# design 1

File: src/rtl/crossbar_sched.sv
// Crossbar route scheduler: two route banks driven onto the crossbar selects, with manual or
// dwell-timed bank switching and a blanking interval. Define CROSSBAR_SCHED_IRQ_EN for bank_irq.
module crossbar_sched #(
    parameter logic [7:0]  ADDR_HI      = 8'h04,
    parameter int unsigned BLANK_CYCLES = 2,
    parameter logic [15:0] DWELL_RESET  = 16'd1000
) (
    input  logic        clk,
    input  logic        reset,
    input  logic        iomem_valid,
    output logic        iomem_ready,
    input  logic [3:0]  iomem_wstrb,
    input  logic [31:0] iomem_addr,
    input  logic [31:0] iomem_wdata,
    output logic [31:0] iomem_rdata,
    output logic [23:0] route,
    output logic [7:0]  out_enable,
    output logic        bank_irq
);

    typedef enum logic [1:0] {StOff, StBlank, StHold} state_e;

    localparam logic [3:0] BlankLast = 4'(BLANK_CYCLES - 1);

    state_e      state_q, state_d;
    logic [3:0]  ctrl_q;
    logic [23:0] bank0_q, bank1_q;
    logic [15:0] dwell_q;
    logic [15:0] dwell_cnt_q, dwell_cnt_d;
    logic [3:0]  blank_cnt_q, blank_cnt_d;
    logic        active_q, active_d;
    logic        target_q, target_d;
    logic [23:0] route_q, route_d;
    logic        enter_blank;
    logic        irq_pending;
    logic [31:0] rdata_d;

    logic       access, wr_en;
    logic [7:0] offset;
    logic       enable, auto_mode, sel, commit, expire;
    logic       unused_bits;

    assign access = iomem_valid && !iomem_ready && (iomem_addr[31:24] == ADDR_HI);
    assign wr_en  = access && (iomem_wstrb != 4'b0000);
    assign offset = iomem_addr[7:0];

    assign enable    = ctrl_q[0];
    assign auto_mode = ctrl_q[1];
    assign sel       = ctrl_q[2];
    assign commit    = ctrl_q[3];
    // >= so a DWELL shrunk below the running count still forces a toggle
    assign expire    = (dwell_q != 16'd0) && (dwell_cnt_q >= dwell_q - 16'd1);

    assign unused_bits = ^{iomem_addr[23:8], iomem_wdata[31:24]};

    // Register file and bus handshake
    always_comb begin
        rdata_d = 32'd0;
        case (offset)
            8'h00:   rdata_d = {29'd0, ctrl_q[2:0]};
            8'h04:   rdata_d = {dwell_cnt_q, 13'd0, irq_pending, state_q == StBlank, active_q};
            8'h08:   rdata_d = {8'd0, bank0_q};
            8'h0C:   rdata_d = {8'd0, bank1_q};
            8'h10:   rdata_d = {16'd0, dwell_q};
            default: rdata_d = 32'd0;
        endcase
    end

    always_ff @(posedge clk) begin
        if (reset) begin
            iomem_ready <= 1'b0;
            iomem_rdata <= 32'd0;
            ctrl_q      <= 4'd0;
            bank0_q     <= 24'd0;
            bank1_q     <= 24'd0;
            dwell_q     <= DWELL_RESET;
        end else begin
            iomem_ready <= access;
            iomem_rdata <= access ? rdata_d : 32'd0;
            ctrl_q[3]   <= 1'b0;
            if (wr_en && offset == 8'h00 && iomem_wstrb[0]) begin
                ctrl_q <= iomem_wdata[3:0];
            end
            for (int b = 0; b < 3; b++) begin
                if (wr_en && offset == 8'h08 && iomem_wstrb[b]) begin
                    bank0_q[8*b +: 8] <= iomem_wdata[8*b +: 8];
                end
                if (wr_en && offset == 8'h0C && iomem_wstrb[b]) begin
                    bank1_q[8*b +: 8] <= iomem_wdata[8*b +: 8];
                end
            end
            for (int b = 0; b < 2; b++) begin
                if (wr_en && offset == 8'h10 && iomem_wstrb[b]) begin
                    dwell_q[8*b +: 8] <= iomem_wdata[8*b +: 8];
                end
            end
        end
    end

    // Bank sequencing
    always_comb begin
        state_d     = state_q;
        target_d    = target_q;
        active_d    = active_q;
        blank_cnt_d = blank_cnt_q;
        route_d     = route_q;
        enter_blank = 1'b0;
        case (state_q)
            StOff: begin
                if (enable) begin
                    enter_blank = 1'b1;
                    target_d    = auto_mode ? 1'b0 : sel;
                end
            end
            StBlank: begin
                if (!enable) begin
                    state_d = StOff;
                end else if (blank_cnt_q == BlankLast) begin
                    state_d  = StHold;
                    active_d = target_q;
                end else begin
                    blank_cnt_d = blank_cnt_q + 4'd1;
                end
            end
            StHold: begin
                if (!enable) begin
                    state_d = StOff;
                end else if (auto_mode && expire) begin
                    enter_blank = 1'b1;
                    target_d    = ~active_q;
                end else if (!auto_mode && (sel != active_q)) begin
                    enter_blank = 1'b1;
                    target_d    = sel;
                end else if (commit) begin
                    enter_blank = 1'b1;
                    target_d    = active_q;
                end
            end
            default: state_d = StOff;
        endcase
        if (enter_blank) begin
            state_d     = StBlank;
            blank_cnt_d = 4'd0;
            route_d     = target_d ? bank1_q : bank0_q;
        end
        dwell_cnt_d = (state_q == StHold && state_d == StHold) ? dwell_cnt_q + 16'd1 : 16'd0;
    end

    always_ff @(posedge clk) begin
        if (reset) begin
            state_q     <= StOff;
            target_q    <= 1'b0;
            active_q    <= 1'b0;
            blank_cnt_q <= 4'd0;
            dwell_cnt_q <= 16'd0;
            route_q     <= 24'd0;
        end else begin
            state_q     <= state_d;
            target_q    <= target_d;
            active_q    <= active_d;
            blank_cnt_q <= blank_cnt_d;
            dwell_cnt_q <= dwell_cnt_d;
            route_q     <= route_d;
        end
    end

    assign route      = route_q;
    // Gated by enable so clearing it blanks the outputs without waiting for OFF
    assign out_enable = (state_q == StHold && enable) ? 8'hFF : 8'h00;

`ifdef CROSSBAR_SCHED_IRQ_EN
    logic irq_q, pend_q;
    logic switch_done, status_wr;

    assign switch_done = (state_q == StBlank) && (state_d == StHold);
    assign status_wr   = wr_en && (offset == 8'h04);

    always_ff @(posedge clk) begin
        if (reset) begin
            irq_q  <= 1'b0;
            pend_q <= 1'b0;
        end else begin
            irq_q <= switch_done;
            if (switch_done) begin
                pend_q <= 1'b1;
            end else if (status_wr) begin
                pend_q <= 1'b0;
            end
        end
    end

    assign bank_irq    = irq_q;
    assign irq_pending = pend_q;
`else
    assign bank_irq    = 1'b0;
    assign irq_pending = 1'b0;
`endif

endmodule

File: config.mk
export PLATFORM = sky130hd
export DESIGN_NAME = crossbar_sched
export DESIGN_NICKNAME = d
export VERILOG_FILES = /design/src/rtl/crossbar_sched.sv
export SDC_FILE = /design/constraint.sdc
export NUM_CORES = 1
export LEC_CHECK = 0
export CAP_MARGIN = 20
export CORE_MARGIN = 4
export CORE_UTILIZATION = 55
export CTS_CLUSTER_DIAMETER = 40
export DETAILED_ROUTE_END_ITERATION = 10
export PLACE_DENSITY = 0.95
export SLEW_MARGIN = 40
export SYNTH_ARGS = -nofsm -noshare
export SYNTH_HDL_FRONTEND = slang
export SYNTH_SLANG_ARGS = --single-unit
File: constraint.sdc
create_clock -name clk -period 11.05 [get_ports clk]
set_clock_uncertainty 0.05 [all_clocks]
set_input_delay 2.21 -clock clk [delete_from_list [all_inputs] [get_ports clk]]
set_output_delay 2.21 -clock clk [all_outputs]
set_load 0.02 [all_outputs]
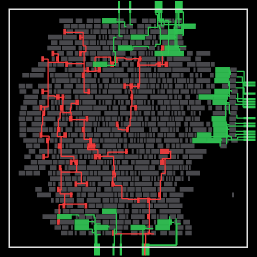
(design_1/port_nets.png)
(2 px per µm)
colour	port	bits	direction	edge	end cells	wire
red	reset	1	input	south	67	613 µm
green	iomem_rdata	32	output	14 east, 10 north, 8 south	32	587 µm

==> results.cfg <==
; physical design summary
[critical_path]
crit_start = iomem_addr[1]
max_stage_delay_ps = 580
worst-path-stages = 8
r2r-start = dwell_q[2]
cp.arrival_ps = 5780

[logic_synthesis]
netlist_instances = 735
synthMostInstantiatedCell = dfxtp_1
ys.flop_type = dfxtp_1
syn_area_per_cell_um2 = 9.10
mux_share_pct = 11.6
common_cells = dfxtp_1 (149), nor2_1 (119), mux2i_1 (68)

[timing]
max_slew_margin_pct = 44.0
setup_violations = 0

[layout]
regMostFlops = iomem_rdata
buf_share_pct = 13.8
fin_cells = 980
syn_to_final_growth_pct = 26.6

[pwr]
p_leak_nw = 3.09

[worst_hold_path]
hp-start = bank1_q[2]

[floorplanning]
fp-row-count = 40

[global_routing]
grt_pass1_wl_um = 30900

[clock_tree]
h-tree-depth = 4

[outcome]
status = completed

[detailed_routing]
drc_errors = 0
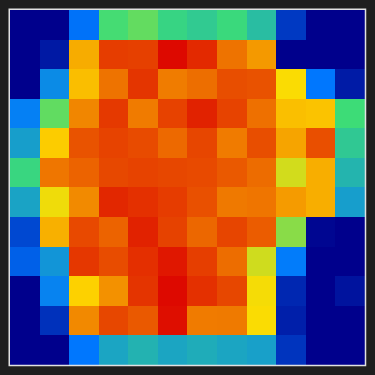
(design_1/density.png)
(3 px per µm) 12 x 12 tiles, from dark blue (low) to red (high), 0 to 100% covered.
nearly empty tiles	15%
fullest tile	99%
tiles over 75% full	54%
emptiest ninth of the die	south-east
densest ninth of the die	centre
final core occ: 70.8%
core box area: 12000 µm²
Initial Util: 55.9%


# design 2

[src/rtl/pulse_frame_receiver_pkg.sv]
// Shared types and default frame constants for the pulse frame receiver.
// State encodings are fixed; the unused code 2'd3 is treated as illegal.
package pulse_frame_receiver_pkg;

  typedef enum logic [1:0] {
    StIdle  = 2'd0,
    StShift = 2'd1,
    StStop  = 2'd2
  } state_e;

  localparam int unsigned DefDataW   = 10;
  localparam logic [9:0]  DefPattern = 10'h14A;
  localparam int unsigned DefCntW    = 8;

  // Frame level of the start and stop bits on the serial line.
  localparam logic StartLevel = 1'b1;
  localparam logic StopLevel  = 1'b0;

endpackage

[src/rtl/serial_shift_reg.sv]
// Indexed-load register: one bit is written at a time at a given position.
// A clear forces the whole word to zero and takes priority over a load.
module serial_shift_reg #(
  parameter int unsigned DATA_W = 10,
  parameter int unsigned IDX_W  = 4
) (
  input  logic              clock,
  input  logic              reset,
  input  logic              i_clear,
  input  logic              i_load,
  input  logic [IDX_W-1:0]  i_idx,
  input  logic              i_bit,
  output logic [DATA_W-1:0] o_q
);

  logic [DATA_W-1:0] r_q;

  always_ff @(posedge clock or posedge reset) begin
    if (reset) begin
      r_q <= '0;
    end else if (i_clear) begin
      r_q <= '0;
    end else if (i_load) begin
      r_q[i_idx] <= i_bit;
    end
  end

  assign o_q = r_q;

endmodule

[src/rtl/pulse_frame_receiver.sv]
// Serial pulse-frame receiver: frames start/data/stop bits, deserializes the
// data LSB first, and counts good frames that equal PATTERN (saturating).
module pulse_frame_receiver
  import pulse_frame_receiver_pkg::*;
#(
  parameter int unsigned        DATA_W  = DefDataW,
  parameter logic [DATA_W-1:0]  PATTERN = DATA_W'(DefPattern),
  parameter int unsigned        CNT_W   = DefCntW
) (
  input  logic              clock,
  input  logic              reset,
  input  logic              signal,
  output logic [DATA_W-1:0] data_out,
  output logic              data_valid,
  output logic              match,
  output logic [CNT_W-1:0]  match_count,
  output logic              frame_error,
  output logic              busy
);

  localparam int unsigned          BitCntW = $clog2(DATA_W);
  localparam logic [BitCntW-1:0]   LastIdx = BitCntW'(DATA_W - 1);

  state_e               r_state, w_state_next;
  logic [BitCntW-1:0]   r_bit_cnt, w_bit_cnt_next;

  logic [DATA_W-1:0]    r_data_out, w_data_out_next;
  logic                 r_data_valid, w_data_valid_next;
  logic                 r_match, w_match_next;
  logic [CNT_W-1:0]     r_match_count, w_match_count_next;
  logic                 r_frame_error, w_frame_error_next;
  logic                 r_busy, w_busy_next;

  logic                 w_sh_clear;
  logic                 w_sh_load;
  logic [DATA_W-1:0]    w_shreg;
  logic                 w_shreg_match;

  serial_shift_reg #(
    .DATA_W (DATA_W),
    .IDX_W  (BitCntW)
  ) u_shreg (
    .clock   (clock),
    .reset   (reset),
    .i_clear (w_sh_clear),
    .i_load  (w_sh_load),
    .i_idx   (r_bit_cnt),
    .i_bit   (signal),
    .o_q     (w_shreg)
  );

  assign w_shreg_match = (w_shreg == PATTERN);

  always_comb begin
    w_state_next       = r_state;
    w_bit_cnt_next     = r_bit_cnt;
    w_data_out_next    = r_data_out;
    w_data_valid_next  = 1'b0;
    w_match_next       = r_match;
    w_match_count_next = r_match_count;
    w_frame_error_next = 1'b0;
    w_sh_clear         = 1'b0;
    w_sh_load          = 1'b0;

    unique case (r_state)
      StIdle: begin
        if (signal == StartLevel) begin
          w_state_next   = StShift;
          w_bit_cnt_next = '0;
          w_sh_clear     = 1'b1;
        end
      end

      StShift: begin
        w_sh_load = 1'b1;
        if (r_bit_cnt == LastIdx) begin
          w_state_next   = StStop;
          w_bit_cnt_next = '0;
        end else begin
          w_bit_cnt_next = r_bit_cnt + 1'b1;
        end
      end

      StStop: begin
        // A high stop sample is a framing error and is not taken as a new start.
        w_state_next = StIdle;
        if (signal == StopLevel) begin
          w_data_out_next   = w_shreg;
          w_data_valid_next = 1'b1;
          w_match_next      = w_shreg_match;
          if (w_shreg_match && (r_match_count != '1)) begin
            w_match_count_next = r_match_count + CNT_W'(1);
          end
        end else begin
          w_frame_error_next = 1'b1;
        end
      end

      default: begin
        w_state_next   = StIdle;
        w_bit_cnt_next = '0;
      end
    endcase

    w_busy_next = (w_state_next == StShift) || (w_state_next == StStop);
  end

  always_ff @(posedge clock or posedge reset) begin
    if (reset) begin
      r_state       <= StIdle;
      r_bit_cnt     <= '0;
      r_data_out    <= '0;
      r_data_valid  <= 1'b0;
      r_match       <= 1'b0;
      r_match_count <= '0;
      r_frame_error <= 1'b0;
      r_busy        <= 1'b0;
    end else begin
      r_state       <= w_state_next;
      r_bit_cnt     <= w_bit_cnt_next;
      r_data_out    <= w_data_out_next;
      r_data_valid  <= w_data_valid_next;
      r_match       <= w_match_next;
      r_match_count <= w_match_count_next;
      r_frame_error <= w_frame_error_next;
      r_busy        <= w_busy_next;
    end
  end

  assign data_out    = r_data_out;
  assign data_valid  = r_data_valid;
  assign match       = r_match;
  assign match_count = r_match_count;
  assign frame_error = r_frame_error;
  assign busy        = r_busy;

endmodule

[config.mk]
export PLATFORM = sky130hd
export DESIGN_NAME = pulse_frame_receiver
export DESIGN_NICKNAME = d
export VERILOG_FILES = /design/src/rtl/pulse_frame_receiver_pkg.sv /design/src/rtl/serial_shift_reg.sv /design/src/rtl/pulse_frame_receiver.sv
export SDC_FILE = /design/constraint.sdc
export NUM_CORES = 1
export LEC_CHECK = 0
export ABC_AREA = 1
export CAP_MARGIN = 20
export CORE_AREA = 3 3 65 67
export DETAILED_ROUTE_END_ITERATION = 6
export DIE_AREA = 0 0 68 70
export PLACE_DENSITY = 0.78
export SYNTH_ARGS = -nofsm -noshare
export SYNTH_HDL_FRONTEND = slang
export SYNTH_HIERARCHICAL = 1
export SYNTH_SLANG_ARGS = --single-unit
export TNS_END_PERCENT = 1
[constraint.sdc]
create_clock -name clock -period 1.85 [get_ports clock]
set_clock_uncertainty 0.1 [all_clocks]
set_input_delay 0.185 -clock clock [delete_from_list [all_inputs] [get_ports clock]]
set_output_delay 0.185 -clock clock [all_outputs]
set_load 0.02 [all_outputs]
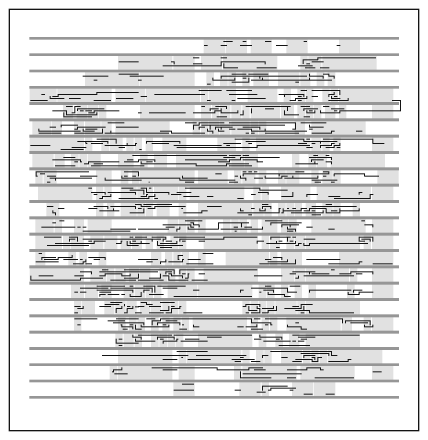
(design_2/met1.png)
(6 px per µm) Supply wires on this layer in grey.
share of all routed wire	48%
nets with wire on the layer	274
longest straight run	15.6 µm
main direction	horizontal

==> results.cfg <==
; physical design summary
[outcome]
status = completed

[critical_path]
cp.arrival_ps = 1360
cp_top_family = buffers and inverters
r2r-end = u_shreg/o_q[2]
r2r-start = r_state[1]

[layout]
fin_nets = 303
final_common_cell = nand2_1
logic_area_um2 = 898
fin_cells = 344

[clock_tree]
postCtsSetupBuffers = 0

[timing]
max_slew_margin_pct = 75.6
rsz0062_at_grt = no

[floorplanning]
die_height_um = 70
n_tap_cell = 48

[logic_synthesis]
aoi_share_pct = 3.59
ys.flops = 38
synth.distinct_cells = 26
netlist_instances = 262
area_leaders = dfrtp_1 (47%), nand2_1 (15%), nand3_1 (8.2%), inv_1 (6.3%), nor2_1 (3.7%)
netlist_area_um2 = 2020
synthMostInstantiatedCell = nand2_1

[pwr]
total_power_mw = 3.05

[global_routing]
busiest_layer = met2

[placement]
dp.cells = 338
pre_cts_slack_ps = -98.3

[detailed_routing]
routed_wl_um = 3720
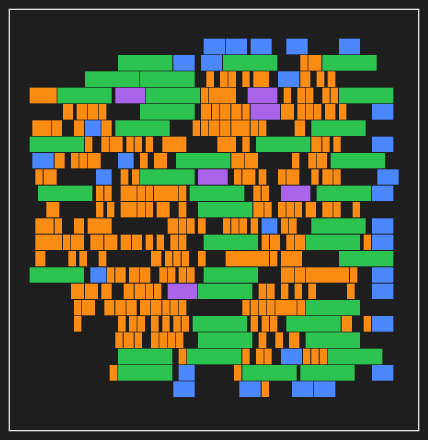
(design_2/cell_classes.png)
(6 px per µm)
colour	class	cells	share of their area
blue	other buffers and delay cells	30	12%
purple	clock drivers and dummy loads	6	3.5%
green	flops	38	40%
orange	all other logic	222	45%
design area: 2440 µm²
final core occ: 66.1%
cell row count: 22


# design 3

### src/rtl/mem_port_arbiter_pkg.sv
// Shared types for mem_port_arbiter: one-hot FSM states, owner encoding, default widths.
// Optional round-robin arbitration is enabled by defining MEM_ARB_RR_EN.
package mem_port_arbiter_pkg;

  localparam int ADDR_W_DEF = 32;
  localparam int DATA_W_DEF = 32;

  typedef enum logic [3:0] {
    ST_IDLE = 4'b0001,
    ST_REQ  = 4'b0010,
    ST_RESP = 4'b0100,
    ST_DLV  = 4'b1000
  } state_e;

  typedef enum logic {
    OWN_I = 1'b0,
    OWN_D = 1'b1
  } owner_e;

endpackage

### src/rtl/mem_arb_pick.sv
// Winner select between fetch and data requesters.
// MEM_ARB_RR_EN: round-robin on ties using a last-grant pointer; otherwise fixed data priority.
module mem_arb_pick
  import mem_port_arbiter_pkg::*;
(
`ifdef MEM_ARB_RR_EN
  input  logic   clk,
  input  logic   rst,
  input  logic   accept_i,
`endif
  input  logic   i_valid_i,
  input  logic   d_valid_i,
  output logic   any_valid_o,
  output owner_e winner_o
);

  assign any_valid_o = i_valid_i | d_valid_i;

`ifdef MEM_ARB_RR_EN
  owner_e last_q, last_d;

  always_comb begin
    winner_o = OWN_I;
    if (d_valid_i && (!i_valid_i || last_q == OWN_I)) winner_o = OWN_D;
  end

  always_comb begin
    last_d = last_q;
    if (accept_i) last_d = winner_o;
  end

  // Resetting to "fetch last" makes the first tie go to data.
  always_ff @(posedge clk or negedge rst) begin
    if (!rst) last_q <= OWN_I;
    else      last_q <= last_d;
  end
`else
  always_comb begin
    winner_o = OWN_I;
    if (d_valid_i) winner_o = OWN_D;
  end
`endif

endmodule

### src/rtl/mem_port_arbiter.sv
// Shares one memory port between instruction fetch and data access; one transaction at a time.
// Define MEM_ARB_RR_EN for round-robin tie-breaking (default: data over fetch).
module mem_port_arbiter
  import mem_port_arbiter_pkg::*;
#(
  parameter int ADDR_W = ADDR_W_DEF,
  parameter int DATA_W = DATA_W_DEF
) (
  input  logic                clk,
  input  logic                rst,
  input  logic [ADDR_W-1:0]   i_req_addr,
  input  logic                i_req_valid,
  output logic                i_req_ready,
  output logic [DATA_W-1:0]   i_rdata,
  output logic                i_rdata_valid,
  input  logic                i_rdata_ready,
  input  logic [ADDR_W-1:0]   d_req_addr,
  input  logic                d_req_wen,
  input  logic [DATA_W-1:0]   d_req_wdata,
  input  logic [DATA_W/8-1:0] d_req_wstrb,
  input  logic                d_req_valid,
  output logic                d_req_ready,
  output logic [DATA_W-1:0]   d_rdata,
  output logic                d_rdata_valid,
  input  logic                d_rdata_ready,
  output logic [ADDR_W-1:0]   m_addr,
  output logic                m_wen,
  output logic [DATA_W-1:0]   m_wdata,
  output logic [DATA_W/8-1:0] m_wstrb,
  output logic                m_req_valid,
  input  logic                m_req_ready,
  input  logic [DATA_W-1:0]   m_rdata,
  input  logic                m_rdata_valid,
  output logic                m_rdata_ready,
  output logic                d_busy,
  output state_e              dbg_state
);

  // Handshakes: a transfer happens on a rising edge where valid && ready are both 1;
  // a valid source holds its payload stable until that edge, and ready may depend on valid.

  state_e              state_q, state_d;
  owner_e              owner_q, owner_d;
  owner_e              winner;
  logic                any_valid;
  logic                accept;
  logic [ADDR_W-1:0]   addr_q, addr_d;
  logic                wen_q, wen_d;
  logic [DATA_W-1:0]   wdata_q, wdata_d;
  logic [DATA_W/8-1:0] wstrb_q, wstrb_d;
  logic [DATA_W-1:0]   buf_q, buf_d;

  mem_arb_pick u_pick (
`ifdef MEM_ARB_RR_EN
    .clk         (clk),
    .rst         (rst),
    .accept_i    (accept),
`endif
    .i_valid_i   (i_req_valid),
    .d_valid_i   (d_req_valid),
    .any_valid_o (any_valid),
    .winner_o    (winner)
  );

  always_comb begin
    state_d       = state_q;
    owner_d       = owner_q;
    addr_d        = addr_q;
    wen_d         = wen_q;
    wdata_d       = wdata_q;
    wstrb_d       = wstrb_q;
    buf_d         = buf_q;
    accept        = 1'b0;
    i_req_ready   = 1'b0;
    d_req_ready   = 1'b0;
    m_req_valid   = 1'b0;
    m_rdata_ready = 1'b0;
    i_rdata_valid = 1'b0;
    d_rdata_valid = 1'b0;
    case (state_q)
      ST_IDLE: begin
        if (any_valid) begin
          accept  = 1'b1;
          owner_d = winner;
          state_d = ST_REQ;
          if (winner == OWN_D) begin
            d_req_ready = 1'b1;
            addr_d      = d_req_addr;
            wen_d       = d_req_wen;
            wdata_d     = d_req_wdata;
            wstrb_d     = d_req_wstrb;
          end else begin
            i_req_ready = 1'b1;
            addr_d      = i_req_addr;
            wen_d       = 1'b0;
            wdata_d     = '0;
            wstrb_d     = '0;
          end
        end
      end
      ST_REQ: begin
        m_req_valid = 1'b1;
        if (m_req_ready) state_d = wen_q ? ST_IDLE : ST_RESP;
      end
      ST_RESP: begin
        m_rdata_ready = 1'b1;
        if (m_rdata_valid) begin
          buf_d   = m_rdata;
          state_d = ST_DLV;
        end
      end
      ST_DLV: begin
        i_rdata_valid = (owner_q == OWN_I);
        d_rdata_valid = (owner_q == OWN_D);
        if ((owner_q == OWN_I) ? i_rdata_ready : d_rdata_ready) state_d = ST_IDLE;
      end
      default: state_d = ST_IDLE;
    endcase
  end

  always_ff @(posedge clk or negedge rst) begin
    if (!rst) begin
      state_q <= ST_IDLE;
      owner_q <= OWN_D;
      addr_q  <= '0;
      wen_q   <= 1'b0;
      wdata_q <= '0;
      wstrb_q <= '0;
      buf_q   <= '0;
    end else begin
      state_q <= state_d;
      owner_q <= owner_d;
      addr_q  <= addr_d;
      wen_q   <= wen_d;
      wdata_q <= wdata_d;
      wstrb_q <= wstrb_d;
      buf_q   <= buf_d;
    end
  end

  assign m_addr    = addr_q;
  assign m_wen     = wen_q;
  assign m_wdata   = wdata_q;
  assign m_wstrb   = wstrb_q;
  assign i_rdata   = buf_q;
  assign d_rdata   = buf_q;
  assign d_busy    = (owner_q == OWN_D) && (state_q != ST_IDLE);
  assign dbg_state = state_q;

endmodule

### config.mk
export PLATFORM = sky130hd
export DESIGN_NAME = mem_port_arbiter
export DESIGN_NICKNAME = d
export VERILOG_FILES = /design/src/rtl/mem_port_arbiter_pkg.sv /design/src/rtl/mem_arb_pick.sv /design/src/rtl/mem_port_arbiter.sv
export SDC_FILE = /design/constraint.sdc
export NUM_CORES = 1
export LEC_CHECK = 0
export ABC_AREA = 1
export CORE_MARGIN = 5
export CORE_UTILIZATION = 40
export DETAILED_ROUTE_END_ITERATION = 8
export PLACE_DENSITY_LB_ADDON = 0.25
export SLEW_MARGIN = 20
export SYNTH_ARGS = -nofsm -noshare
export SYNTH_HDL_FRONTEND = slang
export SYNTH_HIERARCHICAL = 1
export SYNTH_SLANG_ARGS = --single-unit
### constraint.sdc
create_clock -name clk -period 2.3 [get_ports clk]
set_input_delay 0.46 -clock clk [delete_from_list [all_inputs] [get_ports clk]]
set_output_delay 0.46 -clock clk [all_outputs]
set_load 0.05 [all_outputs]
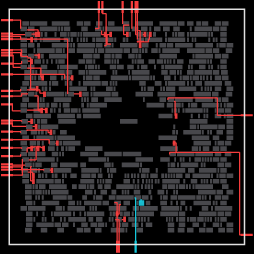
(design_3/port_nets.png)
(2 px per µm)
colour	port	bits	direction	edge	end cells	wire
red	i_req_addr	32	input	22 west, 6 north, 2 east, 2 south	32	698 µm
cyan	m_req_ready	1	input	south	1	25.2 µm

==> results.cfg <==
; physical design summary
[pwr]
total_power_mw = 13.7
p_sw_share_pct = 53.3

[placement]
dp_hpwl_um = 11600
pre_cts_slack_ps = 264

[global_routing]
grt_util_met2_pct = 37.1

[floorplanning]
die_width_um = 117
die_height_um = 117

[layout]
comb_cells = 374
drive_above_1_share_pct = 5.58
n_antenna_cell = 0
signal_buffers = 296
syn_to_final_growth_pct = 67.1

[critical_path]
worst-path-stages = 1
slowest_stage = clkdlybuf4s50_1
crit_start = dbg_state[0]
r2r-start = dbg_state[0]

[timing]
slew_violations = 0
fmax_ghz = 0.458
fin_crit_sh_pct = 94.9
worst_pin_slew_ps = 561

[logic_synthesis]
yosys.area.top_type = dfrtp_1
synthMostInstantiatedCell = nand2_1

[outcome]
status = completed
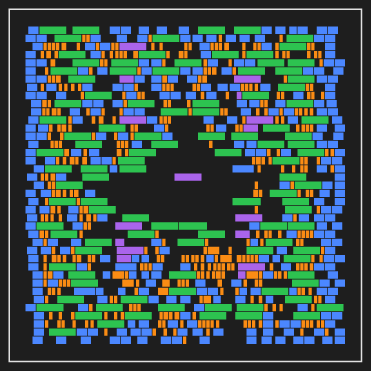
(design_3/cell_classes.png)
(3 px per µm)
colour	class	cells	share of their area
blue	other buffers and delay cells	296	40%
orange	all other logic	388	21%
purple	clock drivers and dummy loads	16	4.0%
green	flops	106	36%


# design 4

==> design_4/port_nets.png <==
(2 px per µm)
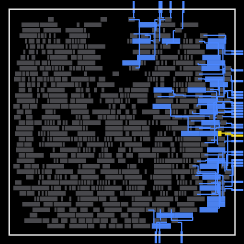
==> design_4/final_placement.png <==
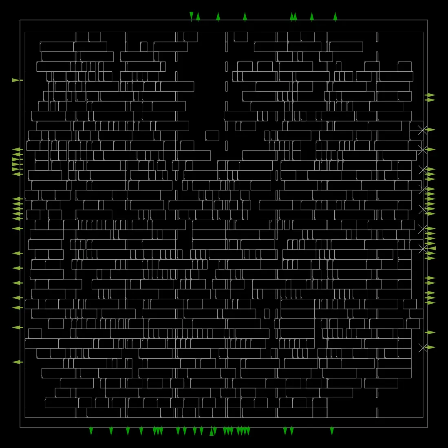
<file path="config.mk">
export PLATFORM = sky130hd
export DESIGN_NAME = xor_cipher_ctrl_flat
export DESIGN_NICKNAME = d
export VERILOG_FILES = /design/src/rtl/xor_cipher_ctrl_if.sv /design/src/rtl/xor_cipher_ctrl.sv /design/src/flat_wrapper.sv
export SDC_FILE = /design/constraint.sdc
export NUM_CORES = 1
export LEC_CHECK = 0
export CAP_MARGIN = 0
export CORE_UTILIZATION = 55
export DETAILED_ROUTE_END_ITERATION = 10
export PLACE_DENSITY = 0.79
export RECOVER_POWER = 100
export SLEW_MARGIN = 10
export SYNTH_ARGS = -nofsm -noshare
export SYNTH_HDL_FRONTEND = slang
export SYNTH_SLANG_ARGS = --single-unit
export TNS_END_PERCENT = 10
</file>
<file path="constraint.sdc">
create_clock -name clk -period 6.9 [get_ports clk]
set_input_delay 1.38 -clock clk [delete_from_list [all_inputs] [get_ports clk]]
set_output_delay 1.38 -clock clk [all_outputs]
set_load 0.02 [all_outputs]
</file>
<file path="src/rtl/xor_cipher_ctrl_if.sv">
// Pin-side bundle of the XOR cipher controller: config chain, run control and LFSR drive.
// master = pins/testbench side, slave = controller side.
interface xor_cipher_ctrl_if #(
    parameter int LFSR_W = 32
);
    logic              cfg_en;
    logic              cfg_i;
    logic              cfg_o;
    logic              start;
    logic              stop;
    logic              bit_valid;
    logic [LFSR_W-1:0] taps_o;
    logic [LFSR_W-1:0] seed_o;
    logic              lfsr_load;
    logic              lfsr_en;
    logic              key_sel;
    logic              busy;
    logic              frame_done;
    logic              cfg_err;

    modport master (
        output cfg_en, cfg_i, start, stop, bit_valid,
        input  cfg_o, taps_o, seed_o, lfsr_load, lfsr_en, key_sel, busy, frame_done, cfg_err
    );

    modport slave (
        input  cfg_en, cfg_i, start, stop, bit_valid,
        output cfg_o, taps_o, seed_o, lfsr_load, lfsr_en, key_sel, busy, frame_done, cfg_err
    );
endinterface

</file>
<file path="src/rtl/xor_cipher_ctrl.sv">
// XOR cipher controller: serial config chain, active taps/seed/key_sel, LFSR load/run/reseed sequencing.
// lfsr_en is combinational on bit_valid; all other outputs registered; no backpressure (bit_valid always accepted in RUN).
module xor_cipher_ctrl #(
    parameter int                LFSR_W       = 32,
    parameter logic [LFSR_W-1:0] DEFAULT_TAPS = LFSR_W'(32'h00000060),
    parameter logic [LFSR_W-1:0] DEFAULT_SEED = LFSR_W'(32'h00000001),
    parameter int                FRAME_LEN    = 256,
    parameter int                CNT_W        = 16
) (
    input  logic           clk,
    input  logic           rst,
    xor_cipher_ctrl_if.slave bus
);

    localparam int                  CHAIN_W    = 2 * LFSR_W + 1;
    localparam int                  SCNT_W     = 7;
    localparam logic [SCNT_W-1:0]   SCNT_MAX   = '1;
    localparam logic [SCNT_W-1:0]   CHAIN_CNT  = SCNT_W'(CHAIN_W);
    localparam logic [CNT_W-1:0]    FRAME_LAST = CNT_W'(FRAME_LEN - 1);
    localparam logic [CHAIN_W-1:0]  SHADOW_RST = {1'b0, DEFAULT_SEED, DEFAULT_TAPS};

    typedef enum logic [1:0] {
        IDLE = 2'd0,
        CFG  = 2'd1,
        LOAD = 2'd2,
        RUN  = 2'd3
    } state_t;

    state_t              state;
    state_t              state_nxt;

    logic [CHAIN_W-1:0]  shadow;
    logic [SCNT_W-1:0]   shift_cnt;
    logic [CNT_W-1:0]    bit_cnt;
    logic [LFSR_W-1:0]   taps_q;
    logic [LFSR_W-1:0]   seed_q;
    logic                key_q;
    logic                busy_q;
    logic                frame_done_q;
    logic                cfg_err_q;

    logic                cfg_start;
    logic                shift_en;
    logic                cfg_exit;
    logic                cfg_ok;
    logic                bit_take;
    logic                frame_end;
    logic                lfsr_load_c;
    logic                lfsr_en_c;

    // Chain is only reachable from IDLE/CFG, so RUN can never disturb the shadow or cfg_o.
    assign cfg_start = (state == IDLE) && bus.cfg_en;
    assign shift_en  = ((state == IDLE) || (state == CFG)) && bus.cfg_en;
    assign cfg_exit  = (state == CFG) && !bus.cfg_en;
    assign cfg_ok    = (shift_cnt == CHAIN_CNT)
                    && (|shadow[LFSR_W-1:0])
                    && (|shadow[2*LFSR_W-1:LFSR_W]);
    assign bit_take  = (state == RUN) && bus.bit_valid && !bus.stop;
    assign frame_end = bit_take && (bit_cnt == FRAME_LAST);

    always_ff @(posedge clk or posedge rst) begin
        if (rst) begin
            state  <= IDLE;
            busy_q <= 1'b0;
        end else begin
            state  <= state_nxt;
            busy_q <= (state_nxt != IDLE);
        end
    end

    always_comb begin
        state_nxt = state;
        case (state)
            IDLE: begin
                if (bus.cfg_en) begin
                    state_nxt = CFG;
                end else if (bus.start) begin
                    state_nxt = LOAD;
                end
            end
            CFG: begin
                if (!bus.cfg_en) begin
                    state_nxt = IDLE;
                end
            end
            LOAD: begin
                state_nxt = RUN;
            end
            RUN: begin
                if (bus.stop) begin
                    state_nxt = IDLE;
                end else if (frame_end) begin
                    state_nxt = LOAD;
                end
            end
            default: begin
                state_nxt = IDLE;
            end
        endcase
    end

    always_comb begin
        lfsr_load_c = 1'b0;
        lfsr_en_c   = 1'b0;
        case (state)
            LOAD:    lfsr_load_c = 1'b1;
            RUN:     lfsr_en_c   = bit_take;
            default: begin
                lfsr_load_c = 1'b0;
                lfsr_en_c   = 1'b0;
            end
        endcase
    end

    always_ff @(posedge clk or posedge rst) begin
        if (rst) begin
            shadow    <= SHADOW_RST;
            shift_cnt <= '0;
            cfg_err_q <= 1'b0;
        end else begin
            if (shift_en) begin
                shadow <= {bus.cfg_i, shadow[CHAIN_W-1:1]};
            end
            if (cfg_start) begin
                shift_cnt <= SCNT_W'(1);
            end else if (shift_en && (shift_cnt != SCNT_MAX)) begin
                shift_cnt <= shift_cnt + SCNT_W'(1);
            end
            if (cfg_start) begin
                cfg_err_q <= 1'b0;
            end else if (cfg_exit && !cfg_ok) begin
                cfg_err_q <= 1'b1;
            end
        end
    end

    // A rejected chain leaves the active set untouched; only a full, non-zero chain is applied.
    always_ff @(posedge clk or posedge rst) begin
        if (rst) begin
            taps_q <= DEFAULT_TAPS;
            seed_q <= DEFAULT_SEED;
            key_q  <= 1'b0;
        end else if (cfg_exit && cfg_ok) begin
            taps_q <= shadow[LFSR_W-1:0];
            seed_q <= shadow[2*LFSR_W-1:LFSR_W];
            key_q  <= shadow[CHAIN_W-1];
        end
    end

    always_ff @(posedge clk or posedge rst) begin
        if (rst) begin
            bit_cnt      <= '0;
            frame_done_q <= 1'b0;
        end else begin
            if (state == LOAD) begin
                bit_cnt <= '0;
            end else if (bit_take) begin
                bit_cnt <= frame_end ? '0 : bit_cnt + CNT_W'(1);
            end
            frame_done_q <= frame_end;
        end
    end

    assign bus.cfg_o      = shadow[0];
    assign bus.taps_o     = taps_q;
    assign bus.seed_o     = seed_q;
    assign bus.key_sel    = key_q;
    assign bus.busy       = busy_q;
    assign bus.frame_done = frame_done_q;
    assign bus.cfg_err    = cfg_err_q;
    assign bus.lfsr_load  = lfsr_load_c;
    assign bus.lfsr_en    = lfsr_en_c;

    a_load_en_excl: assert property (@(posedge clk) disable iff (rst)
        !(lfsr_load_c && lfsr_en_c));
    a_done_reseeds: assert property (@(posedge clk) disable iff (rst)
        frame_done_q |-> (state == LOAD));

endmodule

</file>
<file path="src/flat_wrapper.sv">
// flat-port wrapper written by rule: the top's interface ports become plain ports
module xor_cipher_ctrl_flat 
#(
    parameter int                LFSR_W       = 32,
    parameter logic [LFSR_W-1:0] DEFAULT_TAPS = LFSR_W'(32'h00000060),
    parameter logic [LFSR_W-1:0] DEFAULT_SEED = LFSR_W'(32'h00000001),
    parameter int                FRAME_LEN    = 256,
    parameter int                CNT_W        = 16
)
  (clk, rst, bus_cfg_en, bus_cfg_i, bus_start, bus_stop, bus_bit_valid, bus_cfg_o, bus_taps_o, bus_seed_o, bus_lfsr_load, bus_lfsr_en, bus_key_sel, bus_busy, bus_frame_done, bus_cfg_err);
  xor_cipher_ctrl_if #(.LFSR_W(LFSR_W)) bus_i ();
  input  logic clk;
  input  logic rst;
  input wire logic [$bits(bus_i.cfg_en)-1:0] bus_cfg_en;
  input wire logic [$bits(bus_i.cfg_i)-1:0] bus_cfg_i;
  input wire logic [$bits(bus_i.start)-1:0] bus_start;
  input wire logic [$bits(bus_i.stop)-1:0] bus_stop;
  input wire logic [$bits(bus_i.bit_valid)-1:0] bus_bit_valid;
  output wire logic [$bits(bus_i.cfg_o)-1:0] bus_cfg_o;
  output wire logic [$bits(bus_i.taps_o)-1:0] bus_taps_o;
  output wire logic [$bits(bus_i.seed_o)-1:0] bus_seed_o;
  output wire logic [$bits(bus_i.lfsr_load)-1:0] bus_lfsr_load;
  output wire logic [$bits(bus_i.lfsr_en)-1:0] bus_lfsr_en;
  output wire logic [$bits(bus_i.key_sel)-1:0] bus_key_sel;
  output wire logic [$bits(bus_i.busy)-1:0] bus_busy;
  output wire logic [$bits(bus_i.frame_done)-1:0] bus_frame_done;
  output wire logic [$bits(bus_i.cfg_err)-1:0] bus_cfg_err;
  assign bus_i.cfg_en = bus_cfg_en;
  assign bus_i.cfg_i = bus_cfg_i;
  assign bus_i.start = bus_start;
  assign bus_i.stop = bus_stop;
  assign bus_i.bit_valid = bus_bit_valid;
  assign bus_cfg_o = bus_i.cfg_o;
  assign bus_taps_o = bus_i.taps_o;
  assign bus_seed_o = bus_i.seed_o;
  assign bus_lfsr_load = bus_i.lfsr_load;
  assign bus_lfsr_en = bus_i.lfsr_en;
  assign bus_key_sel = bus_i.key_sel;
  assign bus_busy = bus_i.busy;
  assign bus_frame_done = bus_i.frame_done;
  assign bus_cfg_err = bus_i.cfg_err;
  xor_cipher_ctrl #(.LFSR_W(LFSR_W), .DEFAULT_TAPS(DEFAULT_TAPS), .DEFAULT_SEED(DEFAULT_SEED), .FRAME_LEN(FRAME_LEN), .CNT_W(CNT_W)) u_core (.clk(clk), .rst(rst), .bus(bus_i));
endmodule
</file>
==> results.cfg <==
; physical design summary
[timing]
slew_violations = 233

[logic_synthesis]
yosys_cells = 582
synth-edff-count = 0
ys_sh_simple_pct = 18.7

[clock_tree]
cts_root_buffer = clkbuf_16
cts_hold_buf = 0
cts_sinks = 158

[pwr]
ir_worst_vdd_mv = 0.174

[detailed_routing]
drc_errors = 8
wl_met3_um = 609
num_vias = 4405

[global_routing]
grt_max_degree = 97
antenna_found_initial = 0

[outcome]
status = finished with violations
failed_checks = DRC, capacitance limit, slew limit

[job]
cap_violations = 4
About design_4/port_nets.png:
colour	port	bits	direction	edge	end cells	wire
yellow	rst	1	input	east	1	11.2 µm
blue	bus_seed_o	32	output	24 east, 5 north, 3 south	32	912 µm
# port buffers: 77
Boundary Pins: 78

About design_4/final_placement.png:
Seq cells: 158
Finished Layout Cells: 811
cell row count: 39
flop share of the area: 50.8%
final core occ: 67.2%


# design 5

==> design_5/final_placement.png <==
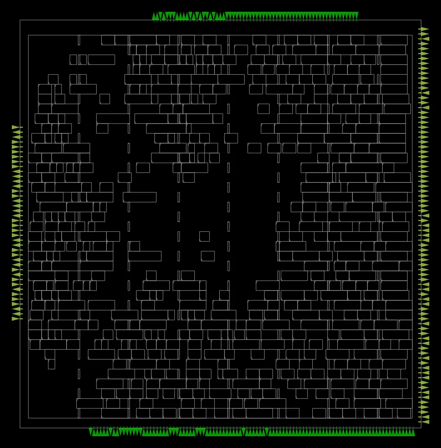
==> design_5/port_nets.png <==
(2 px per µm)
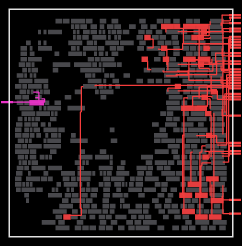
--- src/rtl/alu_pkg.sv ---
// Shared definitions for the ALU sharing arbiter: ALU select codes and response-slot state.
package alu_pkg;

  localparam int unsigned ALU_SEL_W = 4;

  localparam logic [ALU_SEL_W-1:0] ALU_ADD = 4'd0;
  localparam logic [ALU_SEL_W-1:0] ALU_SUB = 4'd1;
  localparam logic [ALU_SEL_W-1:0] ALU_LUI = 4'd2;
  localparam logic [ALU_SEL_W-1:0] ALU_SLL = 4'd3;
  localparam logic [ALU_SEL_W-1:0] ALU_SRL = 4'd4;
  localparam logic [ALU_SEL_W-1:0] ALU_SRA = 4'd5;
  localparam logic [ALU_SEL_W-1:0] ALU_XOR = 4'd6;
  localparam logic [ALU_SEL_W-1:0] ALU_OR  = 4'd7;
  localparam logic [ALU_SEL_W-1:0] ALU_AND = 4'd8;
  localparam logic [ALU_SEL_W-1:0] ALU_SLT = 4'd9;

  typedef enum logic {
    EMPTY = 1'b0,
    FULL  = 1'b1
  } slot_state_e;

endpackage

--- src/rtl/alu_share_arbiter_rr_arb2.sv ---
// Two-way arbiter: round-robin against last_grant, or port 0 always first when FIXED_PRIO.
module rr_arb2 #(
  parameter bit FIXED_PRIO = 1'b0
) (
  input  logic [1:0] req,
  input  logic       last_grant,
  input  logic       advance,
  output logic [1:0] gnt,
  output logic       last_grant_d
);

  always_comb begin
    gnt = 2'b00;
    unique case (req)
      2'b01:   gnt = 2'b01;
      2'b10:   gnt = 2'b10;
      2'b11:   gnt = (FIXED_PRIO || last_grant) ? 2'b01 : 2'b10;
      default: gnt = 2'b00;
    endcase
  end

  // Priority only rotates when the grant actually turns into a transfer.
  always_comb begin
    last_grant_d = last_grant;
    if (advance && (gnt != 2'b00)) begin
      last_grant_d = gnt[1];
    end
  end

endmodule

--- src/rtl/alu_share_arbiter.sv ---
// Shares one external combinational ALU between two requesters and registers its result
// into a one-entry response slot with valid/ready handshakes on every side.
module alu_share_arbiter
  import alu_pkg::*;
#(
  parameter int unsigned DATA_W     = 32,
  parameter int unsigned SEL_W      = 4,
  parameter int unsigned FIXED_PRIO = 0
) (
  input  logic              clk,
  input  logic              rst,
  input  logic              r0_valid,
  output logic              r0_ready,
  input  logic [DATA_W-1:0] r0_op1,
  input  logic [DATA_W-1:0] r0_op2,
  input  logic [SEL_W-1:0]  r0_sel,
  input  logic              r1_valid,
  output logic              r1_ready,
  input  logic [DATA_W-1:0] r1_op1,
  input  logic [DATA_W-1:0] r1_op2,
  input  logic [SEL_W-1:0]  r1_sel,
  output logic [DATA_W-1:0] alu_op1,
  output logic [DATA_W-1:0] alu_op2,
  output logic [SEL_W-1:0]  alu_sel,
  input  logic [DATA_W-1:0] alu_res,
  input  logic              alu_zero,
  input  logic              alu_neg,
  output logic              rsp_valid,
  input  logic              rsp_ready,
  output logic              rsp_id,
  output logic [DATA_W-1:0] rsp_res,
  output logic              rsp_zero,
  output logic              rsp_neg
);

  slot_state_e       state_q;
  logic              last_grant_q;
  logic              last_grant_d;
  logic              rsp_id_q;
  logic [DATA_W-1:0] rsp_res_q;
  logic              rsp_zero_q;
  logic              rsp_neg_q;
  logic [1:0]        gnt;
  logic              can_accept_c;
  logic              xfer_c;

  rr_arb2 #(
    .FIXED_PRIO (FIXED_PRIO != 0)
  ) u_arb (
    .req          ({r1_valid, r0_valid}),
    .last_grant   (last_grant_q),
    .advance      (xfer_c),
    .gnt          (gnt),
    .last_grant_d (last_grant_d)
  );

  assign can_accept_c = (state_q == EMPTY) || rsp_ready;
  assign r0_ready     = gnt[0] && can_accept_c;
  assign r1_ready     = gnt[1] && can_accept_c;
  assign xfer_c       = r0_ready || r1_ready;

  // The ALU follows the grant even when the slot cannot take the result yet.
  always_comb begin
    alu_op1 = '0;
    alu_op2 = '0;
    alu_sel = '0;
    if (gnt[0]) begin
      alu_op1 = r0_op1;
      alu_op2 = r0_op2;
      alu_sel = r0_sel;
    end else if (gnt[1]) begin
      alu_op1 = r1_op1;
      alu_op2 = r1_op2;
      alu_sel = r1_sel;
    end
  end

  // Slot FSM and response payload; a new transfer overwrites the slot in the same edge it drains.
  always_ff @(posedge clk) begin
    if (rst) begin
      state_q      <= EMPTY;
      last_grant_q <= 1'b1;
      rsp_id_q     <= 1'b0;
      rsp_res_q    <= '0;
      rsp_zero_q   <= 1'b0;
      rsp_neg_q    <= 1'b0;
    end else begin
      last_grant_q <= last_grant_d;
      case (state_q)
        EMPTY:   if (xfer_c) state_q <= FULL;
        FULL:    if (!xfer_c && rsp_ready) state_q <= EMPTY;
        default: state_q <= EMPTY;
      endcase
      if (xfer_c) begin
        rsp_id_q   <= gnt[1];
        rsp_res_q  <= alu_res;
        rsp_zero_q <= alu_zero;
        rsp_neg_q  <= alu_neg;
      end
    end
  end

  assign rsp_valid = (state_q == FULL);
  assign rsp_id    = rsp_id_q;
  assign rsp_res   = rsp_res_q;
  assign rsp_zero  = rsp_zero_q;
  assign rsp_neg   = rsp_neg_q;

endmodule

--- config.mk ---
export PLATFORM = sky130hd
export DESIGN_NAME = alu_share_arbiter
export DESIGN_NICKNAME = d
export VERILOG_FILES = /design/src/rtl/alu_pkg.sv /design/src/rtl/alu_share_arbiter_rr_arb2.sv /design/src/rtl/alu_share_arbiter.sv
export SDC_FILE = /design/constraint.sdc
export NUM_CORES = 1
export LEC_CHECK = 0
export CAP_MARGIN = 20
export CORE_AREA = 2 2 109 111
export DETAILED_ROUTE_END_ITERATION = 8
export DIE_AREA = 0 0 111 113
export PLACE_DENSITY = 0.74
export SKIP_LAST_GASP = 1
export SYNTH_ARGS = -nofsm -noshare
export SYNTH_HDL_FRONTEND = slang
export SYNTH_SLANG_ARGS = --single-unit
--- constraint.sdc ---
create_clock -name clk -period 2.7 [get_ports clk]
set_input_delay 0.81 -clock clk [delete_from_list [all_inputs] [get_ports clk]]
set_output_delay 0.81 -clock clk [all_outputs]
set_load 0.05 [all_outputs]
==> results.cfg <==
; physical design summary
[job]
cap_violations = 0

[clock_tree]
cts_tree = done
cts_buffer_depth = 2
clkTransAtPathRegs_ps = 60
postCtsSetupBuffers = 8

[logic_synthesis]
yosys_warnings = 0
netlist_area_um2 = 2180
yosys.area.top_type = dfxtp_1
yosys_cells = 255
xor_share_pct = 0
ys_chip_area_um2 = 2180
ys.flop_type = dfxtp_1

[floorplanning]
n_tap_cell = 143

[pwr]
pwr-share-clk_pct = 22.8
total_power_mw = 2.94

[global_routing]
grt_max_degree = 70
use_met3_pct = 5.14
use_met1_pct = 23.8

[placement]
gp_congestion = 0.997

[detailed_routing]
drt_pass1_iterations = 4
wl_met3_um = 916

[timing]
setup_violations = 0
hold_violations = 0

[critical_path]
r2r-start = rsp_valid
cp.arrival_ps = 1880
crit_start = r1_valid
critPathBufInv = 5

[outcome]
status = completed

[layout]
logic_area_um2 = 1510
largest_register_ffs = 32
## Picture notes: design_5/final_placement.png
Finished Layout Cells: 686
core box area: 11300 µm²

## Picture notes: design_5/port_nets.png
colour	port	bits	direction	edge	end cells	wire
red	alu_op2	32	output	east	32	1240 µm
magenta	rsp_neg	1	output	west	1	32.7 µm


# design 6

==> design_6/density.png <==
(4 px per µm) 6 x 10 tiles, from dark blue (low) to red (high), 0 to 100% covered.
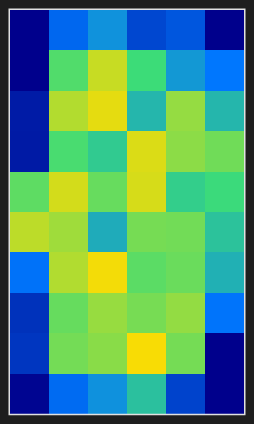
$ cat config.mk
export PLATFORM = sky130hd
export DESIGN_NAME = serial_pattern_tx
export DESIGN_NICKNAME = d
export VERILOG_FILES = /design/src/rtl/serial_tx_pkg.sv /design/src/rtl/piso_shift_reg.sv /design/src/rtl/serial_pattern_tx.sv
export SDC_FILE = /design/constraint.sdc
export NUM_CORES = 1
export LEC_CHECK = 0
export CORE_ASPECT_RATIO = 1.75
export CORE_UTILIZATION = 40
export DETAILED_ROUTE_END_ITERATION = 8
export PLACE_DENSITY = 0.63
export SETUP_SLACK_MARGIN = 0.2
export SKIP_CTS_REPAIR_TIMING = 1
export SYNTH_ARGS = -nofsm -noshare
export SYNTH_HDL_FRONTEND = slang
export SYNTH_SLANG_ARGS = --single-unit
$ cat constraint.sdc
create_clock -name clk -period 6.75 [get_ports clk]
set_input_delay 1.35 -clock clk [delete_from_list [all_inputs] [get_ports clk]]
set_output_delay 1.35 -clock clk [all_outputs]
set_load 0.02 [all_outputs]
$ cat src/rtl/serial_tx_pkg.sv
// rtl/serial_tx_pkg.sv - shared state type and width helpers for the serial pattern transmitter
package serial_tx_pkg;

  typedef enum logic [1:0] {
    S_IDLE,
    S_SHIFT,
    S_GAP,
    S_DONE
  } tx_state_e;

  // Width of a counter that must hold every value 0..w inclusive (the LEN_W rule).
  function automatic int len_width(input int w);
    return $clog2(w + 1);
  endfunction

  // Same as len_width but never narrower than one bit, for counters whose range may be empty.
  function automatic int cnt_width(input int n);
    return (n < 1) ? 1 : $clog2(n + 1);
  endfunction

endpackage

$ cat src/rtl/piso_shift_reg.sv
// rtl/piso_shift_reg.sv - parallel-load, shift-left register presenting its MSB as the next line bit
module piso_shift_reg
  import serial_tx_pkg::*;
#(
  parameter int W = 8
) (
  input  logic         clk,
  input  logic         rst,
  input  logic         load_i,
  input  logic         shift_i,
  input  logic [W-1:0] data_i,
  output logic         head_o
);

  logic [W-1:0] sr_q;
  logic [W-1:0] sr_d;
  logic [W-1:0] word;

  // The word about to be consumed: fresh data on load, else the held remainder; its MSB goes out
  // now and the rest is kept shifted up for the following cycles.
  always_comb begin
    word   = load_i ? data_i : sr_q;
    head_o = word[W-1];
    sr_d   = sr_q;
    if (load_i || shift_i) begin
      sr_d = word << 1;
    end
  end

  // Shift register storage.
  always_ff @(posedge clk) begin
    if (rst) begin
      sr_q <= '0;
    end else begin
      sr_q <= sr_d;
    end
  end

endmodule

$ cat src/rtl/serial_pattern_tx.sv
// rtl/serial_pattern_tx.sv - MSB-first serial pattern transmitter with repeat count and inter-repeat gap
module serial_pattern_tx
  import serial_tx_pkg::*;
#(
  parameter int W     = 8,
  parameter int GAP   = 2,
  parameter int RPT_W = 4
) (
  input  logic                    clk,
  input  logic                    rst,
  input  logic                    start,
  output logic                    ready,
  input  logic [W-1:0]            pattern,
  input  logic [len_width(W)-1:0] len,
  input  logic [RPT_W-1:0]        reps,
  output logic                    x,
  output logic                    x_valid,
  output logic                    busy,
  output logic                    done
);

  localparam int LEN_W = len_width(W);
  localparam int GAP_W = cnt_width(GAP);
  localparam logic [LEN_W-1:0] LEN_MAX  = LEN_W'(W);
  localparam logic [GAP_W-1:0] GAP_LAST = GAP_W'((GAP > 0) ? GAP - 1 : 0);

  tx_state_e        state_q;
  logic [W-1:0]     pat_q;      // captured pattern, left-justified so its first bit sits at W-1
  logic [LEN_W-1:0] len_q;
  logic [LEN_W-1:0] bit_cnt_q;  // bits still to send after the one currently on the line
  logic [RPT_W-1:0] rep_cnt_q;  // repetitions still owed after the current one
  logic [GAP_W-1:0] gap_cnt_q;  // idle cycles still owed after the current one
  logic             x_q;
  logic             x_valid_q;
  logic             busy_q;
  logic             done_q;

  logic             accept;
  logic             last_bit;
  logic [LEN_W-1:0] len_clamped;
  logic [W-1:0]     pat_aligned;
  logic             sr_load;
  logic             sr_shift;
  logic [W-1:0]     sr_data;
  logic             sr_head;

  assign ready    = (state_q == S_IDLE);
  assign accept   = start && ready;
  assign last_bit = (bit_cnt_q == '0);

  assign x        = x_q;
  assign x_valid  = x_valid_q;
  assign busy     = busy_q;
  assign done     = done_q;

  // Clamp the requested length and left-justify the window so bit len-1 lands on W-1.
  always_comb begin
    len_clamped = (len > LEN_MAX) ? LEN_MAX : len;
    pat_aligned = pattern << (LEN_MAX - len_clamped);
  end

  // Decide when the shift register takes a fresh window and when it advances one bit.
  always_comb begin
    sr_load  = 1'b0;
    sr_shift = 1'b0;
    sr_data  = pat_q;
    case (state_q)
      S_IDLE: begin
        sr_data = pat_aligned;
        sr_load = accept && (len_clamped != '0);
      end
      S_SHIFT: begin
        if (!last_bit) begin
          sr_shift = 1'b1;
        end else if ((rep_cnt_q != '0) && (GAP == 0)) begin
          sr_load = 1'b1;
        end
      end
      S_GAP: begin
        sr_load = (gap_cnt_q == '0);
      end
      default: begin
      end
    endcase
  end

  piso_shift_reg #(
    .W(W)
  ) u_piso (
    .clk     (clk),
    .rst     (rst),
    .load_i  (sr_load),
    .shift_i (sr_shift),
    .data_i  (sr_data),
    .head_o  (sr_head)
  );

  // Transmit FSM: counters plus registered line outputs describing the coming cycle.
  always_ff @(posedge clk) begin
    if (rst) begin
      state_q   <= S_IDLE;
      pat_q     <= '0;
      len_q     <= '0;
      bit_cnt_q <= '0;
      rep_cnt_q <= '0;
      gap_cnt_q <= '0;
      x_q       <= 1'b0;
      x_valid_q <= 1'b0;
      busy_q    <= 1'b0;
      done_q    <= 1'b0;
    end else begin
      x_q       <= 1'b0;
      x_valid_q <= 1'b0;
      done_q    <= 1'b0;
      case (state_q)
        S_IDLE: begin
          busy_q <= 1'b0;
          if (accept) begin
            pat_q     <= pat_aligned;
            len_q     <= len_clamped;
            rep_cnt_q <= reps;
            busy_q    <= 1'b1;
            if (len_clamped == '0) begin
              state_q <= S_DONE;
              done_q  <= 1'b1;
            end else begin
              state_q   <= S_SHIFT;
              x_q       <= sr_head;
              x_valid_q <= 1'b1;
              bit_cnt_q <= len_clamped - LEN_W'(1);
            end
          end
        end
        S_SHIFT: begin
          if (!last_bit) begin
            x_q       <= sr_head;
            x_valid_q <= 1'b1;
            bit_cnt_q <= bit_cnt_q - LEN_W'(1);
          end else if (rep_cnt_q != '0) begin
            rep_cnt_q <= rep_cnt_q - RPT_W'(1);
            if (GAP > 0) begin
              state_q   <= S_GAP;
              gap_cnt_q <= GAP_LAST;
            end else begin
              // No gap: the next repetition's first bit follows without a bubble.
              x_q       <= sr_head;
              x_valid_q <= 1'b1;
              bit_cnt_q <= len_q - LEN_W'(1);
            end
          end else begin
            state_q <= S_DONE;
            done_q  <= 1'b1;
          end
        end
        S_GAP: begin
          if (gap_cnt_q != '0) begin
            gap_cnt_q <= gap_cnt_q - GAP_W'(1);
          end else begin
            state_q   <= S_SHIFT;
            x_q       <= sr_head;
            x_valid_q <= 1'b1;
            bit_cnt_q <= len_q - LEN_W'(1);
          end
        end
        S_DONE: begin
          state_q <= S_IDLE;
          busy_q  <= 1'b0;
        end
        default: begin
          state_q <= S_IDLE;
        end
      endcase
    end
  end

endmodule

==> results.cfg <==
; physical design summary
[layout]
signal_buffers = 24
nFillCells = 577
regMostFlops = pat_q

[pwr]
p_switching_uw = 464

[logic_synthesis]
yosys.area.top_type = dfxtp_1
synth-edff-count = 0
ys.flop_type = dfxtp_1
logic_family = AND-OR/OR-AND gates
yosys_cells = 270
ys_chip_area_um2 = 2240
xor_share_pct = 0.783

[outcome]
status = completed

[placement]
dp_hpwl_um = 3850
portBuffers = 23
pre_cts_slack_ps = 2320

[detailed_routing]
num_vias = 2020
Notes on design_6/density.png above:
nearly empty tiles	10%
fullest tile	74%
mean over tiles	42%
Initial Util: 41.9%
final core occ: 48.0%
core box area: 5340 µm²


# design 7

===== src/rtl/speed_pulse_tx_pkg.sv =====
// Shared types and defaults for the speed-pulse transmitter.
// SPG_ABORT_EN adds an abort input that cuts a command short.
package speed_ctrl_pkg;

   typedef enum logic [1:0] {
      IDLE  = 2'd0,
      BURST = 2'd1,
      GAP   = 2'd2,
      FIN   = 2'd3
   } state_t;

   localparam int CNT_W_DEF   = 8;
   localparam int REP_W_DEF   = 4;
   localparam int GAP_LEN_DEF = 2;

endpackage


===== src/rtl/speed_pulse_tx_if.sv =====
// Command/pulse bundle between speed-command logic and the transmitter.
// SPG_ABORT_EN adds the abort signal to the bundle.
interface speed_pulse_tx_if
   import speed_ctrl_pkg::*;
#(
   parameter int CNT_W = CNT_W_DEF,
   parameter int REP_W = REP_W_DEF
);

   logic             cmd_valid;
   logic             cmd_ready;
   logic [CNT_W-1:0] cmd_len;
   logic [REP_W-1:0] cmd_reps;
   logic             w;
   logic             busy;
   logic             done;
`ifdef SPG_ABORT_EN
   logic             abort;

   modport master (
      output cmd_valid, cmd_len, cmd_reps, abort,
      input  cmd_ready, w, busy, done
   );

   modport slave (
      input  cmd_valid, cmd_len, cmd_reps, abort,
      output cmd_ready, w, busy, done
   );
`else
   modport master (
      output cmd_valid, cmd_len, cmd_reps,
      input  cmd_ready, w, busy, done
   );

   modport slave (
      input  cmd_valid, cmd_len, cmd_reps,
      output cmd_ready, w, busy, done
   );
`endif

endinterface


===== src/rtl/speed_pulse_tx_pulse_down_cnt.sv =====
// Loadable down-counter; o_tc flags a count of zero.
// Holds at zero rather than wrapping.
module pulse_down_cnt #(
   parameter int W = 8
) (
   input  logic         clk,
   input  logic         clr_bar,
   input  logic         i_load,
   input  logic [W-1:0] i_val,
   input  logic         i_dec,
   output logic         o_tc
);

   logic [W-1:0] r_cnt;

   always_ff @(posedge clk or negedge clr_bar) begin
      if (!clr_bar) begin
         r_cnt <= '0;
      end else if (i_load) begin
         r_cnt <= i_val;
      end else if (i_dec && (r_cnt != '0)) begin
         r_cnt <= r_cnt - W'(1);
      end
   end

   assign o_tc = (r_cnt == '0);

endmodule


===== src/rtl/speed_pulse_tx.sv =====
// Serialises speed commands into bursts of w-high cycles with low gaps.
// SPG_ABORT_EN enables the abort input that ends a command early.
module speed_pulse_tx
   import speed_ctrl_pkg::*;
#(
   parameter int CNT_W   = CNT_W_DEF,
   parameter int REP_W   = REP_W_DEF,
   parameter int GAP_LEN = GAP_LEN_DEF
) (
   input  logic            clk,
   input  logic            clr_bar,
   speed_pulse_tx_if.slave bus
);

   localparam logic [CNT_W-1:0] GAP_LD = CNT_W'(GAP_LEN - 1);

   state_t           r_state;
   logic [CNT_W-1:0] r_len;
   logic [REP_W-1:0] r_reps;
   logic             r_w;
   logic             r_busy;
   logic             r_done;
   logic             r_ready;

   logic             w_abort;
   logic             w_accept;
   logic             w_tc;
   logic             w_load;
   logic             w_dec;
   logic [CNT_W-1:0] w_val;

`ifdef SPG_ABORT_EN
   assign w_abort = bus.abort;
`else
   assign w_abort = 1'b0;
`endif

   assign w_accept = bus.cmd_valid && r_ready && (r_state == IDLE);

   // One counter serves both burst length and gap, as BURST and GAP never overlap.
   always_comb begin
      w_load = 1'b0;
      w_dec  = 1'b0;
      w_val  = '0;
      unique case (r_state)
         IDLE: begin
            if (w_accept && (bus.cmd_len != '0)) begin
               w_load = 1'b1;
               w_val  = bus.cmd_len - CNT_W'(1);
            end
         end
         BURST: begin
            if (w_abort || w_tc) begin
               w_load = 1'b1;
               w_val  = GAP_LD;
            end else begin
               w_dec = 1'b1;
            end
         end
         GAP: begin
            if (w_tc && (r_reps != '0) && !w_abort) begin
               w_load = 1'b1;
               w_val  = r_len - CNT_W'(1);
            end else begin
               w_dec = 1'b1;
            end
         end
         default: begin
            w_dec = 1'b0;
         end
      endcase
   end

   pulse_down_cnt #(
      .W (CNT_W)
   ) u_cnt (
      .clk     (clk),
      .clr_bar (clr_bar),
      .i_load  (w_load),
      .i_val   (w_val),
      .i_dec   (w_dec),
      .o_tc    (w_tc)
   );

   always_ff @(posedge clk or negedge clr_bar) begin
      if (!clr_bar) begin
         r_state <= IDLE;
         r_len   <= '0;
         r_reps  <= '0;
         r_w     <= 1'b0;
         r_busy  <= 1'b0;
         r_done  <= 1'b0;
         r_ready <= 1'b1;
      end else begin
         unique case (r_state)
            IDLE: begin
               if (w_accept) begin
                  r_len   <= bus.cmd_len;
                  r_reps  <= bus.cmd_reps;
                  r_busy  <= 1'b1;
                  r_ready <= 1'b0;
                  if (bus.cmd_len != '0) begin
                     r_state <= BURST;
                     r_w     <= 1'b1;
                  end else begin
                     r_state <= FIN;
                     r_done  <= 1'b1;
                  end
               end
            end
            BURST: begin
               if (w_abort || w_tc) begin
                  r_state <= GAP;
                  r_w     <= 1'b0;
                  if (w_abort) begin
                     r_reps <= '0;
                  end
               end
            end
            GAP: begin
               if (w_tc) begin
                  if ((r_reps != '0) && !w_abort) begin
                     r_reps  <= r_reps - REP_W'(1);
                     r_state <= BURST;
                     r_w     <= 1'b1;
                  end else begin
                     r_reps  <= '0;
                     r_state <= FIN;
                     r_done  <= 1'b1;
                  end
               end else if (w_abort) begin
                  r_reps <= '0;
               end
            end
            FIN: begin
               r_state <= IDLE;
               r_done  <= 1'b0;
               r_busy  <= 1'b0;
               r_ready <= 1'b1;
            end
            default: begin
               r_state <= IDLE;
            end
         endcase
      end
   end

   assign bus.w         = r_w;
   assign bus.busy      = r_busy;
   assign bus.done      = r_done;
   assign bus.cmd_ready = r_ready;

endmodule


===== src/flat_wrapper.sv =====
// flat-port wrapper written by rule: the top's interface ports become plain ports
module speed_pulse_tx_flat import speed_ctrl_pkg::*;
#(
   parameter int CNT_W   = CNT_W_DEF,
   parameter int REP_W   = REP_W_DEF,
   parameter int GAP_LEN = GAP_LEN_DEF
)
  (clk, clr_bar, bus_cmd_valid, bus_cmd_len, bus_cmd_reps, bus_cmd_ready, bus_w, bus_busy, bus_done);
  speed_pulse_tx_if #(.CNT_W(CNT_W), .REP_W(REP_W)) bus_i ();
  input  logic clk;
  input  logic clr_bar;
  input wire logic [$bits(bus_i.cmd_valid)-1:0] bus_cmd_valid;
  input wire logic [$bits(bus_i.cmd_len)-1:0] bus_cmd_len;
  input wire logic [$bits(bus_i.cmd_reps)-1:0] bus_cmd_reps;
  output wire logic [$bits(bus_i.cmd_ready)-1:0] bus_cmd_ready;
  output wire logic [$bits(bus_i.w)-1:0] bus_w;
  output wire logic [$bits(bus_i.busy)-1:0] bus_busy;
  output wire logic [$bits(bus_i.done)-1:0] bus_done;
  assign bus_i.cmd_valid = bus_cmd_valid;
  assign bus_i.cmd_len = bus_cmd_len;
  assign bus_i.cmd_reps = bus_cmd_reps;
  assign bus_cmd_ready = bus_i.cmd_ready;
  assign bus_w = bus_i.w;
  assign bus_busy = bus_i.busy;
  assign bus_done = bus_i.done;
  speed_pulse_tx #(.CNT_W(CNT_W), .REP_W(REP_W), .GAP_LEN(GAP_LEN)) u_core (.clk(clk), .clr_bar(clr_bar), .bus(bus_i));
endmodule

===== config.mk =====
export PLATFORM = sky130hd
export DESIGN_NAME = speed_pulse_tx_flat
export DESIGN_NICKNAME = d
export VERILOG_FILES = /design/src/rtl/speed_pulse_tx_pkg.sv /design/src/rtl/speed_pulse_tx_if.sv /design/src/rtl/speed_pulse_tx_pulse_down_cnt.sv /design/src/rtl/speed_pulse_tx.sv /design/src/flat_wrapper.sv
export SDC_FILE = /design/constraint.sdc
export NUM_CORES = 1
export LEC_CHECK = 0
export CORE_MARGIN = 4
export CORE_UTILIZATION = 35
export CTS_CLUSTER_SIZE = 12
export DETAILED_ROUTE_END_ITERATION = 8
export PLACE_DENSITY = 0.64
export SYNTH_ARGS = -nofsm -noshare
export SYNTH_HDL_FRONTEND = slang
export SYNTH_SLANG_ARGS = --single-unit

===== constraint.sdc =====
create_clock -name clk -period 2.6 [get_ports clk]
set_clock_uncertainty 0.05 [all_clocks]
set_input_delay 0.52 -clock clk [delete_from_list [all_inputs] [get_ports clk]]
set_output_delay 0.52 -clock clk [all_outputs]
set_load 0.1 [all_outputs]

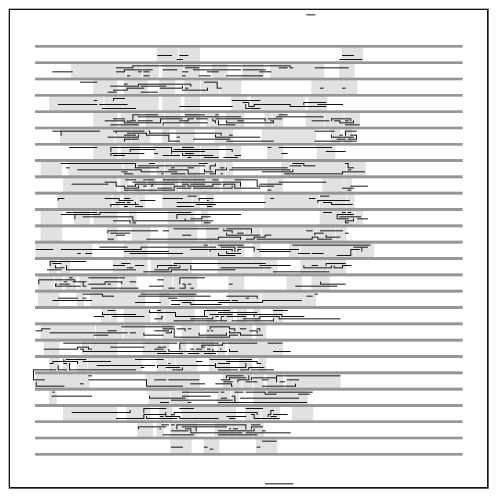
(design_7/met1.png)
(6 px per µm) Supply wires on this layer in grey.
share of all routed wire	51%
nets with wire on the layer	221

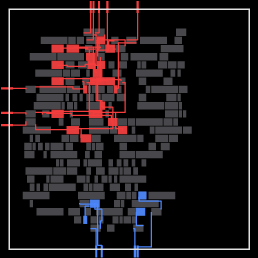
(design_7/port_nets.png)
(3 px per µm)
colour	port	bits	direction	edge	end cells	wire
red	bus_cmd_len	8	input	5 north, 3 west	22	406 µm
blue	bus_cmd_reps	4	input	south	4	88.7 µm
Boundary Pins: 19
# port buffers: 18

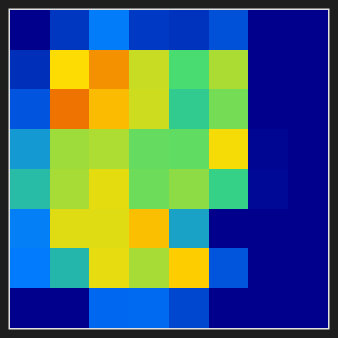
(design_7/density.png)
(4 px per µm) 8 x 8 tiles, from dark blue (low) to red (high), 0 to 100% covered.
tiles over 75% full	7.8%
nearly empty tiles	33%
fullest tile	87%
emptiest ninth of the die	south-east
mean over tiles	33%

==> results.cfg <==
; physical design summary
[pwr]
p_clk_uw = 237
maxPowerGroup = sequential cells

[detailed_routing]
wl_met3_um = 83
routed.top_layer = met4
wl_per_cell_um = 13.5

[worst_hold_path]
min_path_cells = 2

[critical_path]
reg2reg_depth = 7
crit_required_ps = 2710
path_max_fanout = 15
r2r-end = u_core.r_reps[2]
worst-path-stages = 8

[layout]
flops = 26
drive_above_1_share_pct = 17.1

[logic_synthesis]
synth.distinct_cells = 46
yosys.area.top_type = dfrtp_1
mux_share_pct = 7.20
fa_ha_area_share_pct = 6.29

[floorplanning]
n_tap_cell = 67

[placement]
dp_hpwl_um = 2870
pre_cts_slack_ps = 51.7

[global_routing]
use_met3_pct = 1.69
grtUsageTotal_pct = 13.1
antenna_found_initial = 0
busiest_layer = met2

[outcome]
status = completed

[clock_tree]
cts_hold_buf = 0

# design 8

### src/rtl/spatz_pkg.sv
// Shared Spatz VRF types plus the writer indices that vrf_wid_o reports.
package spatz_pkg;

  typedef logic [4:0]  vreg_addr_t;
  typedef logic [31:0] vreg_data_t;
  typedef logic [3:0]  vreg_be_t;

  localparam int NrVrfWriters = 3;

  typedef enum logic [1:0] {
    VFU  = 2'd0,
    VLSU = 2'd1,
    VSLD = 2'd2
  } vrf_writer_e;

endpackage

### src/rtl/spatz_vrf_warb_if.sv
// Bundle between the VRF writers, the write-port arbiter and one VRF write port.
interface spatz_vrf_warb_if #(
  parameter int NrReq = 3
) ();
  import spatz_pkg::*;

  localparam int IdWidth = $clog2(NrReq);

  logic       [NrReq-1:0] req_valid_i;
  logic       [NrReq-1:0] req_ready_o;
  logic       [NrReq-1:0] req_lock_i;
  vreg_addr_t [NrReq-1:0] req_addr_i;
  vreg_data_t [NrReq-1:0] req_data_i;
  vreg_be_t   [NrReq-1:0] req_be_i;

  logic                   vrf_we_o;
  logic                   vrf_wvalid_i;
  vreg_addr_t             vrf_waddr_o;
  vreg_data_t             vrf_wdata_o;
  vreg_be_t               vrf_wbe_o;
  logic     [IdWidth-1:0] vrf_wid_o;
  logic                   busy_o;

  modport master (
    output req_valid_i, req_lock_i, req_addr_i, req_data_i, req_be_i, vrf_wvalid_i,
    input  req_ready_o, vrf_we_o, vrf_waddr_o, vrf_wdata_o, vrf_wbe_o, vrf_wid_o, busy_o
  );

  modport slave (
    input  req_valid_i, req_lock_i, req_addr_i, req_data_i, req_be_i, vrf_wvalid_i,
    output req_ready_o, vrf_we_o, vrf_waddr_o, vrf_wdata_o, vrf_wbe_o, vrf_wid_o, busy_o
  );

endinterface

### src/rtl/spatz_rr_pick.sv
// Combinational rotate-priority picker: first valid at or above ptr, wrapping.
module spatz_rr_pick #(
  parameter int NrReq   = 3,
  parameter int IdWidth = $clog2(NrReq)
) (
  input  logic [NrReq-1:0]   valid,
  input  logic [IdWidth-1:0] ptr,
  output logic [NrReq-1:0]   grant,
  output logic [IdWidth-1:0] idx,
  output logic               found
);

  logic [IdWidth-1:0] pos;

  always_comb begin
    grant = '0;
    idx   = '0;
    found = 1'b0;
    pos   = '0;
    for (int k = 0; k < NrReq; k++) begin
      pos = IdWidth'((int'(ptr) + k) % NrReq);
      if (!found && valid[pos]) begin
        found      = 1'b1;
        grant[pos] = 1'b1;
        idx        = pos;
      end
    end
  end

endmodule

### src/rtl/spatz_vrf_warb.sv
// Round-robin VRF write-port arbiter with burst lock and one registered output beat.
module spatz_vrf_warb
  import spatz_pkg::*;
#(
  parameter int NrReq = 3
) (
  input  logic           clk_i,
  input  logic           rst_i,
  spatz_vrf_warb_if.slave bus
);

  localparam int IdWidth = $clog2(NrReq);

  localparam logic [0:0] LockIdle = 1'b0;
  localparam logic [0:0] LockHeld = 1'b1;

  logic               out_valid_q;
  vreg_addr_t         addr_q;
  vreg_data_t         data_q;
  vreg_be_t           be_q;
  logic [IdWidth-1:0] id_q;
  logic [IdWidth-1:0] rr_ptr_q;
  logic [IdWidth-1:0] lock_id_q;
  logic [0:0]         lock_q;

  logic               space;
  logic               accept;
  logic               found;
  logic [NrReq-1:0]   lock_mask;
  logic [NrReq-1:0]   pick_valid;
  logic [NrReq-1:0]   grant;
  logic [IdWidth-1:0] pick_idx;

  assign space     = !out_valid_q || bus.vrf_wvalid_i;
  assign lock_mask = {{(NrReq-1){1'b0}}, 1'b1} << lock_id_q;

  // While a burst lock is held only its owner is visible to the picker.
  assign pick_valid = (lock_q == LockHeld) ? (bus.req_valid_i & lock_mask) : bus.req_valid_i;

  spatz_rr_pick #(
    .NrReq   (NrReq),
    .IdWidth (IdWidth)
  ) i_pick (
    .valid (pick_valid),
    .ptr   (rr_ptr_q),
    .grant (grant),
    .idx   (pick_idx),
    .found (found)
  );

  assign accept          = found & space & !rst_i;
  assign bus.req_ready_o = grant & {NrReq{accept}};

  always_ff @(posedge clk_i) begin
    if (rst_i) begin
      out_valid_q <= 1'b0;
      addr_q      <= '0;
      data_q      <= '0;
      be_q        <= '0;
      id_q        <= '0;
      rr_ptr_q    <= '0;
      lock_q      <= LockIdle;
      lock_id_q   <= '0;
    end else if (accept) begin
      out_valid_q <= 1'b1;
      addr_q      <= bus.req_addr_i[pick_idx];
      data_q      <= bus.req_data_i[pick_idx];
      be_q        <= bus.req_be_i[pick_idx];
      id_q        <= pick_idx;
      rr_ptr_q    <= (pick_idx == IdWidth'(NrReq - 1)) ? '0 : pick_idx + 1'b1;
      lock_q      <= bus.req_lock_i[pick_idx] ? LockHeld : LockIdle;
      lock_id_q   <= pick_idx;
    end else if (bus.vrf_wvalid_i) begin
      out_valid_q <= 1'b0;
    end
  end

  assign bus.vrf_we_o    = out_valid_q;
  assign bus.vrf_waddr_o = addr_q;
  assign bus.vrf_wdata_o = data_q;
  assign bus.vrf_wbe_o   = be_q;
  assign bus.vrf_wid_o   = id_q;
  assign bus.busy_o      = out_valid_q | (lock_q == LockHeld);

  a_min_req: assert property (@(posedge clk_i) NrReq >= 2)
    else $error("spatz_vrf_warb needs at least two requesters");

  a_onehot_ready: assert property (@(posedge clk_i) $onehot0(bus.req_ready_o))
    else $error("more than one req_ready_o set");

  a_stable_payload: assert property (@(posedge clk_i) disable iff (rst_i)
    (out_valid_q && !bus.vrf_wvalid_i) |=>
      (out_valid_q && $stable(addr_q) && $stable(data_q) && $stable(be_q) && $stable(id_q)))
    else $error("buffered beat changed under backpressure");

endmodule

### src/flat_wrapper.sv
// flat-port wrapper written by rule: the top's interface ports become plain ports
module spatz_vrf_warb_flat import spatz_pkg::*;
#(
  parameter int NrReq = 3
)
  (clk_i, rst_i, bus_req_valid_i, bus_req_lock_i, bus_req_addr_i, bus_req_data_i, bus_req_be_i, bus_vrf_wvalid_i, bus_req_ready_o, bus_vrf_we_o, bus_vrf_waddr_o, bus_vrf_wdata_o, bus_vrf_wbe_o, bus_vrf_wid_o, bus_busy_o);
  spatz_vrf_warb_if #(.NrReq(NrReq)) bus_i ();
  input  logic clk_i;
  input  logic rst_i;
  input wire logic [$bits(bus_i.req_valid_i)-1:0] bus_req_valid_i;
  input wire logic [$bits(bus_i.req_lock_i)-1:0] bus_req_lock_i;
  input wire logic [$bits(bus_i.req_addr_i)-1:0] bus_req_addr_i;
  input wire logic [$bits(bus_i.req_data_i)-1:0] bus_req_data_i;
  input wire logic [$bits(bus_i.req_be_i)-1:0] bus_req_be_i;
  input wire logic [$bits(bus_i.vrf_wvalid_i)-1:0] bus_vrf_wvalid_i;
  output wire logic [$bits(bus_i.req_ready_o)-1:0] bus_req_ready_o;
  output wire logic [$bits(bus_i.vrf_we_o)-1:0] bus_vrf_we_o;
  output wire logic [$bits(bus_i.vrf_waddr_o)-1:0] bus_vrf_waddr_o;
  output wire logic [$bits(bus_i.vrf_wdata_o)-1:0] bus_vrf_wdata_o;
  output wire logic [$bits(bus_i.vrf_wbe_o)-1:0] bus_vrf_wbe_o;
  output wire logic [$bits(bus_i.vrf_wid_o)-1:0] bus_vrf_wid_o;
  output wire logic [$bits(bus_i.busy_o)-1:0] bus_busy_o;
  assign bus_i.req_valid_i = bus_req_valid_i;
  assign bus_i.req_lock_i = bus_req_lock_i;
  assign bus_i.req_addr_i = bus_req_addr_i;
  assign bus_i.req_data_i = bus_req_data_i;
  assign bus_i.req_be_i = bus_req_be_i;
  assign bus_i.vrf_wvalid_i = bus_vrf_wvalid_i;
  assign bus_req_ready_o = bus_i.req_ready_o;
  assign bus_vrf_we_o = bus_i.vrf_we_o;
  assign bus_vrf_waddr_o = bus_i.vrf_waddr_o;
  assign bus_vrf_wdata_o = bus_i.vrf_wdata_o;
  assign bus_vrf_wbe_o = bus_i.vrf_wbe_o;
  assign bus_vrf_wid_o = bus_i.vrf_wid_o;
  assign bus_busy_o = bus_i.busy_o;
  spatz_vrf_warb #(.NrReq(NrReq)) u_core (.clk_i(clk_i), .rst_i(rst_i), .bus(bus_i));
endmodule
### config.mk
export PLATFORM = sky130hd
export DESIGN_NAME = spatz_vrf_warb_flat
export DESIGN_NICKNAME = d
export VERILOG_FILES = /design/src/rtl/spatz_pkg.sv /design/src/rtl/spatz_vrf_warb_if.sv /design/src/rtl/spatz_rr_pick.sv /design/src/rtl/spatz_vrf_warb.sv /design/src/flat_wrapper.sv
export SDC_FILE = /design/constraint.sdc
export NUM_CORES = 1
export LEC_CHECK = 0
export ABC_AREA = 1
export CAP_MARGIN = 20
export CORE_MARGIN = 3
export CORE_UTILIZATION = 39
export DETAILED_ROUTE_END_ITERATION = 10
export GPL_ROUTABILITY_DRIVEN = 0
export PLACE_DENSITY = 0.81
export SLEW_MARGIN = 20
export SYNTH_ARGS = -nofsm -noshare
export SYNTH_HDL_FRONTEND = slang
export SYNTH_HIERARCHICAL = 1
export SYNTH_SLANG_ARGS = --single-unit
### constraint.sdc
create_clock -name clk_i -period 3.57 [get_ports clk_i]
set_input_delay 1.071 -clock clk_i [delete_from_list [all_inputs] [get_ports clk_i]]
set_output_delay 1.071 -clock clk_i [all_outputs]
set_load 0.005 [all_outputs]
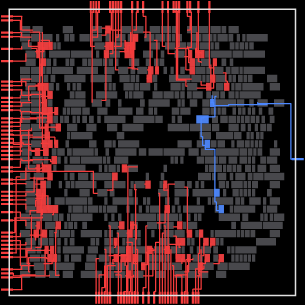
(design_8/port_nets.png)
(3 px per µm)
colour	port	bits	direction	edge	end cells	wire
blue	rst_i	1	input	east	5	102 µm
red	bus_req_data_i	96	input	45 west, 30 south, 21 north	96	1850 µm
Boundary Pins: 180
# port buffers: 179

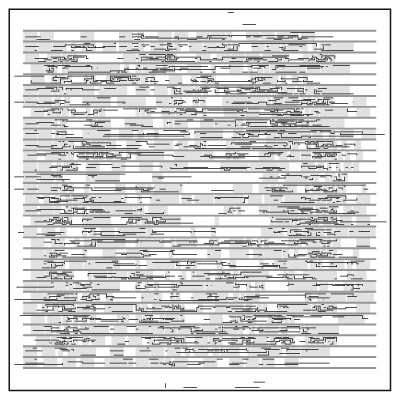
(design_8/met1.png)
(4 px per µm) Supply wires on this layer in grey.
longest straight run	30.4 µm
nets with wire on the layer	704
wire length on this layer	4260 µm
share of all routed wire	39%
main direction	horizontal

==> results.cfg <==
; physical design summary
[layout]
clk_share_pct = 1.57
fin_cells = 782
final_common_cell = clkdlybuf4s50_1
largest_register_ffs = 32
syn_to_final_growth_pct = 67.5
stdcell_area_um2 = 5160

[floorplanning]
n_tap_cell = 99
dieArea_um2 = 9010

[logic_synthesis]
ys.flops = 47
yosys_cells = 500
netlist_instances = 500
xor_share_pct = 0

[critical_path]
slowest_stage = dlygate4sd2_1
critical_path.startpoint_type = input port
reg2reg_depth = 14
worst-path-stages = 12

[pwr]
combPwrFrac_pct = 73.2
p_switching_mw = 2.03

[clock_tree]
cts_tree = done
clkTransAtPathRegs_ps = 80

[timing]
max_slew_margin_pct = 68.8

[detailed_routing]
drt_iter0_markers = 147
final_antenna_net_count = 0

[worst_hold_path]
hold_path.class = register to register

[global_routing]
grtUsageTotal_pct = 25.1

[outcome]
status = completed

# design 9

==> design_9/met1.png <==
(2 px per µm) Supply wires on this layer in grey.
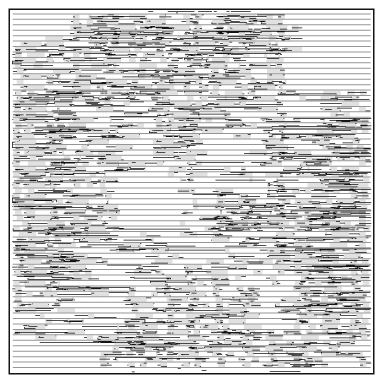
==> config.mk <==
export PLATFORM = sky130hd
export DESIGN_NAME = mu_arbiter
export DESIGN_NICKNAME = d
export VERILOG_FILES = /design/src/rtl/mu_arbiter.sv
export SDC_FILE = /design/constraint.sdc
export NUM_CORES = 1
export LEC_CHECK = 0
export CELL_PAD_IN_SITES_DETAIL_PLACEMENT = 2
export CELL_PAD_IN_SITES_GLOBAL_PLACEMENT = 2
export CORE_UTILIZATION = 29
export DETAILED_ROUTE_END_ITERATION = 10
export PLACE_DENSITY = 0.79
export SLEW_MARGIN = 20
export SYNTH_ARGS = -nofsm -noshare
export SYNTH_HDL_FRONTEND = slang
export SYNTH_SLANG_ARGS = --single-unit
==> constraint.sdc <==
create_clock -name clk -period 3.4 [get_ports clk]
set_input_delay 0.34 -clock clk [delete_from_list [all_inputs] [get_ports clk]]
set_output_delay 0.34 -clock clk [all_outputs]
set_load 0.02 [all_outputs]
==> src/rtl/mu_arbiter.sv <==
// mu_arbiter: shares the single MemoryUnit bus between the CPU and the DMA
// engine. Each port latches one request at a time, the winner is picked by a
// weighted round-robin that lets the CPU take up to CPU_WEIGHT consecutive
// grants while the DMA waits, and the MemoryUnit start/busy handshake is
// sequenced here so neither master ever sees another's transaction.
module mu_arbiter #(
    parameter int unsigned CPU_WEIGHT = 1,
    parameter int unsigned ADDR_W     = 27,
    parameter int unsigned DATA_W     = 32
) (
    input  logic              clk,
    input  logic              nreset,

    input  logic [ADDR_W-1:0] cpu_address,
    input  logic [DATA_W-1:0] cpu_data,
    input  logic              cpu_we,
    input  logic              cpu_start,
    output logic              cpu_busy,
    output logic [DATA_W-1:0] cpu_q,

    input  logic [ADDR_W-1:0] dma_address,
    input  logic [DATA_W-1:0] dma_data,
    input  logic              dma_we,
    input  logic              dma_start,
    output logic              dma_busy,
    output logic [DATA_W-1:0] dma_q,

    output logic [ADDR_W-1:0] mu_address,
    output logic [DATA_W-1:0] mu_data,
    output logic              mu_we,
    output logic              mu_start,
    input  logic              mu_busy,
    input  logic [DATA_W-1:0] mu_q,

    output logic              grant_dma
);

    // Streak counter is 4 bits, enough for the 1..15 weight range.
    localparam logic [3:0] WEIGHT = 4'(CPU_WEIGHT);

    typedef enum logic [1:0] {
        S_IDLE,
        S_ISSUE,
        S_WAIT_ACK,
        S_WAIT_DONE
    } state_t;

    state_t state;
    state_t state_nxt;

    // Per-port request holding registers and pending flags.
    logic [ADDR_W-1:0] cpu_req_addr;
    logic [DATA_W-1:0] cpu_req_data;
    logic              cpu_req_we;
    logic              cpu_pend;

    logic [ADDR_W-1:0] dma_req_addr;
    logic [DATA_W-1:0] dma_req_data;
    logic              dma_req_we;
    logic              dma_pend;

    // Arbitration history: who was granted last and how many CPU grants in a row.
    logic       last_dma;
    logic [3:0] cpu_streak;

    // FSM strobes.
    logic load;
    logic done;
    logic sel_dma;

    // A new request is accepted only when that port has nothing outstanding.
    logic cpu_accept;
    logic dma_accept;

    assign cpu_accept = cpu_start && !cpu_pend;
    assign dma_accept = dma_start && !dma_pend;

    // The pending flag already covers "waiting" and "in service", since it is
    // only cleared when the winner's transaction completes.
    assign cpu_busy = cpu_pend;
    assign dma_busy = dma_pend;

    assign mu_start  = (state == S_ISSUE);
    assign grant_dma = last_dma && (state != S_IDLE);

    // Winner selection: a lone requester always wins; on a tie the DMA only
    // wins once the CPU has used up its streak allowance.
    always_comb begin
        sel_dma = 1'b0;
        if (dma_pend && !cpu_pend) begin
            sel_dma = 1'b1;
        end else if (dma_pend && cpu_pend) begin
            sel_dma = !last_dma && (cpu_streak >= WEIGHT);
        end
    end

    // Next-state logic for the MemoryUnit handshake sequencer.
    always_comb begin
        state_nxt = state;
        load      = 1'b0;
        done      = 1'b0;
        case (state)
            S_IDLE: begin
                if (cpu_pend || dma_pend) begin
                    load      = 1'b1;
                    state_nxt = S_ISSUE;
                end
            end
            S_ISSUE: begin
                state_nxt = S_WAIT_ACK;
            end
            S_WAIT_ACK: begin
                if (mu_busy) begin
                    state_nxt = S_WAIT_DONE;
                end
            end
            S_WAIT_DONE: begin
                if (!mu_busy) begin
                    done      = 1'b1;
                    state_nxt = S_IDLE;
                end
            end
            default: begin
                state_nxt = S_IDLE;
            end
        endcase
    end

    // FSM state register; reset abandons any in-flight MemoryUnit access.
    always_ff @(posedge clk or negedge nreset) begin
        if (!nreset) begin
            state <= S_IDLE;
        end else begin
            state <= state_nxt;
        end
    end

    // Request field capture; the requester may drop its fields after the pulse.
    always_ff @(posedge clk) begin
        if (cpu_accept) begin
            cpu_req_addr <= cpu_address;
            cpu_req_data <= cpu_data;
            cpu_req_we   <= cpu_we;
        end
        if (dma_accept) begin
            dma_req_addr <= dma_address;
            dma_req_data <= dma_data;
            dma_req_we   <= dma_we;
        end
    end

    // Pending flags: set on an accepted start, cleared when that port's
    // transaction completes. A start on the completion cycle still sees the
    // flag set and is dropped, which keeps the two events from colliding.
    always_ff @(posedge clk or negedge nreset) begin
        if (!nreset) begin
            cpu_pend <= 1'b0;
            dma_pend <= 1'b0;
        end else begin
            if (cpu_accept) begin
                cpu_pend <= 1'b1;
            end else if (done && !last_dma) begin
                cpu_pend <= 1'b0;
            end
            if (dma_accept) begin
                dma_pend <= 1'b1;
            end else if (done && last_dma) begin
                dma_pend <= 1'b0;
            end
        end
    end

    // Grant history: last winner doubles as the current bus owner, and the
    // CPU streak saturates at the weight so the tie rule stays simple.
    always_ff @(posedge clk or negedge nreset) begin
        if (!nreset) begin
            last_dma   <= 1'b1;
            cpu_streak <= 4'd0;
        end else if (load) begin
            last_dma <= sel_dma;
            if (sel_dma) begin
                cpu_streak <= 4'd0;
            end else if (cpu_streak < WEIGHT) begin
                cpu_streak <= cpu_streak + 4'd1;
            end
        end
    end

    // Bus drive registers: loaded from the winner in IDLE and then held
    // untouched through the whole transaction and the following idle period.
    always_ff @(posedge clk or negedge nreset) begin
        if (!nreset) begin
            mu_address <= '0;
            mu_data    <= '0;
            mu_we      <= 1'b0;
        end else if (load) begin
            if (sel_dma) begin
                mu_address <= dma_req_addr;
                mu_data    <= dma_req_data;
                mu_we      <= dma_req_we;
            end else begin
                mu_address <= cpu_req_addr;
                mu_data    <= cpu_req_data;
                mu_we      <= cpu_req_we;
            end
        end
    end

    // Read-data return: the owner's q is refreshed on every completion,
    // writes included, and otherwise holds the previous result.
    always_ff @(posedge clk or negedge nreset) begin
        if (!nreset) begin
            cpu_q <= '0;
            dma_q <= '0;
        end else if (done) begin
            if (last_dma) begin
                dma_q <= mu_q;
            end else begin
                cpu_q <= mu_q;
            end
        end
    end

endmodule

==> results.cfg <==
; physical design summary
[timing]
fin_crit_ps = 2490

[critical_path]
cp.arrival_ps = 2150
slowest_stage = clkdlybuf4s50_1
critical_path.startpoint_type = register

[global_routing]
grt_util_met2_pct = 27.7
overflow = 0

[logic_synthesis]
ys_chip_area_um2 = 9340
logic_family = multiplexers
netlist_area_um2 = 9340
yosys.area.top_type = edfxtp_1
synth.distinct_cells = 31
synth-async-reset-ratio_pct = 52.6

[layout]
flops = 253
fin_nets = 1033
fin_util_pct = 42.8
fin_cells = 1295

[placement]
dp_hpwl_um = 17400

[outcome]
status = completed

[worst_hold_path]
min_path_cells = 1

[job]
cap_violations = 0

[detailed_routing]
dr_wl_met2_um = 13200
About design_9/met1.png:
wire length on this layer	9780 µm
longest straight run	56.6 µm
nets with wire on the layer	923
main direction	horizontal


# design 10

**config.mk**
```make
export PLATFORM = sky130hd
export DESIGN_NAME = temp_poll_ctrl_flat
export DESIGN_NICKNAME = d
export VERILOG_FILES = /design/src/rtl/temp_poll_ctrl_if.sv /design/src/rtl/temp_poll_ctrl.sv /design/src/flat_wrapper.sv
export SDC_FILE = /design/constraint.sdc
export NUM_CORES = 1
export LEC_CHECK = 0
export ABC_AREA = 1
export ABC_CLOCK_PERIOD_IN_PS = 4700
export CORE_UTILIZATION = 35
export CTS_CLUSTER_DIAMETER = 30
export DETAILED_ROUTE_END_ITERATION = 8
export PLACE_DENSITY = 0.56
export SYNTH_ARGS = -nofsm -noshare
export SYNTH_HDL_FRONTEND = slang
export SYNTH_SLANG_ARGS = --single-unit
```
**constraint.sdc**
```tcl
create_clock -name clk -period 4.7 [get_ports clk]
set_input_delay 0.705 -clock clk [delete_from_list [all_inputs] [get_ports clk]]
set_output_delay 0.705 -clock clk [all_outputs]
set_load 0.01 [all_outputs]
```
**src/rtl/temp_poll_ctrl_if.sv**
```systemverilog
// I2C master request/response bundle between the polling controller and the
// MAX30205 I2C master.
interface temp_poll_ctrl_if;
  logic        i2c_en;
  logic        i2c_wr_rd;
  logic [6:0]  i2c_slave_addr;
  logic [7:0]  i2c_reg_addr;
  logic [7:0]  i2c_data_wr;
  logic [15:0] i2c_data_rd;
  logic [7:0]  i2c_state;

  modport master (
    output i2c_en,
    output i2c_wr_rd,
    output i2c_slave_addr,
    output i2c_reg_addr,
    output i2c_data_wr,
    input  i2c_data_rd,
    input  i2c_state
  );

  modport slave (
    input  i2c_en,
    input  i2c_wr_rd,
    input  i2c_slave_addr,
    input  i2c_reg_addr,
    input  i2c_data_wr,
    output i2c_data_rd,
    output i2c_state
  );
endinterface

```
**src/rtl/temp_poll_ctrl.sv**
```systemverilog
// Periodic MAX30205 temperature poller: launches reads, block-averages samples,
// converts to tenths of a degree and drives a hysteretic fever flag.
module temp_poll_ctrl #(
  parameter int unsigned POLL_CYC    = 10_000_000,
  parameter int unsigned TIMEOUT_CYC = 1_000_000,
  parameter int unsigned AVG_LOG2    = 2,
  parameter logic [6:0]  SLAVE_ADDR  = 7'h48,
  parameter logic [7:0]  TEMP_REG    = 8'h00,
  parameter logic [7:0]  IDLE_STATE  = 8'h00,
  parameter int unsigned FEVER_HI    = 375,
  parameter int unsigned FEVER_LO    = 372
) (
  input  logic                    clk,
  input  logic                    rst_n,
  input  logic                    run,
  temp_poll_ctrl_if.master        bus,
  output logic [15:0]             temp_raw,
  output logic [11:0]             temp_x10,
  output logic                    temp_valid,
  output logic                    fever,
  output logic                    err_timeout,
  output logic [15:0]             sample_cnt
);

  localparam int unsigned PollW = $clog2(POLL_CYC);
  localparam int unsigned WaitW = $clog2(TIMEOUT_CYC + 1);
  localparam int unsigned IdxW  = AVG_LOG2 + 1;
  localparam int unsigned AccW  = 16 + AVG_LOG2;

  localparam logic [PollW-1:0] PollLast   = PollW'(POLL_CYC - 1);
  localparam logic [WaitW-1:0] WaitLast   = WaitW'(TIMEOUT_CYC - 1);
  localparam logic [IdxW-1:0]  NumSamples = IdxW'(2 ** AVG_LOG2);

  typedef enum logic [2:0] {
    StIdle, StStart, StWaitBusy, StWaitDone, StCapture, StPublish
  } state_e;

  state_e            state_q, state_d;
  logic [PollW-1:0]  poll_q, poll_d;
  logic [WaitW-1:0]  wait_q, wait_d;
  logic [AccW-1:0]   acc_q, acc_d;
  logic [IdxW-1:0]   idx_q, idx_d;
  logic              en_q, en_d;
  logic              err_q, err_d;
  logic [15:0]       cnt_q, cnt_d;
  logic [15:0]       raw_q, raw_d;
  logic [11:0]       x10_q, x10_d;
  logic              valid_q, valid_d;
  logic              fever_q, fever_d;
  logic              to_hit;
  logic [15:0]       avg;
  logic [19:0]       prod;

  always_comb begin
    state_d = state_q;
    poll_d  = poll_q;
    wait_d  = wait_q;
    acc_d   = acc_q;
    idx_d   = idx_q;
    en_d    = en_q;
    err_d   = err_q;
    cnt_d   = cnt_q;
    raw_d   = raw_q;
    x10_d   = x10_q;
    valid_d = 1'b0;
    fever_d = fever_q;
    to_hit  = 1'b0;
    avg     = '0;
    prod    = '0;

    unique case (state_q)
      StIdle: begin
        if (!run) begin
          poll_d = '0;
        end else if (poll_q == PollLast) begin
          poll_d  = '0;
          state_d = StStart;
        end else begin
          poll_d = poll_q + 1'b1;
        end
      end
      StStart: begin
        en_d    = 1'b1;
        wait_d  = '0;
        state_d = StWaitBusy;
      end
      StWaitBusy: begin
        if (bus.i2c_state != IDLE_STATE) begin
          en_d    = 1'b0;
          wait_d  = '0;
          state_d = StWaitDone;
        end else if (wait_q == WaitLast) begin
          to_hit = 1'b1;
        end else begin
          wait_d = wait_q + 1'b1;
        end
      end
      StWaitDone: begin
        if (bus.i2c_state == IDLE_STATE) begin
          state_d = StCapture;
        end else if (wait_q == WaitLast) begin
          to_hit = 1'b1;
        end else begin
          wait_d = wait_q + 1'b1;
        end
      end
      StCapture: begin
        acc_d = acc_q + AccW'(bus.i2c_data_rd);
        idx_d = idx_q + 1'b1;
        cnt_d = cnt_q + 1'b1;
        err_d = 1'b0;
        if (idx_d == NumSamples) begin
          // Results are registered on this edge so they are visible during PUBLISH.
          avg     = acc_d[AVG_LOG2 +: 16];
          prod    = 20'(avg) * 20'd10 + 20'd128;
          raw_d   = avg;
          x10_d   = avg[15] ? 12'd0 : prod[19:8];
          valid_d = 1'b1;
          if (32'(x10_d) >= FEVER_HI) begin
            fever_d = 1'b1;
          end else if (32'(x10_d) < FEVER_LO) begin
            fever_d = 1'b0;
          end
          state_d = StPublish;
        end else begin
          state_d = StIdle;
        end
      end
      StPublish: begin
        acc_d   = '0;
        idx_d   = '0;
        state_d = StIdle;
      end
      default: state_d = StIdle;
    endcase

    if (to_hit) begin
      err_d   = 1'b1;
      en_d    = 1'b0;
      acc_d   = '0;
      idx_d   = '0;
      wait_d  = '0;
      state_d = StIdle;
    end
  end

  always_ff @(posedge clk or negedge rst_n) begin
    if (!rst_n) begin
      state_q <= StIdle;
      poll_q  <= '0;
      wait_q  <= '0;
      acc_q   <= '0;
      idx_q   <= '0;
      en_q    <= 1'b0;
      err_q   <= 1'b0;
      cnt_q   <= '0;
      raw_q   <= '0;
      x10_q   <= '0;
      valid_q <= 1'b0;
      fever_q <= 1'b0;
    end else begin
      state_q <= state_d;
      poll_q  <= poll_d;
      wait_q  <= wait_d;
      acc_q   <= acc_d;
      idx_q   <= idx_d;
      en_q    <= en_d;
      err_q   <= err_d;
      cnt_q   <= cnt_d;
      raw_q   <= raw_d;
      x10_q   <= x10_d;
      valid_q <= valid_d;
      fever_q <= fever_d;
    end
  end

  assign bus.i2c_en         = en_q;
  assign bus.i2c_wr_rd      = 1'b1;
  assign bus.i2c_slave_addr = SLAVE_ADDR;
  assign bus.i2c_reg_addr   = TEMP_REG;
  assign bus.i2c_data_wr    = 8'h00;

  assign temp_raw    = raw_q;
  assign temp_x10    = x10_q;
  assign temp_valid  = valid_q;
  assign fever       = fever_q;
  assign err_timeout = err_q;
  assign sample_cnt  = cnt_q;

endmodule

```
**src/flat_wrapper.sv**
```systemverilog
// flat-port wrapper written by rule: the top's interface ports become plain ports
module temp_poll_ctrl_flat 
#(
  parameter int unsigned POLL_CYC    = 10_000_000,
  parameter int unsigned TIMEOUT_CYC = 1_000_000,
  parameter int unsigned AVG_LOG2    = 2,
  parameter logic [6:0]  SLAVE_ADDR  = 7'h48,
  parameter logic [7:0]  TEMP_REG    = 8'h00,
  parameter logic [7:0]  IDLE_STATE  = 8'h00,
  parameter int unsigned FEVER_HI    = 375,
  parameter int unsigned FEVER_LO    = 372
)
  (clk, rst_n, run, temp_raw, temp_x10, temp_valid, fever, err_timeout, sample_cnt, bus_i2c_en, bus_i2c_wr_rd, bus_i2c_slave_addr, bus_i2c_reg_addr, bus_i2c_data_wr, bus_i2c_data_rd, bus_i2c_state);
  temp_poll_ctrl_if bus_i ();
  input  logic clk;
  input  logic rst_n;
  input  logic run;
  output logic [15:0] temp_raw;
  output logic [11:0] temp_x10;
  output logic temp_valid;
  output logic fever;
  output logic err_timeout;
  output logic [15:0] sample_cnt;
  output wire logic [$bits(bus_i.i2c_en)-1:0] bus_i2c_en;
  output wire logic [$bits(bus_i.i2c_wr_rd)-1:0] bus_i2c_wr_rd;
  output wire logic [$bits(bus_i.i2c_slave_addr)-1:0] bus_i2c_slave_addr;
  output wire logic [$bits(bus_i.i2c_reg_addr)-1:0] bus_i2c_reg_addr;
  output wire logic [$bits(bus_i.i2c_data_wr)-1:0] bus_i2c_data_wr;
  input wire logic [$bits(bus_i.i2c_data_rd)-1:0] bus_i2c_data_rd;
  input wire logic [$bits(bus_i.i2c_state)-1:0] bus_i2c_state;
  assign bus_i2c_en = bus_i.i2c_en;
  assign bus_i2c_wr_rd = bus_i.i2c_wr_rd;
  assign bus_i2c_slave_addr = bus_i.i2c_slave_addr;
  assign bus_i2c_reg_addr = bus_i.i2c_reg_addr;
  assign bus_i2c_data_wr = bus_i.i2c_data_wr;
  assign bus_i.i2c_data_rd = bus_i2c_data_rd;
  assign bus_i.i2c_state = bus_i2c_state;
  temp_poll_ctrl #(.POLL_CYC(POLL_CYC), .TIMEOUT_CYC(TIMEOUT_CYC), .AVG_LOG2(AVG_LOG2), .SLAVE_ADDR(SLAVE_ADDR), .TEMP_REG(TEMP_REG), .IDLE_STATE(IDLE_STATE), .FEVER_HI(FEVER_HI), .FEVER_LO(FEVER_LO)) u_core (.clk(clk), .rst_n(rst_n), .run(run), .bus(bus_i), .temp_raw(temp_raw), .temp_x10(temp_x10), .temp_valid(temp_valid), .fever(fever), .err_timeout(err_timeout), .sample_cnt(sample_cnt));
endmodule
```
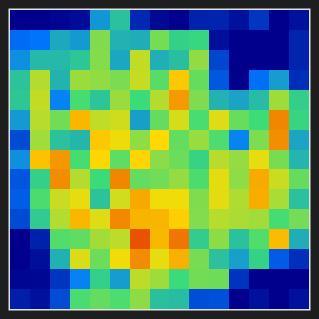
(design_10/density.png)
(2 px per µm) 15 x 15 tiles, from dark blue (low) to red (high), 0 to 100% covered.
nearly empty tiles	9.8%
emptiest ninth of the die	north-east
tiles over 75% full	12%
fullest tile	91%
mean over tiles	45%
final core occ: 49.5%
core box area: 21200 µm²
Initial Util: 36.0%

==> results.cfg <==
; physical design summary
[global_routing]
busiest_layer = met2
use_met3_pct = 3.08

[outcome]
status = completed

[layout]
signal_buffers = 187
regMostFlops = u_core.poll_q
syn_to_final_growth_pct = 37.6
clk_share_pct = 5.92

[clock_tree]
cts_tree = done
cts_hold_buf = 0

[logic_synthesis]
netlist_area_um2 = 7620
synth-edff-count = 0
aoi_share_pct = 11.5
yosys.area.top_type = dfrtp_1
synth.distinct_cells = 50
top_area_share_pct = 38.1

[critical_path]
slowest_stage = clkdlybuf4s50_1
critPathBufInv = 5
endpoint_kind = register
path_max_fanout = 5

[placement]
gp_congestion = 0.853

[pwr]
p_switching_mw = 1.16

[detailed_routing]
vias_per_cell = 4.84
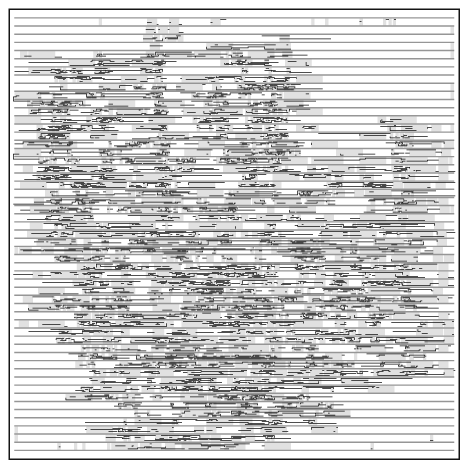
(design_10/met1.png)
(3 px per µm) Supply wires on this layer in grey.
longest straight run	55.7 µm
nets with wire on the layer	1155
wire length on this layer	9840 µm
main direction	horizontal


# design 11

==> design_11/final_placement.png <==
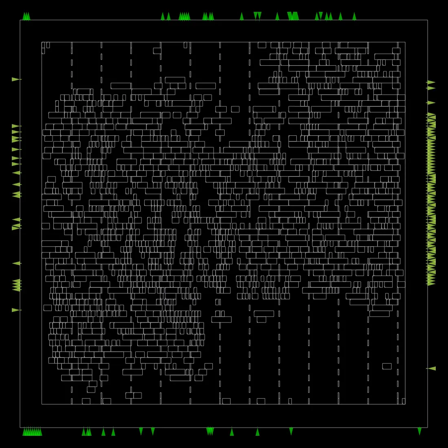
==> design_11/cell_classes.png <==
(2 px per µm)
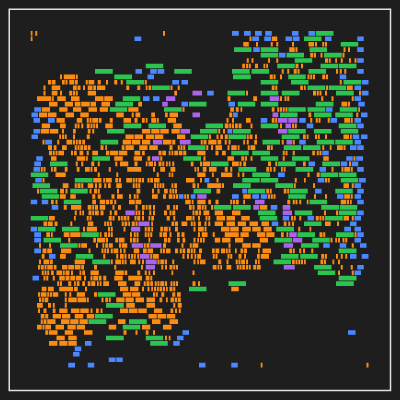
==> design_11/density.png <==
(2 px per µm) 19 x 19 tiles, from dark blue (low) to red (high), 0 to 100% covered.
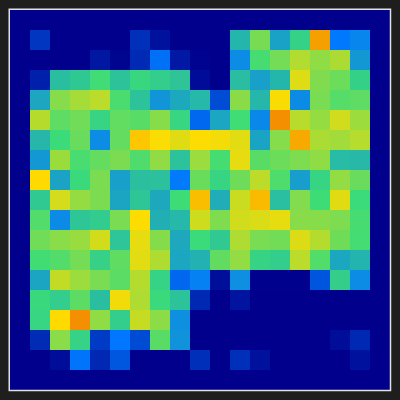
<file path="config.mk">
export PLATFORM = sky130hd
export DESIGN_NAME = accel_atan_sequencer
export DESIGN_NICKNAME = d
export VERILOG_FILES = /design/src/rtl/accel_atan_sequencer.sv
export SDC_FILE = /design/constraint.sdc
export NUM_CORES = 1
export LEC_CHECK = 0
export ABC_AREA = 1
export CAP_MARGIN = 10
export CORE_MARGIN = 10
export CORE_UTILIZATION = 35
export CTS_BUF_LIST = sky130_fd_sc_hd__clkbuf_2 sky130_fd_sc_hd__clkbuf_4 sky130_fd_sc_hd__clkbuf_8
export DETAILED_ROUTE_END_ITERATION = 8
export SETUP_SLACK_MARGIN = 0.1
export SLEW_MARGIN = 25
export SYNTH_ARGS = -nofsm -noshare
export SYNTH_HDL_FRONTEND = slang
export SYNTH_SLANG_ARGS = --single-unit
export TNS_END_PERCENT = 10
</file>
<file path="constraint.sdc">
create_clock -name clk -period 8.1 [get_ports clk]
set_input_delay 2.43 -clock clk [delete_from_list [all_inputs] [get_ports clk]]
set_output_delay 2.43 -clock clk [all_outputs]
set_load 0.01 [all_outputs]
</file>
<file path="src/rtl/accel_atan_sequencer.sv">
// accel_atan_sequencer
// Shares one arctan core across the X/Y/Z tilt computations. Each sample
// strobe captures the accelerometer words and issues three jobs in X, Y, Z
// order. The three results are then presented together with a one-cycle
// valid pulse.
module accel_atan_sequencer #(
  parameter int TIMEOUT = 64
) (
  input  logic        clk,
  input  logic        RST,
  input  logic        sample_stb,
  input  logic [9:0]  x_accel_data,
  input  logic [9:0]  y_accel_data,
  input  logic [9:0]  z_accel_data,
  output logic [15:0] core_x_in,
  output logic [15:0] core_y_in,
  output logic        core_start,
  input  logic [15:0] core_phase,
  input  logic        core_rdy,
  output logic [15:0] x_phase,
  output logic [15:0] y_phase,
  output logic [15:0] z_phase,
  output logic        phase_valid,
  output logic        busy,
  output logic        timeout_err,
  output logic        overrun,
  input  logic        clr_flags
);

  typedef enum logic [1:0] {
    S_IDLE  = 2'd0,
    S_ISSUE = 2'd1,
    S_WAIT  = 2'd2,
    S_DONE  = 2'd3
  } state_t;

  localparam logic [1:0] AX_X = 2'd0;
  localparam logic [1:0] AX_Y = 2'd1;
  localparam logic [1:0] AX_Z = 2'd2;

  // Last WAIT count value; reaching it without a ready abandons the job
  localparam logic [7:0] CNT_LAST = 8'(TIMEOUT - 1);

  state_t      state_q;
  logic [1:0]  axis_q;
  logic [7:0]  cnt_q;
  logic [9:0]  cap_x_q, cap_y_q, cap_z_q;
  logic [15:0] res_x_q, res_y_q;
  logic [15:0] core_x_in_q, core_y_in_q;
  logic        core_start_q;
  logic [15:0] x_phase_q, y_phase_q, z_phase_q;
  logic        phase_valid_q, busy_q, timeout_err_q, overrun_q;

  logic [1:0]  axis_d;
  logic [15:0] op_x_d, op_y_d;
  logic [15:0] res_val_s;
  logic        timeout_s, job_end_s, drop_s;

  // Scale a sign-magnitude accel word into a signed 16-bit core operand.
  // Bit 8 of the magnitude is deliberately ignored.
  function automatic logic [15:0] scale_op(input logic [9:0] a);
    logic [15:0] m;
    logic [15:0] s;
    m = {8'h00, a[7:2], 2'b00} * 16'd164;
    s = {1'b0, m[15:1]};
    return a[9] ? (16'h0000 - s) : s;
  endfunction

  // Operand pair for the job after the current one, from the captured words
  always_comb begin
    axis_d = axis_q + 2'd1;
    op_x_d = 16'h0000;
    op_y_d = 16'h0000;
    case (axis_d)
      AX_Y: begin
        op_x_d = scale_op(cap_z_q);
        op_y_d = scale_op(cap_x_q);
      end
      AX_Z: begin
        op_x_d = scale_op(cap_x_q);
        op_y_d = scale_op(cap_y_q);
      end
      default: begin
        op_x_d = scale_op(cap_y_q);
        op_y_d = scale_op(cap_z_q);
      end
    endcase
  end

  // Job completion, timeout and dropped-strobe events for this cycle
  always_comb begin
    timeout_s = (state_q == S_WAIT) && !core_rdy && (cnt_q == CNT_LAST);
    job_end_s = (state_q == S_WAIT) && (core_rdy || timeout_s);
    res_val_s = core_rdy ? core_phase : 16'h0000;
    drop_s    = sample_stb && (state_q != S_IDLE);
  end

  // Sequencer FSM with registered outputs and sticky flags
  always_ff @(posedge clk or negedge RST) begin
    if (!RST) begin
      state_q       <= S_IDLE;
      axis_q        <= 2'd0;
      cnt_q         <= 8'd0;
      cap_x_q       <= 10'd0;
      cap_y_q       <= 10'd0;
      cap_z_q       <= 10'd0;
      res_x_q       <= 16'h0000;
      res_y_q       <= 16'h0000;
      core_x_in_q   <= 16'h0000;
      core_y_in_q   <= 16'h0000;
      core_start_q  <= 1'b0;
      x_phase_q     <= 16'h0000;
      y_phase_q     <= 16'h0000;
      z_phase_q     <= 16'h0000;
      phase_valid_q <= 1'b0;
      busy_q        <= 1'b0;
      timeout_err_q <= 1'b0;
      overrun_q     <= 1'b0;
    end else begin
      core_start_q  <= 1'b0;
      phase_valid_q <= 1'b0;

      // A set event in the same cycle as clr_flags keeps the flag set
      if (drop_s) begin
        overrun_q <= 1'b1;
      end else if (clr_flags) begin
        overrun_q <= 1'b0;
      end else begin
        overrun_q <= overrun_q;
      end
      if (timeout_s) begin
        timeout_err_q <= 1'b1;
      end else if (clr_flags) begin
        timeout_err_q <= 1'b0;
      end else begin
        timeout_err_q <= timeout_err_q;
      end

      case (state_q)
        S_IDLE: begin
          if (sample_stb) begin
            cap_x_q      <= x_accel_data;
            cap_y_q      <= y_accel_data;
            cap_z_q      <= z_accel_data;
            axis_q       <= AX_X;
            core_x_in_q  <= scale_op(y_accel_data);
            core_y_in_q  <= scale_op(z_accel_data);
            core_start_q <= 1'b1;
            busy_q       <= 1'b1;
            state_q      <= S_ISSUE;
          end
        end
        S_ISSUE: begin
          // Ready is ignored here: it can only be a leftover from an abandoned job
          cnt_q   <= 8'd0;
          state_q <= S_WAIT;
        end
        S_WAIT: begin
          if (job_end_s) begin
            case (axis_q)
              AX_X: res_x_q <= res_val_s;
              AX_Y: res_y_q <= res_val_s;
              default: begin
                x_phase_q     <= res_x_q;
                y_phase_q     <= res_y_q;
                z_phase_q     <= res_val_s;
                phase_valid_q <= 1'b1;
              end
            endcase
            if (axis_q == AX_Z) begin
              state_q <= S_DONE;
            end else begin
              axis_q       <= axis_d;
              core_x_in_q  <= op_x_d;
              core_y_in_q  <= op_y_d;
              core_start_q <= 1'b1;
              state_q      <= S_ISSUE;
            end
          end else begin
            cnt_q <= cnt_q + 8'd1;
          end
        end
        S_DONE: begin
          busy_q  <= 1'b0;
          state_q <= S_IDLE;
        end
        default: begin
          busy_q  <= 1'b0;
          state_q <= S_IDLE;
        end
      endcase
    end
  end

  assign core_x_in   = core_x_in_q;
  assign core_y_in   = core_y_in_q;
  assign core_start  = core_start_q;
  assign x_phase     = x_phase_q;
  assign y_phase     = y_phase_q;
  assign z_phase     = z_phase_q;
  assign phase_valid = phase_valid_q;
  assign busy        = busy_q;
  assign timeout_err = timeout_err_q;
  assign overrun     = overrun_q;

endmodule

</file>
==> results.cfg <==
; physical design summary
[detailed_routing]
vias_per_cell = 4.88

[critical_path]
endpoint_kind = register
path_max_fanout = 4
crit_required_ps = 8490
r2r-start = cap_y_q[2]

[layout]
drive_above_1_share_pct = 8.19
n_antenna_cell = 0
lay_top_cells = nand2_1 (387), dfrtp_1 (144), ha_1 (129)
fin_cells = 1740

[global_routing]
busiest_layer = met2
grt_util_met2_pct = 23.4
use_met1_pct = 19.4

[worst_hold_path]
min_path_cells = 2
hp-start = res_x_q[5]

[clock_tree]
cts_made_buffers = 17

[logic_synthesis]
ys.flop_type = dfrtp_1
synth.distinct_cells = 47
top_area_share_pct = 35.7
yosys_warnings = 0

[timing]
fin_crit_sh_pct = 65.6
fin_skew_ps = 20.2

[outcome]
status = completed

[placement]
pre_cts_slack_ps = 2270
Notes on design_11/final_placement.png above:
final core occ: 42.0%
Seq cells: 144

Notes on design_11/cell_classes.png above:
colour	class	cells	share of their area
orange	all other logic	1054	54%
purple	clock drivers and dummy loads	32	3.7%
green	flops	144	31%
blue	other buffers and delay cells	126	11%

Notes on design_11/density.png above:
emptiest ninth of the die	south-east
mean over tiles	32%
densest ninth of the die	centre
fullest tile	84%


# design 12

==> design_12/port_nets.png <==
(1.5 px per µm)
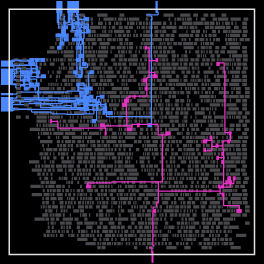
==> design_12/final_placement.png <==
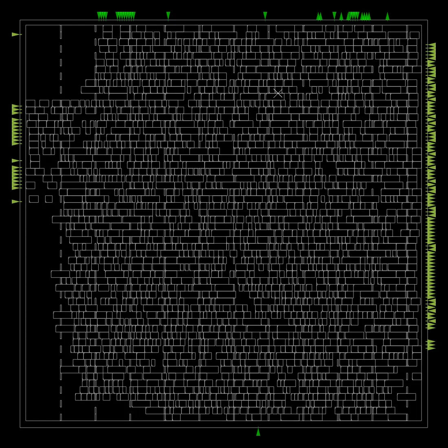
[src/rtl/mult_div_unit.sv]
`default_nettype none
// ============================================================================
//  Module      : mult_div_unit
//  Description : Iterative 32x32 multiply / divide unit with HI/LO registers.
//                One shift-add (MULT/MULTU) or restoring shift-subtract
//                (DIV/DIVU) step per cycle; fixed 33-edge latency.
//                MTHI/MTLO write HI/LO directly without occupying the unit.
//  Ports       : clk     - clock, rising edge
//                rst_n   - synchronous active-low reset
//                A_data  - operand A (dividend / multiplicand, MTHI/MTLO data)
//                B_data  - operand B (divisor / multiplier)
//                op      - 000 MULT, 001 MULTU, 010 DIV, 011 DIVU,
//                          100 MTHI, 101 MTLO, 11x no-op
//                start   - request, sampled only while idle
//                flush   - abort in-flight operation / drop idle request
//                busy    - unit occupied
//                done    - one-cycle pulse when HI/LO take a MULT/DIV result
//                hi, lo  - HI / LO registers
//  Revision    : 1.0 - initial release
// ============================================================================
module mult_div_unit (
    input  logic        clk,
    input  logic        rst_n,
    input  logic [31:0] A_data,
    input  logic [31:0] B_data,
    input  logic [2:0]  op,
    input  logic        start,
    input  logic        flush,
    output logic        busy,
    output logic        done,
    output logic [31:0] hi,
    output logic [31:0] lo
);

    localparam logic [2:0] c_op_mthi   = 3'b100;
    localparam logic [2:0] c_op_mtlo   = 3'b101;

    localparam logic [1:0] c_st_idle   = 2'd0;
    localparam logic [1:0] c_st_calc   = 2'd1;
    localparam logic [1:0] c_st_final  = 2'd2;

    // Counter value seen on the edge that completes the 32nd step.
    localparam logic [5:0] c_last_step = 6'd31;

    logic [1:0]  r_state;
    logic [1:0]  w_state_nxt;
    logic [5:0]  r_cnt;
    logic [63:0] r_acc;       // {partial product / remainder, multiplier / quotient}
    logic [31:0] r_opnd;      // multiplicand or divisor magnitude
    logic        r_is_div;
    logic        r_neg_lo;    // product sign (mult) or quotient sign (div)
    logic        r_neg_hi;    // remainder sign = dividend sign
    logic        r_div_zero;
    logic        r_done;
    logic [31:0] r_hi;
    logic [31:0] r_lo;

    logic        w_accept;
    logic        w_signed;
    logic        w_a_neg;
    logic        w_b_neg;
    logic [31:0] w_a_mag;
    logic [31:0] w_b_mag;
    logic [32:0] w_mul_sum;
    logic [63:0] w_mul_nxt;
    logic [32:0] w_div_top;
    logic        w_div_ge;
    logic [31:0] w_div_diff;
    logic [63:0] w_div_nxt;
    logic [63:0] w_prod;
    logic [31:0] w_quot;
    logic [31:0] w_rem;

    assign busy = (r_state != c_st_idle);
    assign done = r_done;
    assign hi   = r_hi;
    assign lo   = r_lo;

    // Only MULT/MULTU/DIV/DIVU (op[2]=0) occupy the unit.
    assign w_accept = (r_state == c_st_idle) && start && !flush && !op[2];

    // Work on magnitudes; signs are reapplied in FINAL.
    assign w_signed = ~op[0];
    assign w_a_neg  = w_signed & A_data[31];
    assign w_b_neg  = w_signed & B_data[31];
    assign w_a_mag  = w_a_neg ? (32'd0 - A_data) : A_data;
    assign w_b_mag  = w_b_neg ? (32'd0 - B_data) : B_data;

    // Shift-add: add multiplicand into the upper half when the current
    // multiplier bit is set, then shift the whole accumulator right.
    assign w_mul_sum = {1'b0, r_acc[63:32]} + (r_acc[0] ? {1'b0, r_opnd} : 33'd0);
    assign w_mul_nxt = {w_mul_sum, r_acc[31:1]};

    // Restoring divide: shift left, try subtracting the divisor from the
    // upper part; the quotient bit enters at the bottom. When the subtract
    // succeeds the difference is below the divisor, so 32 bits suffice.
    assign w_div_top  = r_acc[63:31];
    assign w_div_ge   = (w_div_top >= {1'b0, r_opnd});
    assign w_div_diff = w_div_top[31:0] - r_opnd;
    assign w_div_nxt  = {(w_div_ge ? w_div_diff : w_div_top[31:0]), r_acc[30:0], w_div_ge};

    // Sign correction. Divide by zero yields an all-ones quotient; the
    // remainder is |A| re-signed with A's sign, which is A itself.
    assign w_prod = r_neg_lo ? (64'd0 - r_acc) : r_acc;
    assign w_quot = r_div_zero ? 32'hFFFF_FFFF :
                    (r_neg_lo ? (32'd0 - r_acc[31:0]) : r_acc[31:0]);
    assign w_rem  = r_neg_hi ? (32'd0 - r_acc[63:32]) : r_acc[63:32];

    always_comb begin
        w_state_nxt = r_state;
        case (r_state)
            c_st_idle:  if (w_accept) w_state_nxt = c_st_calc;
            c_st_calc:  if (r_cnt == c_last_step) w_state_nxt = c_st_final;
            c_st_final: w_state_nxt = c_st_idle;
            default:    w_state_nxt = c_st_idle;
        endcase
        if (flush) begin
            w_state_nxt = c_st_idle;
        end
    end

    always_ff @(posedge clk) begin
        if (!rst_n) begin
            r_state <= c_st_idle;
        end else begin
            r_state <= w_state_nxt;
        end
    end

    always_ff @(posedge clk) begin
        if (!rst_n) begin
            r_cnt      <= 6'd0;
            r_acc      <= 64'd0;
            r_opnd     <= 32'd0;
            r_is_div   <= 1'b0;
            r_neg_lo   <= 1'b0;
            r_neg_hi   <= 1'b0;
            r_div_zero <= 1'b0;
            r_done     <= 1'b0;
            r_hi       <= 32'd0;
            r_lo       <= 32'd0;
        end else begin
            r_done <= 1'b0;
            if (!flush) begin
                case (r_state)
                    c_st_idle: begin
                        if (w_accept) begin
                            r_cnt      <= 6'd0;
                            r_is_div   <= op[1];
                            r_neg_lo   <= w_a_neg ^ w_b_neg;
                            r_neg_hi   <= w_a_neg;
                            r_div_zero <= op[1] && (B_data == 32'd0);
                            r_acc      <= {32'd0, (op[1] ? w_a_mag : w_b_mag)};
                            r_opnd     <= op[1] ? w_b_mag : w_a_mag;
                        end else if (start && (op == c_op_mthi)) begin
                            r_hi <= A_data;
                        end else if (start && (op == c_op_mtlo)) begin
                            r_lo <= A_data;
                        end
                    end
                    c_st_calc: begin
                        r_acc <= r_is_div ? w_div_nxt : w_mul_nxt;
                        r_cnt <= r_cnt + 6'd1;
                    end
                    c_st_final: begin
                        r_done <= 1'b1;
                        if (r_is_div) begin
                            r_hi <= w_rem;
                            r_lo <= w_quot;
                        end else begin
                            r_hi <= w_prod[63:32];
                            r_lo <= w_prod[31:0];
                        end
                    end
                    default: ;
                endcase
            end
        end
    end

endmodule
`default_nettype wire

[config.mk]
export PLATFORM = sky130hd
export DESIGN_NAME = mult_div_unit
export DESIGN_NICKNAME = d
export VERILOG_FILES = /design/src/rtl/mult_div_unit.sv
export SDC_FILE = /design/constraint.sdc
export NUM_CORES = 1
export LEC_CHECK = 0
export CAP_MARGIN = 20
export CORE_MARGIN = 2
export CORE_UTILIZATION = 58
export CTS_BUF_LIST = sky130_fd_sc_hd__clkbuf_4
export DETAILED_ROUTE_END_ITERATION = 6
export GPL_ROUTABILITY_DRIVEN = 0
export HOLD_SLACK_MARGIN = 0.12
export PLACE_DENSITY = 0.81
export SYNTH_ARGS = -nofsm -noshare
export SYNTH_HDL_FRONTEND = slang
export SYNTH_SLANG_ARGS = --single-unit
[constraint.sdc]
create_clock -name clk -period 4.45 [get_ports clk]
set_clock_uncertainty 0.2 [all_clocks]
set_input_delay 0.6675 -clock clk [delete_from_list [all_inputs] [get_ports clk]]
set_output_delay 0.6675 -clock clk [all_outputs]
set_load 0.05 [all_outputs]
==> results.cfg <==
; physical design summary
[clock_tree]
h-tree-depth = 4
cts_made_buffers = 17

[global_routing]
grt_pass1_wl_um = 80400
grt_pass1_vias = 14600

[pwr]
combPwrFrac_pct = 31.3
p_per_area_nw_per_um2 = 231

[logic_synthesis]
syn-num-nets = 2156
ys_sh_simple_pct = 20.9
syn_area_per_cell_um2 = 7.24

[placement]
place_area_um2 = 16200

[critical_path]
max_stage_delay_ps = 460
crit_start = r_opnd[0]
cp.arrival_ps = 4290

[worst_hold_path]
holdPathEnd = lo[10]

[outcome]
status = finished with violations
failed_checks = DRC

[layout]
signal_buffers = 187
largest_cell_class = logic gates
flops = 173

[detailed_routing]
routed_wl_um = 52500
drc_errors = 2
## Picture notes: design_12/port_nets.png
colour	port	bits	direction	edge	end cells	wire
magenta	rst_n	1	input	south	37	547 µm
blue	B_data	32	input	19 west, 13 north	70	1470 µm
# port buffers: 136
Boundary Pins: 137

## Picture notes: design_12/final_placement.png
final core occ: 66.6%
# fillers: 2178
Finished Layout Cells: 2430
core box area: 24900 µm²
n_taps: 330


# design 13

==> design_13/density.png <==
(4 px per µm) 10 x 10 tiles, from dark blue (low) to red (high), 0 to 100% covered.
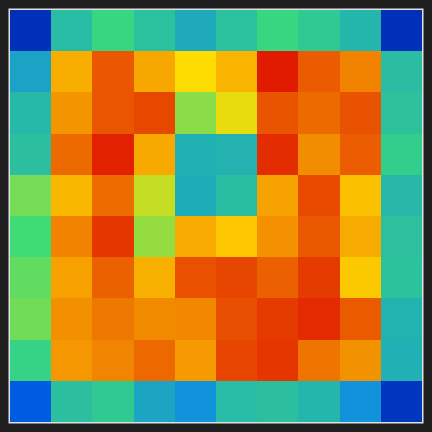
==> design_13/final_placement.png <==
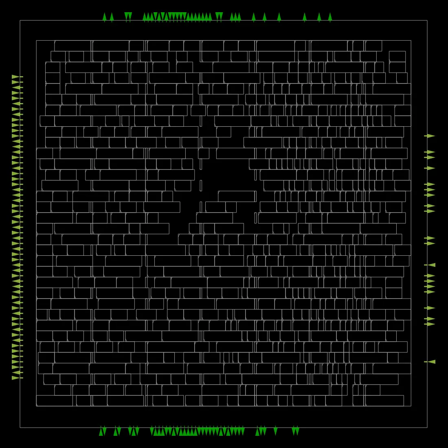
`src/rtl/pipe_stage_reg.sv`:
```
// Inter-stage pipeline register: DEPTH slices of {valid, ctrl, data} with hazard
// stall/flush control and saturating stall/flush event counters for perf debug.
module pipe_stage_reg #(
    parameter int DATA_W = 32,
    parameter int CTRL_W = 24,
    parameter int DEPTH  = 1,
    parameter int CNT_W  = 16
) (
    input  logic              i_clk,
    input  logic              i_rst_n,
    input  logic              i_stall,
    input  logic              i_flush,
    input  logic              i_valid,
    input  logic [CTRL_W-1:0] i_ctrl,
    input  logic [DATA_W-1:0] i_data,
    output logic              o_valid,
    output logic [CTRL_W-1:0] o_ctrl,
    output logic [DATA_W-1:0] o_data,
    output logic [CNT_W-1:0]  o_stall_cnt,
    output logic [CNT_W-1:0]  o_flush_cnt
);

    localparam logic [CNT_W-1:0] CNT_ONE = CNT_W'(1);
    localparam logic [CNT_W-1:0] CNT_MAX = '1;

    generate
        if (DEPTH < 1 || DEPTH > 4) begin : g_bad_depth
            $error("pipe_stage_reg: DEPTH must be in 1..4");
        end
    endgenerate

    genvar gi;
    generate
        for (gi = 0; gi < DEPTH; gi++) begin : g_slice
            logic              r_valid;
            logic [CTRL_W-1:0] r_ctrl;
            logic [DATA_W-1:0] r_data;
            logic              w_valid_src;
            logic [CTRL_W-1:0] w_ctrl_src;
            logic [DATA_W-1:0] w_data_src;

            if (gi == 0) begin : g_head
                // Invalid entries enter as bubbles: control forced to NOP, data kept.
                assign w_valid_src = i_valid;
                assign w_ctrl_src  = i_valid ? i_ctrl : '0;
                assign w_data_src  = i_data;
            end else begin : g_body
                assign w_valid_src = g_slice[gi-1].r_valid;
                assign w_ctrl_src  = g_slice[gi-1].r_ctrl;
                assign w_data_src  = g_slice[gi-1].r_data;
            end

            always_ff @(posedge i_clk or negedge i_rst_n) begin
                if (!i_rst_n) begin
                    r_valid <= 1'b0;
                    r_ctrl  <= '0;
                    r_data  <= '0;
                end else if (i_flush) begin
                    r_valid <= 1'b0;
                    r_ctrl  <= '0;
                end else if (!i_stall) begin
                    r_valid <= w_valid_src;
                    r_ctrl  <= w_ctrl_src;
                    r_data  <= w_data_src;
                end
            end
        end
    endgenerate

    assign o_valid = g_slice[DEPTH-1].r_valid;
    assign o_ctrl  = g_slice[DEPTH-1].r_ctrl;
    assign o_data  = g_slice[DEPTH-1].r_data;

    logic [CNT_W-1:0] r_stall_cnt;
    logic [CNT_W-1:0] r_flush_cnt;

    // A flush edge counts only as a flush even when stall is also asserted.
    always_ff @(posedge i_clk or negedge i_rst_n) begin
        if (!i_rst_n) begin
            r_stall_cnt <= '0;
            r_flush_cnt <= '0;
        end else if (i_flush) begin
            if (r_flush_cnt != CNT_MAX) begin
                r_flush_cnt <= r_flush_cnt + CNT_ONE;
            end
        end else if (i_stall) begin
            if (r_stall_cnt != CNT_MAX) begin
                r_stall_cnt <= r_stall_cnt + CNT_ONE;
            end
        end
    end

    assign o_stall_cnt = r_stall_cnt;
    assign o_flush_cnt = r_flush_cnt;

endmodule

```
`config.mk`:
```
export PLATFORM = sky130hd
export DESIGN_NAME = pipe_stage_reg
export DESIGN_NICKNAME = d
export VERILOG_FILES = /design/src/rtl/pipe_stage_reg.sv
export SDC_FILE = /design/constraint.sdc
export NUM_CORES = 1
export LEC_CHECK = 0
export ABC_AREA = 1
export CORE_MARGIN = 4
export CORE_UTILIZATION = 45
export CTS_CLUSTER_SIZE = 12
export DETAILED_ROUTE_END_ITERATION = 8
export GPL_ROUTABILITY_DRIVEN = 0
export MAX_ROUTING_LAYER = met4
export PLACE_DENSITY = 0.81
export SETUP_SLACK_MARGIN = 0.5
export SLEW_MARGIN = 30
export SYNTH_ARGS = -nofsm -noshare
export SYNTH_HDL_FRONTEND = slang
export SYNTH_SLANG_ARGS = --single-unit
```
`constraint.sdc`:
```
create_clock -name i_clk -period 1.6 [get_ports i_clk]
set_input_delay 0.32 -clock i_clk [delete_from_list [all_inputs] [get_ports i_clk]]
set_output_delay 0.32 -clock i_clk [all_outputs]
set_load 0.02 [all_outputs]
```
==> results.cfg <==
; physical design summary
[outcome]
status = finished with violations
failed_checks = hold timing

[global_routing]
grt_pass1_wl_um = 19400

[pwr]
p_comb_mw = 2.34
p_leak_nw = 3.38
intPower_mw = 4.57
p_clk_mw = 1.55

[critical_path]
reg2reg_depth = 9
critPathBufInv = 2
path_cells = ha_4, inv_4, nor2_4, nand2_4, nor2_4, buf_6, nand3_2, nand2_1, nand2_1
endpoint_kind = register
max_stage_delay_ps = 440

[timing]
hold_violations = 11
whs_ps = -34.1
fin_crit_ps = 1430
rsz0062_at_grt = yes
setup_tns_ps = 0

[clock_tree]
postCtsSetupBuffers = 51
cts_tree = done

[job]
cap_violations = 0

[logic_synthesis]
syn_area_per_cell_um2 = 9.91
ys_seq_share_pct = 54.8
ys_chip_area_um2 = 4060

[layout]
syn_to_final_growth_pct = 78.5
clockBufferCount = 13
logic_area_um2 = 2000

[detailed_routing]
routed.top_layer = met4

[placement]
place_area_um2 = 5900
Notes on design_13/density.png above:
mean over tiles	67%
tiles over 75% full	55%
fullest tile	97%

Notes on design_13/final_placement.png above:
Seq cells: 89
flop share of the area: 31.1%


# design 14

**config.mk**
```make
export PLATFORM = sky130hd
export DESIGN_NAME = dmem_arbiter
export DESIGN_NICKNAME = d
export VERILOG_FILES = /design/src/rtl/dmem_arbiter.sv
export SDC_FILE = /design/constraint.sdc
export NUM_CORES = 1
export LEC_CHECK = 0
export CORE_ASPECT_RATIO = 1.5
export CORE_MARGIN = 5
export CORE_UTILIZATION = 40
export CTS_CLUSTER_DIAMETER = 60
export CTS_CLUSTER_SIZE = 10
export DETAILED_ROUTE_END_ITERATION = 7
export GPL_TIMING_DRIVEN = 0
export PLACE_DENSITY = 0.81
export SLEW_MARGIN = 10
export SYNTH_ARGS = -nofsm -noshare
export SYNTH_HDL_FRONTEND = slang
export SYNTH_SLANG_ARGS = --single-unit
```
**constraint.sdc**
```tcl
create_clock -name clock -period 1.6 [get_ports clock]
set_clock_uncertainty 0.1 [all_clocks]
set_input_delay 0.32 -clock clock [delete_from_list [all_inputs] [get_ports clock]]
set_output_delay 0.32 -clock clock [all_outputs]
set_load 0.05 [all_outputs]
```
**src/rtl/dmem_arbiter.sv**
```systemverilog
// dmem_arbiter: shares the i281 single-port data memory between the CPU FSM (fixed priority)
// and the debug/loader port, forcing debug through after STARVE_LIMIT consecutive losses.
module dmem_arbiter #(
  parameter int ADDR_W       = 4,
  parameter int DATA_W       = 8,
  parameter int STARVE_LIMIT = 4
) (
  input  logic              clock,
  input  logic              reset,
  input  logic              cpu_req,
  input  logic              cpu_we,
  input  logic [ADDR_W-1:0] cpu_addr,
  input  logic [DATA_W-1:0] cpu_wdata,
  output logic              cpu_ack,
  output logic [DATA_W-1:0] cpu_rdata,
  output logic              cpu_stall,
  input  logic              dbg_req,
  input  logic              dbg_we,
  input  logic [ADDR_W-1:0] dbg_addr,
  input  logic [DATA_W-1:0] dbg_wdata,
  output logic              dbg_ack,
  output logic [DATA_W-1:0] dbg_rdata,
  output logic              mem_en,
  output logic              mem_we,
  output logic [ADDR_W-1:0] mem_addr,
  output logic [DATA_W-1:0] mem_wdata,
  input  logic [DATA_W-1:0] mem_rdata,
  output logic              busy,
  output logic              owner
);
  typedef enum logic [1:0] {IDLE, ISSUE, RESP} state_t;
  localparam logic [3:0] LIMIT = 4'(STARVE_LIMIT);
  state_t            state_q;
  logic              we_q, owner_q, grant_dbg, rd_resp;
  logic [ADDR_W-1:0] addr_q;
  logic [DATA_W-1:0] wdata_q, cpu_rdata_q, dbg_rdata_q;
  logic [3:0]        starve_q, starve_d;
  always_comb begin
    grant_dbg = dbg_req & (~cpu_req | (starve_q >= LIMIT));
    starve_d  = (dbg_req & ~grant_dbg) ? starve_q + 4'(starve_q != 4'hf) : 4'h0;
    rd_resp   = (state_q == RESP) & ~we_q;
  end
  always_ff @(posedge clock or posedge reset) begin
    if (reset) begin
      state_q     <= IDLE;
      we_q        <= 1'b0;
      owner_q     <= 1'b0;
      addr_q      <= '0;
      wdata_q     <= '0;
      cpu_rdata_q <= '0;
      dbg_rdata_q <= '0;
      starve_q    <= '0;
    end else begin
      case (state_q)
        IDLE: begin
          starve_q <= starve_d;
          if (cpu_req | dbg_req) begin
            state_q <= ISSUE;
            owner_q <= grant_dbg;
            we_q    <= grant_dbg ? dbg_we : cpu_we;
            addr_q  <= grant_dbg ? dbg_addr : cpu_addr;
            wdata_q <= grant_dbg ? dbg_wdata : cpu_wdata;
          end
        end
        ISSUE: state_q <= RESP;
        default: begin
          state_q <= IDLE;
          if (rd_resp & ~owner_q) cpu_rdata_q <= mem_rdata;
          if (rd_resp & owner_q) dbg_rdata_q <= mem_rdata;
        end
      endcase
    end
  end
  // read data bypasses the capture register during RESP so it is valid alongside the ack
  assign mem_en    = state_q == ISSUE;
  assign mem_we    = mem_en & we_q;
  assign mem_addr  = addr_q;
  assign mem_wdata = wdata_q;
  assign busy      = state_q != IDLE;
  assign owner     = owner_q;
  assign cpu_ack   = (state_q == RESP) & ~owner_q;
  assign dbg_ack   = (state_q == RESP) & owner_q;
  assign cpu_rdata = (rd_resp & ~owner_q) ? mem_rdata : cpu_rdata_q;
  assign dbg_rdata = (rd_resp & owner_q) ? mem_rdata : dbg_rdata_q;
  assign cpu_stall = cpu_req & ~cpu_ack;
endmodule

```
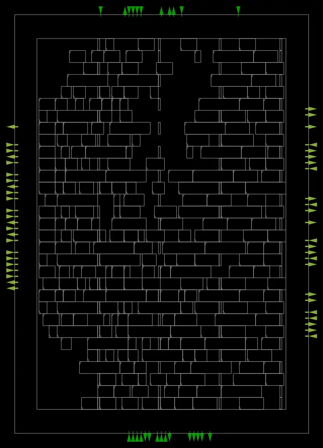
(design_14/final_placement.png)
# fillers: 361
final core occ: 69.1%

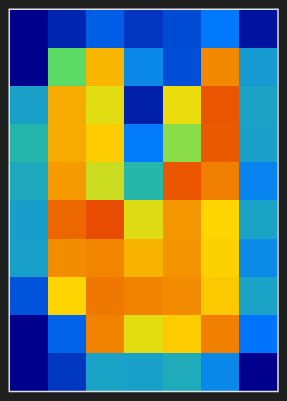
(design_14/density.png)
(4 px per µm) 7 x 10 tiles, from dark blue (low) to red (high), 0 to 100% covered.
fullest tile	91%
nearly empty tiles	7.1%
tiles over 75% full	39%
mean over tiles	51%

==> results.cfg <==
; physical design summary
[floorplanning]
fp-row-count = 31

[critical_path]
crit_required_ps = 1180
endpoint_kind = primary output
worstSetupPathType = register to primary output
path_max_fanout = 9

[timing]
fmax_ghz = 0.448
slew_violations = 0
setup_violations = 54
whs_ps = 306
fin_crit_ps = 2230
finalWorstSetupSlack_ps = -634

[worst_hold_path]
hp-start = dbg_req

[logic_synthesis]
fa_ha_area_share_pct = 1.29
yosys_cells = 167
top_area_share_pct = 46.5
synth.distinct_cells = 31
ys.flop_type = dfrtp_1

[placement]
gp_congestion = 0.752

[layout]
logic_area_um2 = 1120
fin_cells = 338

[detailed_routing]
routed_wl_um = 5610
wl_met3_um = 371
drt_iter0_markers = 33

[outcome]
failed_checks = setup timing
status = finished with violations

[pwr]
p_comb_mw = 5.26
ir_worst_vdd_mv = 1.13

[global_routing]
grt_pass1_wl_um = 8140

[clock_tree]
cts_sinks = 36

# design 15

==> design_15/cell_classes.png <==
(1 px per µm)
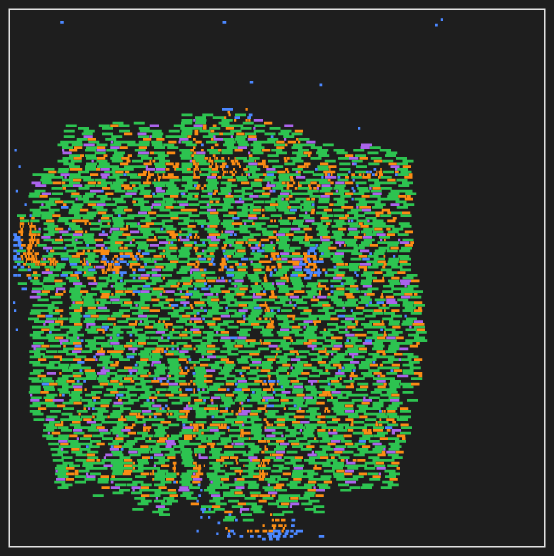
==> design_15/final_placement.png <==
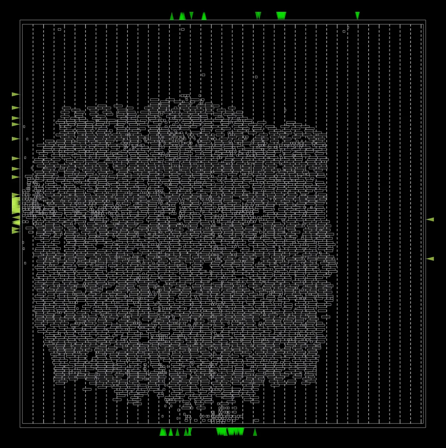
==> config.mk <==
export PLATFORM = sky130hd
export DESIGN_NAME = trace_capture
export DESIGN_NICKNAME = d
export VERILOG_FILES = /design/src/rtl/event_monitor_pkg.sv /design/src/rtl/trace_capture_checker.sv /design/src/rtl/trace_ram.sv /design/src/rtl/trace_capture.sv
export SDC_FILE = /design/constraint.sdc
export NUM_CORES = 2
export LEC_CHECK = 0
export CORE_AREA = 3 3 531 533
export DETAILED_ROUTE_END_ITERATION = 10
export DIE_AREA = 0 0 534 536
export MAX_ROUTING_LAYER = met4
export SYNTH_ARGS = -nofsm -noshare
export SYNTH_HDL_FRONTEND = slang
export SYNTH_SLANG_ARGS = --single-unit
==> constraint.sdc <==
create_clock -name clk -period 4.6 [get_ports clk]
set_input_delay 0.92 -clock clk [delete_from_list [all_inputs] [get_ports clk]]
set_output_delay 0.92 -clock clk [all_outputs]
set_load 0.05 [all_outputs]
==> src/rtl/event_monitor_pkg.sv <==
// Shared types for the event monitor: capture FSM states and small arithmetic helpers.
package event_monitor_pkg;

  typedef enum logic [1:0] {
    IDLE  = 2'd0,
    ARMED = 2'd1,
    POST  = 2'd2,
    DONE  = 2'd3
  } cap_state_t;

  function automatic logic [31:0] clamp_u32(input logic [31:0] value, input logic [31:0] limit);
    if (value > limit) begin
      return limit;
    end else begin
      return value;
    end
  endfunction

endpackage

==> src/rtl/trace_capture_checker.sv <==
// Invariants on the capture controller outputs.
module trace_capture_checker
  import event_monitor_pkg::*;
(
  input logic       clk,
  input logic       rst_n,
  input cap_state_t state,
  input logic       arm,
  input logic       done,
  input logic       rd_valid
);

  a_arm_in_armed: assert property (@(posedge clk) disable iff (!rst_n) arm |-> (state == ARMED));
  a_arm_done_excl: assert property (@(posedge clk) disable iff (!rst_n) !(arm && done));
  a_rd_valid_known: assert property (@(posedge clk) disable iff (!rst_n) !$isunknown(rd_valid));

endmodule

==> src/rtl/trace_ram.sv <==
// Simple dual-port sample store: one write port, one synchronous read port, contents not reset.
module trace_ram #(
  parameter int W      = 32,
  parameter int DEPTH  = 64,
  parameter int ADDR_W = $clog2(DEPTH)
) (
  input  logic              clk,
  input  logic              we,
  input  logic [ADDR_W-1:0] waddr,
  input  logic [W-1:0]      wdata,
  input  logic              re,
  input  logic [ADDR_W-1:0] raddr,
  output logic [W-1:0]      rdata
);

  logic [W-1:0] mem_r [DEPTH];
  logic [W-1:0] rdata_r;

  // write port
  always_ff @(posedge clk) begin
    if (we) begin
      mem_r[waddr] <= wdata;
    end
  end

  // registered read port
  always_ff @(posedge clk) begin
    if (re) begin
      rdata_r <= mem_r[raddr];
    end
  end

  assign rdata = rdata_r;

endmodule

==> src/rtl/trace_capture.sv <==
// Trigger-centred trace capture: circular sample buffer, post-trigger countdown, read-back in DONE.
module trace_capture
  import event_monitor_pkg::*;
#(
  parameter int PROBE_W = 32,
  parameter int DEPTH   = 64,
  localparam int ADDR_W = $clog2(DEPTH)
) (
  input  logic               clk,
  input  logic               rst_n,
  input  logic               en,
  input  logic               start,
  input  logic               abort,
  input  logic [PROBE_W-1:0] probe_data,
  input  logic               trigger_hit,
  input  logic [ADDR_W-1:0]  post_count,
  output logic               arm,
  output logic               done,
  output logic [ADDR_W-1:0]  trig_addr,
  output logic               wrapped,
  input  logic               rd_en,
  input  logic [ADDR_W-1:0]  rd_addr,
  output logic [PROBE_W-1:0] rd_data,
  output logic               rd_valid
);

  localparam logic [ADDR_W-1:0] LAST_ADDR = ADDR_W'(DEPTH - 1);

  cap_state_t          state_r, state_nxt_s;
  logic [ADDR_W-1:0]   wr_ptr_r, wr_ptr_nxt_s;
  logic [ADDR_W-1:0]   remaining_r, remaining_nxt_s;
  logic [ADDR_W-1:0]   trig_addr_r, trig_addr_nxt_s;
  logic [ADDR_W-1:0]   post_clamp_s;
  logic                wrapped_r, wrapped_nxt_s;
  logic                arm_r, done_r, rd_valid_r;
  logic                we_s, re_s;
  logic [PROBE_W-1:0]  ram_q_s;

  // Clamped so the trigger sample can never be overwritten by its own post-trigger window
  assign post_clamp_s = ADDR_W'(clamp_u32(32'(post_count), 32'(LAST_ADDR)));

  // next-state, write-enable and pointer bookkeeping
  always_comb begin
    state_nxt_s     = state_r;
    wr_ptr_nxt_s    = wr_ptr_r;
    remaining_nxt_s = remaining_r;
    trig_addr_nxt_s = trig_addr_r;
    wrapped_nxt_s   = wrapped_r;
    we_s            = 1'b0;
    if (abort) begin
      state_nxt_s = IDLE;
    end else if (start) begin
      state_nxt_s     = ARMED;
      wr_ptr_nxt_s    = '0;
      remaining_nxt_s = '0;
      wrapped_nxt_s   = 1'b0;
    end else begin
      case (state_r)
        ARMED: begin
          if (en) begin
            we_s = 1'b1;
            if (trigger_hit) begin
              trig_addr_nxt_s = wr_ptr_r;
              remaining_nxt_s = post_clamp_s;
              state_nxt_s     = (post_clamp_s == '0) ? DONE : POST;
            end else begin
              state_nxt_s = ARMED;
            end
          end else begin
            state_nxt_s = ARMED;
          end
        end
        POST: begin
          if (en) begin
            we_s            = 1'b1;
            remaining_nxt_s = remaining_r - ADDR_W'(1);
            state_nxt_s     = (remaining_r == ADDR_W'(1)) ? DONE : POST;
          end else begin
            state_nxt_s = POST;
          end
        end
        default: begin
          state_nxt_s = state_r;
        end
      endcase
      if (we_s) begin
        wr_ptr_nxt_s = wr_ptr_r + ADDR_W'(1);
        if (wr_ptr_r == LAST_ADDR) begin
          wrapped_nxt_s = 1'b1;
        end else begin
          wrapped_nxt_s = wrapped_r;
        end
      end else begin
        wr_ptr_nxt_s = wr_ptr_r;
      end
    end
  end

  assign re_s = rd_en && (state_r == DONE);

  // state, pointers and registered status outputs
  always_ff @(posedge clk or negedge rst_n) begin
    if (!rst_n) begin
      state_r     <= IDLE;
      wr_ptr_r    <= '0;
      remaining_r <= '0;
      trig_addr_r <= '0;
      wrapped_r   <= 1'b0;
      arm_r       <= 1'b0;
      done_r      <= 1'b0;
      rd_valid_r  <= 1'b0;
    end else begin
      state_r     <= state_nxt_s;
      wr_ptr_r    <= wr_ptr_nxt_s;
      remaining_r <= remaining_nxt_s;
      trig_addr_r <= trig_addr_nxt_s;
      wrapped_r   <= wrapped_nxt_s;
      arm_r       <= (state_nxt_s == ARMED);
      done_r      <= (state_nxt_s == DONE);
      rd_valid_r  <= re_s;
    end
  end

  trace_ram #(
    .W      (PROBE_W),
    .DEPTH  (DEPTH),
    .ADDR_W (ADDR_W)
  ) u_ram (
    .clk   (clk),
    .we    (we_s),
    .waddr (wr_ptr_r),
    .wdata (probe_data),
    .re    (re_s),
    .raddr (rd_addr),
    .rdata (ram_q_s)
  );

  trace_capture_checker u_chk (
    .clk      (clk),
    .rst_n    (rst_n),
    .state    (state_r),
    .arm      (arm_r),
    .done     (done_r),
    .rd_valid (rd_valid_r)
  );

  assign arm       = arm_r;
  assign done      = done_r;
  assign trig_addr = trig_addr_r;
  assign wrapped   = wrapped_r;
  assign rd_valid  = rd_valid_r;
  // RAM output has no reset, so mask it to keep rd_data at zero out of reset
  assign rd_data   = rd_valid_r ? ram_q_s : '0;

endmodule

==> results.cfg <==
; physical design summary
[global_routing]
use_met1_pct = 18.1

[logic_synthesis]
top_area_share_pct = 77.7
ys_chip_area_um2 = 80400
logic_family = multiplexers
common_cells = edfxtp_1 (2080), mux4_2 (491), nor2_1 (119)
ys_seq_share_pct = 78.4

[layout]
n_antenna_cell = 16
flops = 2104

[pwr]
seqPwrFrac_pct = 54.0

[outcome]
status = completed

[critical_path]
crit_start = rd_valid
slowest_stage = clkdlybuf4s50_1
max_stage_delay_ps = 840
rrSetupSlack_ps = 1450

[placement]
dp.cells = 7390

[detailed_routing]
wl_met3_um = 13000

[timing]
fmax_ghz = 0.285
## Picture notes: design_15/cell_classes.png
colour	class	cells	share of their area
blue	other buffers and delay cells	321	3.5%
green	flops	2104	71%
orange	all other logic	1260	19%
purple	clock drivers and dummy loads	380	7.2%
cell row count: 193
flop share of the area: 67.1%

## Picture notes: design_15/final_placement.png
n_taps: 3705
core box area: 277000 µm²


# design 16

==> design_16/port_nets.png <==
(6 px per µm)
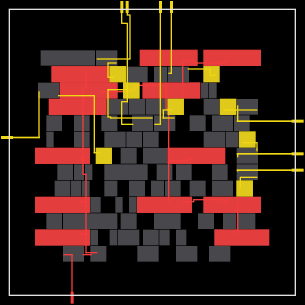
==> design_16/final_placement.png <==
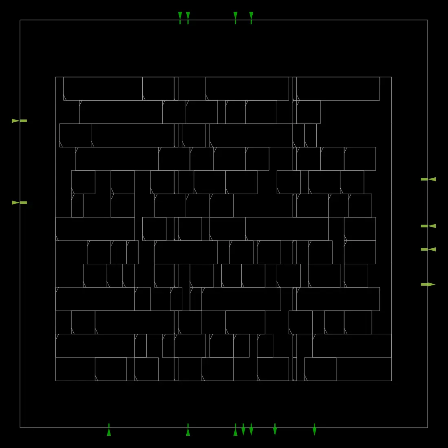
<file path="src/rtl/seq_bit_serializer.sv">
// -----------------------------------------------------------------------------
// seq_bit_serializer
//
// Parallel-to-serial stage feeding a 001 sequence detector. Words of WIDTH bits
// are accepted over a valid/ready handshake and shifted out MSB-first, one bit
// per clock. When no data bit is being sent, ser_out carries IDLE_BIT. With the
// default IDLE_BIT of 1, the detector returns to its start state between words.
// Optional GAP_CYCLES of idle fill are forced after every word.
//
// Ports:
//   clk        in   rising-edge clock
//   reset      in   asynchronous active-low reset (0 = reset)
//   load_data  in   word to serialize
//   load_valid in   load_data is valid
//   load_ready out  a word can be accepted this cycle
//   abort      in   synchronous cancel of the current word or gap
//   ser_out    out  serial bit to the detector
//   ser_valid  out  ser_out carries a data bit rather than idle fill
//   busy       out  block is not idle
//   done       out  one-cycle pulse after the last bit of a word
// -----------------------------------------------------------------------------
module seq_bit_serializer #(
  parameter int unsigned WIDTH      = 8,
  parameter int unsigned GAP_CYCLES = 0,
  parameter logic        IDLE_BIT   = 1'b1
) (
  input  logic             clk,
  input  logic             reset,
  input  logic [WIDTH-1:0] load_data,
  input  logic             load_valid,
  output logic             load_ready,
  input  logic             abort,
  output logic             ser_out,
  output logic             ser_valid,
  output logic             busy,
  output logic             done
);

  localparam int unsigned CNT_W  = $clog2(WIDTH);
  localparam int unsigned GCNT_W = (GAP_CYCLES > 1) ? $clog2(GAP_CYCLES) : 1;

  localparam logic [CNT_W-1:0]  CNT_LAST  = CNT_W'(WIDTH - 1);
  localparam logic [GCNT_W-1:0] GCNT_INIT =
    (GAP_CYCLES > 0) ? GCNT_W'(GAP_CYCLES - 1) : '0;
  localparam logic [WIDTH-1:0]  SHREG_IDLE = {WIDTH{IDLE_BIT}};

  typedef enum logic [1:0] {
    ST_IDLE  = 2'd0,
    ST_SHIFT = 2'd1,
    ST_GAP   = 2'd2
  } state_e;

  state_e            state_q, state_d;
  logic [WIDTH-1:0]  shreg_q, shreg_d;
  logic [CNT_W-1:0]  cnt_q,   cnt_d;
  logic [GCNT_W-1:0] gcnt_q,  gcnt_d;
  logic              done_q,  done_d;

  logic last_bit;
  logic accept;

  // The last data bit of a word is on the line; with no gap configured a new
  // word may be taken here to produce a seamless stream.
  assign last_bit   = (state_q == ST_SHIFT) && (cnt_q == '0);
  assign load_ready = (state_q == ST_IDLE) ||
                      (last_bit && (GAP_CYCLES == 0) && !abort);
  // Abort wins over a concurrent load, including in IDLE where load_ready
  // is already high.
  assign accept     = load_valid && load_ready && !abort;

  assign ser_out   = (state_q == ST_SHIFT) ? shreg_q[WIDTH-1] : IDLE_BIT;
  assign ser_valid = (state_q == ST_SHIFT);
  assign busy      = (state_q != ST_IDLE);
  assign done      = done_q;

  always_comb begin
    // NOTE: every signal assigned here starts from a default, so no path can
    // leave one unassigned and infer a latch.
    state_d = state_q;
    shreg_d = shreg_q;
    cnt_d   = cnt_q;
    gcnt_d  = gcnt_q;
    done_d  = 1'b0;

    if (abort) begin
      state_d = ST_IDLE;
      shreg_d = SHREG_IDLE;
      cnt_d   = '0;
      gcnt_d  = '0;
    end else begin
      unique case (state_q)
        ST_IDLE: begin
          if (accept) begin
            shreg_d = load_data;
            cnt_d   = CNT_LAST;
            state_d = ST_SHIFT;
          end
        end

        ST_SHIFT: begin
          shreg_d = {shreg_q[WIDTH-2:0], IDLE_BIT};
          if (cnt_q != '0) begin
            cnt_d = cnt_q - 1'b1;
          end else begin
            done_d = 1'b1;
            if (accept) begin
              shreg_d = load_data;
              cnt_d   = CNT_LAST;
            end else if (GAP_CYCLES > 0) begin
              state_d = ST_GAP;
              gcnt_d  = GCNT_INIT;
            end else begin
              state_d = ST_IDLE;
            end
          end
        end

        ST_GAP: begin
          if (gcnt_q == '0) begin
            state_d = ST_IDLE;
          end else begin
            gcnt_d = gcnt_q - 1'b1;
          end
        end

        default: state_d = ST_IDLE;
      endcase
    end
  end

  // NOTE: sequential state uses non-blocking assignments so every register
  // samples the pre-edge values, independent of statement order.
  always_ff @(posedge clk or negedge reset) begin
    if (!reset) begin
      state_q <= ST_IDLE;
      shreg_q <= SHREG_IDLE;
      cnt_q   <= '0;
      gcnt_q  <= '0;
      done_q  <= 1'b0;
    end else begin
      state_q <= state_d;
      shreg_q <= shreg_d;
      cnt_q   <= cnt_d;
      gcnt_q  <= gcnt_d;
      done_q  <= done_d;
    end
  end

endmodule

</file>
<file path="config.mk">
export PLATFORM = sky130hd
export DESIGN_NAME = seq_bit_serializer
export DESIGN_NICKNAME = d
export VERILOG_FILES = /design/src/rtl/seq_bit_serializer.sv
export SDC_FILE = /design/constraint.sdc
export NUM_CORES = 1
export LEC_CHECK = 0
export CORE_MARGIN = 4
export CORE_UTILIZATION = 47
export CTS_CLUSTER_SIZE = 10
export DETAILED_ROUTE_END_ITERATION = 8
export HOLD_SLACK_MARGIN = 0.03
export PLACE_DENSITY = 0.76
export SETUP_SLACK_MARGIN = 0.05
export SYNTH_ARGS = -nofsm -noshare
export SYNTH_HDL_FRONTEND = slang
export SYNTH_SLANG_ARGS = --single-unit
</file>
<file path="constraint.sdc">
create_clock -name clk -period 1.75 [get_ports clk]
set_input_delay 0.4375 -clock clk [delete_from_list [all_inputs] [get_ports clk]]
set_output_delay 0.4375 -clock clk [all_outputs]
set_load 0.01 [all_outputs]
</file>
==> results.cfg <==
; physical design summary
[logic_synthesis]
xor_share_pct = 0
syn_area_per_cell_um2 = 11.1
area_leaders = dfstp_2 (29%), dfrtp_1 (17%), o32a_1 (9.6%), a21boi_0 (7.2%), and3_2 (5.1%)

[layout]
largest_cell_class = logic gates
syn_to_final_growth_pct = 35.1
clockBufferCount = 4

[job]
tool_warnings = 28

[detailed_routing]
wl_met1_um = 685
routed.top_layer = met4

[floorplanning]
die_width_um = 47.4
coreArea_um2 = 1380
die_height_um = 47.4

[placement]
dp.cells = 98

[outcome]
status = completed

[pwr]
pg_seq_uw = 353
seqPwrFrac_pct = 47.9
p_leak_nw = 0.428

[clock_tree]
clkTransAtPathRegs_ps = 80

[timing]
max_slew_margin_pct = 76.0
worst_pin_slew_ps = 360

[critical_path]
crit_start = cnt_q[1]
critPathBufInv = 3
## Picture notes: design_16/port_nets.png
colour	port	bits	direction	edge	end cells	wire
yellow	load_data	8	input	4 north, 3 east, 1 west	8	170 µm
red	reset	1	input	south	13	107 µm

## Picture notes: design_16/final_placement.png
Seq cells: 13
flop share of the area: 34.0%
final core occ: 71.4%


# design 17

==> design_17/port_nets.png <==
(2 px per µm)
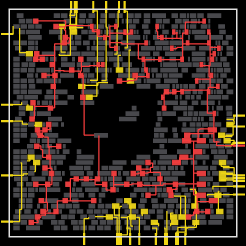
==> design_17/met1.png <==
(4 px per µm) Supply wires on this layer in grey.
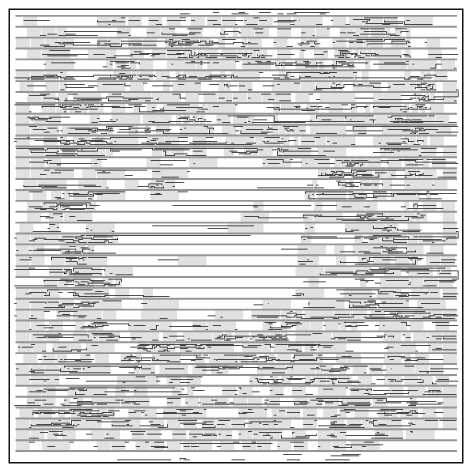
==> design_17/density.png <==
(3 px per µm) 11 x 11 tiles, from dark blue (low) to red (high), 0 to 100% covered.
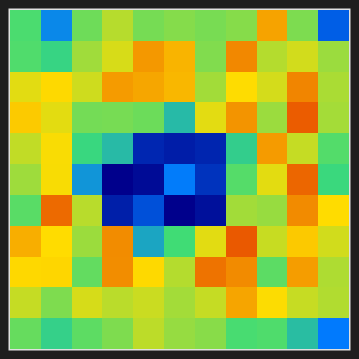
--- config.mk ---
export PLATFORM = sky130hd
export DESIGN_NAME = alu_share_arbiter
export DESIGN_NICKNAME = d
export VERILOG_FILES = /design/src/rtl/alu_share_arbiter_pkg.sv /design/src/rtl/alu_share_arbiter_rr_grant2.sv /design/src/rtl/alu_share_arbiter.sv
export SDC_FILE = /design/constraint.sdc
export NUM_CORES = 1
export LEC_CHECK = 0
export CORE_UTILIZATION = 37
export DETAILED_ROUTE_END_ITERATION = 16
export HOLD_SLACK_MARGIN = 0.1
export PLACE_DENSITY = 0.8
export SLEW_MARGIN = 20
export SYNTH_ARGS = -nofsm -noshare
export SYNTH_HDL_FRONTEND = slang
export SYNTH_HIERARCHICAL = 1
export SYNTH_SLANG_ARGS = --single-unit
--- constraint.sdc ---
create_clock -name clk -period 2 [get_ports clk]
set_clock_uncertainty 0.05 [all_clocks]
set_input_delay 0.2 -clock clk [delete_from_list [all_inputs] [get_ports clk]]
set_output_delay 0.2 -clock clk [all_outputs]
set_load 0.01 [all_outputs]
--- src/rtl/alu_share_arbiter_pkg.sv ---
// Shared definitions for the ALU share arbiter: opcodes, FSM encodings, legal-op check.
package alu_share_arbiter_pkg;

  localparam logic [3:0] ALU_ADD = 4'b0000;
  localparam logic [3:0] ALU_SUB = 4'b0001;
  localparam logic [3:0] ALU_AND = 4'b0010;
  localparam logic [3:0] ALU_OR  = 4'b0011;
  localparam logic [3:0] ALU_LUI = 4'b0100;

  typedef enum logic [1:0] {
    ST_IDLE = 2'b00,
    ST_EXEC = 2'b01,
    ST_RESP = 2'b10
  } state_t;

  function automatic logic is_legal_op(input logic [3:0] op);
    case (op)
      ALU_ADD, ALU_SUB, ALU_AND, ALU_OR, ALU_LUI: is_legal_op = 1'b1;
      default:                                    is_legal_op = 1'b0;
    endcase
  endfunction

endpackage

--- src/rtl/alu_share_arbiter_rr_grant2.sv ---
// Two-way grant: round-robin on ties, or fixed priority to port 0 when PRIO_MODE=1.
module rr_grant2 #(
  parameter int PRIO_MODE = 0
) (
  input  logic [1:0] req_valid,
  input  logic       last_grant,
  output logic [1:0] grant
);

  // One-hot grant from the current requests and the previous winner
  always_comb begin
    grant = 2'b00;
    if (PRIO_MODE != 0) begin
      if (req_valid[0])      grant = 2'b01;
      else if (req_valid[1]) grant = 2'b10;
    end else begin
      if (req_valid == 2'b11) grant = last_grant ? 2'b01 : 2'b10;
      else                    grant = req_valid;
    end
  end

endmodule

--- src/rtl/alu_share_arbiter.sv ---
// Arbitrates two requesters onto one external ALU and returns the result per port.
//
//  state   | meaning
//  --------+-----------------------------------------------------------
//  ST_IDLE | waiting for a request; req_ready follows the grant
//  ST_EXEC | operands registered, ALU settling; capture on the next edge
//  ST_RESP | response held on the granted port until it is accepted
module alu_share_arbiter
  import alu_share_arbiter_pkg::*;
#(
  parameter int PRIO_MODE = 0
) (
  input  logic        clk,
  input  logic        reset,
  input  logic [1:0]  req_valid,
  output logic [1:0]  req_ready,
  input  logic [3:0]  req_op0,
  input  logic [31:0] req_a0,
  input  logic [31:0] req_b0,
  input  logic [3:0]  req_op1,
  input  logic [31:0] req_a1,
  input  logic [31:0] req_b1,
  output logic [31:0] alu_read1,
  output logic [31:0] alu_read2,
  output logic [3:0]  alu_op,
  input  logic [31:0] alu_res,
  input  logic        alu_iseq,
  output logic [1:0]  resp_valid,
  input  logic [1:0]  resp_ready,
  output logic [31:0] resp_res,
  output logic        resp_iseq,
  output logic        resp_err
);

  state_t     state;
  logic       last_grant;
  logic       gsel;
  logic [1:0] grant;

  rr_grant2 #(.PRIO_MODE(PRIO_MODE)) u_grant (
    .req_valid  (req_valid),
    .last_grant (last_grant),
    .grant      (grant)
  );

  // Accept only in IDLE so a single op is ever in flight
  always_comb begin
    req_ready = 2'b00;
    if (state == ST_IDLE) req_ready = grant;
  end

  // Sequencer plus operand and response registers
  always_ff @(posedge clk) begin
    if (reset) begin
      state      <= ST_IDLE;
      last_grant <= 1'b1;
      gsel       <= 1'b0;
      alu_read1  <= '0;
      alu_read2  <= '0;
      alu_op     <= '0;
      resp_valid <= 2'b00;
      resp_res   <= '0;
      resp_iseq  <= 1'b0;
      resp_err   <= 1'b0;
    end else begin
      case (state)
        ST_IDLE: begin
          if (grant != 2'b00) begin
            if (grant[1]) begin
              alu_op    <= req_op1;
              alu_read1 <= req_a1;
              alu_read2 <= req_b1;
            end else begin
              alu_op    <= req_op0;
              alu_read1 <= req_a0;
              alu_read2 <= req_b0;
            end
            gsel       <= grant[1];
            last_grant <= grant[1];
            state      <= ST_EXEC;
          end
        end
        ST_EXEC: begin
          resp_res   <= alu_res;
          resp_iseq  <= alu_iseq;
          resp_err   <= ~is_legal_op(alu_op);
          resp_valid <= gsel ? 2'b10 : 2'b01;
          state      <= ST_RESP;
        end
        ST_RESP: begin
          // Only the granted port's ready completes the response
          if (resp_ready[gsel]) begin
            resp_valid <= 2'b00;
            state      <= ST_IDLE;
          end
        end
        default: state <= ST_IDLE;
      endcase
    end
  end

endmodule
==> results.cfg <==
; physical design summary
[timing]
hold_violations = 0
setup_tns_ps = 0
fin_crit_sh_pct = 95.4
worst_pin_slew_ps = 653

[layout]
comb_cells = 330
sh_comb_area_pct = 27.9
reg_top3 = alu_read1 (32), alu_read2 (32), resp_res (32)
largest_cell_class = non-clock buffers
drive_above_1_share_pct = 7.26

[logic_synthesis]
yosys.area.top_type = dfxtp_1
mux_share_pct = 15.2
syn_area_per_cell_um2 = 9.26
ys_chip_area_um2 = 4560
ys.flop_type = dfxtp_1
ys.flops = 108
synth-edff-count = 0
top_area_share_pct = 47.4

[critical_path]
slowest_stage = or3b_2
r2r-start = last_grant

[clock_tree]
cts_made_buffers = 9

[pwr]
p_switching_mw = 1.79
pg_seq_mw = 2.55
p_sw_share_pct = 29.2

[outcome]
status = completed

[detailed_routing]
drc_errors = 0
final_antenna_net_count = 0

[job]
tool_warnings = 26

[placement]
portBuffers = 280
About design_17/port_nets.png:
colour	port	bits	direction	edge	end cells	wire
red	reset	1	input	east	108	924 µm
yellow	req_b1	32	input	12 south, 8 east, 7 north, 5 west	32	685 µm

About design_17/met1.png:
wire length on this layer	5580 µm
longest straight run	40.9 µm
main direction	horizontal
share of all routed wire	40%

About design_17/density.png:
nearly empty tiles	1.7%
fullest tile	90%
emptiest ninth of the die	centre
mean over tiles	60%
tiles over 75% full	23%
core box area: 12000 µm²
final core occ: 65.3%


# design 18

==> design_18/final_placement.png <==
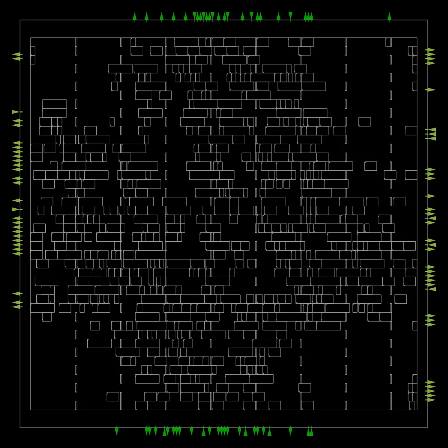
==> design_18/density.png <==
(3 px per µm) 13 x 13 tiles, from dark blue (low) to red (high), 0 to 100% covered.
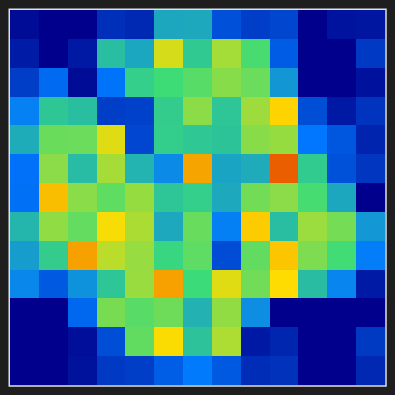
`src/rtl/hough_pkg.sv`:
```
// Shared constants and reader state encoding for the Hough line detector.
// The voting FSM and the peak reader both use MAX_RHO and the bin count
// from here, so rho <-> address mapping cannot drift between them.
package hough_pkg;

  localparam int ADDR_W    = 11;    // accumulator address width
  localparam int COUNT_W   = 16;    // vote counter width per bin
  localparam int RHO_BINS  = 1600;  // bins scanned: addresses 0..RHO_BINS-1
  localparam int MAX_RHO   = 800;   // rho = address - MAX_RHO
  localparam int THRESHOLD = 100;   // minimum votes for a candidate

  // Peak reader states, one-hot.
  typedef enum logic [5:0] {
    RD_IDLE    = 6'b000001,
    RD_ISSUE   = 6'b000010,
    RD_CAPTURE = 6'b000100,
    RD_EVAL    = 6'b001000,
    RD_EMIT    = 6'b010000,
    RD_FINISH  = 6'b100000
  } rd_state_t;

endpackage

```
`src/rtl/hough_peak_reader_if.sv`:
```
// Bus bundle between the peak reader, the rho accumulator RAM and the
// candidate consumer.
//
// Candidate stream handshake: a candidate transfers on every rising clock
// edge where peak_valid && peak_ready. Once peak_valid is raised, it and
// peak_rho/peak_votes stay unchanged until that transfer edge; peak_ready
// may change freely and is never required before peak_valid.
//
// RAM side: mem_read_data returns the word at mem_address one cycle after
// the address is presented (registered read). mem_write_enable writes
// mem_write_data (always zero) to mem_address on the same edge.
interface hough_peak_reader_if #(
  parameter int ADDR_W  = hough_pkg::ADDR_W,
  parameter int COUNT_W = hough_pkg::COUNT_W
);

  logic [ADDR_W-1:0]  mem_address;
  logic [COUNT_W-1:0] mem_read_data;
  logic               mem_write_enable;
  logic [COUNT_W-1:0] mem_write_data;
  logic               peak_valid;
  logic               peak_ready;
  logic [ADDR_W-1:0]  peak_rho;
  logic [COUNT_W-1:0] peak_votes;

  // Reader side.
  modport master (
    output mem_address, mem_write_enable, mem_write_data,
    output peak_valid, peak_rho, peak_votes,
    input  mem_read_data, peak_ready
  );

  // RAM model / consumer side.
  modport slave (
    input  mem_address, mem_write_enable, mem_write_data,
    input  peak_valid, peak_rho, peak_votes,
    output mem_read_data, peak_ready
  );

endinterface

```
`src/rtl/hough_peak_max.sv`:
```
// Registered running maximum over the scanned bins. A strictly-greater
// update means the first (lowest-address) bin wins a tie. clear reloads
// votes=0 and rho=-MAX_RHO, i.e. "bin 0 with no votes".
module hough_peak_max #(
  parameter int ADDR_W  = hough_pkg::ADDR_W,
  parameter int COUNT_W = hough_pkg::COUNT_W,
  parameter int MAX_RHO = hough_pkg::MAX_RHO
) (
  input  logic               clock,
  input  logic               reset,
  input  logic               clear,
  input  logic               update,
  input  logic [COUNT_W-1:0] vote,
  input  logic [ADDR_W-1:0]  rho,
  output logic [COUNT_W-1:0] max_votes,
  output logic [ADDR_W-1:0]  max_rho
);

  localparam logic [ADDR_W-1:0] RHO_FLOOR = ADDR_W'(-MAX_RHO);

  logic [COUNT_W-1:0] max_votes_q, max_votes_d;
  logic [ADDR_W-1:0]  max_rho_q, max_rho_d;

  // Next max: clear on scan start, strict-greater update while evaluating.
  always_comb begin
    max_votes_d = max_votes_q;
    max_rho_d   = max_rho_q;
    if (clear) begin
      max_votes_d = '0;
      max_rho_d   = RHO_FLOOR;
    end else if (update && (vote > max_votes_q)) begin
      max_votes_d = vote;
      max_rho_d   = rho;
    end
  end

  // Max registers.
  always_ff @(posedge clock) begin
    if (reset) begin
      max_votes_q <= '0;
      max_rho_q   <= '0;
    end else begin
      max_votes_q <= max_votes_d;
      max_rho_q   <= max_rho_d;
    end
  end

  assign max_votes = max_votes_q;
  assign max_rho   = max_rho_q;

endmodule

```
`src/rtl/hough_peak_reader.sv`:
```
// Hough peak reader: after the voting FSM finishes a frame, walks the rho
// accumulator one bin at a time (ISSUE -> CAPTURE -> EVAL), streams every
// bin at or above THRESHOLD as a (rho, votes) candidate, and tracks the
// strongest bin.
// Build option HOUGH_PEAK_CLEAR_EN: when defined, each bin is written back
// to zero in its CAPTURE cycle so the accumulator is clean for the next
// frame; when undefined the accumulator is left untouched.
module hough_peak_reader
  import hough_pkg::*;
#(
  parameter int ADDR_W    = hough_pkg::ADDR_W,
  parameter int COUNT_W   = hough_pkg::COUNT_W,
  parameter int RHO_BINS  = hough_pkg::RHO_BINS,
  parameter int MAX_RHO   = hough_pkg::MAX_RHO,
  parameter int THRESHOLD = hough_pkg::THRESHOLD
) (
  input  logic                clock,
  input  logic                reset,
  input  logic                start,
  hough_peak_reader_if.master bus,
  output logic                busy,
  output logic                done,
  output logic [ADDR_W-1:0]   max_rho,
  output logic [COUNT_W-1:0]  max_votes,
  output rd_state_t           state_dbg
);

  localparam logic [ADDR_W-1:0]  LAST_BIN = ADDR_W'(RHO_BINS - 1);
  localparam logic [ADDR_W-1:0]  RHO_OFS  = ADDR_W'(MAX_RHO);
  localparam logic [COUNT_W-1:0] THRESH   = COUNT_W'(THRESHOLD);

  rd_state_t          state_q, state_d;
  logic [ADDR_W-1:0]  bin_q, bin_d;
  logic [COUNT_W-1:0] vote_q, vote_d;
  logic               we_q, we_d;
  logic               peak_valid_q, peak_valid_d;
  logic [ADDR_W-1:0]  peak_rho_q, peak_rho_d;
  logic [COUNT_W-1:0] peak_votes_q, peak_votes_d;
  logic               busy_q, busy_d;
  logic               done_q, done_d;

  logic               advance;
  logic [ADDR_W-1:0]  bin_rho;
  logic               max_clear;
  logic               max_update;

  // Subtracting in ADDR_W bits gives the same low bits as widening to
  // ADDR_W+1 first, so bin_rho is the two's complement rho directly.
  assign bin_rho = bin_q - RHO_OFS;

  assign max_clear  = (state_q == RD_IDLE) && start;
  assign max_update = (state_q == RD_EVAL);

  // Scan sequencing: next state, bin pointer, candidate and strobe values.
  always_comb begin
    state_d      = state_q;
    bin_d        = bin_q;
    vote_d       = vote_q;
    we_d         = we_q;
    peak_valid_d = peak_valid_q;
    peak_rho_d   = peak_rho_q;
    peak_votes_d = peak_votes_q;
    busy_d       = busy_q;
    done_d       = 1'b0;
    advance      = 1'b0;

    case (state_q)
      RD_IDLE: begin
        if (start) begin
          state_d = RD_ISSUE;
          bin_d   = '0;
          busy_d  = 1'b1;
        end
      end
      RD_ISSUE: begin
        state_d = RD_CAPTURE;
`ifdef HOUGH_PEAK_CLEAR_EN
        // The read of this bin was launched in ISSUE, so zeroing it during
        // CAPTURE cannot disturb the value being captured.
        we_d = 1'b1;
`endif
      end
      RD_CAPTURE: begin
        vote_d  = bus.mem_read_data;
        we_d    = 1'b0;
        state_d = RD_EVAL;
      end
      RD_EVAL: begin
        if (vote_q >= THRESH) begin
          state_d      = RD_EMIT;
          peak_valid_d = 1'b1;
          peak_rho_d   = bin_rho;
          peak_votes_d = vote_q;
        end else begin
          advance = 1'b1;
        end
      end
      RD_EMIT: begin
        if (bus.peak_ready) begin
          peak_valid_d = 1'b0;
          advance      = 1'b1;
        end
      end
      RD_FINISH: begin
        busy_d  = 1'b0;
        state_d = RD_IDLE;
      end
      default: begin
        state_d = RD_IDLE;
      end
    endcase

    if (advance) begin
      if (bin_q == LAST_BIN) begin
        state_d = RD_FINISH;
        done_d  = 1'b1;
      end else begin
        bin_d   = bin_q + ADDR_W'(1);
        state_d = RD_ISSUE;
      end
    end
  end

  // Reader state and registered outputs.
  always_ff @(posedge clock) begin
    if (reset) begin
      state_q      <= RD_IDLE;
      bin_q        <= '0;
      vote_q       <= '0;
      we_q         <= 1'b0;
      peak_valid_q <= 1'b0;
      peak_rho_q   <= '0;
      peak_votes_q <= '0;
      busy_q       <= 1'b0;
      done_q       <= 1'b0;
    end else begin
      state_q      <= state_d;
      bin_q        <= bin_d;
      vote_q       <= vote_d;
      we_q         <= we_d;
      peak_valid_q <= peak_valid_d;
      peak_rho_q   <= peak_rho_d;
      peak_votes_q <= peak_votes_d;
      busy_q       <= busy_d;
      done_q       <= done_d;
    end
  end

  hough_peak_max #(
    .ADDR_W  (ADDR_W),
    .COUNT_W (COUNT_W),
    .MAX_RHO (MAX_RHO)
  ) u_max (
    .clock     (clock),
    .reset     (reset),
    .clear     (max_clear),
    .update    (max_update),
    .vote      (vote_q),
    .rho       (bin_rho),
    .max_votes (max_votes),
    .max_rho   (max_rho)
  );

  assign bus.mem_address      = bin_q;
  assign bus.mem_write_enable = we_q;
  assign bus.mem_write_data   = '0;
  assign bus.peak_valid       = peak_valid_q;
  assign bus.peak_rho         = peak_rho_q;
  assign bus.peak_votes       = peak_votes_q;
  assign busy                 = busy_q;
  assign done                 = done_q;
  assign state_dbg            = state_q;

endmodule

```
`src/flat_wrapper.sv`:
```
// flat-port wrapper written by rule: the top's interface ports become plain ports
module hough_peak_reader_flat import hough_pkg::*;
#(
  parameter int ADDR_W    = hough_pkg::ADDR_W,
  parameter int COUNT_W   = hough_pkg::COUNT_W,
  parameter int RHO_BINS  = hough_pkg::RHO_BINS,
  parameter int MAX_RHO   = hough_pkg::MAX_RHO,
  parameter int THRESHOLD = hough_pkg::THRESHOLD
)
  (clock, reset, start, busy, done, max_rho, max_votes, state_dbg, bus_mem_address, bus_mem_write_enable, bus_mem_write_data, bus_peak_valid, bus_peak_rho, bus_peak_votes, bus_mem_read_data, bus_peak_ready);
  hough_peak_reader_if #(.ADDR_W(ADDR_W), .COUNT_W(COUNT_W)) bus_i ();
  input  logic clock;
  input  logic reset;
  input  logic start;
  output logic busy;
  output logic done;
  output logic [ADDR_W-1:0] max_rho;
  output logic [COUNT_W-1:0] max_votes;
  output rd_state_t state_dbg;
  output wire logic [$bits(bus_i.mem_address)-1:0] bus_mem_address;
  output wire logic [$bits(bus_i.mem_write_enable)-1:0] bus_mem_write_enable;
  output wire logic [$bits(bus_i.mem_write_data)-1:0] bus_mem_write_data;
  output wire logic [$bits(bus_i.peak_valid)-1:0] bus_peak_valid;
  output wire logic [$bits(bus_i.peak_rho)-1:0] bus_peak_rho;
  output wire logic [$bits(bus_i.peak_votes)-1:0] bus_peak_votes;
  input wire logic [$bits(bus_i.mem_read_data)-1:0] bus_mem_read_data;
  input wire logic [$bits(bus_i.peak_ready)-1:0] bus_peak_ready;
  assign bus_mem_address = bus_i.mem_address;
  assign bus_mem_write_enable = bus_i.mem_write_enable;
  assign bus_mem_write_data = bus_i.mem_write_data;
  assign bus_peak_valid = bus_i.peak_valid;
  assign bus_peak_rho = bus_i.peak_rho;
  assign bus_peak_votes = bus_i.peak_votes;
  assign bus_i.mem_read_data = bus_mem_read_data;
  assign bus_i.peak_ready = bus_peak_ready;
  hough_peak_reader #(.ADDR_W(ADDR_W), .COUNT_W(COUNT_W), .RHO_BINS(RHO_BINS), .MAX_RHO(MAX_RHO), .THRESHOLD(THRESHOLD)) u_core (.clock(clock), .reset(reset), .start(start), .bus(bus_i), .busy(busy), .done(done), .max_rho(max_rho), .max_votes(max_votes), .state_dbg(state_dbg));
endmodule
```
`config.mk`:
```
export PLATFORM = sky130hd
export DESIGN_NAME = hough_peak_reader_flat
export DESIGN_NICKNAME = d
export VERILOG_FILES = /design/src/rtl/hough_pkg.sv /design/src/rtl/hough_peak_reader_if.sv /design/src/rtl/hough_peak_max.sv /design/src/rtl/hough_peak_reader.sv /design/src/flat_wrapper.sv
export SDC_FILE = /design/constraint.sdc
export NUM_CORES = 1
export LEC_CHECK = 0
export CORE_MARGIN = 3
export CORE_UTILIZATION = 30
export DETAILED_ROUTE_END_ITERATION = 6
export SETUP_SLACK_MARGIN = 0.02
export SYNTH_ARGS = -nofsm -noshare
export SYNTH_HDL_FRONTEND = slang
export SYNTH_SLANG_ARGS = --single-unit
```
`constraint.sdc`:
```
create_clock -name clock -period 3.45 [get_ports clock]
set_input_delay 0.69 -clock clock [delete_from_list [all_inputs] [get_ports clock]]
set_output_delay 0.69 -clock clock [all_outputs]
set_load 0.01 [all_outputs]
```
==> results.cfg <==
; physical design summary
[layout]
n_antenna_cell = 0
clockBufferCount = 13

[global_routing]
grtUsageTotal_pct = 14.3
grt_max_degree = 50
use_met1_pct = 18.3
antenna_found_initial = 0

[outcome]
status = completed

[floorplanning]
die_height_um = 125
dieArea_um2 = 15700
io_pins = 111

[worst_hold_path]
hp-start = u_core.bus.peak_votes[6]
min_path_cells = 2

[clock_tree]
cts_sinks = 90

[pwr]
p_per_area_nw_per_um2 = 383
maxPowerGroup = sequential cells
p_sw_share_pct = 22.4

[placement]
gp_congestion = 0.768
pre_cts_slack_ps = 678

[detailed_routing]
wl_per_cell_um = 14.6
dr_wl_met2_um = 5200
routed.top_layer = met4
drt_iter0_markers = 144

[timing]
rsz0062_at_grt = no

[logic_synthesis]
netlist_instances = 493
yosys_warnings = 0
common_cells = nand2_1 (103), dfxtp_1 (90), mux2i_1 (47)

[critical_path]
cp.arrival_ps = 3020
About design_18/final_placement.png:
# fillers: 1364
core box area: 13600 µm²
final core occ: 40.8%
cell row count: 42

About design_18/density.png:
densest ninth of the die	west
fullest tile	89%
tiles over 75% full	4.7%
nearly empty tiles	14%
Initial Util: 31.4%


# design 19

==> design_19/cell_classes.png <==
(2 px per µm)
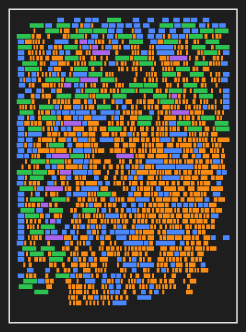
==> design_19/met1.png <==
(3 px per µm) Supply wires on this layer in grey.
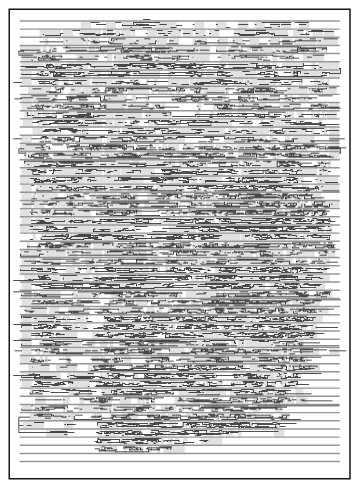
==> design_19/density.png <==
(2 px per µm) 11 x 16 tiles, from dark blue (low) to red (high), 0 to 100% covered.
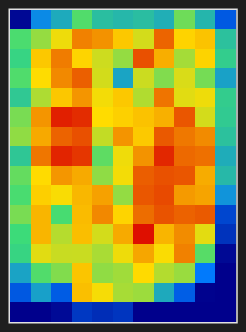
File: src/rtl/alu_shift_sequencer_pkg.sv
// Shared definitions for the shift ALU sequencer: core configuration
// constants, the ALU command encoding, the sequencer state type and a
// command-classification helper.
package alu_shift_sequencer_pkg;

  localparam int CORE_XLEN                = 32;
  localparam int CORE_MAX_SHIFT_PER_CYCLE = 8;
  localparam int CORE_TAG_W               = 5;

  typedef enum logic [6:0] {
    c_ADD = 7'd0,
    c_SUB = 7'd1,
    c_AND = 7'd2,
    c_OR  = 7'd3,
    c_XOR = 7'd4,
    c_SLL = 7'd5,
    c_SRL = 7'd6,
    c_SRA = 7'd7,
    c_SLT = 7'd8
  } alu_commands_t;

  typedef enum logic [1:0] {
    SH_IDLE  = 2'd0,
    SH_SHIFT = 2'd1,
    SH_DONE  = 2'd2
  } shift_state_t;

  typedef enum logic {
    SH_LEFT  = 1'b0,
    SH_RIGHT = 1'b1
  } shift_dir_t;

  // True for the commands this slot actually executes.
  function automatic logic is_shift_cmd(input alu_commands_t cmd);
    logic r;
    case (cmd)
      c_SLL, c_SRL, c_SRA: r = 1'b1;
      default:             r = 1'b0;
    endcase
    return r;
  endfunction

endpackage

File: src/rtl/alu_shift_sequencer_step.sv
// Combinational narrow shifter used once per SHIFT cycle.
// Ports:
//   value   - running value to shift
//   step    - shift distance this cycle (0..MAX_SHIFT_PER_CYCLE)
//   dir     - SH_LEFT or SH_RIGHT
//   arith   - right shifts replicate bit XLEN-1 when set
//   shifted - shifted value
module alu_shift_step
  import alu_shift_sequencer_pkg::*;
#(
  parameter int XLEN   = CORE_XLEN,
  parameter int STEP_W = 4
) (
  input  logic [XLEN-1:0]   value,
  input  logic [STEP_W-1:0] step,
  input  shift_dir_t        dir,
  input  logic              arith,
  output logic [XLEN-1:0]   shifted
);

  // Select left, arithmetic-right or logical-right shift.
  always_comb begin
    shifted = value;
    if (dir == SH_LEFT) begin
      shifted = value << step;
    end else if (arith) begin
      shifted = $unsigned($signed(value) >>> step);
    end else begin
      shifted = value >> step;
    end
  end

endmodule

File: src/rtl/alu_shift_sequencer.sv
// Multi-cycle sequencer for SLL/SRL/SRA. Shifts at most MAX_SHIFT_PER_CYCLE
// bits per cycle using one narrow shifter; non-shift commands complete
// immediately with the operand passed through and out_err set.
// Ports:
//   clk, rst (sync, active-high), flush (abort in-flight op)
//   in_valid/in_ready, in_cmd, in_a (value), in_b (shift amount), in_tag
//   out_valid/out_ready, out_result, out_tag, out_err
//   busy - sequencer not idle
// All outputs are registered.
module alu_shift_sequencer
  import alu_shift_sequencer_pkg::*;
#(
  parameter int XLEN                = CORE_XLEN,
  parameter int MAX_SHIFT_PER_CYCLE = CORE_MAX_SHIFT_PER_CYCLE,
  parameter int TAG_W               = CORE_TAG_W
) (
  input  logic              clk,
  input  logic              rst,
  input  logic              flush,
  input  logic              in_valid,
  output logic              in_ready,
  input  alu_commands_t     in_cmd,
  input  logic [XLEN-1:0]   in_a,
  input  logic [XLEN-1:0]   in_b,
  input  logic [TAG_W-1:0]  in_tag,
  output logic              out_valid,
  input  logic              out_ready,
  output logic [XLEN-1:0]   out_result,
  output logic [TAG_W-1:0]  out_tag,
  output logic              out_err,
  output logic              busy
);

  localparam int SHAMT_W = $clog2(XLEN);
  localparam int REM_W   = SHAMT_W + 1;
  localparam int STEP_W  = $clog2(MAX_SHIFT_PER_CYCLE + 1);
  localparam logic [REM_W-1:0] MAX_REM = REM_W'(MAX_SHIFT_PER_CYCLE);

  shift_state_t       state_r;
  logic [XLEN-1:0]    value_r;
  logic [REM_W-1:0]   rem_r;
  alu_commands_t      cmd_r;
  logic [TAG_W-1:0]   tag_r;

  logic [STEP_W-1:0]  step_s;
  logic               last_step_s;
  shift_dir_t         dir_s;
  logic               arith_s;
  logic [XLEN-1:0]    shifted_s;
  logic [SHAMT_W-1:0] in_shamt_s;

  assign in_shamt_s = in_b[SHAMT_W-1:0];

  // Clamp the per-cycle step so the remaining count never underflows.
  always_comb begin
    step_s      = {STEP_W{1'b0}};
    last_step_s = 1'b0;
    if (rem_r > MAX_REM) begin
      step_s      = STEP_W'(MAX_SHIFT_PER_CYCLE);
      last_step_s = 1'b0;
    end else begin
      step_s      = STEP_W'(rem_r);
      last_step_s = 1'b1;
    end
  end

  // Shift direction and fill come from the latched command.
  always_comb begin
    dir_s   = SH_RIGHT;
    arith_s = 1'b0;
    if (cmd_r == c_SLL) begin
      dir_s   = SH_LEFT;
      arith_s = 1'b0;
    end else begin
      dir_s   = SH_RIGHT;
      arith_s = (cmd_r == c_SRA);
    end
  end

  alu_shift_step #(
    .XLEN   (XLEN),
    .STEP_W (STEP_W)
  ) u_step (
    .value   (value_r),
    .step    (step_s),
    .dir     (dir_s),
    .arith   (arith_s),
    .shifted (shifted_s)
  );

  // Sequencer FSM with registered handshake and result outputs.
  always_ff @(posedge clk) begin
    if (rst) begin
      state_r    <= SH_IDLE;
      value_r    <= {XLEN{1'b0}};
      rem_r      <= {REM_W{1'b0}};
      cmd_r      <= c_ADD;
      tag_r      <= {TAG_W{1'b0}};
      out_valid  <= 1'b0;
      out_result <= {XLEN{1'b0}};
      out_tag    <= {TAG_W{1'b0}};
      out_err    <= 1'b0;
      busy       <= 1'b0;
      in_ready   <= 1'b1;
    end else if (flush) begin
      // Flush beats any accept or out handshake in the same cycle.
      state_r   <= SH_IDLE;
      out_valid <= 1'b0;
      busy      <= 1'b0;
      in_ready  <= 1'b1;
    end else begin
      case (state_r)
        SH_IDLE: begin
          if (in_valid) begin
            value_r  <= in_a;
            rem_r    <= {1'b0, in_shamt_s};
            cmd_r    <= in_cmd;
            tag_r    <= in_tag;
            busy     <= 1'b1;
            in_ready <= 1'b0;
            if (is_shift_cmd(in_cmd) && (in_shamt_s != {SHAMT_W{1'b0}})) begin
              state_r <= SH_SHIFT;
            end else begin
              state_r    <= SH_DONE;
              out_valid  <= 1'b1;
              out_result <= in_a;
              out_tag    <= in_tag;
              out_err    <= ~is_shift_cmd(in_cmd);
            end
          end else begin
            state_r <= SH_IDLE;
          end
        end
        SH_SHIFT: begin
          value_r <= shifted_s;
          rem_r   <= rem_r - REM_W'(step_s);
          if (last_step_s) begin
            state_r    <= SH_DONE;
            out_valid  <= 1'b1;
            out_result <= shifted_s;
            out_tag    <= tag_r;
            out_err    <= 1'b0;
          end else begin
            state_r <= SH_SHIFT;
          end
        end
        SH_DONE: begin
          // in_ready returns only after the handshake edge, so no re-accept here.
          if (out_ready) begin
            state_r   <= SH_IDLE;
            out_valid <= 1'b0;
            busy      <= 1'b0;
            in_ready  <= 1'b1;
          end else begin
            state_r <= SH_DONE;
          end
        end
        default: begin
          state_r   <= SH_IDLE;
          out_valid <= 1'b0;
          busy      <= 1'b0;
          in_ready  <= 1'b1;
        end
      endcase
    end
  end

endmodule

File: config.mk
export PLATFORM = sky130hd
export DESIGN_NAME = alu_shift_sequencer
export DESIGN_NICKNAME = d
export VERILOG_FILES = /design/src/rtl/alu_shift_sequencer_pkg.sv /design/src/rtl/alu_shift_sequencer_step.sv /design/src/rtl/alu_shift_sequencer.sv
export SDC_FILE = /design/constraint.sdc
export NUM_CORES = 1
export LEC_CHECK = 0
export ABC_AREA = 1
export CORE_ASPECT_RATIO = 1.4
export CORE_MARGIN = 3
export CORE_UTILIZATION = 43
export CTS_CLUSTER_SIZE = 28
export DETAILED_ROUTE_END_ITERATION = 10
export PLACE_DENSITY = 0.7
export SLEW_MARGIN = 10
export SYNTH_ARGS = -nofsm -noshare
export SYNTH_HDL_FRONTEND = slang
export SYNTH_SLANG_ARGS = --single-unit
File: constraint.sdc
create_clock -name clk -period 1.9 [get_ports clk]
set_input_delay 0.19 -clock clk [delete_from_list [all_inputs] [get_ports clk]]
set_output_delay 0.19 -clock clk [all_outputs]
set_load 0.01 [all_outputs]
==> results.cfg <==
; physical design summary
[outcome]
status = finished with violations
failed_checks = setup timing

[timing]
setup_tns_ps = -9850
fin_crit_ps = 2180
setup_violations = 64
worst_pin_slew_ps = 645
finalWorstSetupSlack_ps = -280

[pwr]
combPwrFrac_pct = 38.9
seqPwrFrac_pct = 33.0
pwr-share-clk_pct = 28.1

[floorplanning]
die_width_um = 113

[logic_synthesis]
fa_ha_area_share_pct = 0.181
aoi_share_pct = 13.7
netlist_area_um2 = 6910
synth.distinct_cells = 41

[layout]
fin_nets = 1510
largest_cell_class = logic gates
inv_count = 72

[clock_tree]
cts_root_buffer = clkbuf_16
cts_tree = done

[global_routing]
grt_pass1_wl_um = 45300

[critical_path]
critical_path.startpoint_type = register
Notes on design_19/cell_classes.png above:
colour	class	cells	share of their area
blue	other buffers and delay cells	279	26%
green	flops	93	17%
orange	all other logic	1045	54%
purple	clock drivers and dummy loads	16	2.8%
cell row count: 54
final core occ: 71.0%
flop share of the area: 16.8%
core box area: 15700 µm²
design area: 11100 µm²

Notes on design_19/met1.png above:
wire length on this layer	11500 µm
longest straight run	37.3 µm
share of all routed wire	35%
main direction	horizontal
nets with wire on the layer	1383
met1 Usage GRT: 35.9%
final WL: 32600 µm
Via Count: 9731

Notes on design_19/density.png above:
tiles over 75% full	42%
mean over tiles	62%
fullest tile	98%
emptiest ninth of the die	south-east
nearly empty tiles	6.8%
Initial Util: 44.1%


# design 20

==> design_20/port_nets.png <==
(1 px per µm)
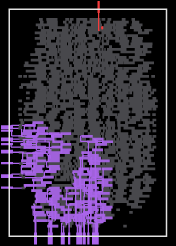
==> design_20/final_placement.png <==
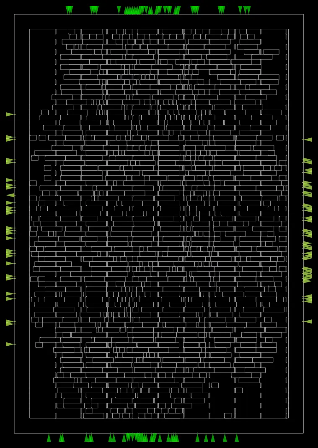
==> design_20/density.png <==
(1.5 px per µm) 16 x 23 tiles, from dark blue (low) to red (high), 0 to 100% covered.
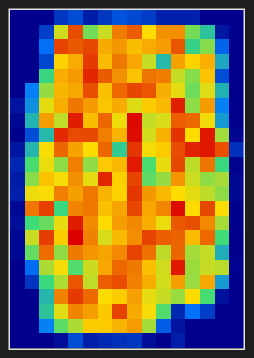
$ cat config.mk
export PLATFORM = sky130hd
export DESIGN_NAME = receiver_queue
export DESIGN_NICKNAME = d
export VERILOG_FILES = /design/src/rtl/receiver_queue_pkg.sv /design/src/rtl/rq_fifo.sv /design/src/rtl/receiver_queue.sv
export SDC_FILE = /design/constraint.sdc
export NUM_CORES = 1
export LEC_CHECK = 0
export CAP_MARGIN = 10
export CORE_ASPECT_RATIO = 1.5
export CORE_MARGIN = 8
export CORE_UTILIZATION = 58
export CTS_BUF_LIST = sky130_fd_sc_hd__clkbuf_4 sky130_fd_sc_hd__clkbuf_8 sky130_fd_sc_hd__clkbuf_16
export DETAILED_ROUTE_END_ITERATION = 12
export HOLD_SLACK_MARGIN = 0.05
export PLACE_DENSITY = 0.8
export SLEW_MARGIN = 15
export SYNTH_ARGS = -nofsm -noshare
export SYNTH_HDL_FRONTEND = slang
export SYNTH_SLANG_ARGS = --single-unit
$ cat constraint.sdc
create_clock -name clk -period 3.23 [get_ports clk]
set_input_delay 0.969 -clock clk [delete_from_list [all_inputs] [get_ports clk]]
set_output_delay 0.969 -clock clk [all_outputs]
set_load 0.03 [all_outputs]
$ cat src/rtl/receiver_queue_pkg.sv
// ---------------------------------------------------------------------------
// receiver_queue_pkg : shared constants for the node receiver queue
// Rev 1.0 - initial release
// ---------------------------------------------------------------------------
`default_nettype none

package receiver_queue_pkg;

  localparam int WIDTH_DEF = 32;
  localparam int DEPTH_DEF = 4;

  localparam logic [1:0] SRC_NONE  = 2'b00;
  localparam logic [1:0] SRC_RIGHT = 2'b01;
  localparam logic [1:0] SRC_LEFT  = 2'b10;
  localparam logic [1:0] SRC_SELF  = 2'b11;

endpackage

`default_nettype wire

$ cat src/rtl/rq_fifo.sv
// ---------------------------------------------------------------------------
// rq_fifo : single-clock FIFO with async reset and combinational head word
// Rev 1.0 - initial release
// ---------------------------------------------------------------------------
`default_nettype none

module rq_fifo #(
  parameter int WIDTH = 32,
  parameter int DEPTH = 4
) (
  input  logic             clk,
  input  logic             rst,
  input  logic             push,
  input  logic             pop,
  input  logic [WIDTH-1:0] din,
  output logic [WIDTH-1:0] dout,
  output logic             empty,
  output logic             full
);

  localparam int AW = $clog2(DEPTH);

  logic [WIDTH-1:0] r_mem [DEPTH];
  logic [AW:0]      r_wr_ptr;
  logic [AW:0]      r_rd_ptr;
  logic             w_do_push;
  logic             w_do_pop;

  // Pointers carry one wrap bit so full and empty are distinguishable.
  assign empty = (r_wr_ptr == r_rd_ptr);
  assign full  = (r_wr_ptr == {~r_rd_ptr[AW], r_rd_ptr[AW-1:0]});
  assign dout  = r_mem[r_rd_ptr[AW-1:0]];

  assign w_do_pop  = pop & ~empty;
  assign w_do_push = push & (~full | w_do_pop);

  always_ff @(posedge clk or posedge rst) begin
    if (rst) begin
      r_wr_ptr <= '0;
      r_rd_ptr <= '0;
    end else begin
      if (w_do_push) r_wr_ptr <= r_wr_ptr + 1'b1;
      if (w_do_pop)  r_rd_ptr <= r_rd_ptr + 1'b1;
    end
  end

  always_ff @(posedge clk) begin
    if (w_do_push) r_mem[r_wr_ptr[AW-1:0]] <= din;
  end

endmodule

`default_nettype wire

$ cat src/rtl/receiver_queue.sv
// ---------------------------------------------------------------------------
// receiver_queue : three per-source FIFOs merged by a fixed-priority arbiter
// Rev 1.0 - initial release
// ---------------------------------------------------------------------------
`default_nettype none

module receiver_queue
  import receiver_queue_pkg::*;
#(
  parameter int WIDTH = WIDTH_DEF,
  parameter int DEPTH = DEPTH_DEF
) (
  input  logic             clk,
  input  logic             reset,
  input  logic             check_r,
  input  logic             check_l,
  input  logic             check_s,
  input  logic [WIDTH-1:0] in_sig_right,
  input  logic [WIDTH-1:0] in_sig_left,
  input  logic [WIDTH-1:0] in_sig_self,
  output logic [WIDTH-1:0] selected_sig,
  output logic             sig_alert,
  output logic [1:0]       s
);

  logic [WIDTH-1:0] w_dout_r, w_dout_l, w_dout_s;
  logic             w_empty_r, w_empty_l, w_empty_s;
  logic             w_full_r, w_full_l, w_full_s;
  logic             w_pop_r, w_pop_l, w_pop_s;
  logic             w_any;
  logic [WIDTH-1:0] w_data;
  logic [1:0]       w_tag;

  logic [WIDTH-1:0] r_selected;
  logic             r_alert;
  logic [1:0]       r_src;

  rq_fifo #(.WIDTH(WIDTH), .DEPTH(DEPTH)) u_fifo_r (
    .clk(clk), .rst(reset), .push(check_r), .pop(w_pop_r), .din(in_sig_right),
    .dout(w_dout_r), .empty(w_empty_r), .full(w_full_r)
  );

  rq_fifo #(.WIDTH(WIDTH), .DEPTH(DEPTH)) u_fifo_l (
    .clk(clk), .rst(reset), .push(check_l), .pop(w_pop_l), .din(in_sig_left),
    .dout(w_dout_l), .empty(w_empty_l), .full(w_full_l)
  );

  rq_fifo #(.WIDTH(WIDTH), .DEPTH(DEPTH)) u_fifo_s (
    .clk(clk), .rst(reset), .push(check_s), .pop(w_pop_s), .din(in_sig_self),
    .dout(w_dout_s), .empty(w_empty_s), .full(w_full_s)
  );

  // Full flags are not needed here: the FIFOs drop overflowing pushes themselves.
  logic w_unused_full;
  assign w_unused_full = w_full_r ^ w_full_l ^ w_full_s;

  // Fixed priority right > left > self on pre-edge occupancy only.
  always_comb begin
    w_pop_r = 1'b0;
    w_pop_l = 1'b0;
    w_pop_s = 1'b0;
    w_any   = 1'b1;
    w_data  = '0;
    w_tag   = SRC_NONE;
    if (!w_empty_r) begin
      w_pop_r = 1'b1;
      w_data  = w_dout_r;
      w_tag   = SRC_RIGHT;
    end else if (!w_empty_l) begin
      w_pop_l = 1'b1;
      w_data  = w_dout_l;
      w_tag   = SRC_LEFT;
    end else if (!w_empty_s) begin
      w_pop_s = 1'b1;
      w_data  = w_dout_s;
      w_tag   = SRC_SELF;
    end else begin
      w_any   = 1'b0;
    end
  end

  always_ff @(posedge clk or posedge reset) begin
    if (reset) begin
      r_selected <= '0;
      r_alert    <= 1'b0;
      r_src      <= SRC_NONE;
    end else begin
      r_alert <= w_any;
      if (w_any) begin
        r_selected <= w_data;
        r_src      <= w_tag;
      end
    end
  end

  assign selected_sig = r_selected;
  assign sig_alert    = r_alert;
  assign s            = r_src;

endmodule

`default_nettype wire

==> results.cfg <==
; physical design summary
[detailed_routing]
num_vias = 8652
dr_wl_met2_um = 19900
routed.top_layer = met4

[layout]
lay_top_cells = edfxtp_1 (384), clkdlybuf4s50_1 (135), mux4_2 (96)
drive_above_1_share_pct = 21.2
seq_area_share_pct = 63.6

[timing]
fin_crit_sh_pct = 81.9
fin_crit_ps = 2650
rsz0062_at_grt = no

[critical_path]
reg2reg_depth = 5
critPathBufInv = 1
crit_required_ps = 2260

[outcome]
status = completed

[worst_hold_path]
hp-start = u_fifo_r.r_wr_ptr[2]
min_path_cells = 1

[logic_synthesis]
netlist_instances = 836
syn-num-nets = 952
netlist_area_um2 = 17000

[global_routing]
overflow = 0

[floorplanning]
coreArea_um2 = 29200

[pwr]
p_leak_nw = 6.73
Notes on design_20/port_nets.png above:
colour	port	bits	direction	edge	end cells	wire
red	reset	1	input	north	1	23.2 µm
purple	in_sig_right	32	input	20 south, 12 west	128	2010 µm
# port buffers: 135
Boundary Pins: 136

Notes on design_20/final_placement.png above:
Finished Layout Cells: 1424
# fillers: 1785
final core occ: 69.2%

Notes on design_20/density.png above:
fullest tile	100%
emptiest ninth of the die	south-east
nearly empty tiles	16%
densest ninth of the die	centre
mean over tiles	56%


# design 21

[config.mk]
export PLATFORM = sky130hd
export DESIGN_NAME = numberentry
export DESIGN_NICKNAME = d
export VERILOG_FILES = /design/src/rtl/numberentry_pkg.sv /design/src/rtl/numberentry_index_to_digit.sv /design/src/rtl/numberentry.sv
export SDC_FILE = /design/constraint.sdc
export NUM_CORES = 1
export LEC_CHECK = 0
export CORE_MARGIN = 5
export CORE_UTILIZATION = 48
export DETAILED_ROUTE_END_ITERATION = 16
export PLACE_DENSITY = 0.79
export SETUP_SLACK_MARGIN = 0.2
export SYNTH_ARGS = -nofsm -noshare
export SYNTH_HDL_FRONTEND = slang
export SYNTH_HIERARCHICAL = 1
export SYNTH_SLANG_ARGS = --single-unit
[constraint.sdc]
create_clock -name clk -period 2.5 [get_ports clk]
set_clock_uncertainty 0.15 [all_clocks]
set_input_delay 0.75 -clock clk [delete_from_list [all_inputs] [get_ports clk]]
set_output_delay 0.75 -clock clk [all_outputs]
set_load 0.03 [all_outputs]
[src/rtl/numberentry_pkg.sv]
// Shared definitions for the number entry / number display pair:
// character-index constants and the entry FSM state encoding.
package numberentry_pkg;

  localparam int unsigned IDX_WIDTH = 7;

  localparam logic [IDX_WIDTH-1:0] IDX_DIGIT0   = 7'd28;
  localparam logic [IDX_WIDTH-1:0] IDX_DIGIT9   = 7'd37;
  localparam logic [IDX_WIDTH-1:0] IDX_LETTER_A = 7'd1;
  localparam logic [IDX_WIDTH-1:0] IDX_LETTER_F = 7'd6;

  // state | meaning
  // EDIT  | accepting characters and edit actions
  // HOLD  | committed value offered to the consumer
  localparam logic [0:0] EDIT = 1'b0;
  localparam logic [0:0] HOLD = 1'b1;

endpackage

[src/rtl/numberentry_index_to_digit.sv]
// Character index to hex digit decoder; inverse of the display-side
// digit-to-index mapping. '0'..'9' at 28..37, 'A'..'F' at 1..6.
module numberentry_index_to_digit
  import numberentry_pkg::*;
(
  input  logic [IDX_WIDTH-1:0] char_index,
  output logic [3:0]           digit,
  output logic                 digit_valid
);

  logic [IDX_WIDTH-1:0] num_off;
  logic [IDX_WIDTH-1:0] let_off;

  // Decode index to digit; anything outside the two ranges is invalid.
  always_comb begin
    num_off     = char_index - IDX_DIGIT0;
    let_off     = char_index - IDX_LETTER_A + 7'd10;
    digit       = 4'd0;
    digit_valid = 1'b0;
    if (char_index >= IDX_DIGIT0 && char_index <= IDX_DIGIT9) begin
      digit       = num_off[3:0];
      digit_valid = 1'b1;
    end else if (char_index >= IDX_LETTER_A && char_index <= IDX_LETTER_F) begin
      digit       = let_off[3:0];
      digit_valid = 1'b1;
    end
  end

endmodule

[src/rtl/numberentry.sv]
// Number entry block: collects hex digits from a character source into a
// live edit register and hands committed values to a consumer.
// Optional build macro NUMBERENTRY_AUTOCOMMIT_EN: the digit that fills the
// edit register also commits it in the same cycle.
module numberentry
  import numberentry_pkg::*;
#(
  parameter int SYMBOLS = 4
) (
  input  logic                         clk,
  input  logic                         rst_n,
  input  logic                         char_valid,
  input  logic [IDX_WIDTH-1:0]         char_index,
  output logic                         char_ready,
  input  logic                         backspace,
  input  logic                         commit,
  input  logic                         clear,
  output logic [4*SYMBOLS-1:0]         edit_number,
  output logic [$clog2(SYMBOLS+1)-1:0] edit_count,
  output logic [4*SYMBOLS-1:0]         value,
  output logic                         value_valid,
  input  logic                         value_ready,
  output logic                         error
);

  localparam int W  = 4 * SYMBOLS;
  localparam int CW = $clog2(SYMBOLS + 1);

  logic [0:0]    state_q, state_d;
  logic [W-1:0]  edit_q, edit_d;
  logic [CW-1:0] count_q, count_d;
  logic [W-1:0]  value_q, value_d;
  logic          error_q, error_d;

  logic [3:0]    digit;
  logic          digit_valid;
  logic          char_fire;
  logic [W+3:0]  shifted_in;

  numberentry_index_to_digit u_decode (
    .char_index  (char_index),
    .digit       (digit),
    .digit_valid (digit_valid)
  );

  assign char_ready = (state_q == EDIT);
  assign char_fire  = char_valid & char_ready;
  assign shifted_in = {edit_q, digit};

  // Next-state logic; within one cycle clear beats commit beats backspace
  // beats a character, and a losing character is still consumed.
  always_comb begin
    state_d = state_q;
    edit_d  = edit_q;
    count_d = count_q;
    value_d = value_q;
    error_d = 1'b0;
    if (state_q == EDIT) begin
      if (clear) begin
        edit_d  = '0;
        count_d = '0;
      end else if (commit) begin
        if (count_q != '0) begin
          value_d = edit_q;
          edit_d  = '0;
          count_d = '0;
          state_d = HOLD;
        end else begin
          error_d = 1'b1;
        end
      end else if (backspace) begin
        if (count_q != '0) begin
          edit_d  = edit_q >> 4;
          count_d = count_q - 1'b1;
        end
      end else if (char_fire) begin
        if (!digit_valid || count_q == CW'(SYMBOLS)) begin
          error_d = 1'b1;
        end else begin
          edit_d  = shifted_in[W-1:0];
          count_d = count_q + 1'b1;
`ifdef NUMBERENTRY_AUTOCOMMIT_EN
          if (count_d == CW'(SYMBOLS)) begin
            value_d = shifted_in[W-1:0];
            edit_d  = '0;
            count_d = '0;
            state_d = HOLD;
          end
`endif
        end
      end
    end else begin
      if (value_ready) state_d = EDIT;
    end
  end

  // State registers.
  always_ff @(posedge clk or negedge rst_n) begin
    if (!rst_n) begin
      state_q <= EDIT;
      edit_q  <= '0;
      count_q <= '0;
      value_q <= '0;
      error_q <= 1'b0;
    end else begin
      state_q <= state_d;
      edit_q  <= edit_d;
      count_q <= count_d;
      value_q <= value_d;
      error_q <= error_d;
    end
  end

  assign edit_number = edit_q;
  assign edit_count  = count_q;
  assign value       = value_q;
  assign value_valid = (state_q == HOLD);
  assign error       = error_q;

endmodule
==> results.cfg <==
; physical design summary
[outcome]
status = finished with violations
failed_checks = setup timing

[layout]
inv_count = 11
sh_comb_area_pct = 35.5
seq_area_um2 = 926
flops = 37

[pwr]
p_sw_share_pct = 33.4
total_power_mw = 2.21
pg_seq_uw = 711

[global_routing]
busiest_layer = met2

[logic_synthesis]
netlist_area_um2 = 1970
xor_share_pct = 0.888

[critical_path]
critPathCapture = edit_number[0]
cp.arrival_ps = 2610
worst-path-stages = 9

[placement]
dp.cells = 285

[timing]
finalWorstSetupSlack_ps = -89.2
hold_violations = 0
setup_violations = 17

[detailed_routing]
final_antenna_net_count = 0

[clock_tree]
cts_hold_buf = 0
cts_tree = done
cts_sinks = 37
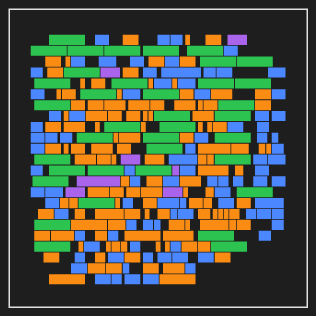
(design_21/cell_classes.png)
(4 px per µm)
colour	class	cells	share of their area
purple	clock drivers and dummy loads	7	3.4%
orange	all other logic	119	38%
green	flops	37	30%
blue	other buffers and delay cells	88	28%

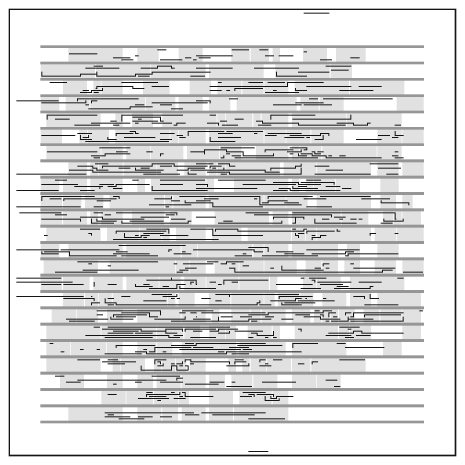
(design_21/met1.png)
(6 px per µm) Supply wires on this layer in grey.
share of all routed wire	41%
main direction	horizontal
nets with wire on the layer	241
longest straight run	24.6 µm
wire length on this layer	2250 µm


# design 22

===== src/rtl/mux2_arbiter_pkg.sv =====
// Shared types for the two-requester round-robin arbiter.
// The state encoding keeps 2'd3 unused; the FSM recovers it to IDLE.
package mux2_arbiter_pkg;

  typedef enum logic [1:0] {
    IDLE  = 2'd0,
    GNT_A = 2'd1,
    GNT_B = 2'd2
  } arb_state_t;

endpackage


===== src/rtl/mux_2.sv =====
// Single-bit 2:1 select cell of the shared datapath; sel=0 picks a, sel=1 picks b.
module mux_2 (
  input  logic a,
  input  logic b,
  input  logic sel,
  output logic y
);

  assign y = sel ? b : a;

endmodule


===== src/rtl/mux2_arbiter.sv =====
// Round-robin arbiter sharing one DATA_W-bit 2:1 path between requesters A and B,
// holding the grant for a transfer and pre-empting a holder after MAX_HOLD cycles.
module mux2_arbiter
  import mux2_arbiter_pkg::*;
#(
  parameter int DATA_W   = 8,
  parameter int MAX_HOLD = 16
) (
  input  logic              sys_clk,
  input  logic              sys_rst_n,
  input  logic              req_a,
  input  logic              req_b,
  input  logic              last_a,
  input  logic              last_b,
  input  logic              valid_a,
  input  logic              valid_b,
  input  logic [DATA_W-1:0] data_a,
  input  logic [DATA_W-1:0] data_b,
  output logic              gnt_a,
  output logic              gnt_b,
  output logic              sel,
  output logic              busy,
  output logic [DATA_W-1:0] out_data,
  output logic              out_valid
);

  localparam int              CNT_W   = $clog2(MAX_HOLD);
  localparam logic [CNT_W-1:0] CNT_MAX = CNT_W'(MAX_HOLD - 1);

  arb_state_t       state_r;
  arb_state_t       next_state_s;
  logic             prio_r;
  logic             next_prio_s;
  logic [CNT_W-1:0] hold_cnt_r;
  logic             end_a_s;
  logic             end_b_s;

  // Next-state and priority decision from the current state and requests
  always_comb begin
    end_a_s      = !req_a || last_a || ((hold_cnt_r == CNT_MAX) && req_b);
    end_b_s      = !req_b || last_b || ((hold_cnt_r == CNT_MAX) && req_a);
    next_state_s = state_r;
    next_prio_s  = prio_r;
    case (state_r)
      IDLE: begin
        if (req_a && (!req_b || !prio_r)) begin
          next_state_s = GNT_A;
        end else if (req_b) begin
          next_state_s = GNT_B;
        end else begin
          next_state_s = IDLE;
        end
      end
      GNT_A: begin
        if (end_a_s) begin
          next_prio_s  = 1'b1;
          next_state_s = req_b ? GNT_B : IDLE;
        end else begin
          next_state_s = GNT_A;
        end
      end
      GNT_B: begin
        if (end_b_s) begin
          next_prio_s  = 1'b0;
          next_state_s = req_a ? GNT_A : IDLE;
        end else begin
          next_state_s = GNT_B;
        end
      end
      default: begin
        next_state_s = IDLE;
      end
    endcase
  end

  // FSM state, priority, hold counter and registered grant outputs
  always_ff @(posedge sys_clk or negedge sys_rst_n) begin
    if (!sys_rst_n) begin
      state_r    <= IDLE;
      prio_r     <= 1'b0;
      hold_cnt_r <= '0;
      gnt_a      <= 1'b0;
      gnt_b      <= 1'b0;
      sel        <= 1'b0;
      busy       <= 1'b0;
    end else begin
      state_r <= next_state_s;
      prio_r  <= next_prio_s;
      gnt_a   <= (next_state_s == GNT_A);
      gnt_b   <= (next_state_s == GNT_B);
      sel     <= (next_state_s == GNT_B);
      busy    <= (next_state_s != IDLE);
      // The counter restarts on every grant entry, including a direct handover.
      if ((next_state_s == IDLE) || (next_state_s != state_r)) begin
        hold_cnt_r <= '0;
      end else if (hold_cnt_r != CNT_MAX) begin
        hold_cnt_r <= hold_cnt_r + CNT_W'(1);
      end else begin
        hold_cnt_r <= hold_cnt_r;
      end
    end
  end

  for (genvar i = 0; i < DATA_W; i++) begin : g_mux
    mux_2 u_mux (
      .a  (data_a[i]),
      .b  (data_b[i]),
      .sel(sel),
      .y  (out_data[i])
    );
  end

  assign out_valid = (gnt_a & valid_a) | (gnt_b & valid_b);

endmodule


===== config.mk =====
export PLATFORM = sky130hd
export DESIGN_NAME = mux2_arbiter
export DESIGN_NICKNAME = d
export VERILOG_FILES = /design/src/rtl/mux2_arbiter_pkg.sv /design/src/rtl/mux_2.sv /design/src/rtl/mux2_arbiter.sv
export SDC_FILE = /design/constraint.sdc
export NUM_CORES = 1
export LEC_CHECK = 0
export CAP_MARGIN = 20
export CORE_ASPECT_RATIO = 0.8
export CORE_MARGIN = 10
export CORE_UTILIZATION = 34
export DETAILED_ROUTE_END_ITERATION = 8
export PLACE_DENSITY = 0.74
export SLEW_MARGIN = 0
export SYNTH_ARGS = -nofsm -noshare
export SYNTH_HDL_FRONTEND = slang
export SYNTH_SLANG_ARGS = --single-unit
export TNS_END_PERCENT = 5

===== constraint.sdc =====
create_clock -name sys_clk -period 1.55 [get_ports sys_clk]
set_input_delay 0.155 -clock sys_clk [delete_from_list [all_inputs] [get_ports sys_clk]]
set_output_delay 0.155 -clock sys_clk [all_outputs]
set_load 0.02 [all_outputs]

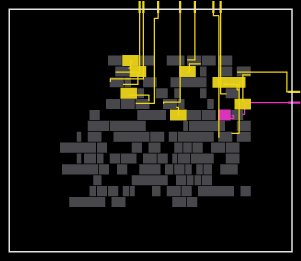
(design_22/port_nets.png)
(4 px per µm)
colour	port	bits	direction	edge	end cells	wire
magenta	out_valid	1	output	east	1	16.7 µm
yellow	data_a	8	input	7 north, 1 east	8	242 µm
# port buffers: 36
Boundary Pins: 37

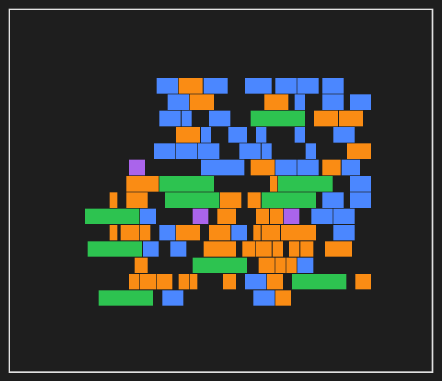
(design_22/cell_classes.png)
(6 px per µm)
colour	class	cells	share of their area
blue	other buffers and delay cells	43	38%
orange	all other logic	46	36%
green	flops	10	24%
purple	cells driving clock nets	3	2.2%
final core occ: 56.0%
cell row count: 14
flop share of the area: 23.4%

==> results.cfg <==
; physical design summary
[logic_synthesis]
logic_family = simple AND/OR/NAND/NOR gates

[layout]
signal_buffers = 43
seq_area_um2 = 250
comb_cells = 46

[timing]
rsz0062_at_grt = yes

[floorplanning]
die_height_um = 60.2
dieArea_um2 = 4230

[pwr]
p_comb_uw = 850

[critical_path]
rrSetupSlack_ps = 120
crit_start = sel
cp_top_family = buffers and inverters
critPathCapture = out_data[5]

[detailed_routing]
drt_pass1_iterations = 4
dr_wl_met2_um = 1080

[outcome]
status = completed

# design 23

==> design_23/cell_classes.png <==
(4 px per µm)
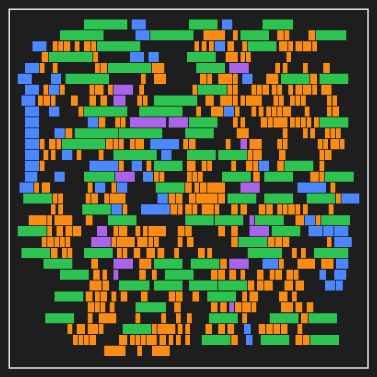
==> design_23/density.png <==
(4 px per µm) 9 x 9 tiles, from dark blue (low) to red (high), 0 to 100% covered.
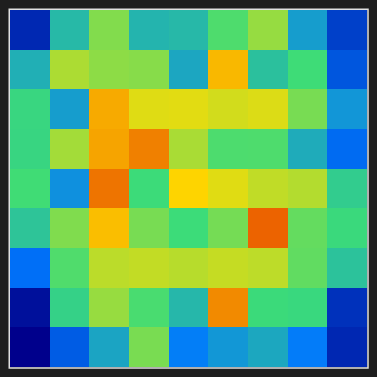
===== src/rtl/fnd_scan_controller.sv =====
// fnd_scan_controller: double-dabble binary-to-BCD converter feeding a 4-digit multiplexed FND scan.
// Define FND_LZ_BLANK_EN to blank leading zero digits.
module fnd_scan_controller #(
  parameter int TICK_DIV = 100000,
  parameter int TICK_W   = 17
) (
  input  logic        i_clk,
  input  logic        i_reset,
  input  logic [13:0] i_value,
  input  logic        i_load,
  input  logic        i_en,
  output logic        o_busy,
  output logic        o_done,
  output logic [1:0]  o_digitSelect,
  output logic [3:0]  o_sum,
  output logic        o_en
);
  typedef enum logic [1:0] {IDLE, SHIFT, COMMIT} state_t;
  state_t r_state, w_next;
  logic [TICK_W-1:0] r_presc;
  logic [1:0]  r_scan;
  logic [15:0] r_disp, r_bcd, w_adj;
  logic [13:0] r_bin;
  logic [3:0]  r_cnt;
  logic        r_en, r_done, w_tick, w_blank;
  assign w_tick = r_presc == TICK_W'(TICK_DIV - 1);
  always_ff @(posedge i_clk) begin
    if (i_reset) begin
      r_presc <= '0;
      r_scan  <= '0;
      r_en    <= 1'b0;
    end else begin
      r_presc <= w_tick ? '0 : r_presc + 1'b1;
      r_scan  <= r_scan + {1'b0, w_tick};
      r_en    <= i_en;
    end
  end
  for (genvar n = 0; n < 4; n++) begin : g_adj
    assign w_adj[4*n +: 4] = r_bcd[4*n +: 4] >= 4'd5 ? r_bcd[4*n +: 4] + 4'd3 : r_bcd[4*n +: 4];
  end
  always_comb begin
    w_next = r_state;
    if (r_state == IDLE) w_next = i_load ? SHIFT : IDLE;
    else if (r_state == SHIFT) w_next = r_cnt == 4'd13 ? COMMIT : SHIFT;
    else w_next = IDLE;
  end
  always_ff @(posedge i_clk) begin
    if (i_reset) begin
      r_state <= IDLE;
      r_done  <= 1'b0;
      r_disp  <= '0;
    end else begin
      r_state <= w_next;
      r_done  <= r_state == COMMIT;
      if (r_state == COMMIT) r_disp <= r_bcd;
    end
  end
  // scratch path needs no reset: it is always reinitialised on acceptance
  always_ff @(posedge i_clk) begin
    if (r_state == IDLE && i_load) begin
      r_bin <= i_value > 14'd9999 ? 14'd9999 : i_value;
      r_bcd <= '0;
      r_cnt <= '0;
    end else if (r_state == SHIFT) begin
      r_bcd <= {w_adj[14:0], r_bin[13]};
      r_bin <= r_bin << 1;
      r_cnt <= r_cnt + 4'd1;
    end
  end
`ifdef FND_LZ_BLANK_EN
  assign w_blank = r_scan != 2'd0 && (r_disp >> {r_scan, 2'b00}) == 16'd0;
`else
  assign w_blank = 1'b0;
`endif
  assign o_busy        = r_state != IDLE;
  assign o_done        = r_done;
  assign o_digitSelect = r_scan;
  assign o_sum         = r_disp[{r_scan, 2'b00} +: 4];
  assign o_en          = r_en & ~w_blank;
endmodule


===== config.mk =====
export PLATFORM = sky130hd
export DESIGN_NAME = fnd_scan_controller
export DESIGN_NICKNAME = d
export VERILOG_FILES = /design/src/rtl/fnd_scan_controller.sv
export SDC_FILE = /design/constraint.sdc
export NUM_CORES = 1
export LEC_CHECK = 0
export ABC_AREA = 1
export CORE_MARGIN = 1.5
export CORE_UTILIZATION = 45
export DETAILED_ROUTE_END_ITERATION = 8
export SYNTH_ARGS = -nofsm -noshare
export SYNTH_HDL_FRONTEND = slang
export SYNTH_SLANG_ARGS = --single-unit

===== constraint.sdc =====
create_clock -name i_clk -period 1.42 [get_ports i_clk]
set_input_delay 0.213 -clock i_clk [delete_from_list [all_inputs] [get_ports i_clk]]
set_output_delay 0.213 -clock i_clk [all_outputs]
set_load 0.01 [all_outputs]

==> results.cfg <==
; physical design summary
[outcome]
status = completed

[clock_tree]
cts_buffer_depth = 2
cts_tree = done
worstSkewPairLatency_ps = 340
clkTransAtPathRegs_ps = 80

[placement]
dp_hpwl_um = 4890

[pwr]
p_comb_uw = 456
maxPowerGroup = sequential cells
intPower_mw = 3.17

[logic_synthesis]
syn-num-nets = 463
netlist_instances = 433
logic_family = simple AND/OR/NAND/NOR gates
common_cells = nand2_1 (75), nor2_1 (70), dfxtp_1 (59)
fa_ha_area_share_pct = 4.48
area_leaders = dfxtp_1 (35%), edfxtp_1 (13%), nand2_1 (8.4%), nor2_1 (7.8%), o21ai_0 (5.5%)
ys.flop_type = dfxtp_1

[timing]
fin_skew_ps = 8.14

[global_routing]
grt_pass1_wl_um = 11800

[critical_path]
worstSetupPathType = register to primary output
reg2reg_depth = 8

[job]
tool_warnings = 32

[layout]
inv_count = 50
## Picture notes: design_23/cell_classes.png
colour	class	cells	share of their area
orange	all other logic	347	43%
blue	other buffers and delay cells	54	13%
green	flops	73	40%
purple	clock drivers and dummy loads	16	4.5%

## Picture notes: design_23/density.png
nearly empty tiles	1.2%
tiles over 75% full	11%
fullest tile	89%
mean over tiles	50%


# design 24

$ cat config.mk
export PLATFORM = sky130hd
export DESIGN_NAME = wt_fetch_ctrl
export DESIGN_NICKNAME = d
export VERILOG_FILES = /design/src/rtl/wt_fetch_pkg.sv /design/src/rtl/wt_fetch_arb.sv /design/src/rtl/wt_fetch_ctrl.sv
export SDC_FILE = /design/constraint.sdc
export NUM_CORES = 1
export LEC_CHECK = 0
export CAP_MARGIN = 20
export CORE_AREA = 3 3 100 102
export CTS_CLUSTER_DIAMETER = 200
export DETAILED_ROUTE_END_ITERATION = 16
export DIE_AREA = 0 0 103 105
export PLACE_DENSITY = 0.82
export SETUP_SLACK_MARGIN = 0.1
export SLEW_MARGIN = 20
export SYNTH_ARGS = -nofsm -noshare
export SYNTH_HDL_FRONTEND = slang
export SYNTH_SLANG_ARGS = --single-unit
export TNS_END_PERCENT = 100
$ cat constraint.sdc
create_clock -name clk -period 5.4 [get_ports clk]
set_clock_uncertainty 0.15 [all_clocks]
set_input_delay 1.08 -clock clk [delete_from_list [all_inputs] [get_ports clk]]
set_output_delay 1.08 -clock clk [all_outputs]
set_load 0.03 [all_outputs]
$ cat src/rtl/wt_fetch_pkg.sv
// Shared types and helpers for the weight-SRAM fetch controller.
// The build macro WT_FETCH_RR_EN (see wt_fetch_arb) selects round-robin arbitration.
package wt_fetch_pkg;

    localparam int DEF_NUM_LAYERS = 5;
    localparam int DEF_ADDR_W     = 10;
    localparam int DEF_DATA_W     = 72;
    localparam int DEF_LEN_W      = 4;
    localparam int DEF_LID_W      = 3;

    // Widest packed cfg vector the field extractor accepts
    localparam int CFG_VEC_W = 1024;

    typedef enum logic [1:0] {
        IDLE  = 2'd0,
        READ  = 2'd1,
        DRAIN = 2'd2
    } fetch_state_t;

    function automatic logic [31:0] cfg_field(input logic [CFG_VEC_W-1:0] vec,
                                              input int width,
                                              input int idx);
        logic [CFG_VEC_W-1:0] shifted;
        logic [31:0]          mask;
        shifted = vec >> (idx * width);
        mask    = (width >= 32) ? 32'hFFFF_FFFF : ((32'd1 << width) - 32'd1);
        return shifted[31:0] & mask;
    endfunction

endpackage

$ cat src/rtl/wt_fetch_arb.sv
// Pending-vector arbiter: one-hot grant plus index.
// WT_FETCH_RR_EN defined -> round-robin from (i_last+1); undefined -> lowest index wins.
module wt_fetch_arb
    import wt_fetch_pkg::*;
#(
    parameter int NUM_LAYERS = DEF_NUM_LAYERS,
    parameter int LID_W      = DEF_LID_W
) (
    input  logic [NUM_LAYERS-1:0] i_pending,
    input  logic [LID_W-1:0]      i_last,
    output logic [NUM_LAYERS-1:0] o_grant_oh,
    output logic [LID_W-1:0]      o_grant_idx,
    output logic                  o_grant_vld
);

`ifdef WT_FETCH_RR_EN
    // Walk the ring once starting after the last winner; first pending layer takes it
    always_comb begin
        int j;
        j           = 0;
        o_grant_oh  = '0;
        o_grant_idx = '0;
        o_grant_vld = 1'b0;
        for (int k = 0; k < NUM_LAYERS; k++) begin
            j = int'(i_last) + 1 + k;
            if (j >= NUM_LAYERS) j = j - NUM_LAYERS;
            if (j >= NUM_LAYERS) j = j - NUM_LAYERS;
            if (!o_grant_vld && (|(i_pending & (NUM_LAYERS'(1) << j)))) begin
                o_grant_vld = 1'b1;
                o_grant_oh  = NUM_LAYERS'(1) << j;
                o_grant_idx = LID_W'(j);
            end
        end
    end
`else
    logic w_unused_last;
    assign w_unused_last = ^i_last;

    always_comb begin
        o_grant_oh  = '0;
        o_grant_idx = '0;
        o_grant_vld = 1'b0;
        for (int k = NUM_LAYERS - 1; k >= 0; k--) begin
            if (|(i_pending & (NUM_LAYERS'(1) << k))) begin
                o_grant_vld = 1'b1;
                o_grant_oh  = NUM_LAYERS'(1) << k;
                o_grant_idx = LID_W'(k);
            end
        end
    end
`endif

endmodule

$ cat src/rtl/wt_fetch_ctrl.sv
// Weight SRAM fetch controller: external writes plus arbitrated per-layer burst reads.
// Define WT_FETCH_RR_EN for round-robin arbitration instead of fixed priority.
module wt_fetch_ctrl
    import wt_fetch_pkg::*;
#(
    parameter int NUM_LAYERS = DEF_NUM_LAYERS,
    parameter int ADDR_W     = DEF_ADDR_W,
    parameter int DATA_W     = DEF_DATA_W,
    parameter int LEN_W      = DEF_LEN_W,
    parameter int LID_W      = DEF_LID_W
) (
    input  logic                         clk,
    input  logic                         rst_n,
    input  logic                         write_en,
    input  logic [ADDR_W-1:0]            addr_w,
    input  logic                         clr_i,
    input  logic [NUM_LAYERS-1:0]        layer_req_i,
    input  logic [NUM_LAYERS*ADDR_W-1:0] cfg_base_i,
    input  logic [NUM_LAYERS*LEN_W-1:0]  cfg_len_i,
    input  logic [DATA_W-1:0]            data_r,
    output logic [ADDR_W-1:0]            addr,
    output logic                         me,
    output logic                         we,
    output logic                         wt_valid_o,
    output logic [DATA_W-1:0]            wt_data_o,
    output logic [LID_W-1:0]             wt_layer_o,
    output logic [LEN_W-1:0]             wt_idx_o,
    output logic [NUM_LAYERS-1:0]        layer_rdy_o,
    output logic                         busy_o
);

    fetch_state_t            r_state, w_state_nxt;
    logic [NUM_LAYERS-1:0]   r_pending, w_pending_nxt;
    logic [NUM_LAYERS-1:0]   w_grant_oh;
    logic [LID_W-1:0]        w_grant_idx;
    logic                    w_grant_vld, w_grant;
    logic [LID_W-1:0]        r_layer, r_last;
    logic [ADDR_W-1:0]       r_base, w_base_sel;
    logic [LEN_W-1:0]        r_len, r_idx, w_len_sel;
    logic                    w_rd_issue, w_last_rd;
    logic                    r_out_valid;
    logic [LID_W-1:0]        r_out_layer;
    logic [LEN_W-1:0]        r_out_idx;

    wt_fetch_arb #(
        .NUM_LAYERS (NUM_LAYERS),
        .LID_W      (LID_W)
    ) u_arb (
        .i_pending   (r_pending),
        .i_last      (r_last),
        .o_grant_oh  (w_grant_oh),
        .o_grant_idx (w_grant_idx),
        .o_grant_vld (w_grant_vld)
    );

    assign w_grant    = (r_state == IDLE) && w_grant_vld;
    assign w_base_sel = ADDR_W'(cfg_field(CFG_VEC_W'(cfg_base_i), ADDR_W, int'(w_grant_idx)));
    assign w_len_sel  = LEN_W'(cfg_field(CFG_VEC_W'(cfg_len_i), LEN_W, int'(w_grant_idx)));
    assign w_last_rd  = (r_idx == r_len - LEN_W'(1));

    // A request landing in its own grant cycle re-arms the bit; clear beats both
    always_comb begin
        w_pending_nxt = r_pending;
        if (w_grant) w_pending_nxt = w_pending_nxt & ~w_grant_oh;
        w_pending_nxt = w_pending_nxt | layer_req_i;
        if (clr_i) w_pending_nxt = '0;
    end

    always_comb begin
        w_state_nxt = r_state;
        w_rd_issue  = 1'b0;
        case (r_state)
            IDLE: begin
                if (w_grant) w_state_nxt = (w_len_sel == '0) ? DRAIN : READ;
            end
            READ: begin
                if (!write_en) begin
                    w_rd_issue = 1'b1;
                    if (w_last_rd) w_state_nxt = DRAIN;
                end
            end
            DRAIN:   w_state_nxt = IDLE;
            default: w_state_nxt = IDLE;
        endcase
    end

    // External writes always own the single SRAM port
    always_comb begin
        addr = '0;
        me   = 1'b0;
        we   = 1'b0;
        if (write_en) begin
            addr = addr_w;
            me   = 1'b1;
            we   = 1'b1;
        end else if (w_rd_issue) begin
            addr = r_base + ADDR_W'(r_idx);
            me   = 1'b1;
        end
    end

    always_ff @(posedge clk or negedge rst_n) begin
        if (!rst_n) begin
            r_state     <= IDLE;
            r_pending   <= '0;
            r_layer     <= '0;
            r_last      <= LID_W'(NUM_LAYERS - 1);
            r_base      <= '0;
            r_len       <= '0;
            r_idx       <= '0;
            r_out_valid <= 1'b0;
            r_out_layer <= '0;
            r_out_idx   <= '0;
        end else begin
            r_state   <= w_state_nxt;
            r_pending <= w_pending_nxt;
            if (w_grant) begin
                r_layer <= w_grant_idx;
                r_last  <= w_grant_idx;
                r_base  <= w_base_sel;
                r_len   <= w_len_sel;
                r_idx   <= '0;
            end else if (w_rd_issue && !w_last_rd) begin
                r_idx <= r_idx + LEN_W'(1);
            end
            r_out_valid <= w_rd_issue;
            if (w_rd_issue) begin
                r_out_layer <= r_layer;
                r_out_idx   <= r_idx;
            end
        end
    end

    always_comb begin
        layer_rdy_o = '0;
        for (int i = 0; i < NUM_LAYERS; i++) begin
            layer_rdy_o[i] = (r_state == DRAIN) && (r_layer == LID_W'(i));
        end
    end

    assign wt_valid_o = r_out_valid;
    assign wt_data_o  = data_r;
    assign wt_layer_o = r_out_layer;
    assign wt_idx_o   = r_out_idx;
    assign busy_o     = (r_state != IDLE) || w_grant;

endmodule

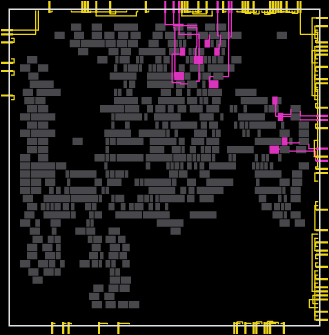
(design_24/port_nets.png)
(3 px per µm)
colour	port	bits	direction	edge	end cells	wire
yellow	data_r	72	input	27 east, 25 north, 14 south, 6 west	0	441 µm
magenta	addr	10	output	6 north, 4 east	10	207 µm

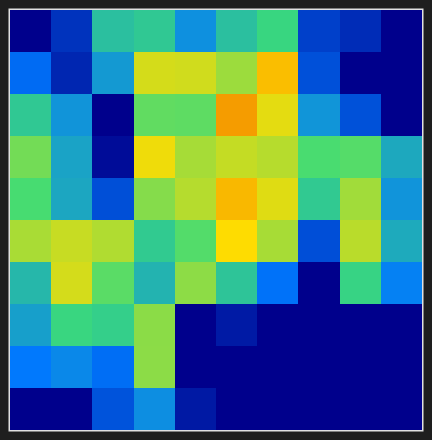
(design_24/density.png)
(4 px per µm) 10 x 10 tiles, from dark blue (low) to red (high), 0 to 100% covered.
nearly empty tiles	25%
fullest tile	82%
emptiest ninth of the die	south-east
core box area: 9200 µm²
Initial Util: 32.7%
final core occ: 41.1%

==> results.cfg <==
; physical design summary
[layout]
final_common_cell = clkdlybuf4s50_1
sh_comb_area_pct = 38.5
comb_cells = 219
syn_to_final_growth_pct = 25.6
largest_register_ffs = 10
fin_cells = 501

[pwr]
p_sw_share_pct = 43.6
p_comb_uw = 838

[critical_path]
critPathBufInv = 4

[placement]
pre_cts_slack_ps = 658
dp_hpwl_um = 6570

[detailed_routing]
num_vias = 2571
final_antenna_net_count = 0

[logic_synthesis]
ys.flops = 36
ys_sh_simple_pct = 19.1
ys_seq_share_pct = 30.0

[clock_tree]
cts_tree = done
cts_hold_buf = 0
cts_root_buffer = clkbuf_8

[floorplanning]
die_height_um = 105

[outcome]
status = completed

[global_routing]
overflow = 0
busiest_layer = met2

[timing]
worst_pin_slew_ps = 993
setup_violations = 0

# design 25

==> design_25/met1.png <==
(4 px per µm) Supply wires on this layer in grey.
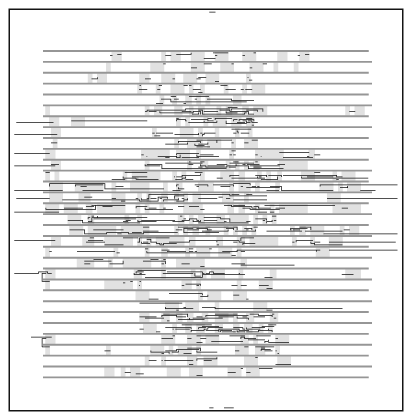
==> design_25/cell_classes.png <==
(4 px per µm)
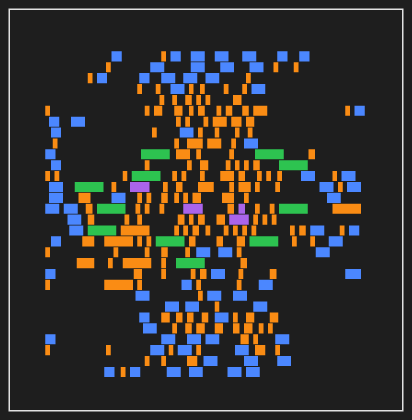
==> design_25/density.png <==
(4 px per µm) 10 x 10 tiles, from dark blue (low) to red (high), 0 to 100% covered.
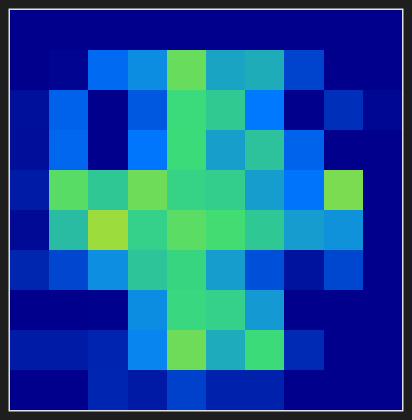
### src/rtl/issue_slot_ctrl.sv
// Slot allocator and issue sequencer for an age-ordered issue queue.
// Define ISSUE_SLOT_CTRL_STALL_CNT_EN to build the full-stall counter.
module issue_slot_ctrl #(
  parameter int EntryCount = 4,
  parameter int EnqWidth   = 2,
  parameter int SelWidth   = 2,
  localparam int IdxW      = $clog2(EntryCount)
) (
  input  logic                           clk,
  input  logic                           rst,
  input  logic                           flush_i,
  input  logic [EnqWidth-1:0]            enq_vld_i,
  input  logic [EnqWidth-1:0]            enq_opr_rdy_i,
  output logic [EnqWidth-1:0]            enq_rdy_o,
  output logic [EnqWidth*IdxW-1:0]       enq_idx_o,
  input  logic [EntryCount-1:0]          wakeup_i,
  output logic [EnqWidth-1:0]            sel_enq_fire_o,
  output logic [EnqWidth*EntryCount-1:0] sel_enq_mask_o,
  output logic                           sel_deq_fire_o,
  output logic [EntryCount-1:0]          sel_deq_mask_o,
  output logic [EntryCount-1:0]          sel_mask_o,
  output logic [EntryCount-1:0]          entry_vld_o,
  input  logic [SelWidth*EntryCount-1:0] sel_result_i,
  output logic [SelWidth-1:0]            iss_vld_o,
  output logic [SelWidth*IdxW-1:0]       iss_idx_o,
  input  logic [SelWidth-1:0]            iss_rdy_i,
  output logic [IdxW:0]                  occupancy_o,
  output logic [15:0]                    stall_cnt_o
);

  logic [EntryCount-1:0] entry_vld;
  logic [EntryCount-1:0] entry_rdy;
  logic [IdxW:0]         occupancy;

  logic [EntryCount-1:0] claimed;
  logic                  chain;
  logic                  found;
  logic [IdxW-1:0]       pick;
  logic [IdxW-1:0]       slot;
  logic [EntryCount-1:0] vld_nxt;
  logic [EntryCount-1:0] rdy_nxt;
  logic [IdxW:0]         occ_nxt;

  function automatic logic [IdxW:0] cnt_ones(
    input logic [EntryCount-1:0] v
  );
    logic [IdxW:0] c;
    c = '0;
    for (int k = 0; k < EntryCount; k++)
      c = c + (IdxW+1)'(v[k]);
    return c;
  endfunction

  assign entry_vld_o = entry_vld;
  assign occupancy_o = occupancy;
  assign sel_mask_o  = flush_i ? '0
                     : (entry_vld & entry_rdy);

  // A refused port holds back every later port to keep enqueue in order.
  always_comb begin
    claimed        = '0;
    chain          = ~rst & ~flush_i;
    found          = 1'b0;
    pick           = '0;
    enq_rdy_o      = '0;
    enq_idx_o      = '0;
    sel_enq_mask_o = '0;
    for (int j = 0; j < EnqWidth; j++) begin
      found = 1'b0;
      pick  = '0;
      for (int k = 0; k < EntryCount; k++) begin
        if (!found && !entry_vld[k] && !claimed[k]) begin
          found = 1'b1;
          pick  = IdxW'(k);
        end
      end
      chain        = chain & found;
      enq_rdy_o[j] = chain;
      if (chain) begin
        claimed[pick] = 1'b1;
        enq_idx_o[j*IdxW +: IdxW] = pick;
        sel_enq_mask_o[j*EntryCount + int'(pick)] = 1'b1;
      end
    end
  end

  assign sel_enq_fire_o = enq_vld_i & enq_rdy_o;

  always_comb begin
    iss_vld_o      = '0;
    iss_idx_o      = '0;
    sel_deq_mask_o = '0;
    for (int i = 0; i < SelWidth; i++) begin
      iss_vld_o[i] = (|sel_result_i[i*EntryCount +: EntryCount])
                   & ~flush_i;
      for (int k = 0; k < EntryCount; k++) begin
        if (sel_result_i[i*EntryCount + k])
          iss_idx_o[i*IdxW +: IdxW] = IdxW'(k);
      end
      if (iss_vld_o[i] && iss_rdy_i[i])
        sel_deq_mask_o = sel_deq_mask_o
                       | sel_result_i[i*EntryCount +: EntryCount];
    end
  end

  assign sel_deq_fire_o = |sel_deq_mask_o;

  // Issue beats a same-cycle wakeup: the cleared slot stays free.
  always_comb begin
    slot    = '0;
    vld_nxt = entry_vld & ~sel_deq_mask_o;
    rdy_nxt = (entry_rdy | (wakeup_i & entry_vld))
            & ~sel_deq_mask_o;
    for (int j = 0; j < EnqWidth; j++) begin
      slot = enq_idx_o[j*IdxW +: IdxW];
      if (sel_enq_fire_o[j]) begin
        vld_nxt[slot] = 1'b1;
        rdy_nxt[slot] = enq_opr_rdy_i[j];
      end
    end
    occ_nxt = occupancy
            + cnt_ones(EntryCount'(sel_enq_fire_o))
            - cnt_ones(sel_deq_mask_o);
  end

  always_ff @(posedge clk) begin
    if (rst || flush_i) begin
      entry_vld <= '0;
      entry_rdy <= '0;
      occupancy <= '0;
    end else begin
      entry_vld <= vld_nxt;
      entry_rdy <= rdy_nxt;
      occupancy <= occ_nxt;
    end
  end

`ifdef ISSUE_SLOT_CTRL_STALL_CNT_EN
  logic [15:0] stall_cnt;

  always_ff @(posedge clk) begin
    if (rst || flush_i)
      stall_cnt <= '0;
    else if ((|enq_vld_i) && !enq_rdy_o[0]
             && stall_cnt != 16'hFFFF)
      stall_cnt <= stall_cnt + 16'd1;
  end

  assign stall_cnt_o = stall_cnt;
`else
  assign stall_cnt_o = '0;
`endif

  function automatic logic results_ok(
    input logic [SelWidth*EntryCount-1:0] res,
    input logic [EntryCount-1:0]          cand
  );
    logic [EntryCount-1:0] seen;
    logic [EntryCount-1:0] r;
    logic                  ok;
    seen = '0;
    ok   = 1'b1;
    for (int i = 0; i < SelWidth; i++) begin
      r = res[i*EntryCount +: EntryCount];
      if (!$onehot0(r))        ok = 1'b0;
      if ((r & ~cand) != '0)   ok = 1'b0;
      if ((r & seen) != '0)    ok = 1'b0;
      seen = seen | r;
    end
    return ok;
  endfunction

  a_sel_legal: assert property (
    @(posedge clk) disable iff (rst || flush_i)
    results_ok(sel_result_i, sel_mask_o));

  a_occ_match: assert property (
    @(posedge clk) disable iff (rst)
    occupancy_o == cnt_ones(entry_vld_o));

endmodule

### config.mk
export PLATFORM = sky130hd
export DESIGN_NAME = issue_slot_ctrl
export DESIGN_NICKNAME = d
export VERILOG_FILES = /design/src/rtl/issue_slot_ctrl.sv
export SDC_FILE = /design/constraint.sdc
export NUM_CORES = 1
export LEC_CHECK = 0
export ABC_AREA = 1
export CAP_MARGIN = 20
export CELL_PAD_IN_SITES_DETAIL_PLACEMENT = 1
export CELL_PAD_IN_SITES_GLOBAL_PLACEMENT = 2
export CORE_AREA = 8 8 90 92
export DETAILED_ROUTE_END_ITERATION = 8
export DIE_AREA = 0 0 98 100
export GPL_TIMING_DRIVEN = 0
export PLACE_DENSITY = 0.93
export SLEW_MARGIN = 0
export SYNTH_ARGS = -nofsm -noshare
export SYNTH_HDL_FRONTEND = slang
export SYNTH_SLANG_ARGS = --single-unit
### constraint.sdc
create_clock -name clk -period 5.5 [get_ports clk]
set_input_delay 1.1 -clock clk [delete_from_list [all_inputs] [get_ports clk]]
set_output_delay 1.1 -clock clk [all_outputs]
set_load 0.02 [all_outputs]
==> results.cfg <==
; physical design summary
[critical_path]
cpMostUsedCell = clkdlybuf4s50_1
critPathCapture = enq_rdy_o[1]
worst-path-stages = 9

[logic_synthesis]
netlist_instances = 191
ys_chip_area_um2 = 1220

[global_routing]
antenna_found_initial = 0

[pwr]
p_leak_nw = 0.956
pg_seq_uw = 87.7
seqPwrFrac_pct = 28.6

[clock_tree]
cts_hold_buf = 0
cts_tree = done
clkTransAtPathRegs_ps = 60

[detailed_routing]
wl_met3_um = 233
drc_errors = 0
dr_wl_met2_um = 2460

[floorplanning]
dieArea_um2 = 9800

[layout]
nFillCells = 847

[outcome]
status = completed
About design_25/met1.png:
main direction	horizontal
share of all routed wire	41%
longest straight run	31.7 µm
nets with wire on the layer	262
final WL: 4570 µm
met1 Usage GRT: 9.69%
Via Count: 1381

About design_25/cell_classes.png:
colour	class	cells	share of their area
orange	all other logic	176	48%
purple	clock drivers and dummy loads	4	2.5%
blue	other buffers and delay cells	76	38%
green	flops	11	12%
cell row count: 30
flop share of the area: 11.1%

About design_25/density.png:
nearly empty tiles	37%
fullest tile	62%
densest ninth of the die	centre
emptiest ninth of the die	south-east
final core occ: 29.8%
Initial Util: 18.3%
core box area: 6640 µm²


# design 26

==> design_26/met1.png <==
(6 px per µm) Supply wires on this layer in grey.
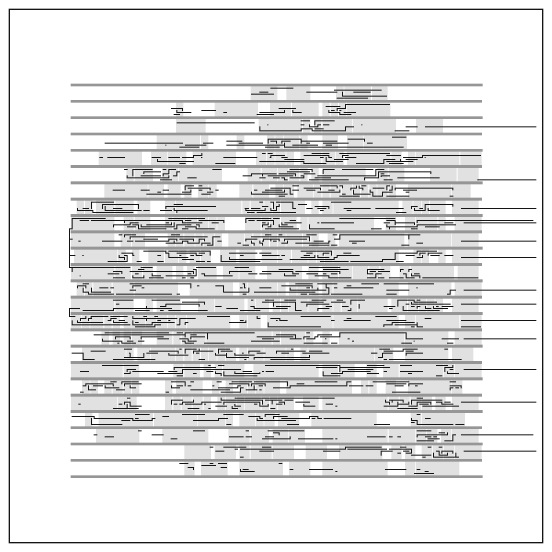
==> design_26/port_nets.png <==
(3 px per µm)
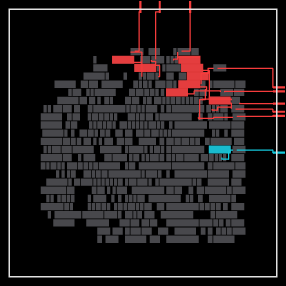
**src/rtl/mouse_pkt_framer.sv**
```systemverilog
// Assembles 3-byte PS/2 mouse packets from a UART byte stream and presents
// held button state plus saturated signed X/Y deltas with a one-cycle valid pulse.
module mouse_pkt_framer #(
    parameter int TIMEOUT_CYCLES = 100000,
    parameter bit INVERT_Y       = 1'b1
) (
    input  logic       clk,
    input  logic       rst,
    input  logic [7:0] rx_data,
    input  logic       rx_valid,
    input  logic       rx_frame_err,
    output logic       btn_left,
    output logic       btn_right,
    output logic       btn_middle,
    output logic [7:0] delta_x,
    output logic [7:0] delta_y,
    output logic       data_valid,
    output logic       sync_err
);

    typedef enum logic [1:0] {WAIT_B0, WAIT_B1, WAIT_B2} state_t;

    localparam int CNT_W = ($clog2(TIMEOUT_CYCLES + 1) > 16) ? $clog2(TIMEOUT_CYCLES + 1) : 16;
    localparam logic [CNT_W-1:0] CNT_LAST = CNT_W'(TIMEOUT_CYCLES - 1);

    state_t           state, state_nxt;
    logic [CNT_W-1:0] cnt, cnt_nxt;
    logic [2:0]       btn_q;
    logic [1:0]       sgn_q;
    logic [1:0]       ovf_q;
    logic [7:0]       x_q;
    logic             latch_hdr, latch_x;
    logic             vld_p0, err_p0;
    logic signed [7:0] dx_p0, dy_sat_p0, dy_p0;

    // Overflow flag forces the rail matching the sign; otherwise clamp the 9-bit value.
    function automatic logic signed [7:0] sat_delta(input logic sgn, input logic ovf,
                                                    input logic [7:0] mag);
        logic signed [8:0] raw;
        raw = {sgn, mag};
        if (ovf)
            sat_delta = sgn ? 8'sh80 : 8'sh7F;
        else if (raw > 9'sd127)
            sat_delta = 8'sh7F;
        else if (raw < -9'sd128)
            sat_delta = 8'sh80;
        else
            sat_delta = raw[7:0];
    endfunction

    function automatic logic signed [7:0] neg_sat(input logic signed [7:0] v);
        neg_sat = (v == 8'sh80) ? 8'sh7F : -v;
    endfunction

    always_comb begin
        dx_p0     = sat_delta(sgn_q[0], ovf_q[0], x_q);
        dy_sat_p0 = sat_delta(sgn_q[1], ovf_q[1], rx_data);
        dy_p0     = INVERT_Y ? neg_sat(dy_sat_p0) : dy_sat_p0;
    end

    always_comb begin
        state_nxt = state;
        cnt_nxt   = cnt;
        latch_hdr = 1'b0;
        latch_x   = 1'b0;
        vld_p0    = 1'b0;
        err_p0    = 1'b0;
        if (rx_frame_err) begin
            state_nxt = WAIT_B0;
            cnt_nxt   = '0;
            err_p0    = 1'b1;
        end else begin
            case (state)
                WAIT_B0: begin
                    cnt_nxt = '0;
                    if (rx_valid) begin
                        if (rx_data[3]) begin
                            latch_hdr = 1'b1;
                            state_nxt = WAIT_B1;
                        end else begin
                            err_p0 = 1'b1;
                        end
                    end
                end
                WAIT_B1, WAIT_B2: begin
                    // An arriving byte beats a simultaneous timeout expiry.
                    if (rx_valid) begin
                        cnt_nxt = '0;
                        if (state == WAIT_B1) begin
                            latch_x   = 1'b1;
                            state_nxt = WAIT_B2;
                        end else begin
                            vld_p0    = 1'b1;
                            state_nxt = WAIT_B0;
                        end
                    end else if (cnt == CNT_LAST) begin
                        state_nxt = WAIT_B0;
                        cnt_nxt   = '0;
                        err_p0    = 1'b1;
                    end else begin
                        cnt_nxt = cnt + CNT_W'(1);
                    end
                end
                default: begin
                    state_nxt = WAIT_B0;
                    cnt_nxt   = '0;
                end
            endcase
        end
    end

    // Stage p0 -> p1: control and presented outputs
    always_ff @(posedge clk) begin
        if (rst) begin
            state      <= WAIT_B0;
            cnt        <= '0;
            data_valid <= 1'b0;
            sync_err   <= 1'b0;
            btn_left   <= 1'b0;
            btn_right  <= 1'b0;
            btn_middle <= 1'b0;
            delta_x    <= '0;
            delta_y    <= '0;
        end else begin
            state      <= state_nxt;
            cnt        <= cnt_nxt;
            data_valid <= vld_p0;
            sync_err   <= err_p0;
            if (vld_p0) begin
                btn_left   <= btn_q[0];
                btn_right  <= btn_q[1];
                btn_middle <= btn_q[2];
                delta_x    <= dx_p0;
                delta_y    <= dy_p0;
            end
        end
    end

    always_ff @(posedge clk) begin
        if (latch_hdr) begin
            btn_q <= rx_data[2:0];
            sgn_q <= rx_data[5:4];
            ovf_q <= rx_data[7:6];
        end
        if (latch_x)
            x_q <= rx_data;
    end

endmodule

```
**config.mk**
```make
export PLATFORM = sky130hd
export DESIGN_NAME = mouse_pkt_framer
export DESIGN_NICKNAME = d
export VERILOG_FILES = /design/src/rtl/mouse_pkt_framer.sv
export SDC_FILE = /design/constraint.sdc
export NUM_CORES = 1
export LEC_CHECK = 0
export ABC_AREA = 1
export ABC_CLOCK_PERIOD_IN_PS = 1700
export CAP_MARGIN = 10
export CORE_MARGIN = 10
export CORE_UTILIZATION = 53
export CTS_CLUSTER_DIAMETER = 40
export DETAILED_ROUTE_END_ITERATION = 12
export PLACE_DENSITY = 0.89
export SYNTH_ARGS = -nofsm -noshare
export SYNTH_HDL_FRONTEND = slang
export SYNTH_SLANG_ARGS = --single-unit
```
**constraint.sdc**
```tcl
create_clock -name clk -period 1.7 [get_ports clk]
set_input_delay 0.425 -clock clk [delete_from_list [all_inputs] [get_ports clk]]
set_output_delay 0.425 -clock clk [all_outputs]
set_load 0.02 [all_outputs]
```
==> results.cfg <==
; physical design summary
[outcome]
status = completed

[logic_synthesis]
synthMostInstantiatedCell = nor2_1
ys.flops = 55
netlist_area_um2 = 2500
netlist_instances = 310
yosys.area.top_type = dfxtp_1

[pwr]
pg_seq_mw = 1.39
p_sw_share_pct = 22.6
p_leak_nw = 1.71

[clock_tree]
cts_buffer_depth = 2
clkTransAtPathRegs_ps = 100
postCtsResizedCells = 2

[global_routing]
antenna_found_initial = 0

[critical_path]
cp.arrival_ps = 1250
max_stage_delay_ps = 600
reg2reg_depth = 10
r2r-start = ovf_q[1]
worst-path-stages = 1
crit_start = delta_x[0]

[timing]
setup_violations = 0
slew_violations = 0
hold_violations = 0

[detailed_routing]
wl_per_cell_um = 14.3
wl_met1_um = 2480
wl_met3_um = 224

[layout]
nFillCells = 293
buf_share_pct = 18.9
sh_comb_area_pct = 33.6
clockBufferCount = 6

[worst_hold_path]
holdPathEnd = cnt[0]
Notes on design_26/met1.png above:
main direction	horizontal
longest straight run	19.8 µm
nets with wire on the layer	377
wire length on this layer	2480 µm

Notes on design_26/port_nets.png above:
colour	port	bits	direction	edge	end cells	wire
cyan	btn_middle	1	output	east	1	20.1 µm
red	delta_y	8	output	5 east, 3 north	8	245 µm
Boundary Pins: 33
# port buffers: 32


# design 27

==> design_27/met1.png <==
(2 px per µm) Supply wires on this layer in grey.
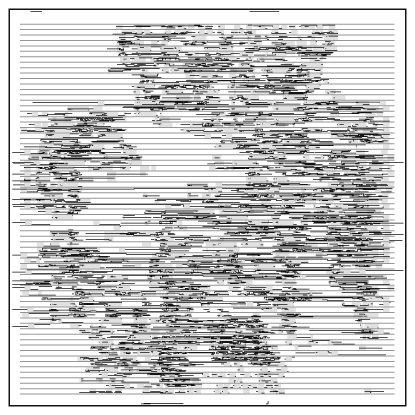
==> config.mk <==
export PLATFORM = sky130hd
export DESIGN_NAME = wb_arbiter_flat
export DESIGN_NICKNAME = d
export VERILOG_FILES = /design/src/rtl/wb_pkg.sv /design/src/rtl/wb_arbiter_if.sv /design/src/rtl/wb_fifo.sv /design/src/rtl/wb_arbiter.sv /design/src/flat_wrapper.sv
export SDC_FILE = /design/constraint.sdc
export NUM_CORES = 1
export LEC_CHECK = 0
export ABC_CLOCK_PERIOD_IN_PS = 6750
export CELL_PAD_IN_SITES_DETAIL_PLACEMENT = 0
export CELL_PAD_IN_SITES_GLOBAL_PLACEMENT = 2
export CORE_MARGIN = 5
export CORE_UTILIZATION = 32
export CTS_BUF_LIST = sky130_fd_sc_hd__clkbuf_8
export DETAILED_ROUTE_END_ITERATION = 8
export PLACE_DENSITY = 0.88
export SLEW_MARGIN = 10
export SYNTH_ARGS = -nofsm -noshare
export SYNTH_HDL_FRONTEND = slang
export SYNTH_HIERARCHICAL = 1
export SYNTH_SLANG_ARGS = --single-unit
==> constraint.sdc <==
create_clock -name Clk -period 6.75 [get_ports Clk]
set_clock_uncertainty 0.15 [all_clocks]
set_input_delay 1.35 -clock Clk [delete_from_list [all_inputs] [get_ports Clk]]
set_output_delay 1.35 -clock Clk [all_outputs]
set_load 0.005 [all_outputs]
==> src/rtl/wb_pkg.sv <==
// Shared definitions for the write-back arbiter: defaults, FIFO entry layout
// and a small helper used to build the busy mask.
package wb_pkg;

  localparam int WB_DEPTH  = 2;
  localparam int WB_DATA_W = 32;

  localparam logic [4:0] REG_ZERO = 5'd0;

  // Layout of one queued mul/div result.
  typedef struct packed {
    logic [4:0]           rd;
    logic [WB_DATA_W-1:0] data;
    logic [31:0]          pc;
  } wb_entry_t;

  // One-hot decode of a register index into the 32-bit busy mask.
  function automatic logic [31:0] reg_onehot(input logic [4:0] r);
    return 32'd1 << r;
  endfunction

endpackage

==> src/rtl/wb_arbiter_if.sv <==
// Bus bundle between the pipeline / mul-div producers and the register-file
// write port. The master side is the environment, the slave side the arbiter.
interface wb_arbiter_if #(
  parameter int DEPTH  = 2,
  parameter int DATA_W = 32
);
  logic                       pipe_we;
  logic [4:0]                 pipe_rd;
  logic [DATA_W-1:0]          pipe_data;
  logic [31:0]                pipe_pc;
  logic                       md_valid;
  logic                       md_ready;
  logic [4:0]                 md_rd;
  logic [DATA_W-1:0]          md_data;
  logic [31:0]                md_pc;
  logic                       RegWrite;
  logic [4:0]                 rd;
  logic [DATA_W-1:0]          WriteData;
  logic [31:0]                PC;
  logic [31:0]                busy_mask;
  logic [$clog2(DEPTH):0]     fifo_count;

  modport slave (
    input  pipe_we, pipe_rd, pipe_data, pipe_pc,
    input  md_valid, md_rd, md_data, md_pc,
    output md_ready, RegWrite, rd, WriteData, PC, busy_mask, fifo_count
  );

  modport master (
    output pipe_we, pipe_rd, pipe_data, pipe_pc,
    output md_valid, md_rd, md_data, md_pc,
    input  md_ready, RegWrite, rd, WriteData, PC, busy_mask, fifo_count
  );
endinterface

==> src/rtl/wb_fifo.sv <==
// In-order compacting queue for mul/div results. Each edge it drops killed
// entries and the popped head, closes the gaps preserving order, then appends
// the pushed entry behind the survivors.
module wb_fifo
  import wb_pkg::*;
#(
  parameter int  DEPTH   = WB_DEPTH,
  parameter type entry_t = wb_entry_t
) (
  input  logic                   Clk,
  input  logic                   Rst,
  input  logic                   push_i,
  input  entry_t                 push_entry_i,
  input  logic                   pop_i,
  input  logic                   kill_i,
  input  logic [4:0]             kill_rd_i,
  output entry_t                 head_o,
  output logic [$clog2(DEPTH):0] count_o,
  output logic [DEPTH-1:0]       valid_o,
  output logic [DEPTH-1:0][4:0]  rd_o
);
  localparam int CW = $clog2(DEPTH) + 1;

  entry_t          entries_q [DEPTH];
  entry_t          entries_d [DEPTH];
  logic [CW-1:0]   count_q;
  logic [CW-1:0]   count_d;

  // Next queue contents: keep survivors in order, then append the push.
  always_comb begin
    logic [CW-1:0] n;
    logic          keep;
    // NOTE: every output of this block gets a default first so no latch is inferred.
    entries_d = entries_q;
    n         = '0;
    keep      = 1'b0;
    for (int i = 0; i < DEPTH; i++) begin
      keep = (CW'(i) < count_q)
          && !(pop_i && (i == 0))
          && !(kill_i && (entries_q[i].rd == kill_rd_i));
      if (keep) begin
        entries_d[n[CW-2:0]] = entries_q[i];
        n = n + CW'(1);
      end
    end
    if (push_i && (n < CW'(DEPTH))) begin
      entries_d[n[CW-2:0]] = push_entry_i;
      n = n + CW'(1);
    end
    count_d = n;
  end

  // Occupancy register; reset empties the queue.
  always_ff @(posedge Clk) begin
    // NOTE: sequential state always uses non-blocking assignments.
    if (Rst) count_q <= '0;
    else     count_q <= count_d;
  end

  // Entry storage.
  always_ff @(posedge Clk) begin
    // NOTE: storage is deliberately not reset; validity comes from count_q alone.
    entries_q <= entries_d;
  end

  assign head_o  = entries_q[0];
  assign count_o = count_q;

  // Per-entry valid/rd view used to build the busy mask.
  always_comb begin
    for (int i = 0; i < DEPTH; i++) begin
      valid_o[i] = (CW'(i) < count_q);
      rd_o[i]    = entries_q[i].rd;
    end
  end

endmodule

==> src/rtl/wb_arbiter.sv <==
// Write-back arbiter: the pipeline always wins the register-file port,
// mul/div results queue in wb_fifo and drain on idle pipeline cycles.
// A pipeline write kills same-rd results still queued or arriving.
module wb_arbiter
  import wb_pkg::*;
#(
  parameter int DEPTH  = WB_DEPTH,
  parameter int DATA_W = WB_DATA_W
) (
  input logic          Clk,
  input logic          Rst,
  wb_arbiter_if.slave  bus
);
  localparam int CW = $clog2(DEPTH) + 1;

  typedef struct packed {
    logic [4:0]        rd;
    logic [DATA_W-1:0] data;
    logic [31:0]       pc;
  } md_entry_t;

  md_entry_t              push_entry;
  md_entry_t              head;
  logic [CW-1:0]          count;
  logic [DEPTH-1:0]       valid;
  logic [DEPTH-1:0][4:0]  rds;
  logic                   pipe_wr;
  logic                   md_ready;
  logic                   push;
  logic                   pop;
  logic [31:0]            busy_mask;

  logic                   reg_write_q;
  logic [4:0]             rd_q;
  logic [DATA_W-1:0]      write_data_q;
  logic [31:0]            pc_q;

  assign pipe_wr    = bus.pipe_we && (bus.pipe_rd != REG_ZERO);
  assign md_ready   = !Rst && (count < CW'(DEPTH));
  // Accepted transfers to x0, or to the register the pipeline writes this edge, are dropped.
  assign push       = bus.md_valid && md_ready && (bus.md_rd != REG_ZERO)
                   && !(pipe_wr && (bus.md_rd == bus.pipe_rd));
  assign pop        = !pipe_wr && (count != '0);
  assign push_entry = '{rd: bus.md_rd, data: bus.md_data, pc: bus.md_pc};

  wb_fifo #(
    .DEPTH   (DEPTH),
    .entry_t (md_entry_t)
  ) u_fifo (
    .Clk          (Clk),
    .Rst          (Rst),
    .push_i       (push),
    .push_entry_i (push_entry),
    .pop_i        (pop),
    .kill_i       (pipe_wr),
    .kill_rd_i    (bus.pipe_rd),
    .head_o       (head),
    .count_o      (count),
    .valid_o      (valid),
    .rd_o         (rds)
  );

  // Busy mask: registers still owed a result by a queued entry.
  always_comb begin
    busy_mask = '0;
    for (int i = 0; i < DEPTH; i++) begin
      if (valid[i]) busy_mask = busy_mask | reg_onehot(rds[i]);
    end
  end

  // Output register: pipeline first, else FIFO head, else idle holding fields.
  always_ff @(posedge Clk) begin
    if (Rst) begin
      reg_write_q  <= 1'b0;
      rd_q         <= '0;
      write_data_q <= '0;
      pc_q         <= '0;
    end else if (pipe_wr) begin
      reg_write_q  <= 1'b1;
      rd_q         <= bus.pipe_rd;
      write_data_q <= bus.pipe_data;
      pc_q         <= bus.pipe_pc;
    end else if (pop) begin
      reg_write_q  <= 1'b1;
      rd_q         <= head.rd;
      write_data_q <= head.data;
      pc_q         <= head.pc;
    end else begin
      reg_write_q  <= 1'b0;
    end
  end

  assign bus.md_ready   = md_ready;
  assign bus.RegWrite   = reg_write_q;
  assign bus.rd         = rd_q;
  assign bus.WriteData  = write_data_q;
  assign bus.PC         = pc_q;
  assign bus.busy_mask  = busy_mask;
  assign bus.fifo_count = count;

endmodule

==> src/flat_wrapper.sv <==
// flat-port wrapper written by rule: the top's interface ports become plain ports
module wb_arbiter_flat import wb_pkg::*;
#(
  parameter int DEPTH  = WB_DEPTH,
  parameter int DATA_W = WB_DATA_W
)
  (Clk, Rst, bus_pipe_we, bus_pipe_rd, bus_pipe_data, bus_pipe_pc, bus_md_valid, bus_md_rd, bus_md_data, bus_md_pc, bus_md_ready, bus_RegWrite, bus_rd, bus_WriteData, bus_PC, bus_busy_mask, bus_fifo_count);
  wb_arbiter_if #(.DEPTH(DEPTH), .DATA_W(DATA_W)) bus_i ();
  input logic Clk;
  input logic Rst;
  input wire logic [$bits(bus_i.pipe_we)-1:0] bus_pipe_we;
  input wire logic [$bits(bus_i.pipe_rd)-1:0] bus_pipe_rd;
  input wire logic [$bits(bus_i.pipe_data)-1:0] bus_pipe_data;
  input wire logic [$bits(bus_i.pipe_pc)-1:0] bus_pipe_pc;
  input wire logic [$bits(bus_i.md_valid)-1:0] bus_md_valid;
  input wire logic [$bits(bus_i.md_rd)-1:0] bus_md_rd;
  input wire logic [$bits(bus_i.md_data)-1:0] bus_md_data;
  input wire logic [$bits(bus_i.md_pc)-1:0] bus_md_pc;
  output wire logic [$bits(bus_i.md_ready)-1:0] bus_md_ready;
  output wire logic [$bits(bus_i.RegWrite)-1:0] bus_RegWrite;
  output wire logic [$bits(bus_i.rd)-1:0] bus_rd;
  output wire logic [$bits(bus_i.WriteData)-1:0] bus_WriteData;
  output wire logic [$bits(bus_i.PC)-1:0] bus_PC;
  output wire logic [$bits(bus_i.busy_mask)-1:0] bus_busy_mask;
  output wire logic [$bits(bus_i.fifo_count)-1:0] bus_fifo_count;
  assign bus_i.pipe_we = bus_pipe_we;
  assign bus_i.pipe_rd = bus_pipe_rd;
  assign bus_i.pipe_data = bus_pipe_data;
  assign bus_i.pipe_pc = bus_pipe_pc;
  assign bus_i.md_valid = bus_md_valid;
  assign bus_i.md_rd = bus_md_rd;
  assign bus_i.md_data = bus_md_data;
  assign bus_i.md_pc = bus_md_pc;
  assign bus_md_ready = bus_i.md_ready;
  assign bus_RegWrite = bus_i.RegWrite;
  assign bus_rd = bus_i.rd;
  assign bus_WriteData = bus_i.WriteData;
  assign bus_PC = bus_i.PC;
  assign bus_busy_mask = bus_i.busy_mask;
  assign bus_fifo_count = bus_i.fifo_count;
  wb_arbiter #(.DEPTH(DEPTH), .DATA_W(DATA_W)) u_core (.Clk(Clk), .Rst(Rst), .bus(bus_i));
endmodule
==> results.cfg <==
; physical design summary
[layout]
inv_count = 6
syn_to_final_growth_pct = 25.6
final_common_cell = clkdlybuf4s50_1
fin_nets = 1450

[critical_path]
rrSetupSlack_ps = 2530
reg2reg_depth = 9
r2r-end = u_core/u_fifo/head_o[38]
critPathBufInv = 2
worstSetupPathType = register to primary output

[detailed_routing]
drt_pass1_iterations = 4

[global_routing]
grt_pass1_wl_um = 52500
use_met3_pct = 4.69

[job]
cap_violations = 0

[logic_synthesis]
syn_area_per_cell_um2 = 9.42
yosys_cells = 1194
synth.distinct_cells = 41
synth-edff-count = 69

[timing]
slew_violations = 0
whs_ps = 339
fin_crit_sh_pct = 73.7

[placement]
dp.cells = 1719
dp_hpwl_um = 22200

[outcome]
status = completed

[worst_hold_path]
hp-start = u_core/u_fifo/head_o[41]

[pwr]
combPwrFrac_pct = 20.6
## Picture notes: design_27/met1.png
nets with wire on the layer	1332
longest straight run	103 µm



==> notes/layouts.md <==
Pictures saved along the way, in no particular order.

Nets reached from selected ports.
picture 1
(1.5 px per µm)
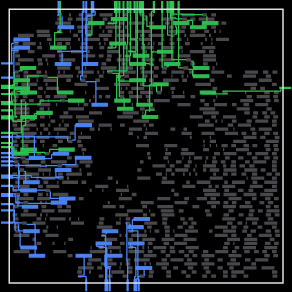
picture 2
(1 px per µm)
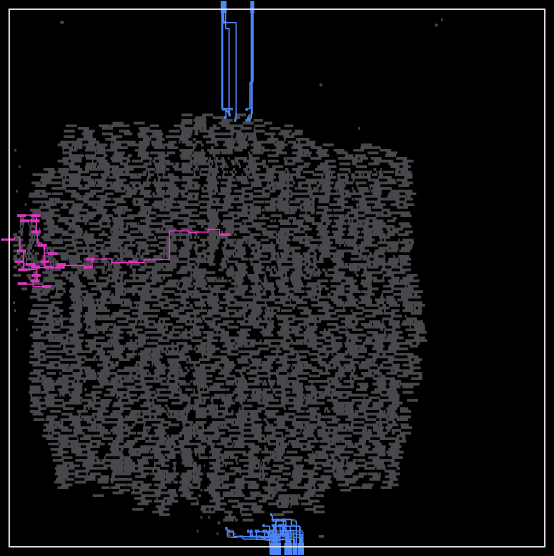
picture 3
(2 px per µm)
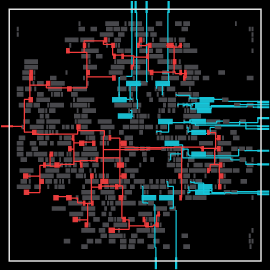
picture 4
(4 px per µm)
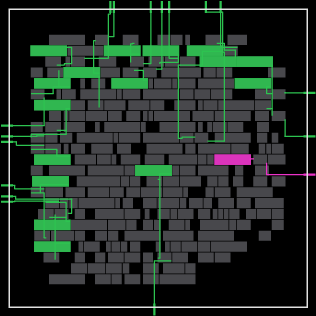
picture 5
(4 px per µm)
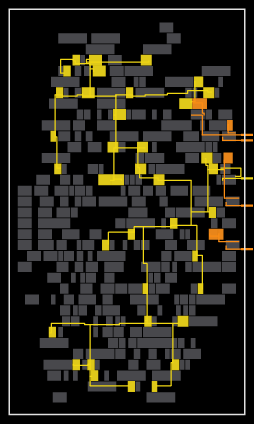
picture 6
(3 px per µm)
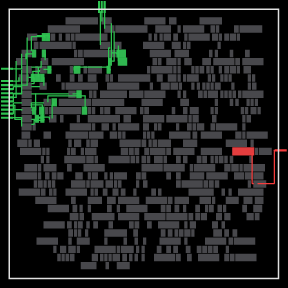
design 6 -> picture 5
design 15 -> picture 2
design 23 -> picture 6
design 9 -> picture 1
design 18 -> picture 3
design 21 -> picture 4


==> layout pictures side by side <==
Nets reached from selected ports.
shot_01.png
(1.5 px per µm)
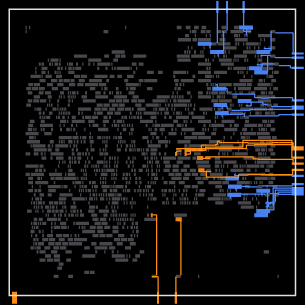
shot_02.png
(2 px per µm)
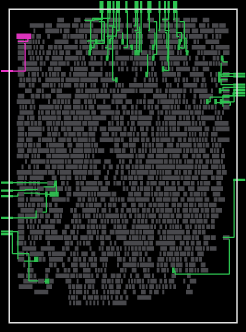
shot_03.png
(3 px per µm)
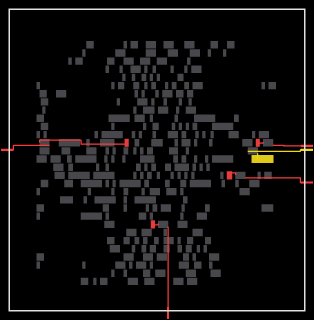
shot_04.png
(4 px per µm)
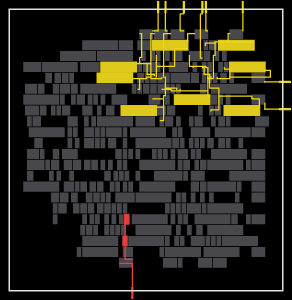
shot_05.png
(1.5 px per µm)
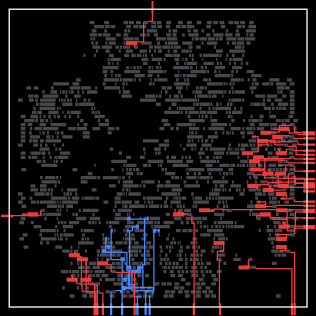
shot_06.png
(2 px per µm)
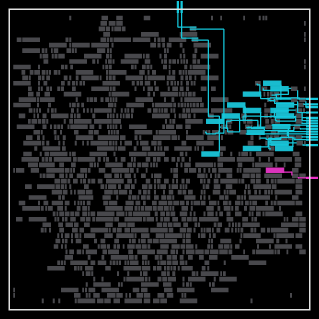
shot_05.png: design 27
shot_01.png: design 11
shot_03.png: design 25
shot_04.png: design 2
shot_06.png: design 10
shot_02.png: design 19
- smallest die: shot_04.png

Key to shot_02.png:
colour	port	bits	direction	edge	end cells	wire
green	in_a	32	input	18 north, 8 east, 6 west	32	811 µm
magenta	out_valid	1	output	west	1	29.5 µm

Power figures rest on the tool's default switching activity, not on a simulated workload.
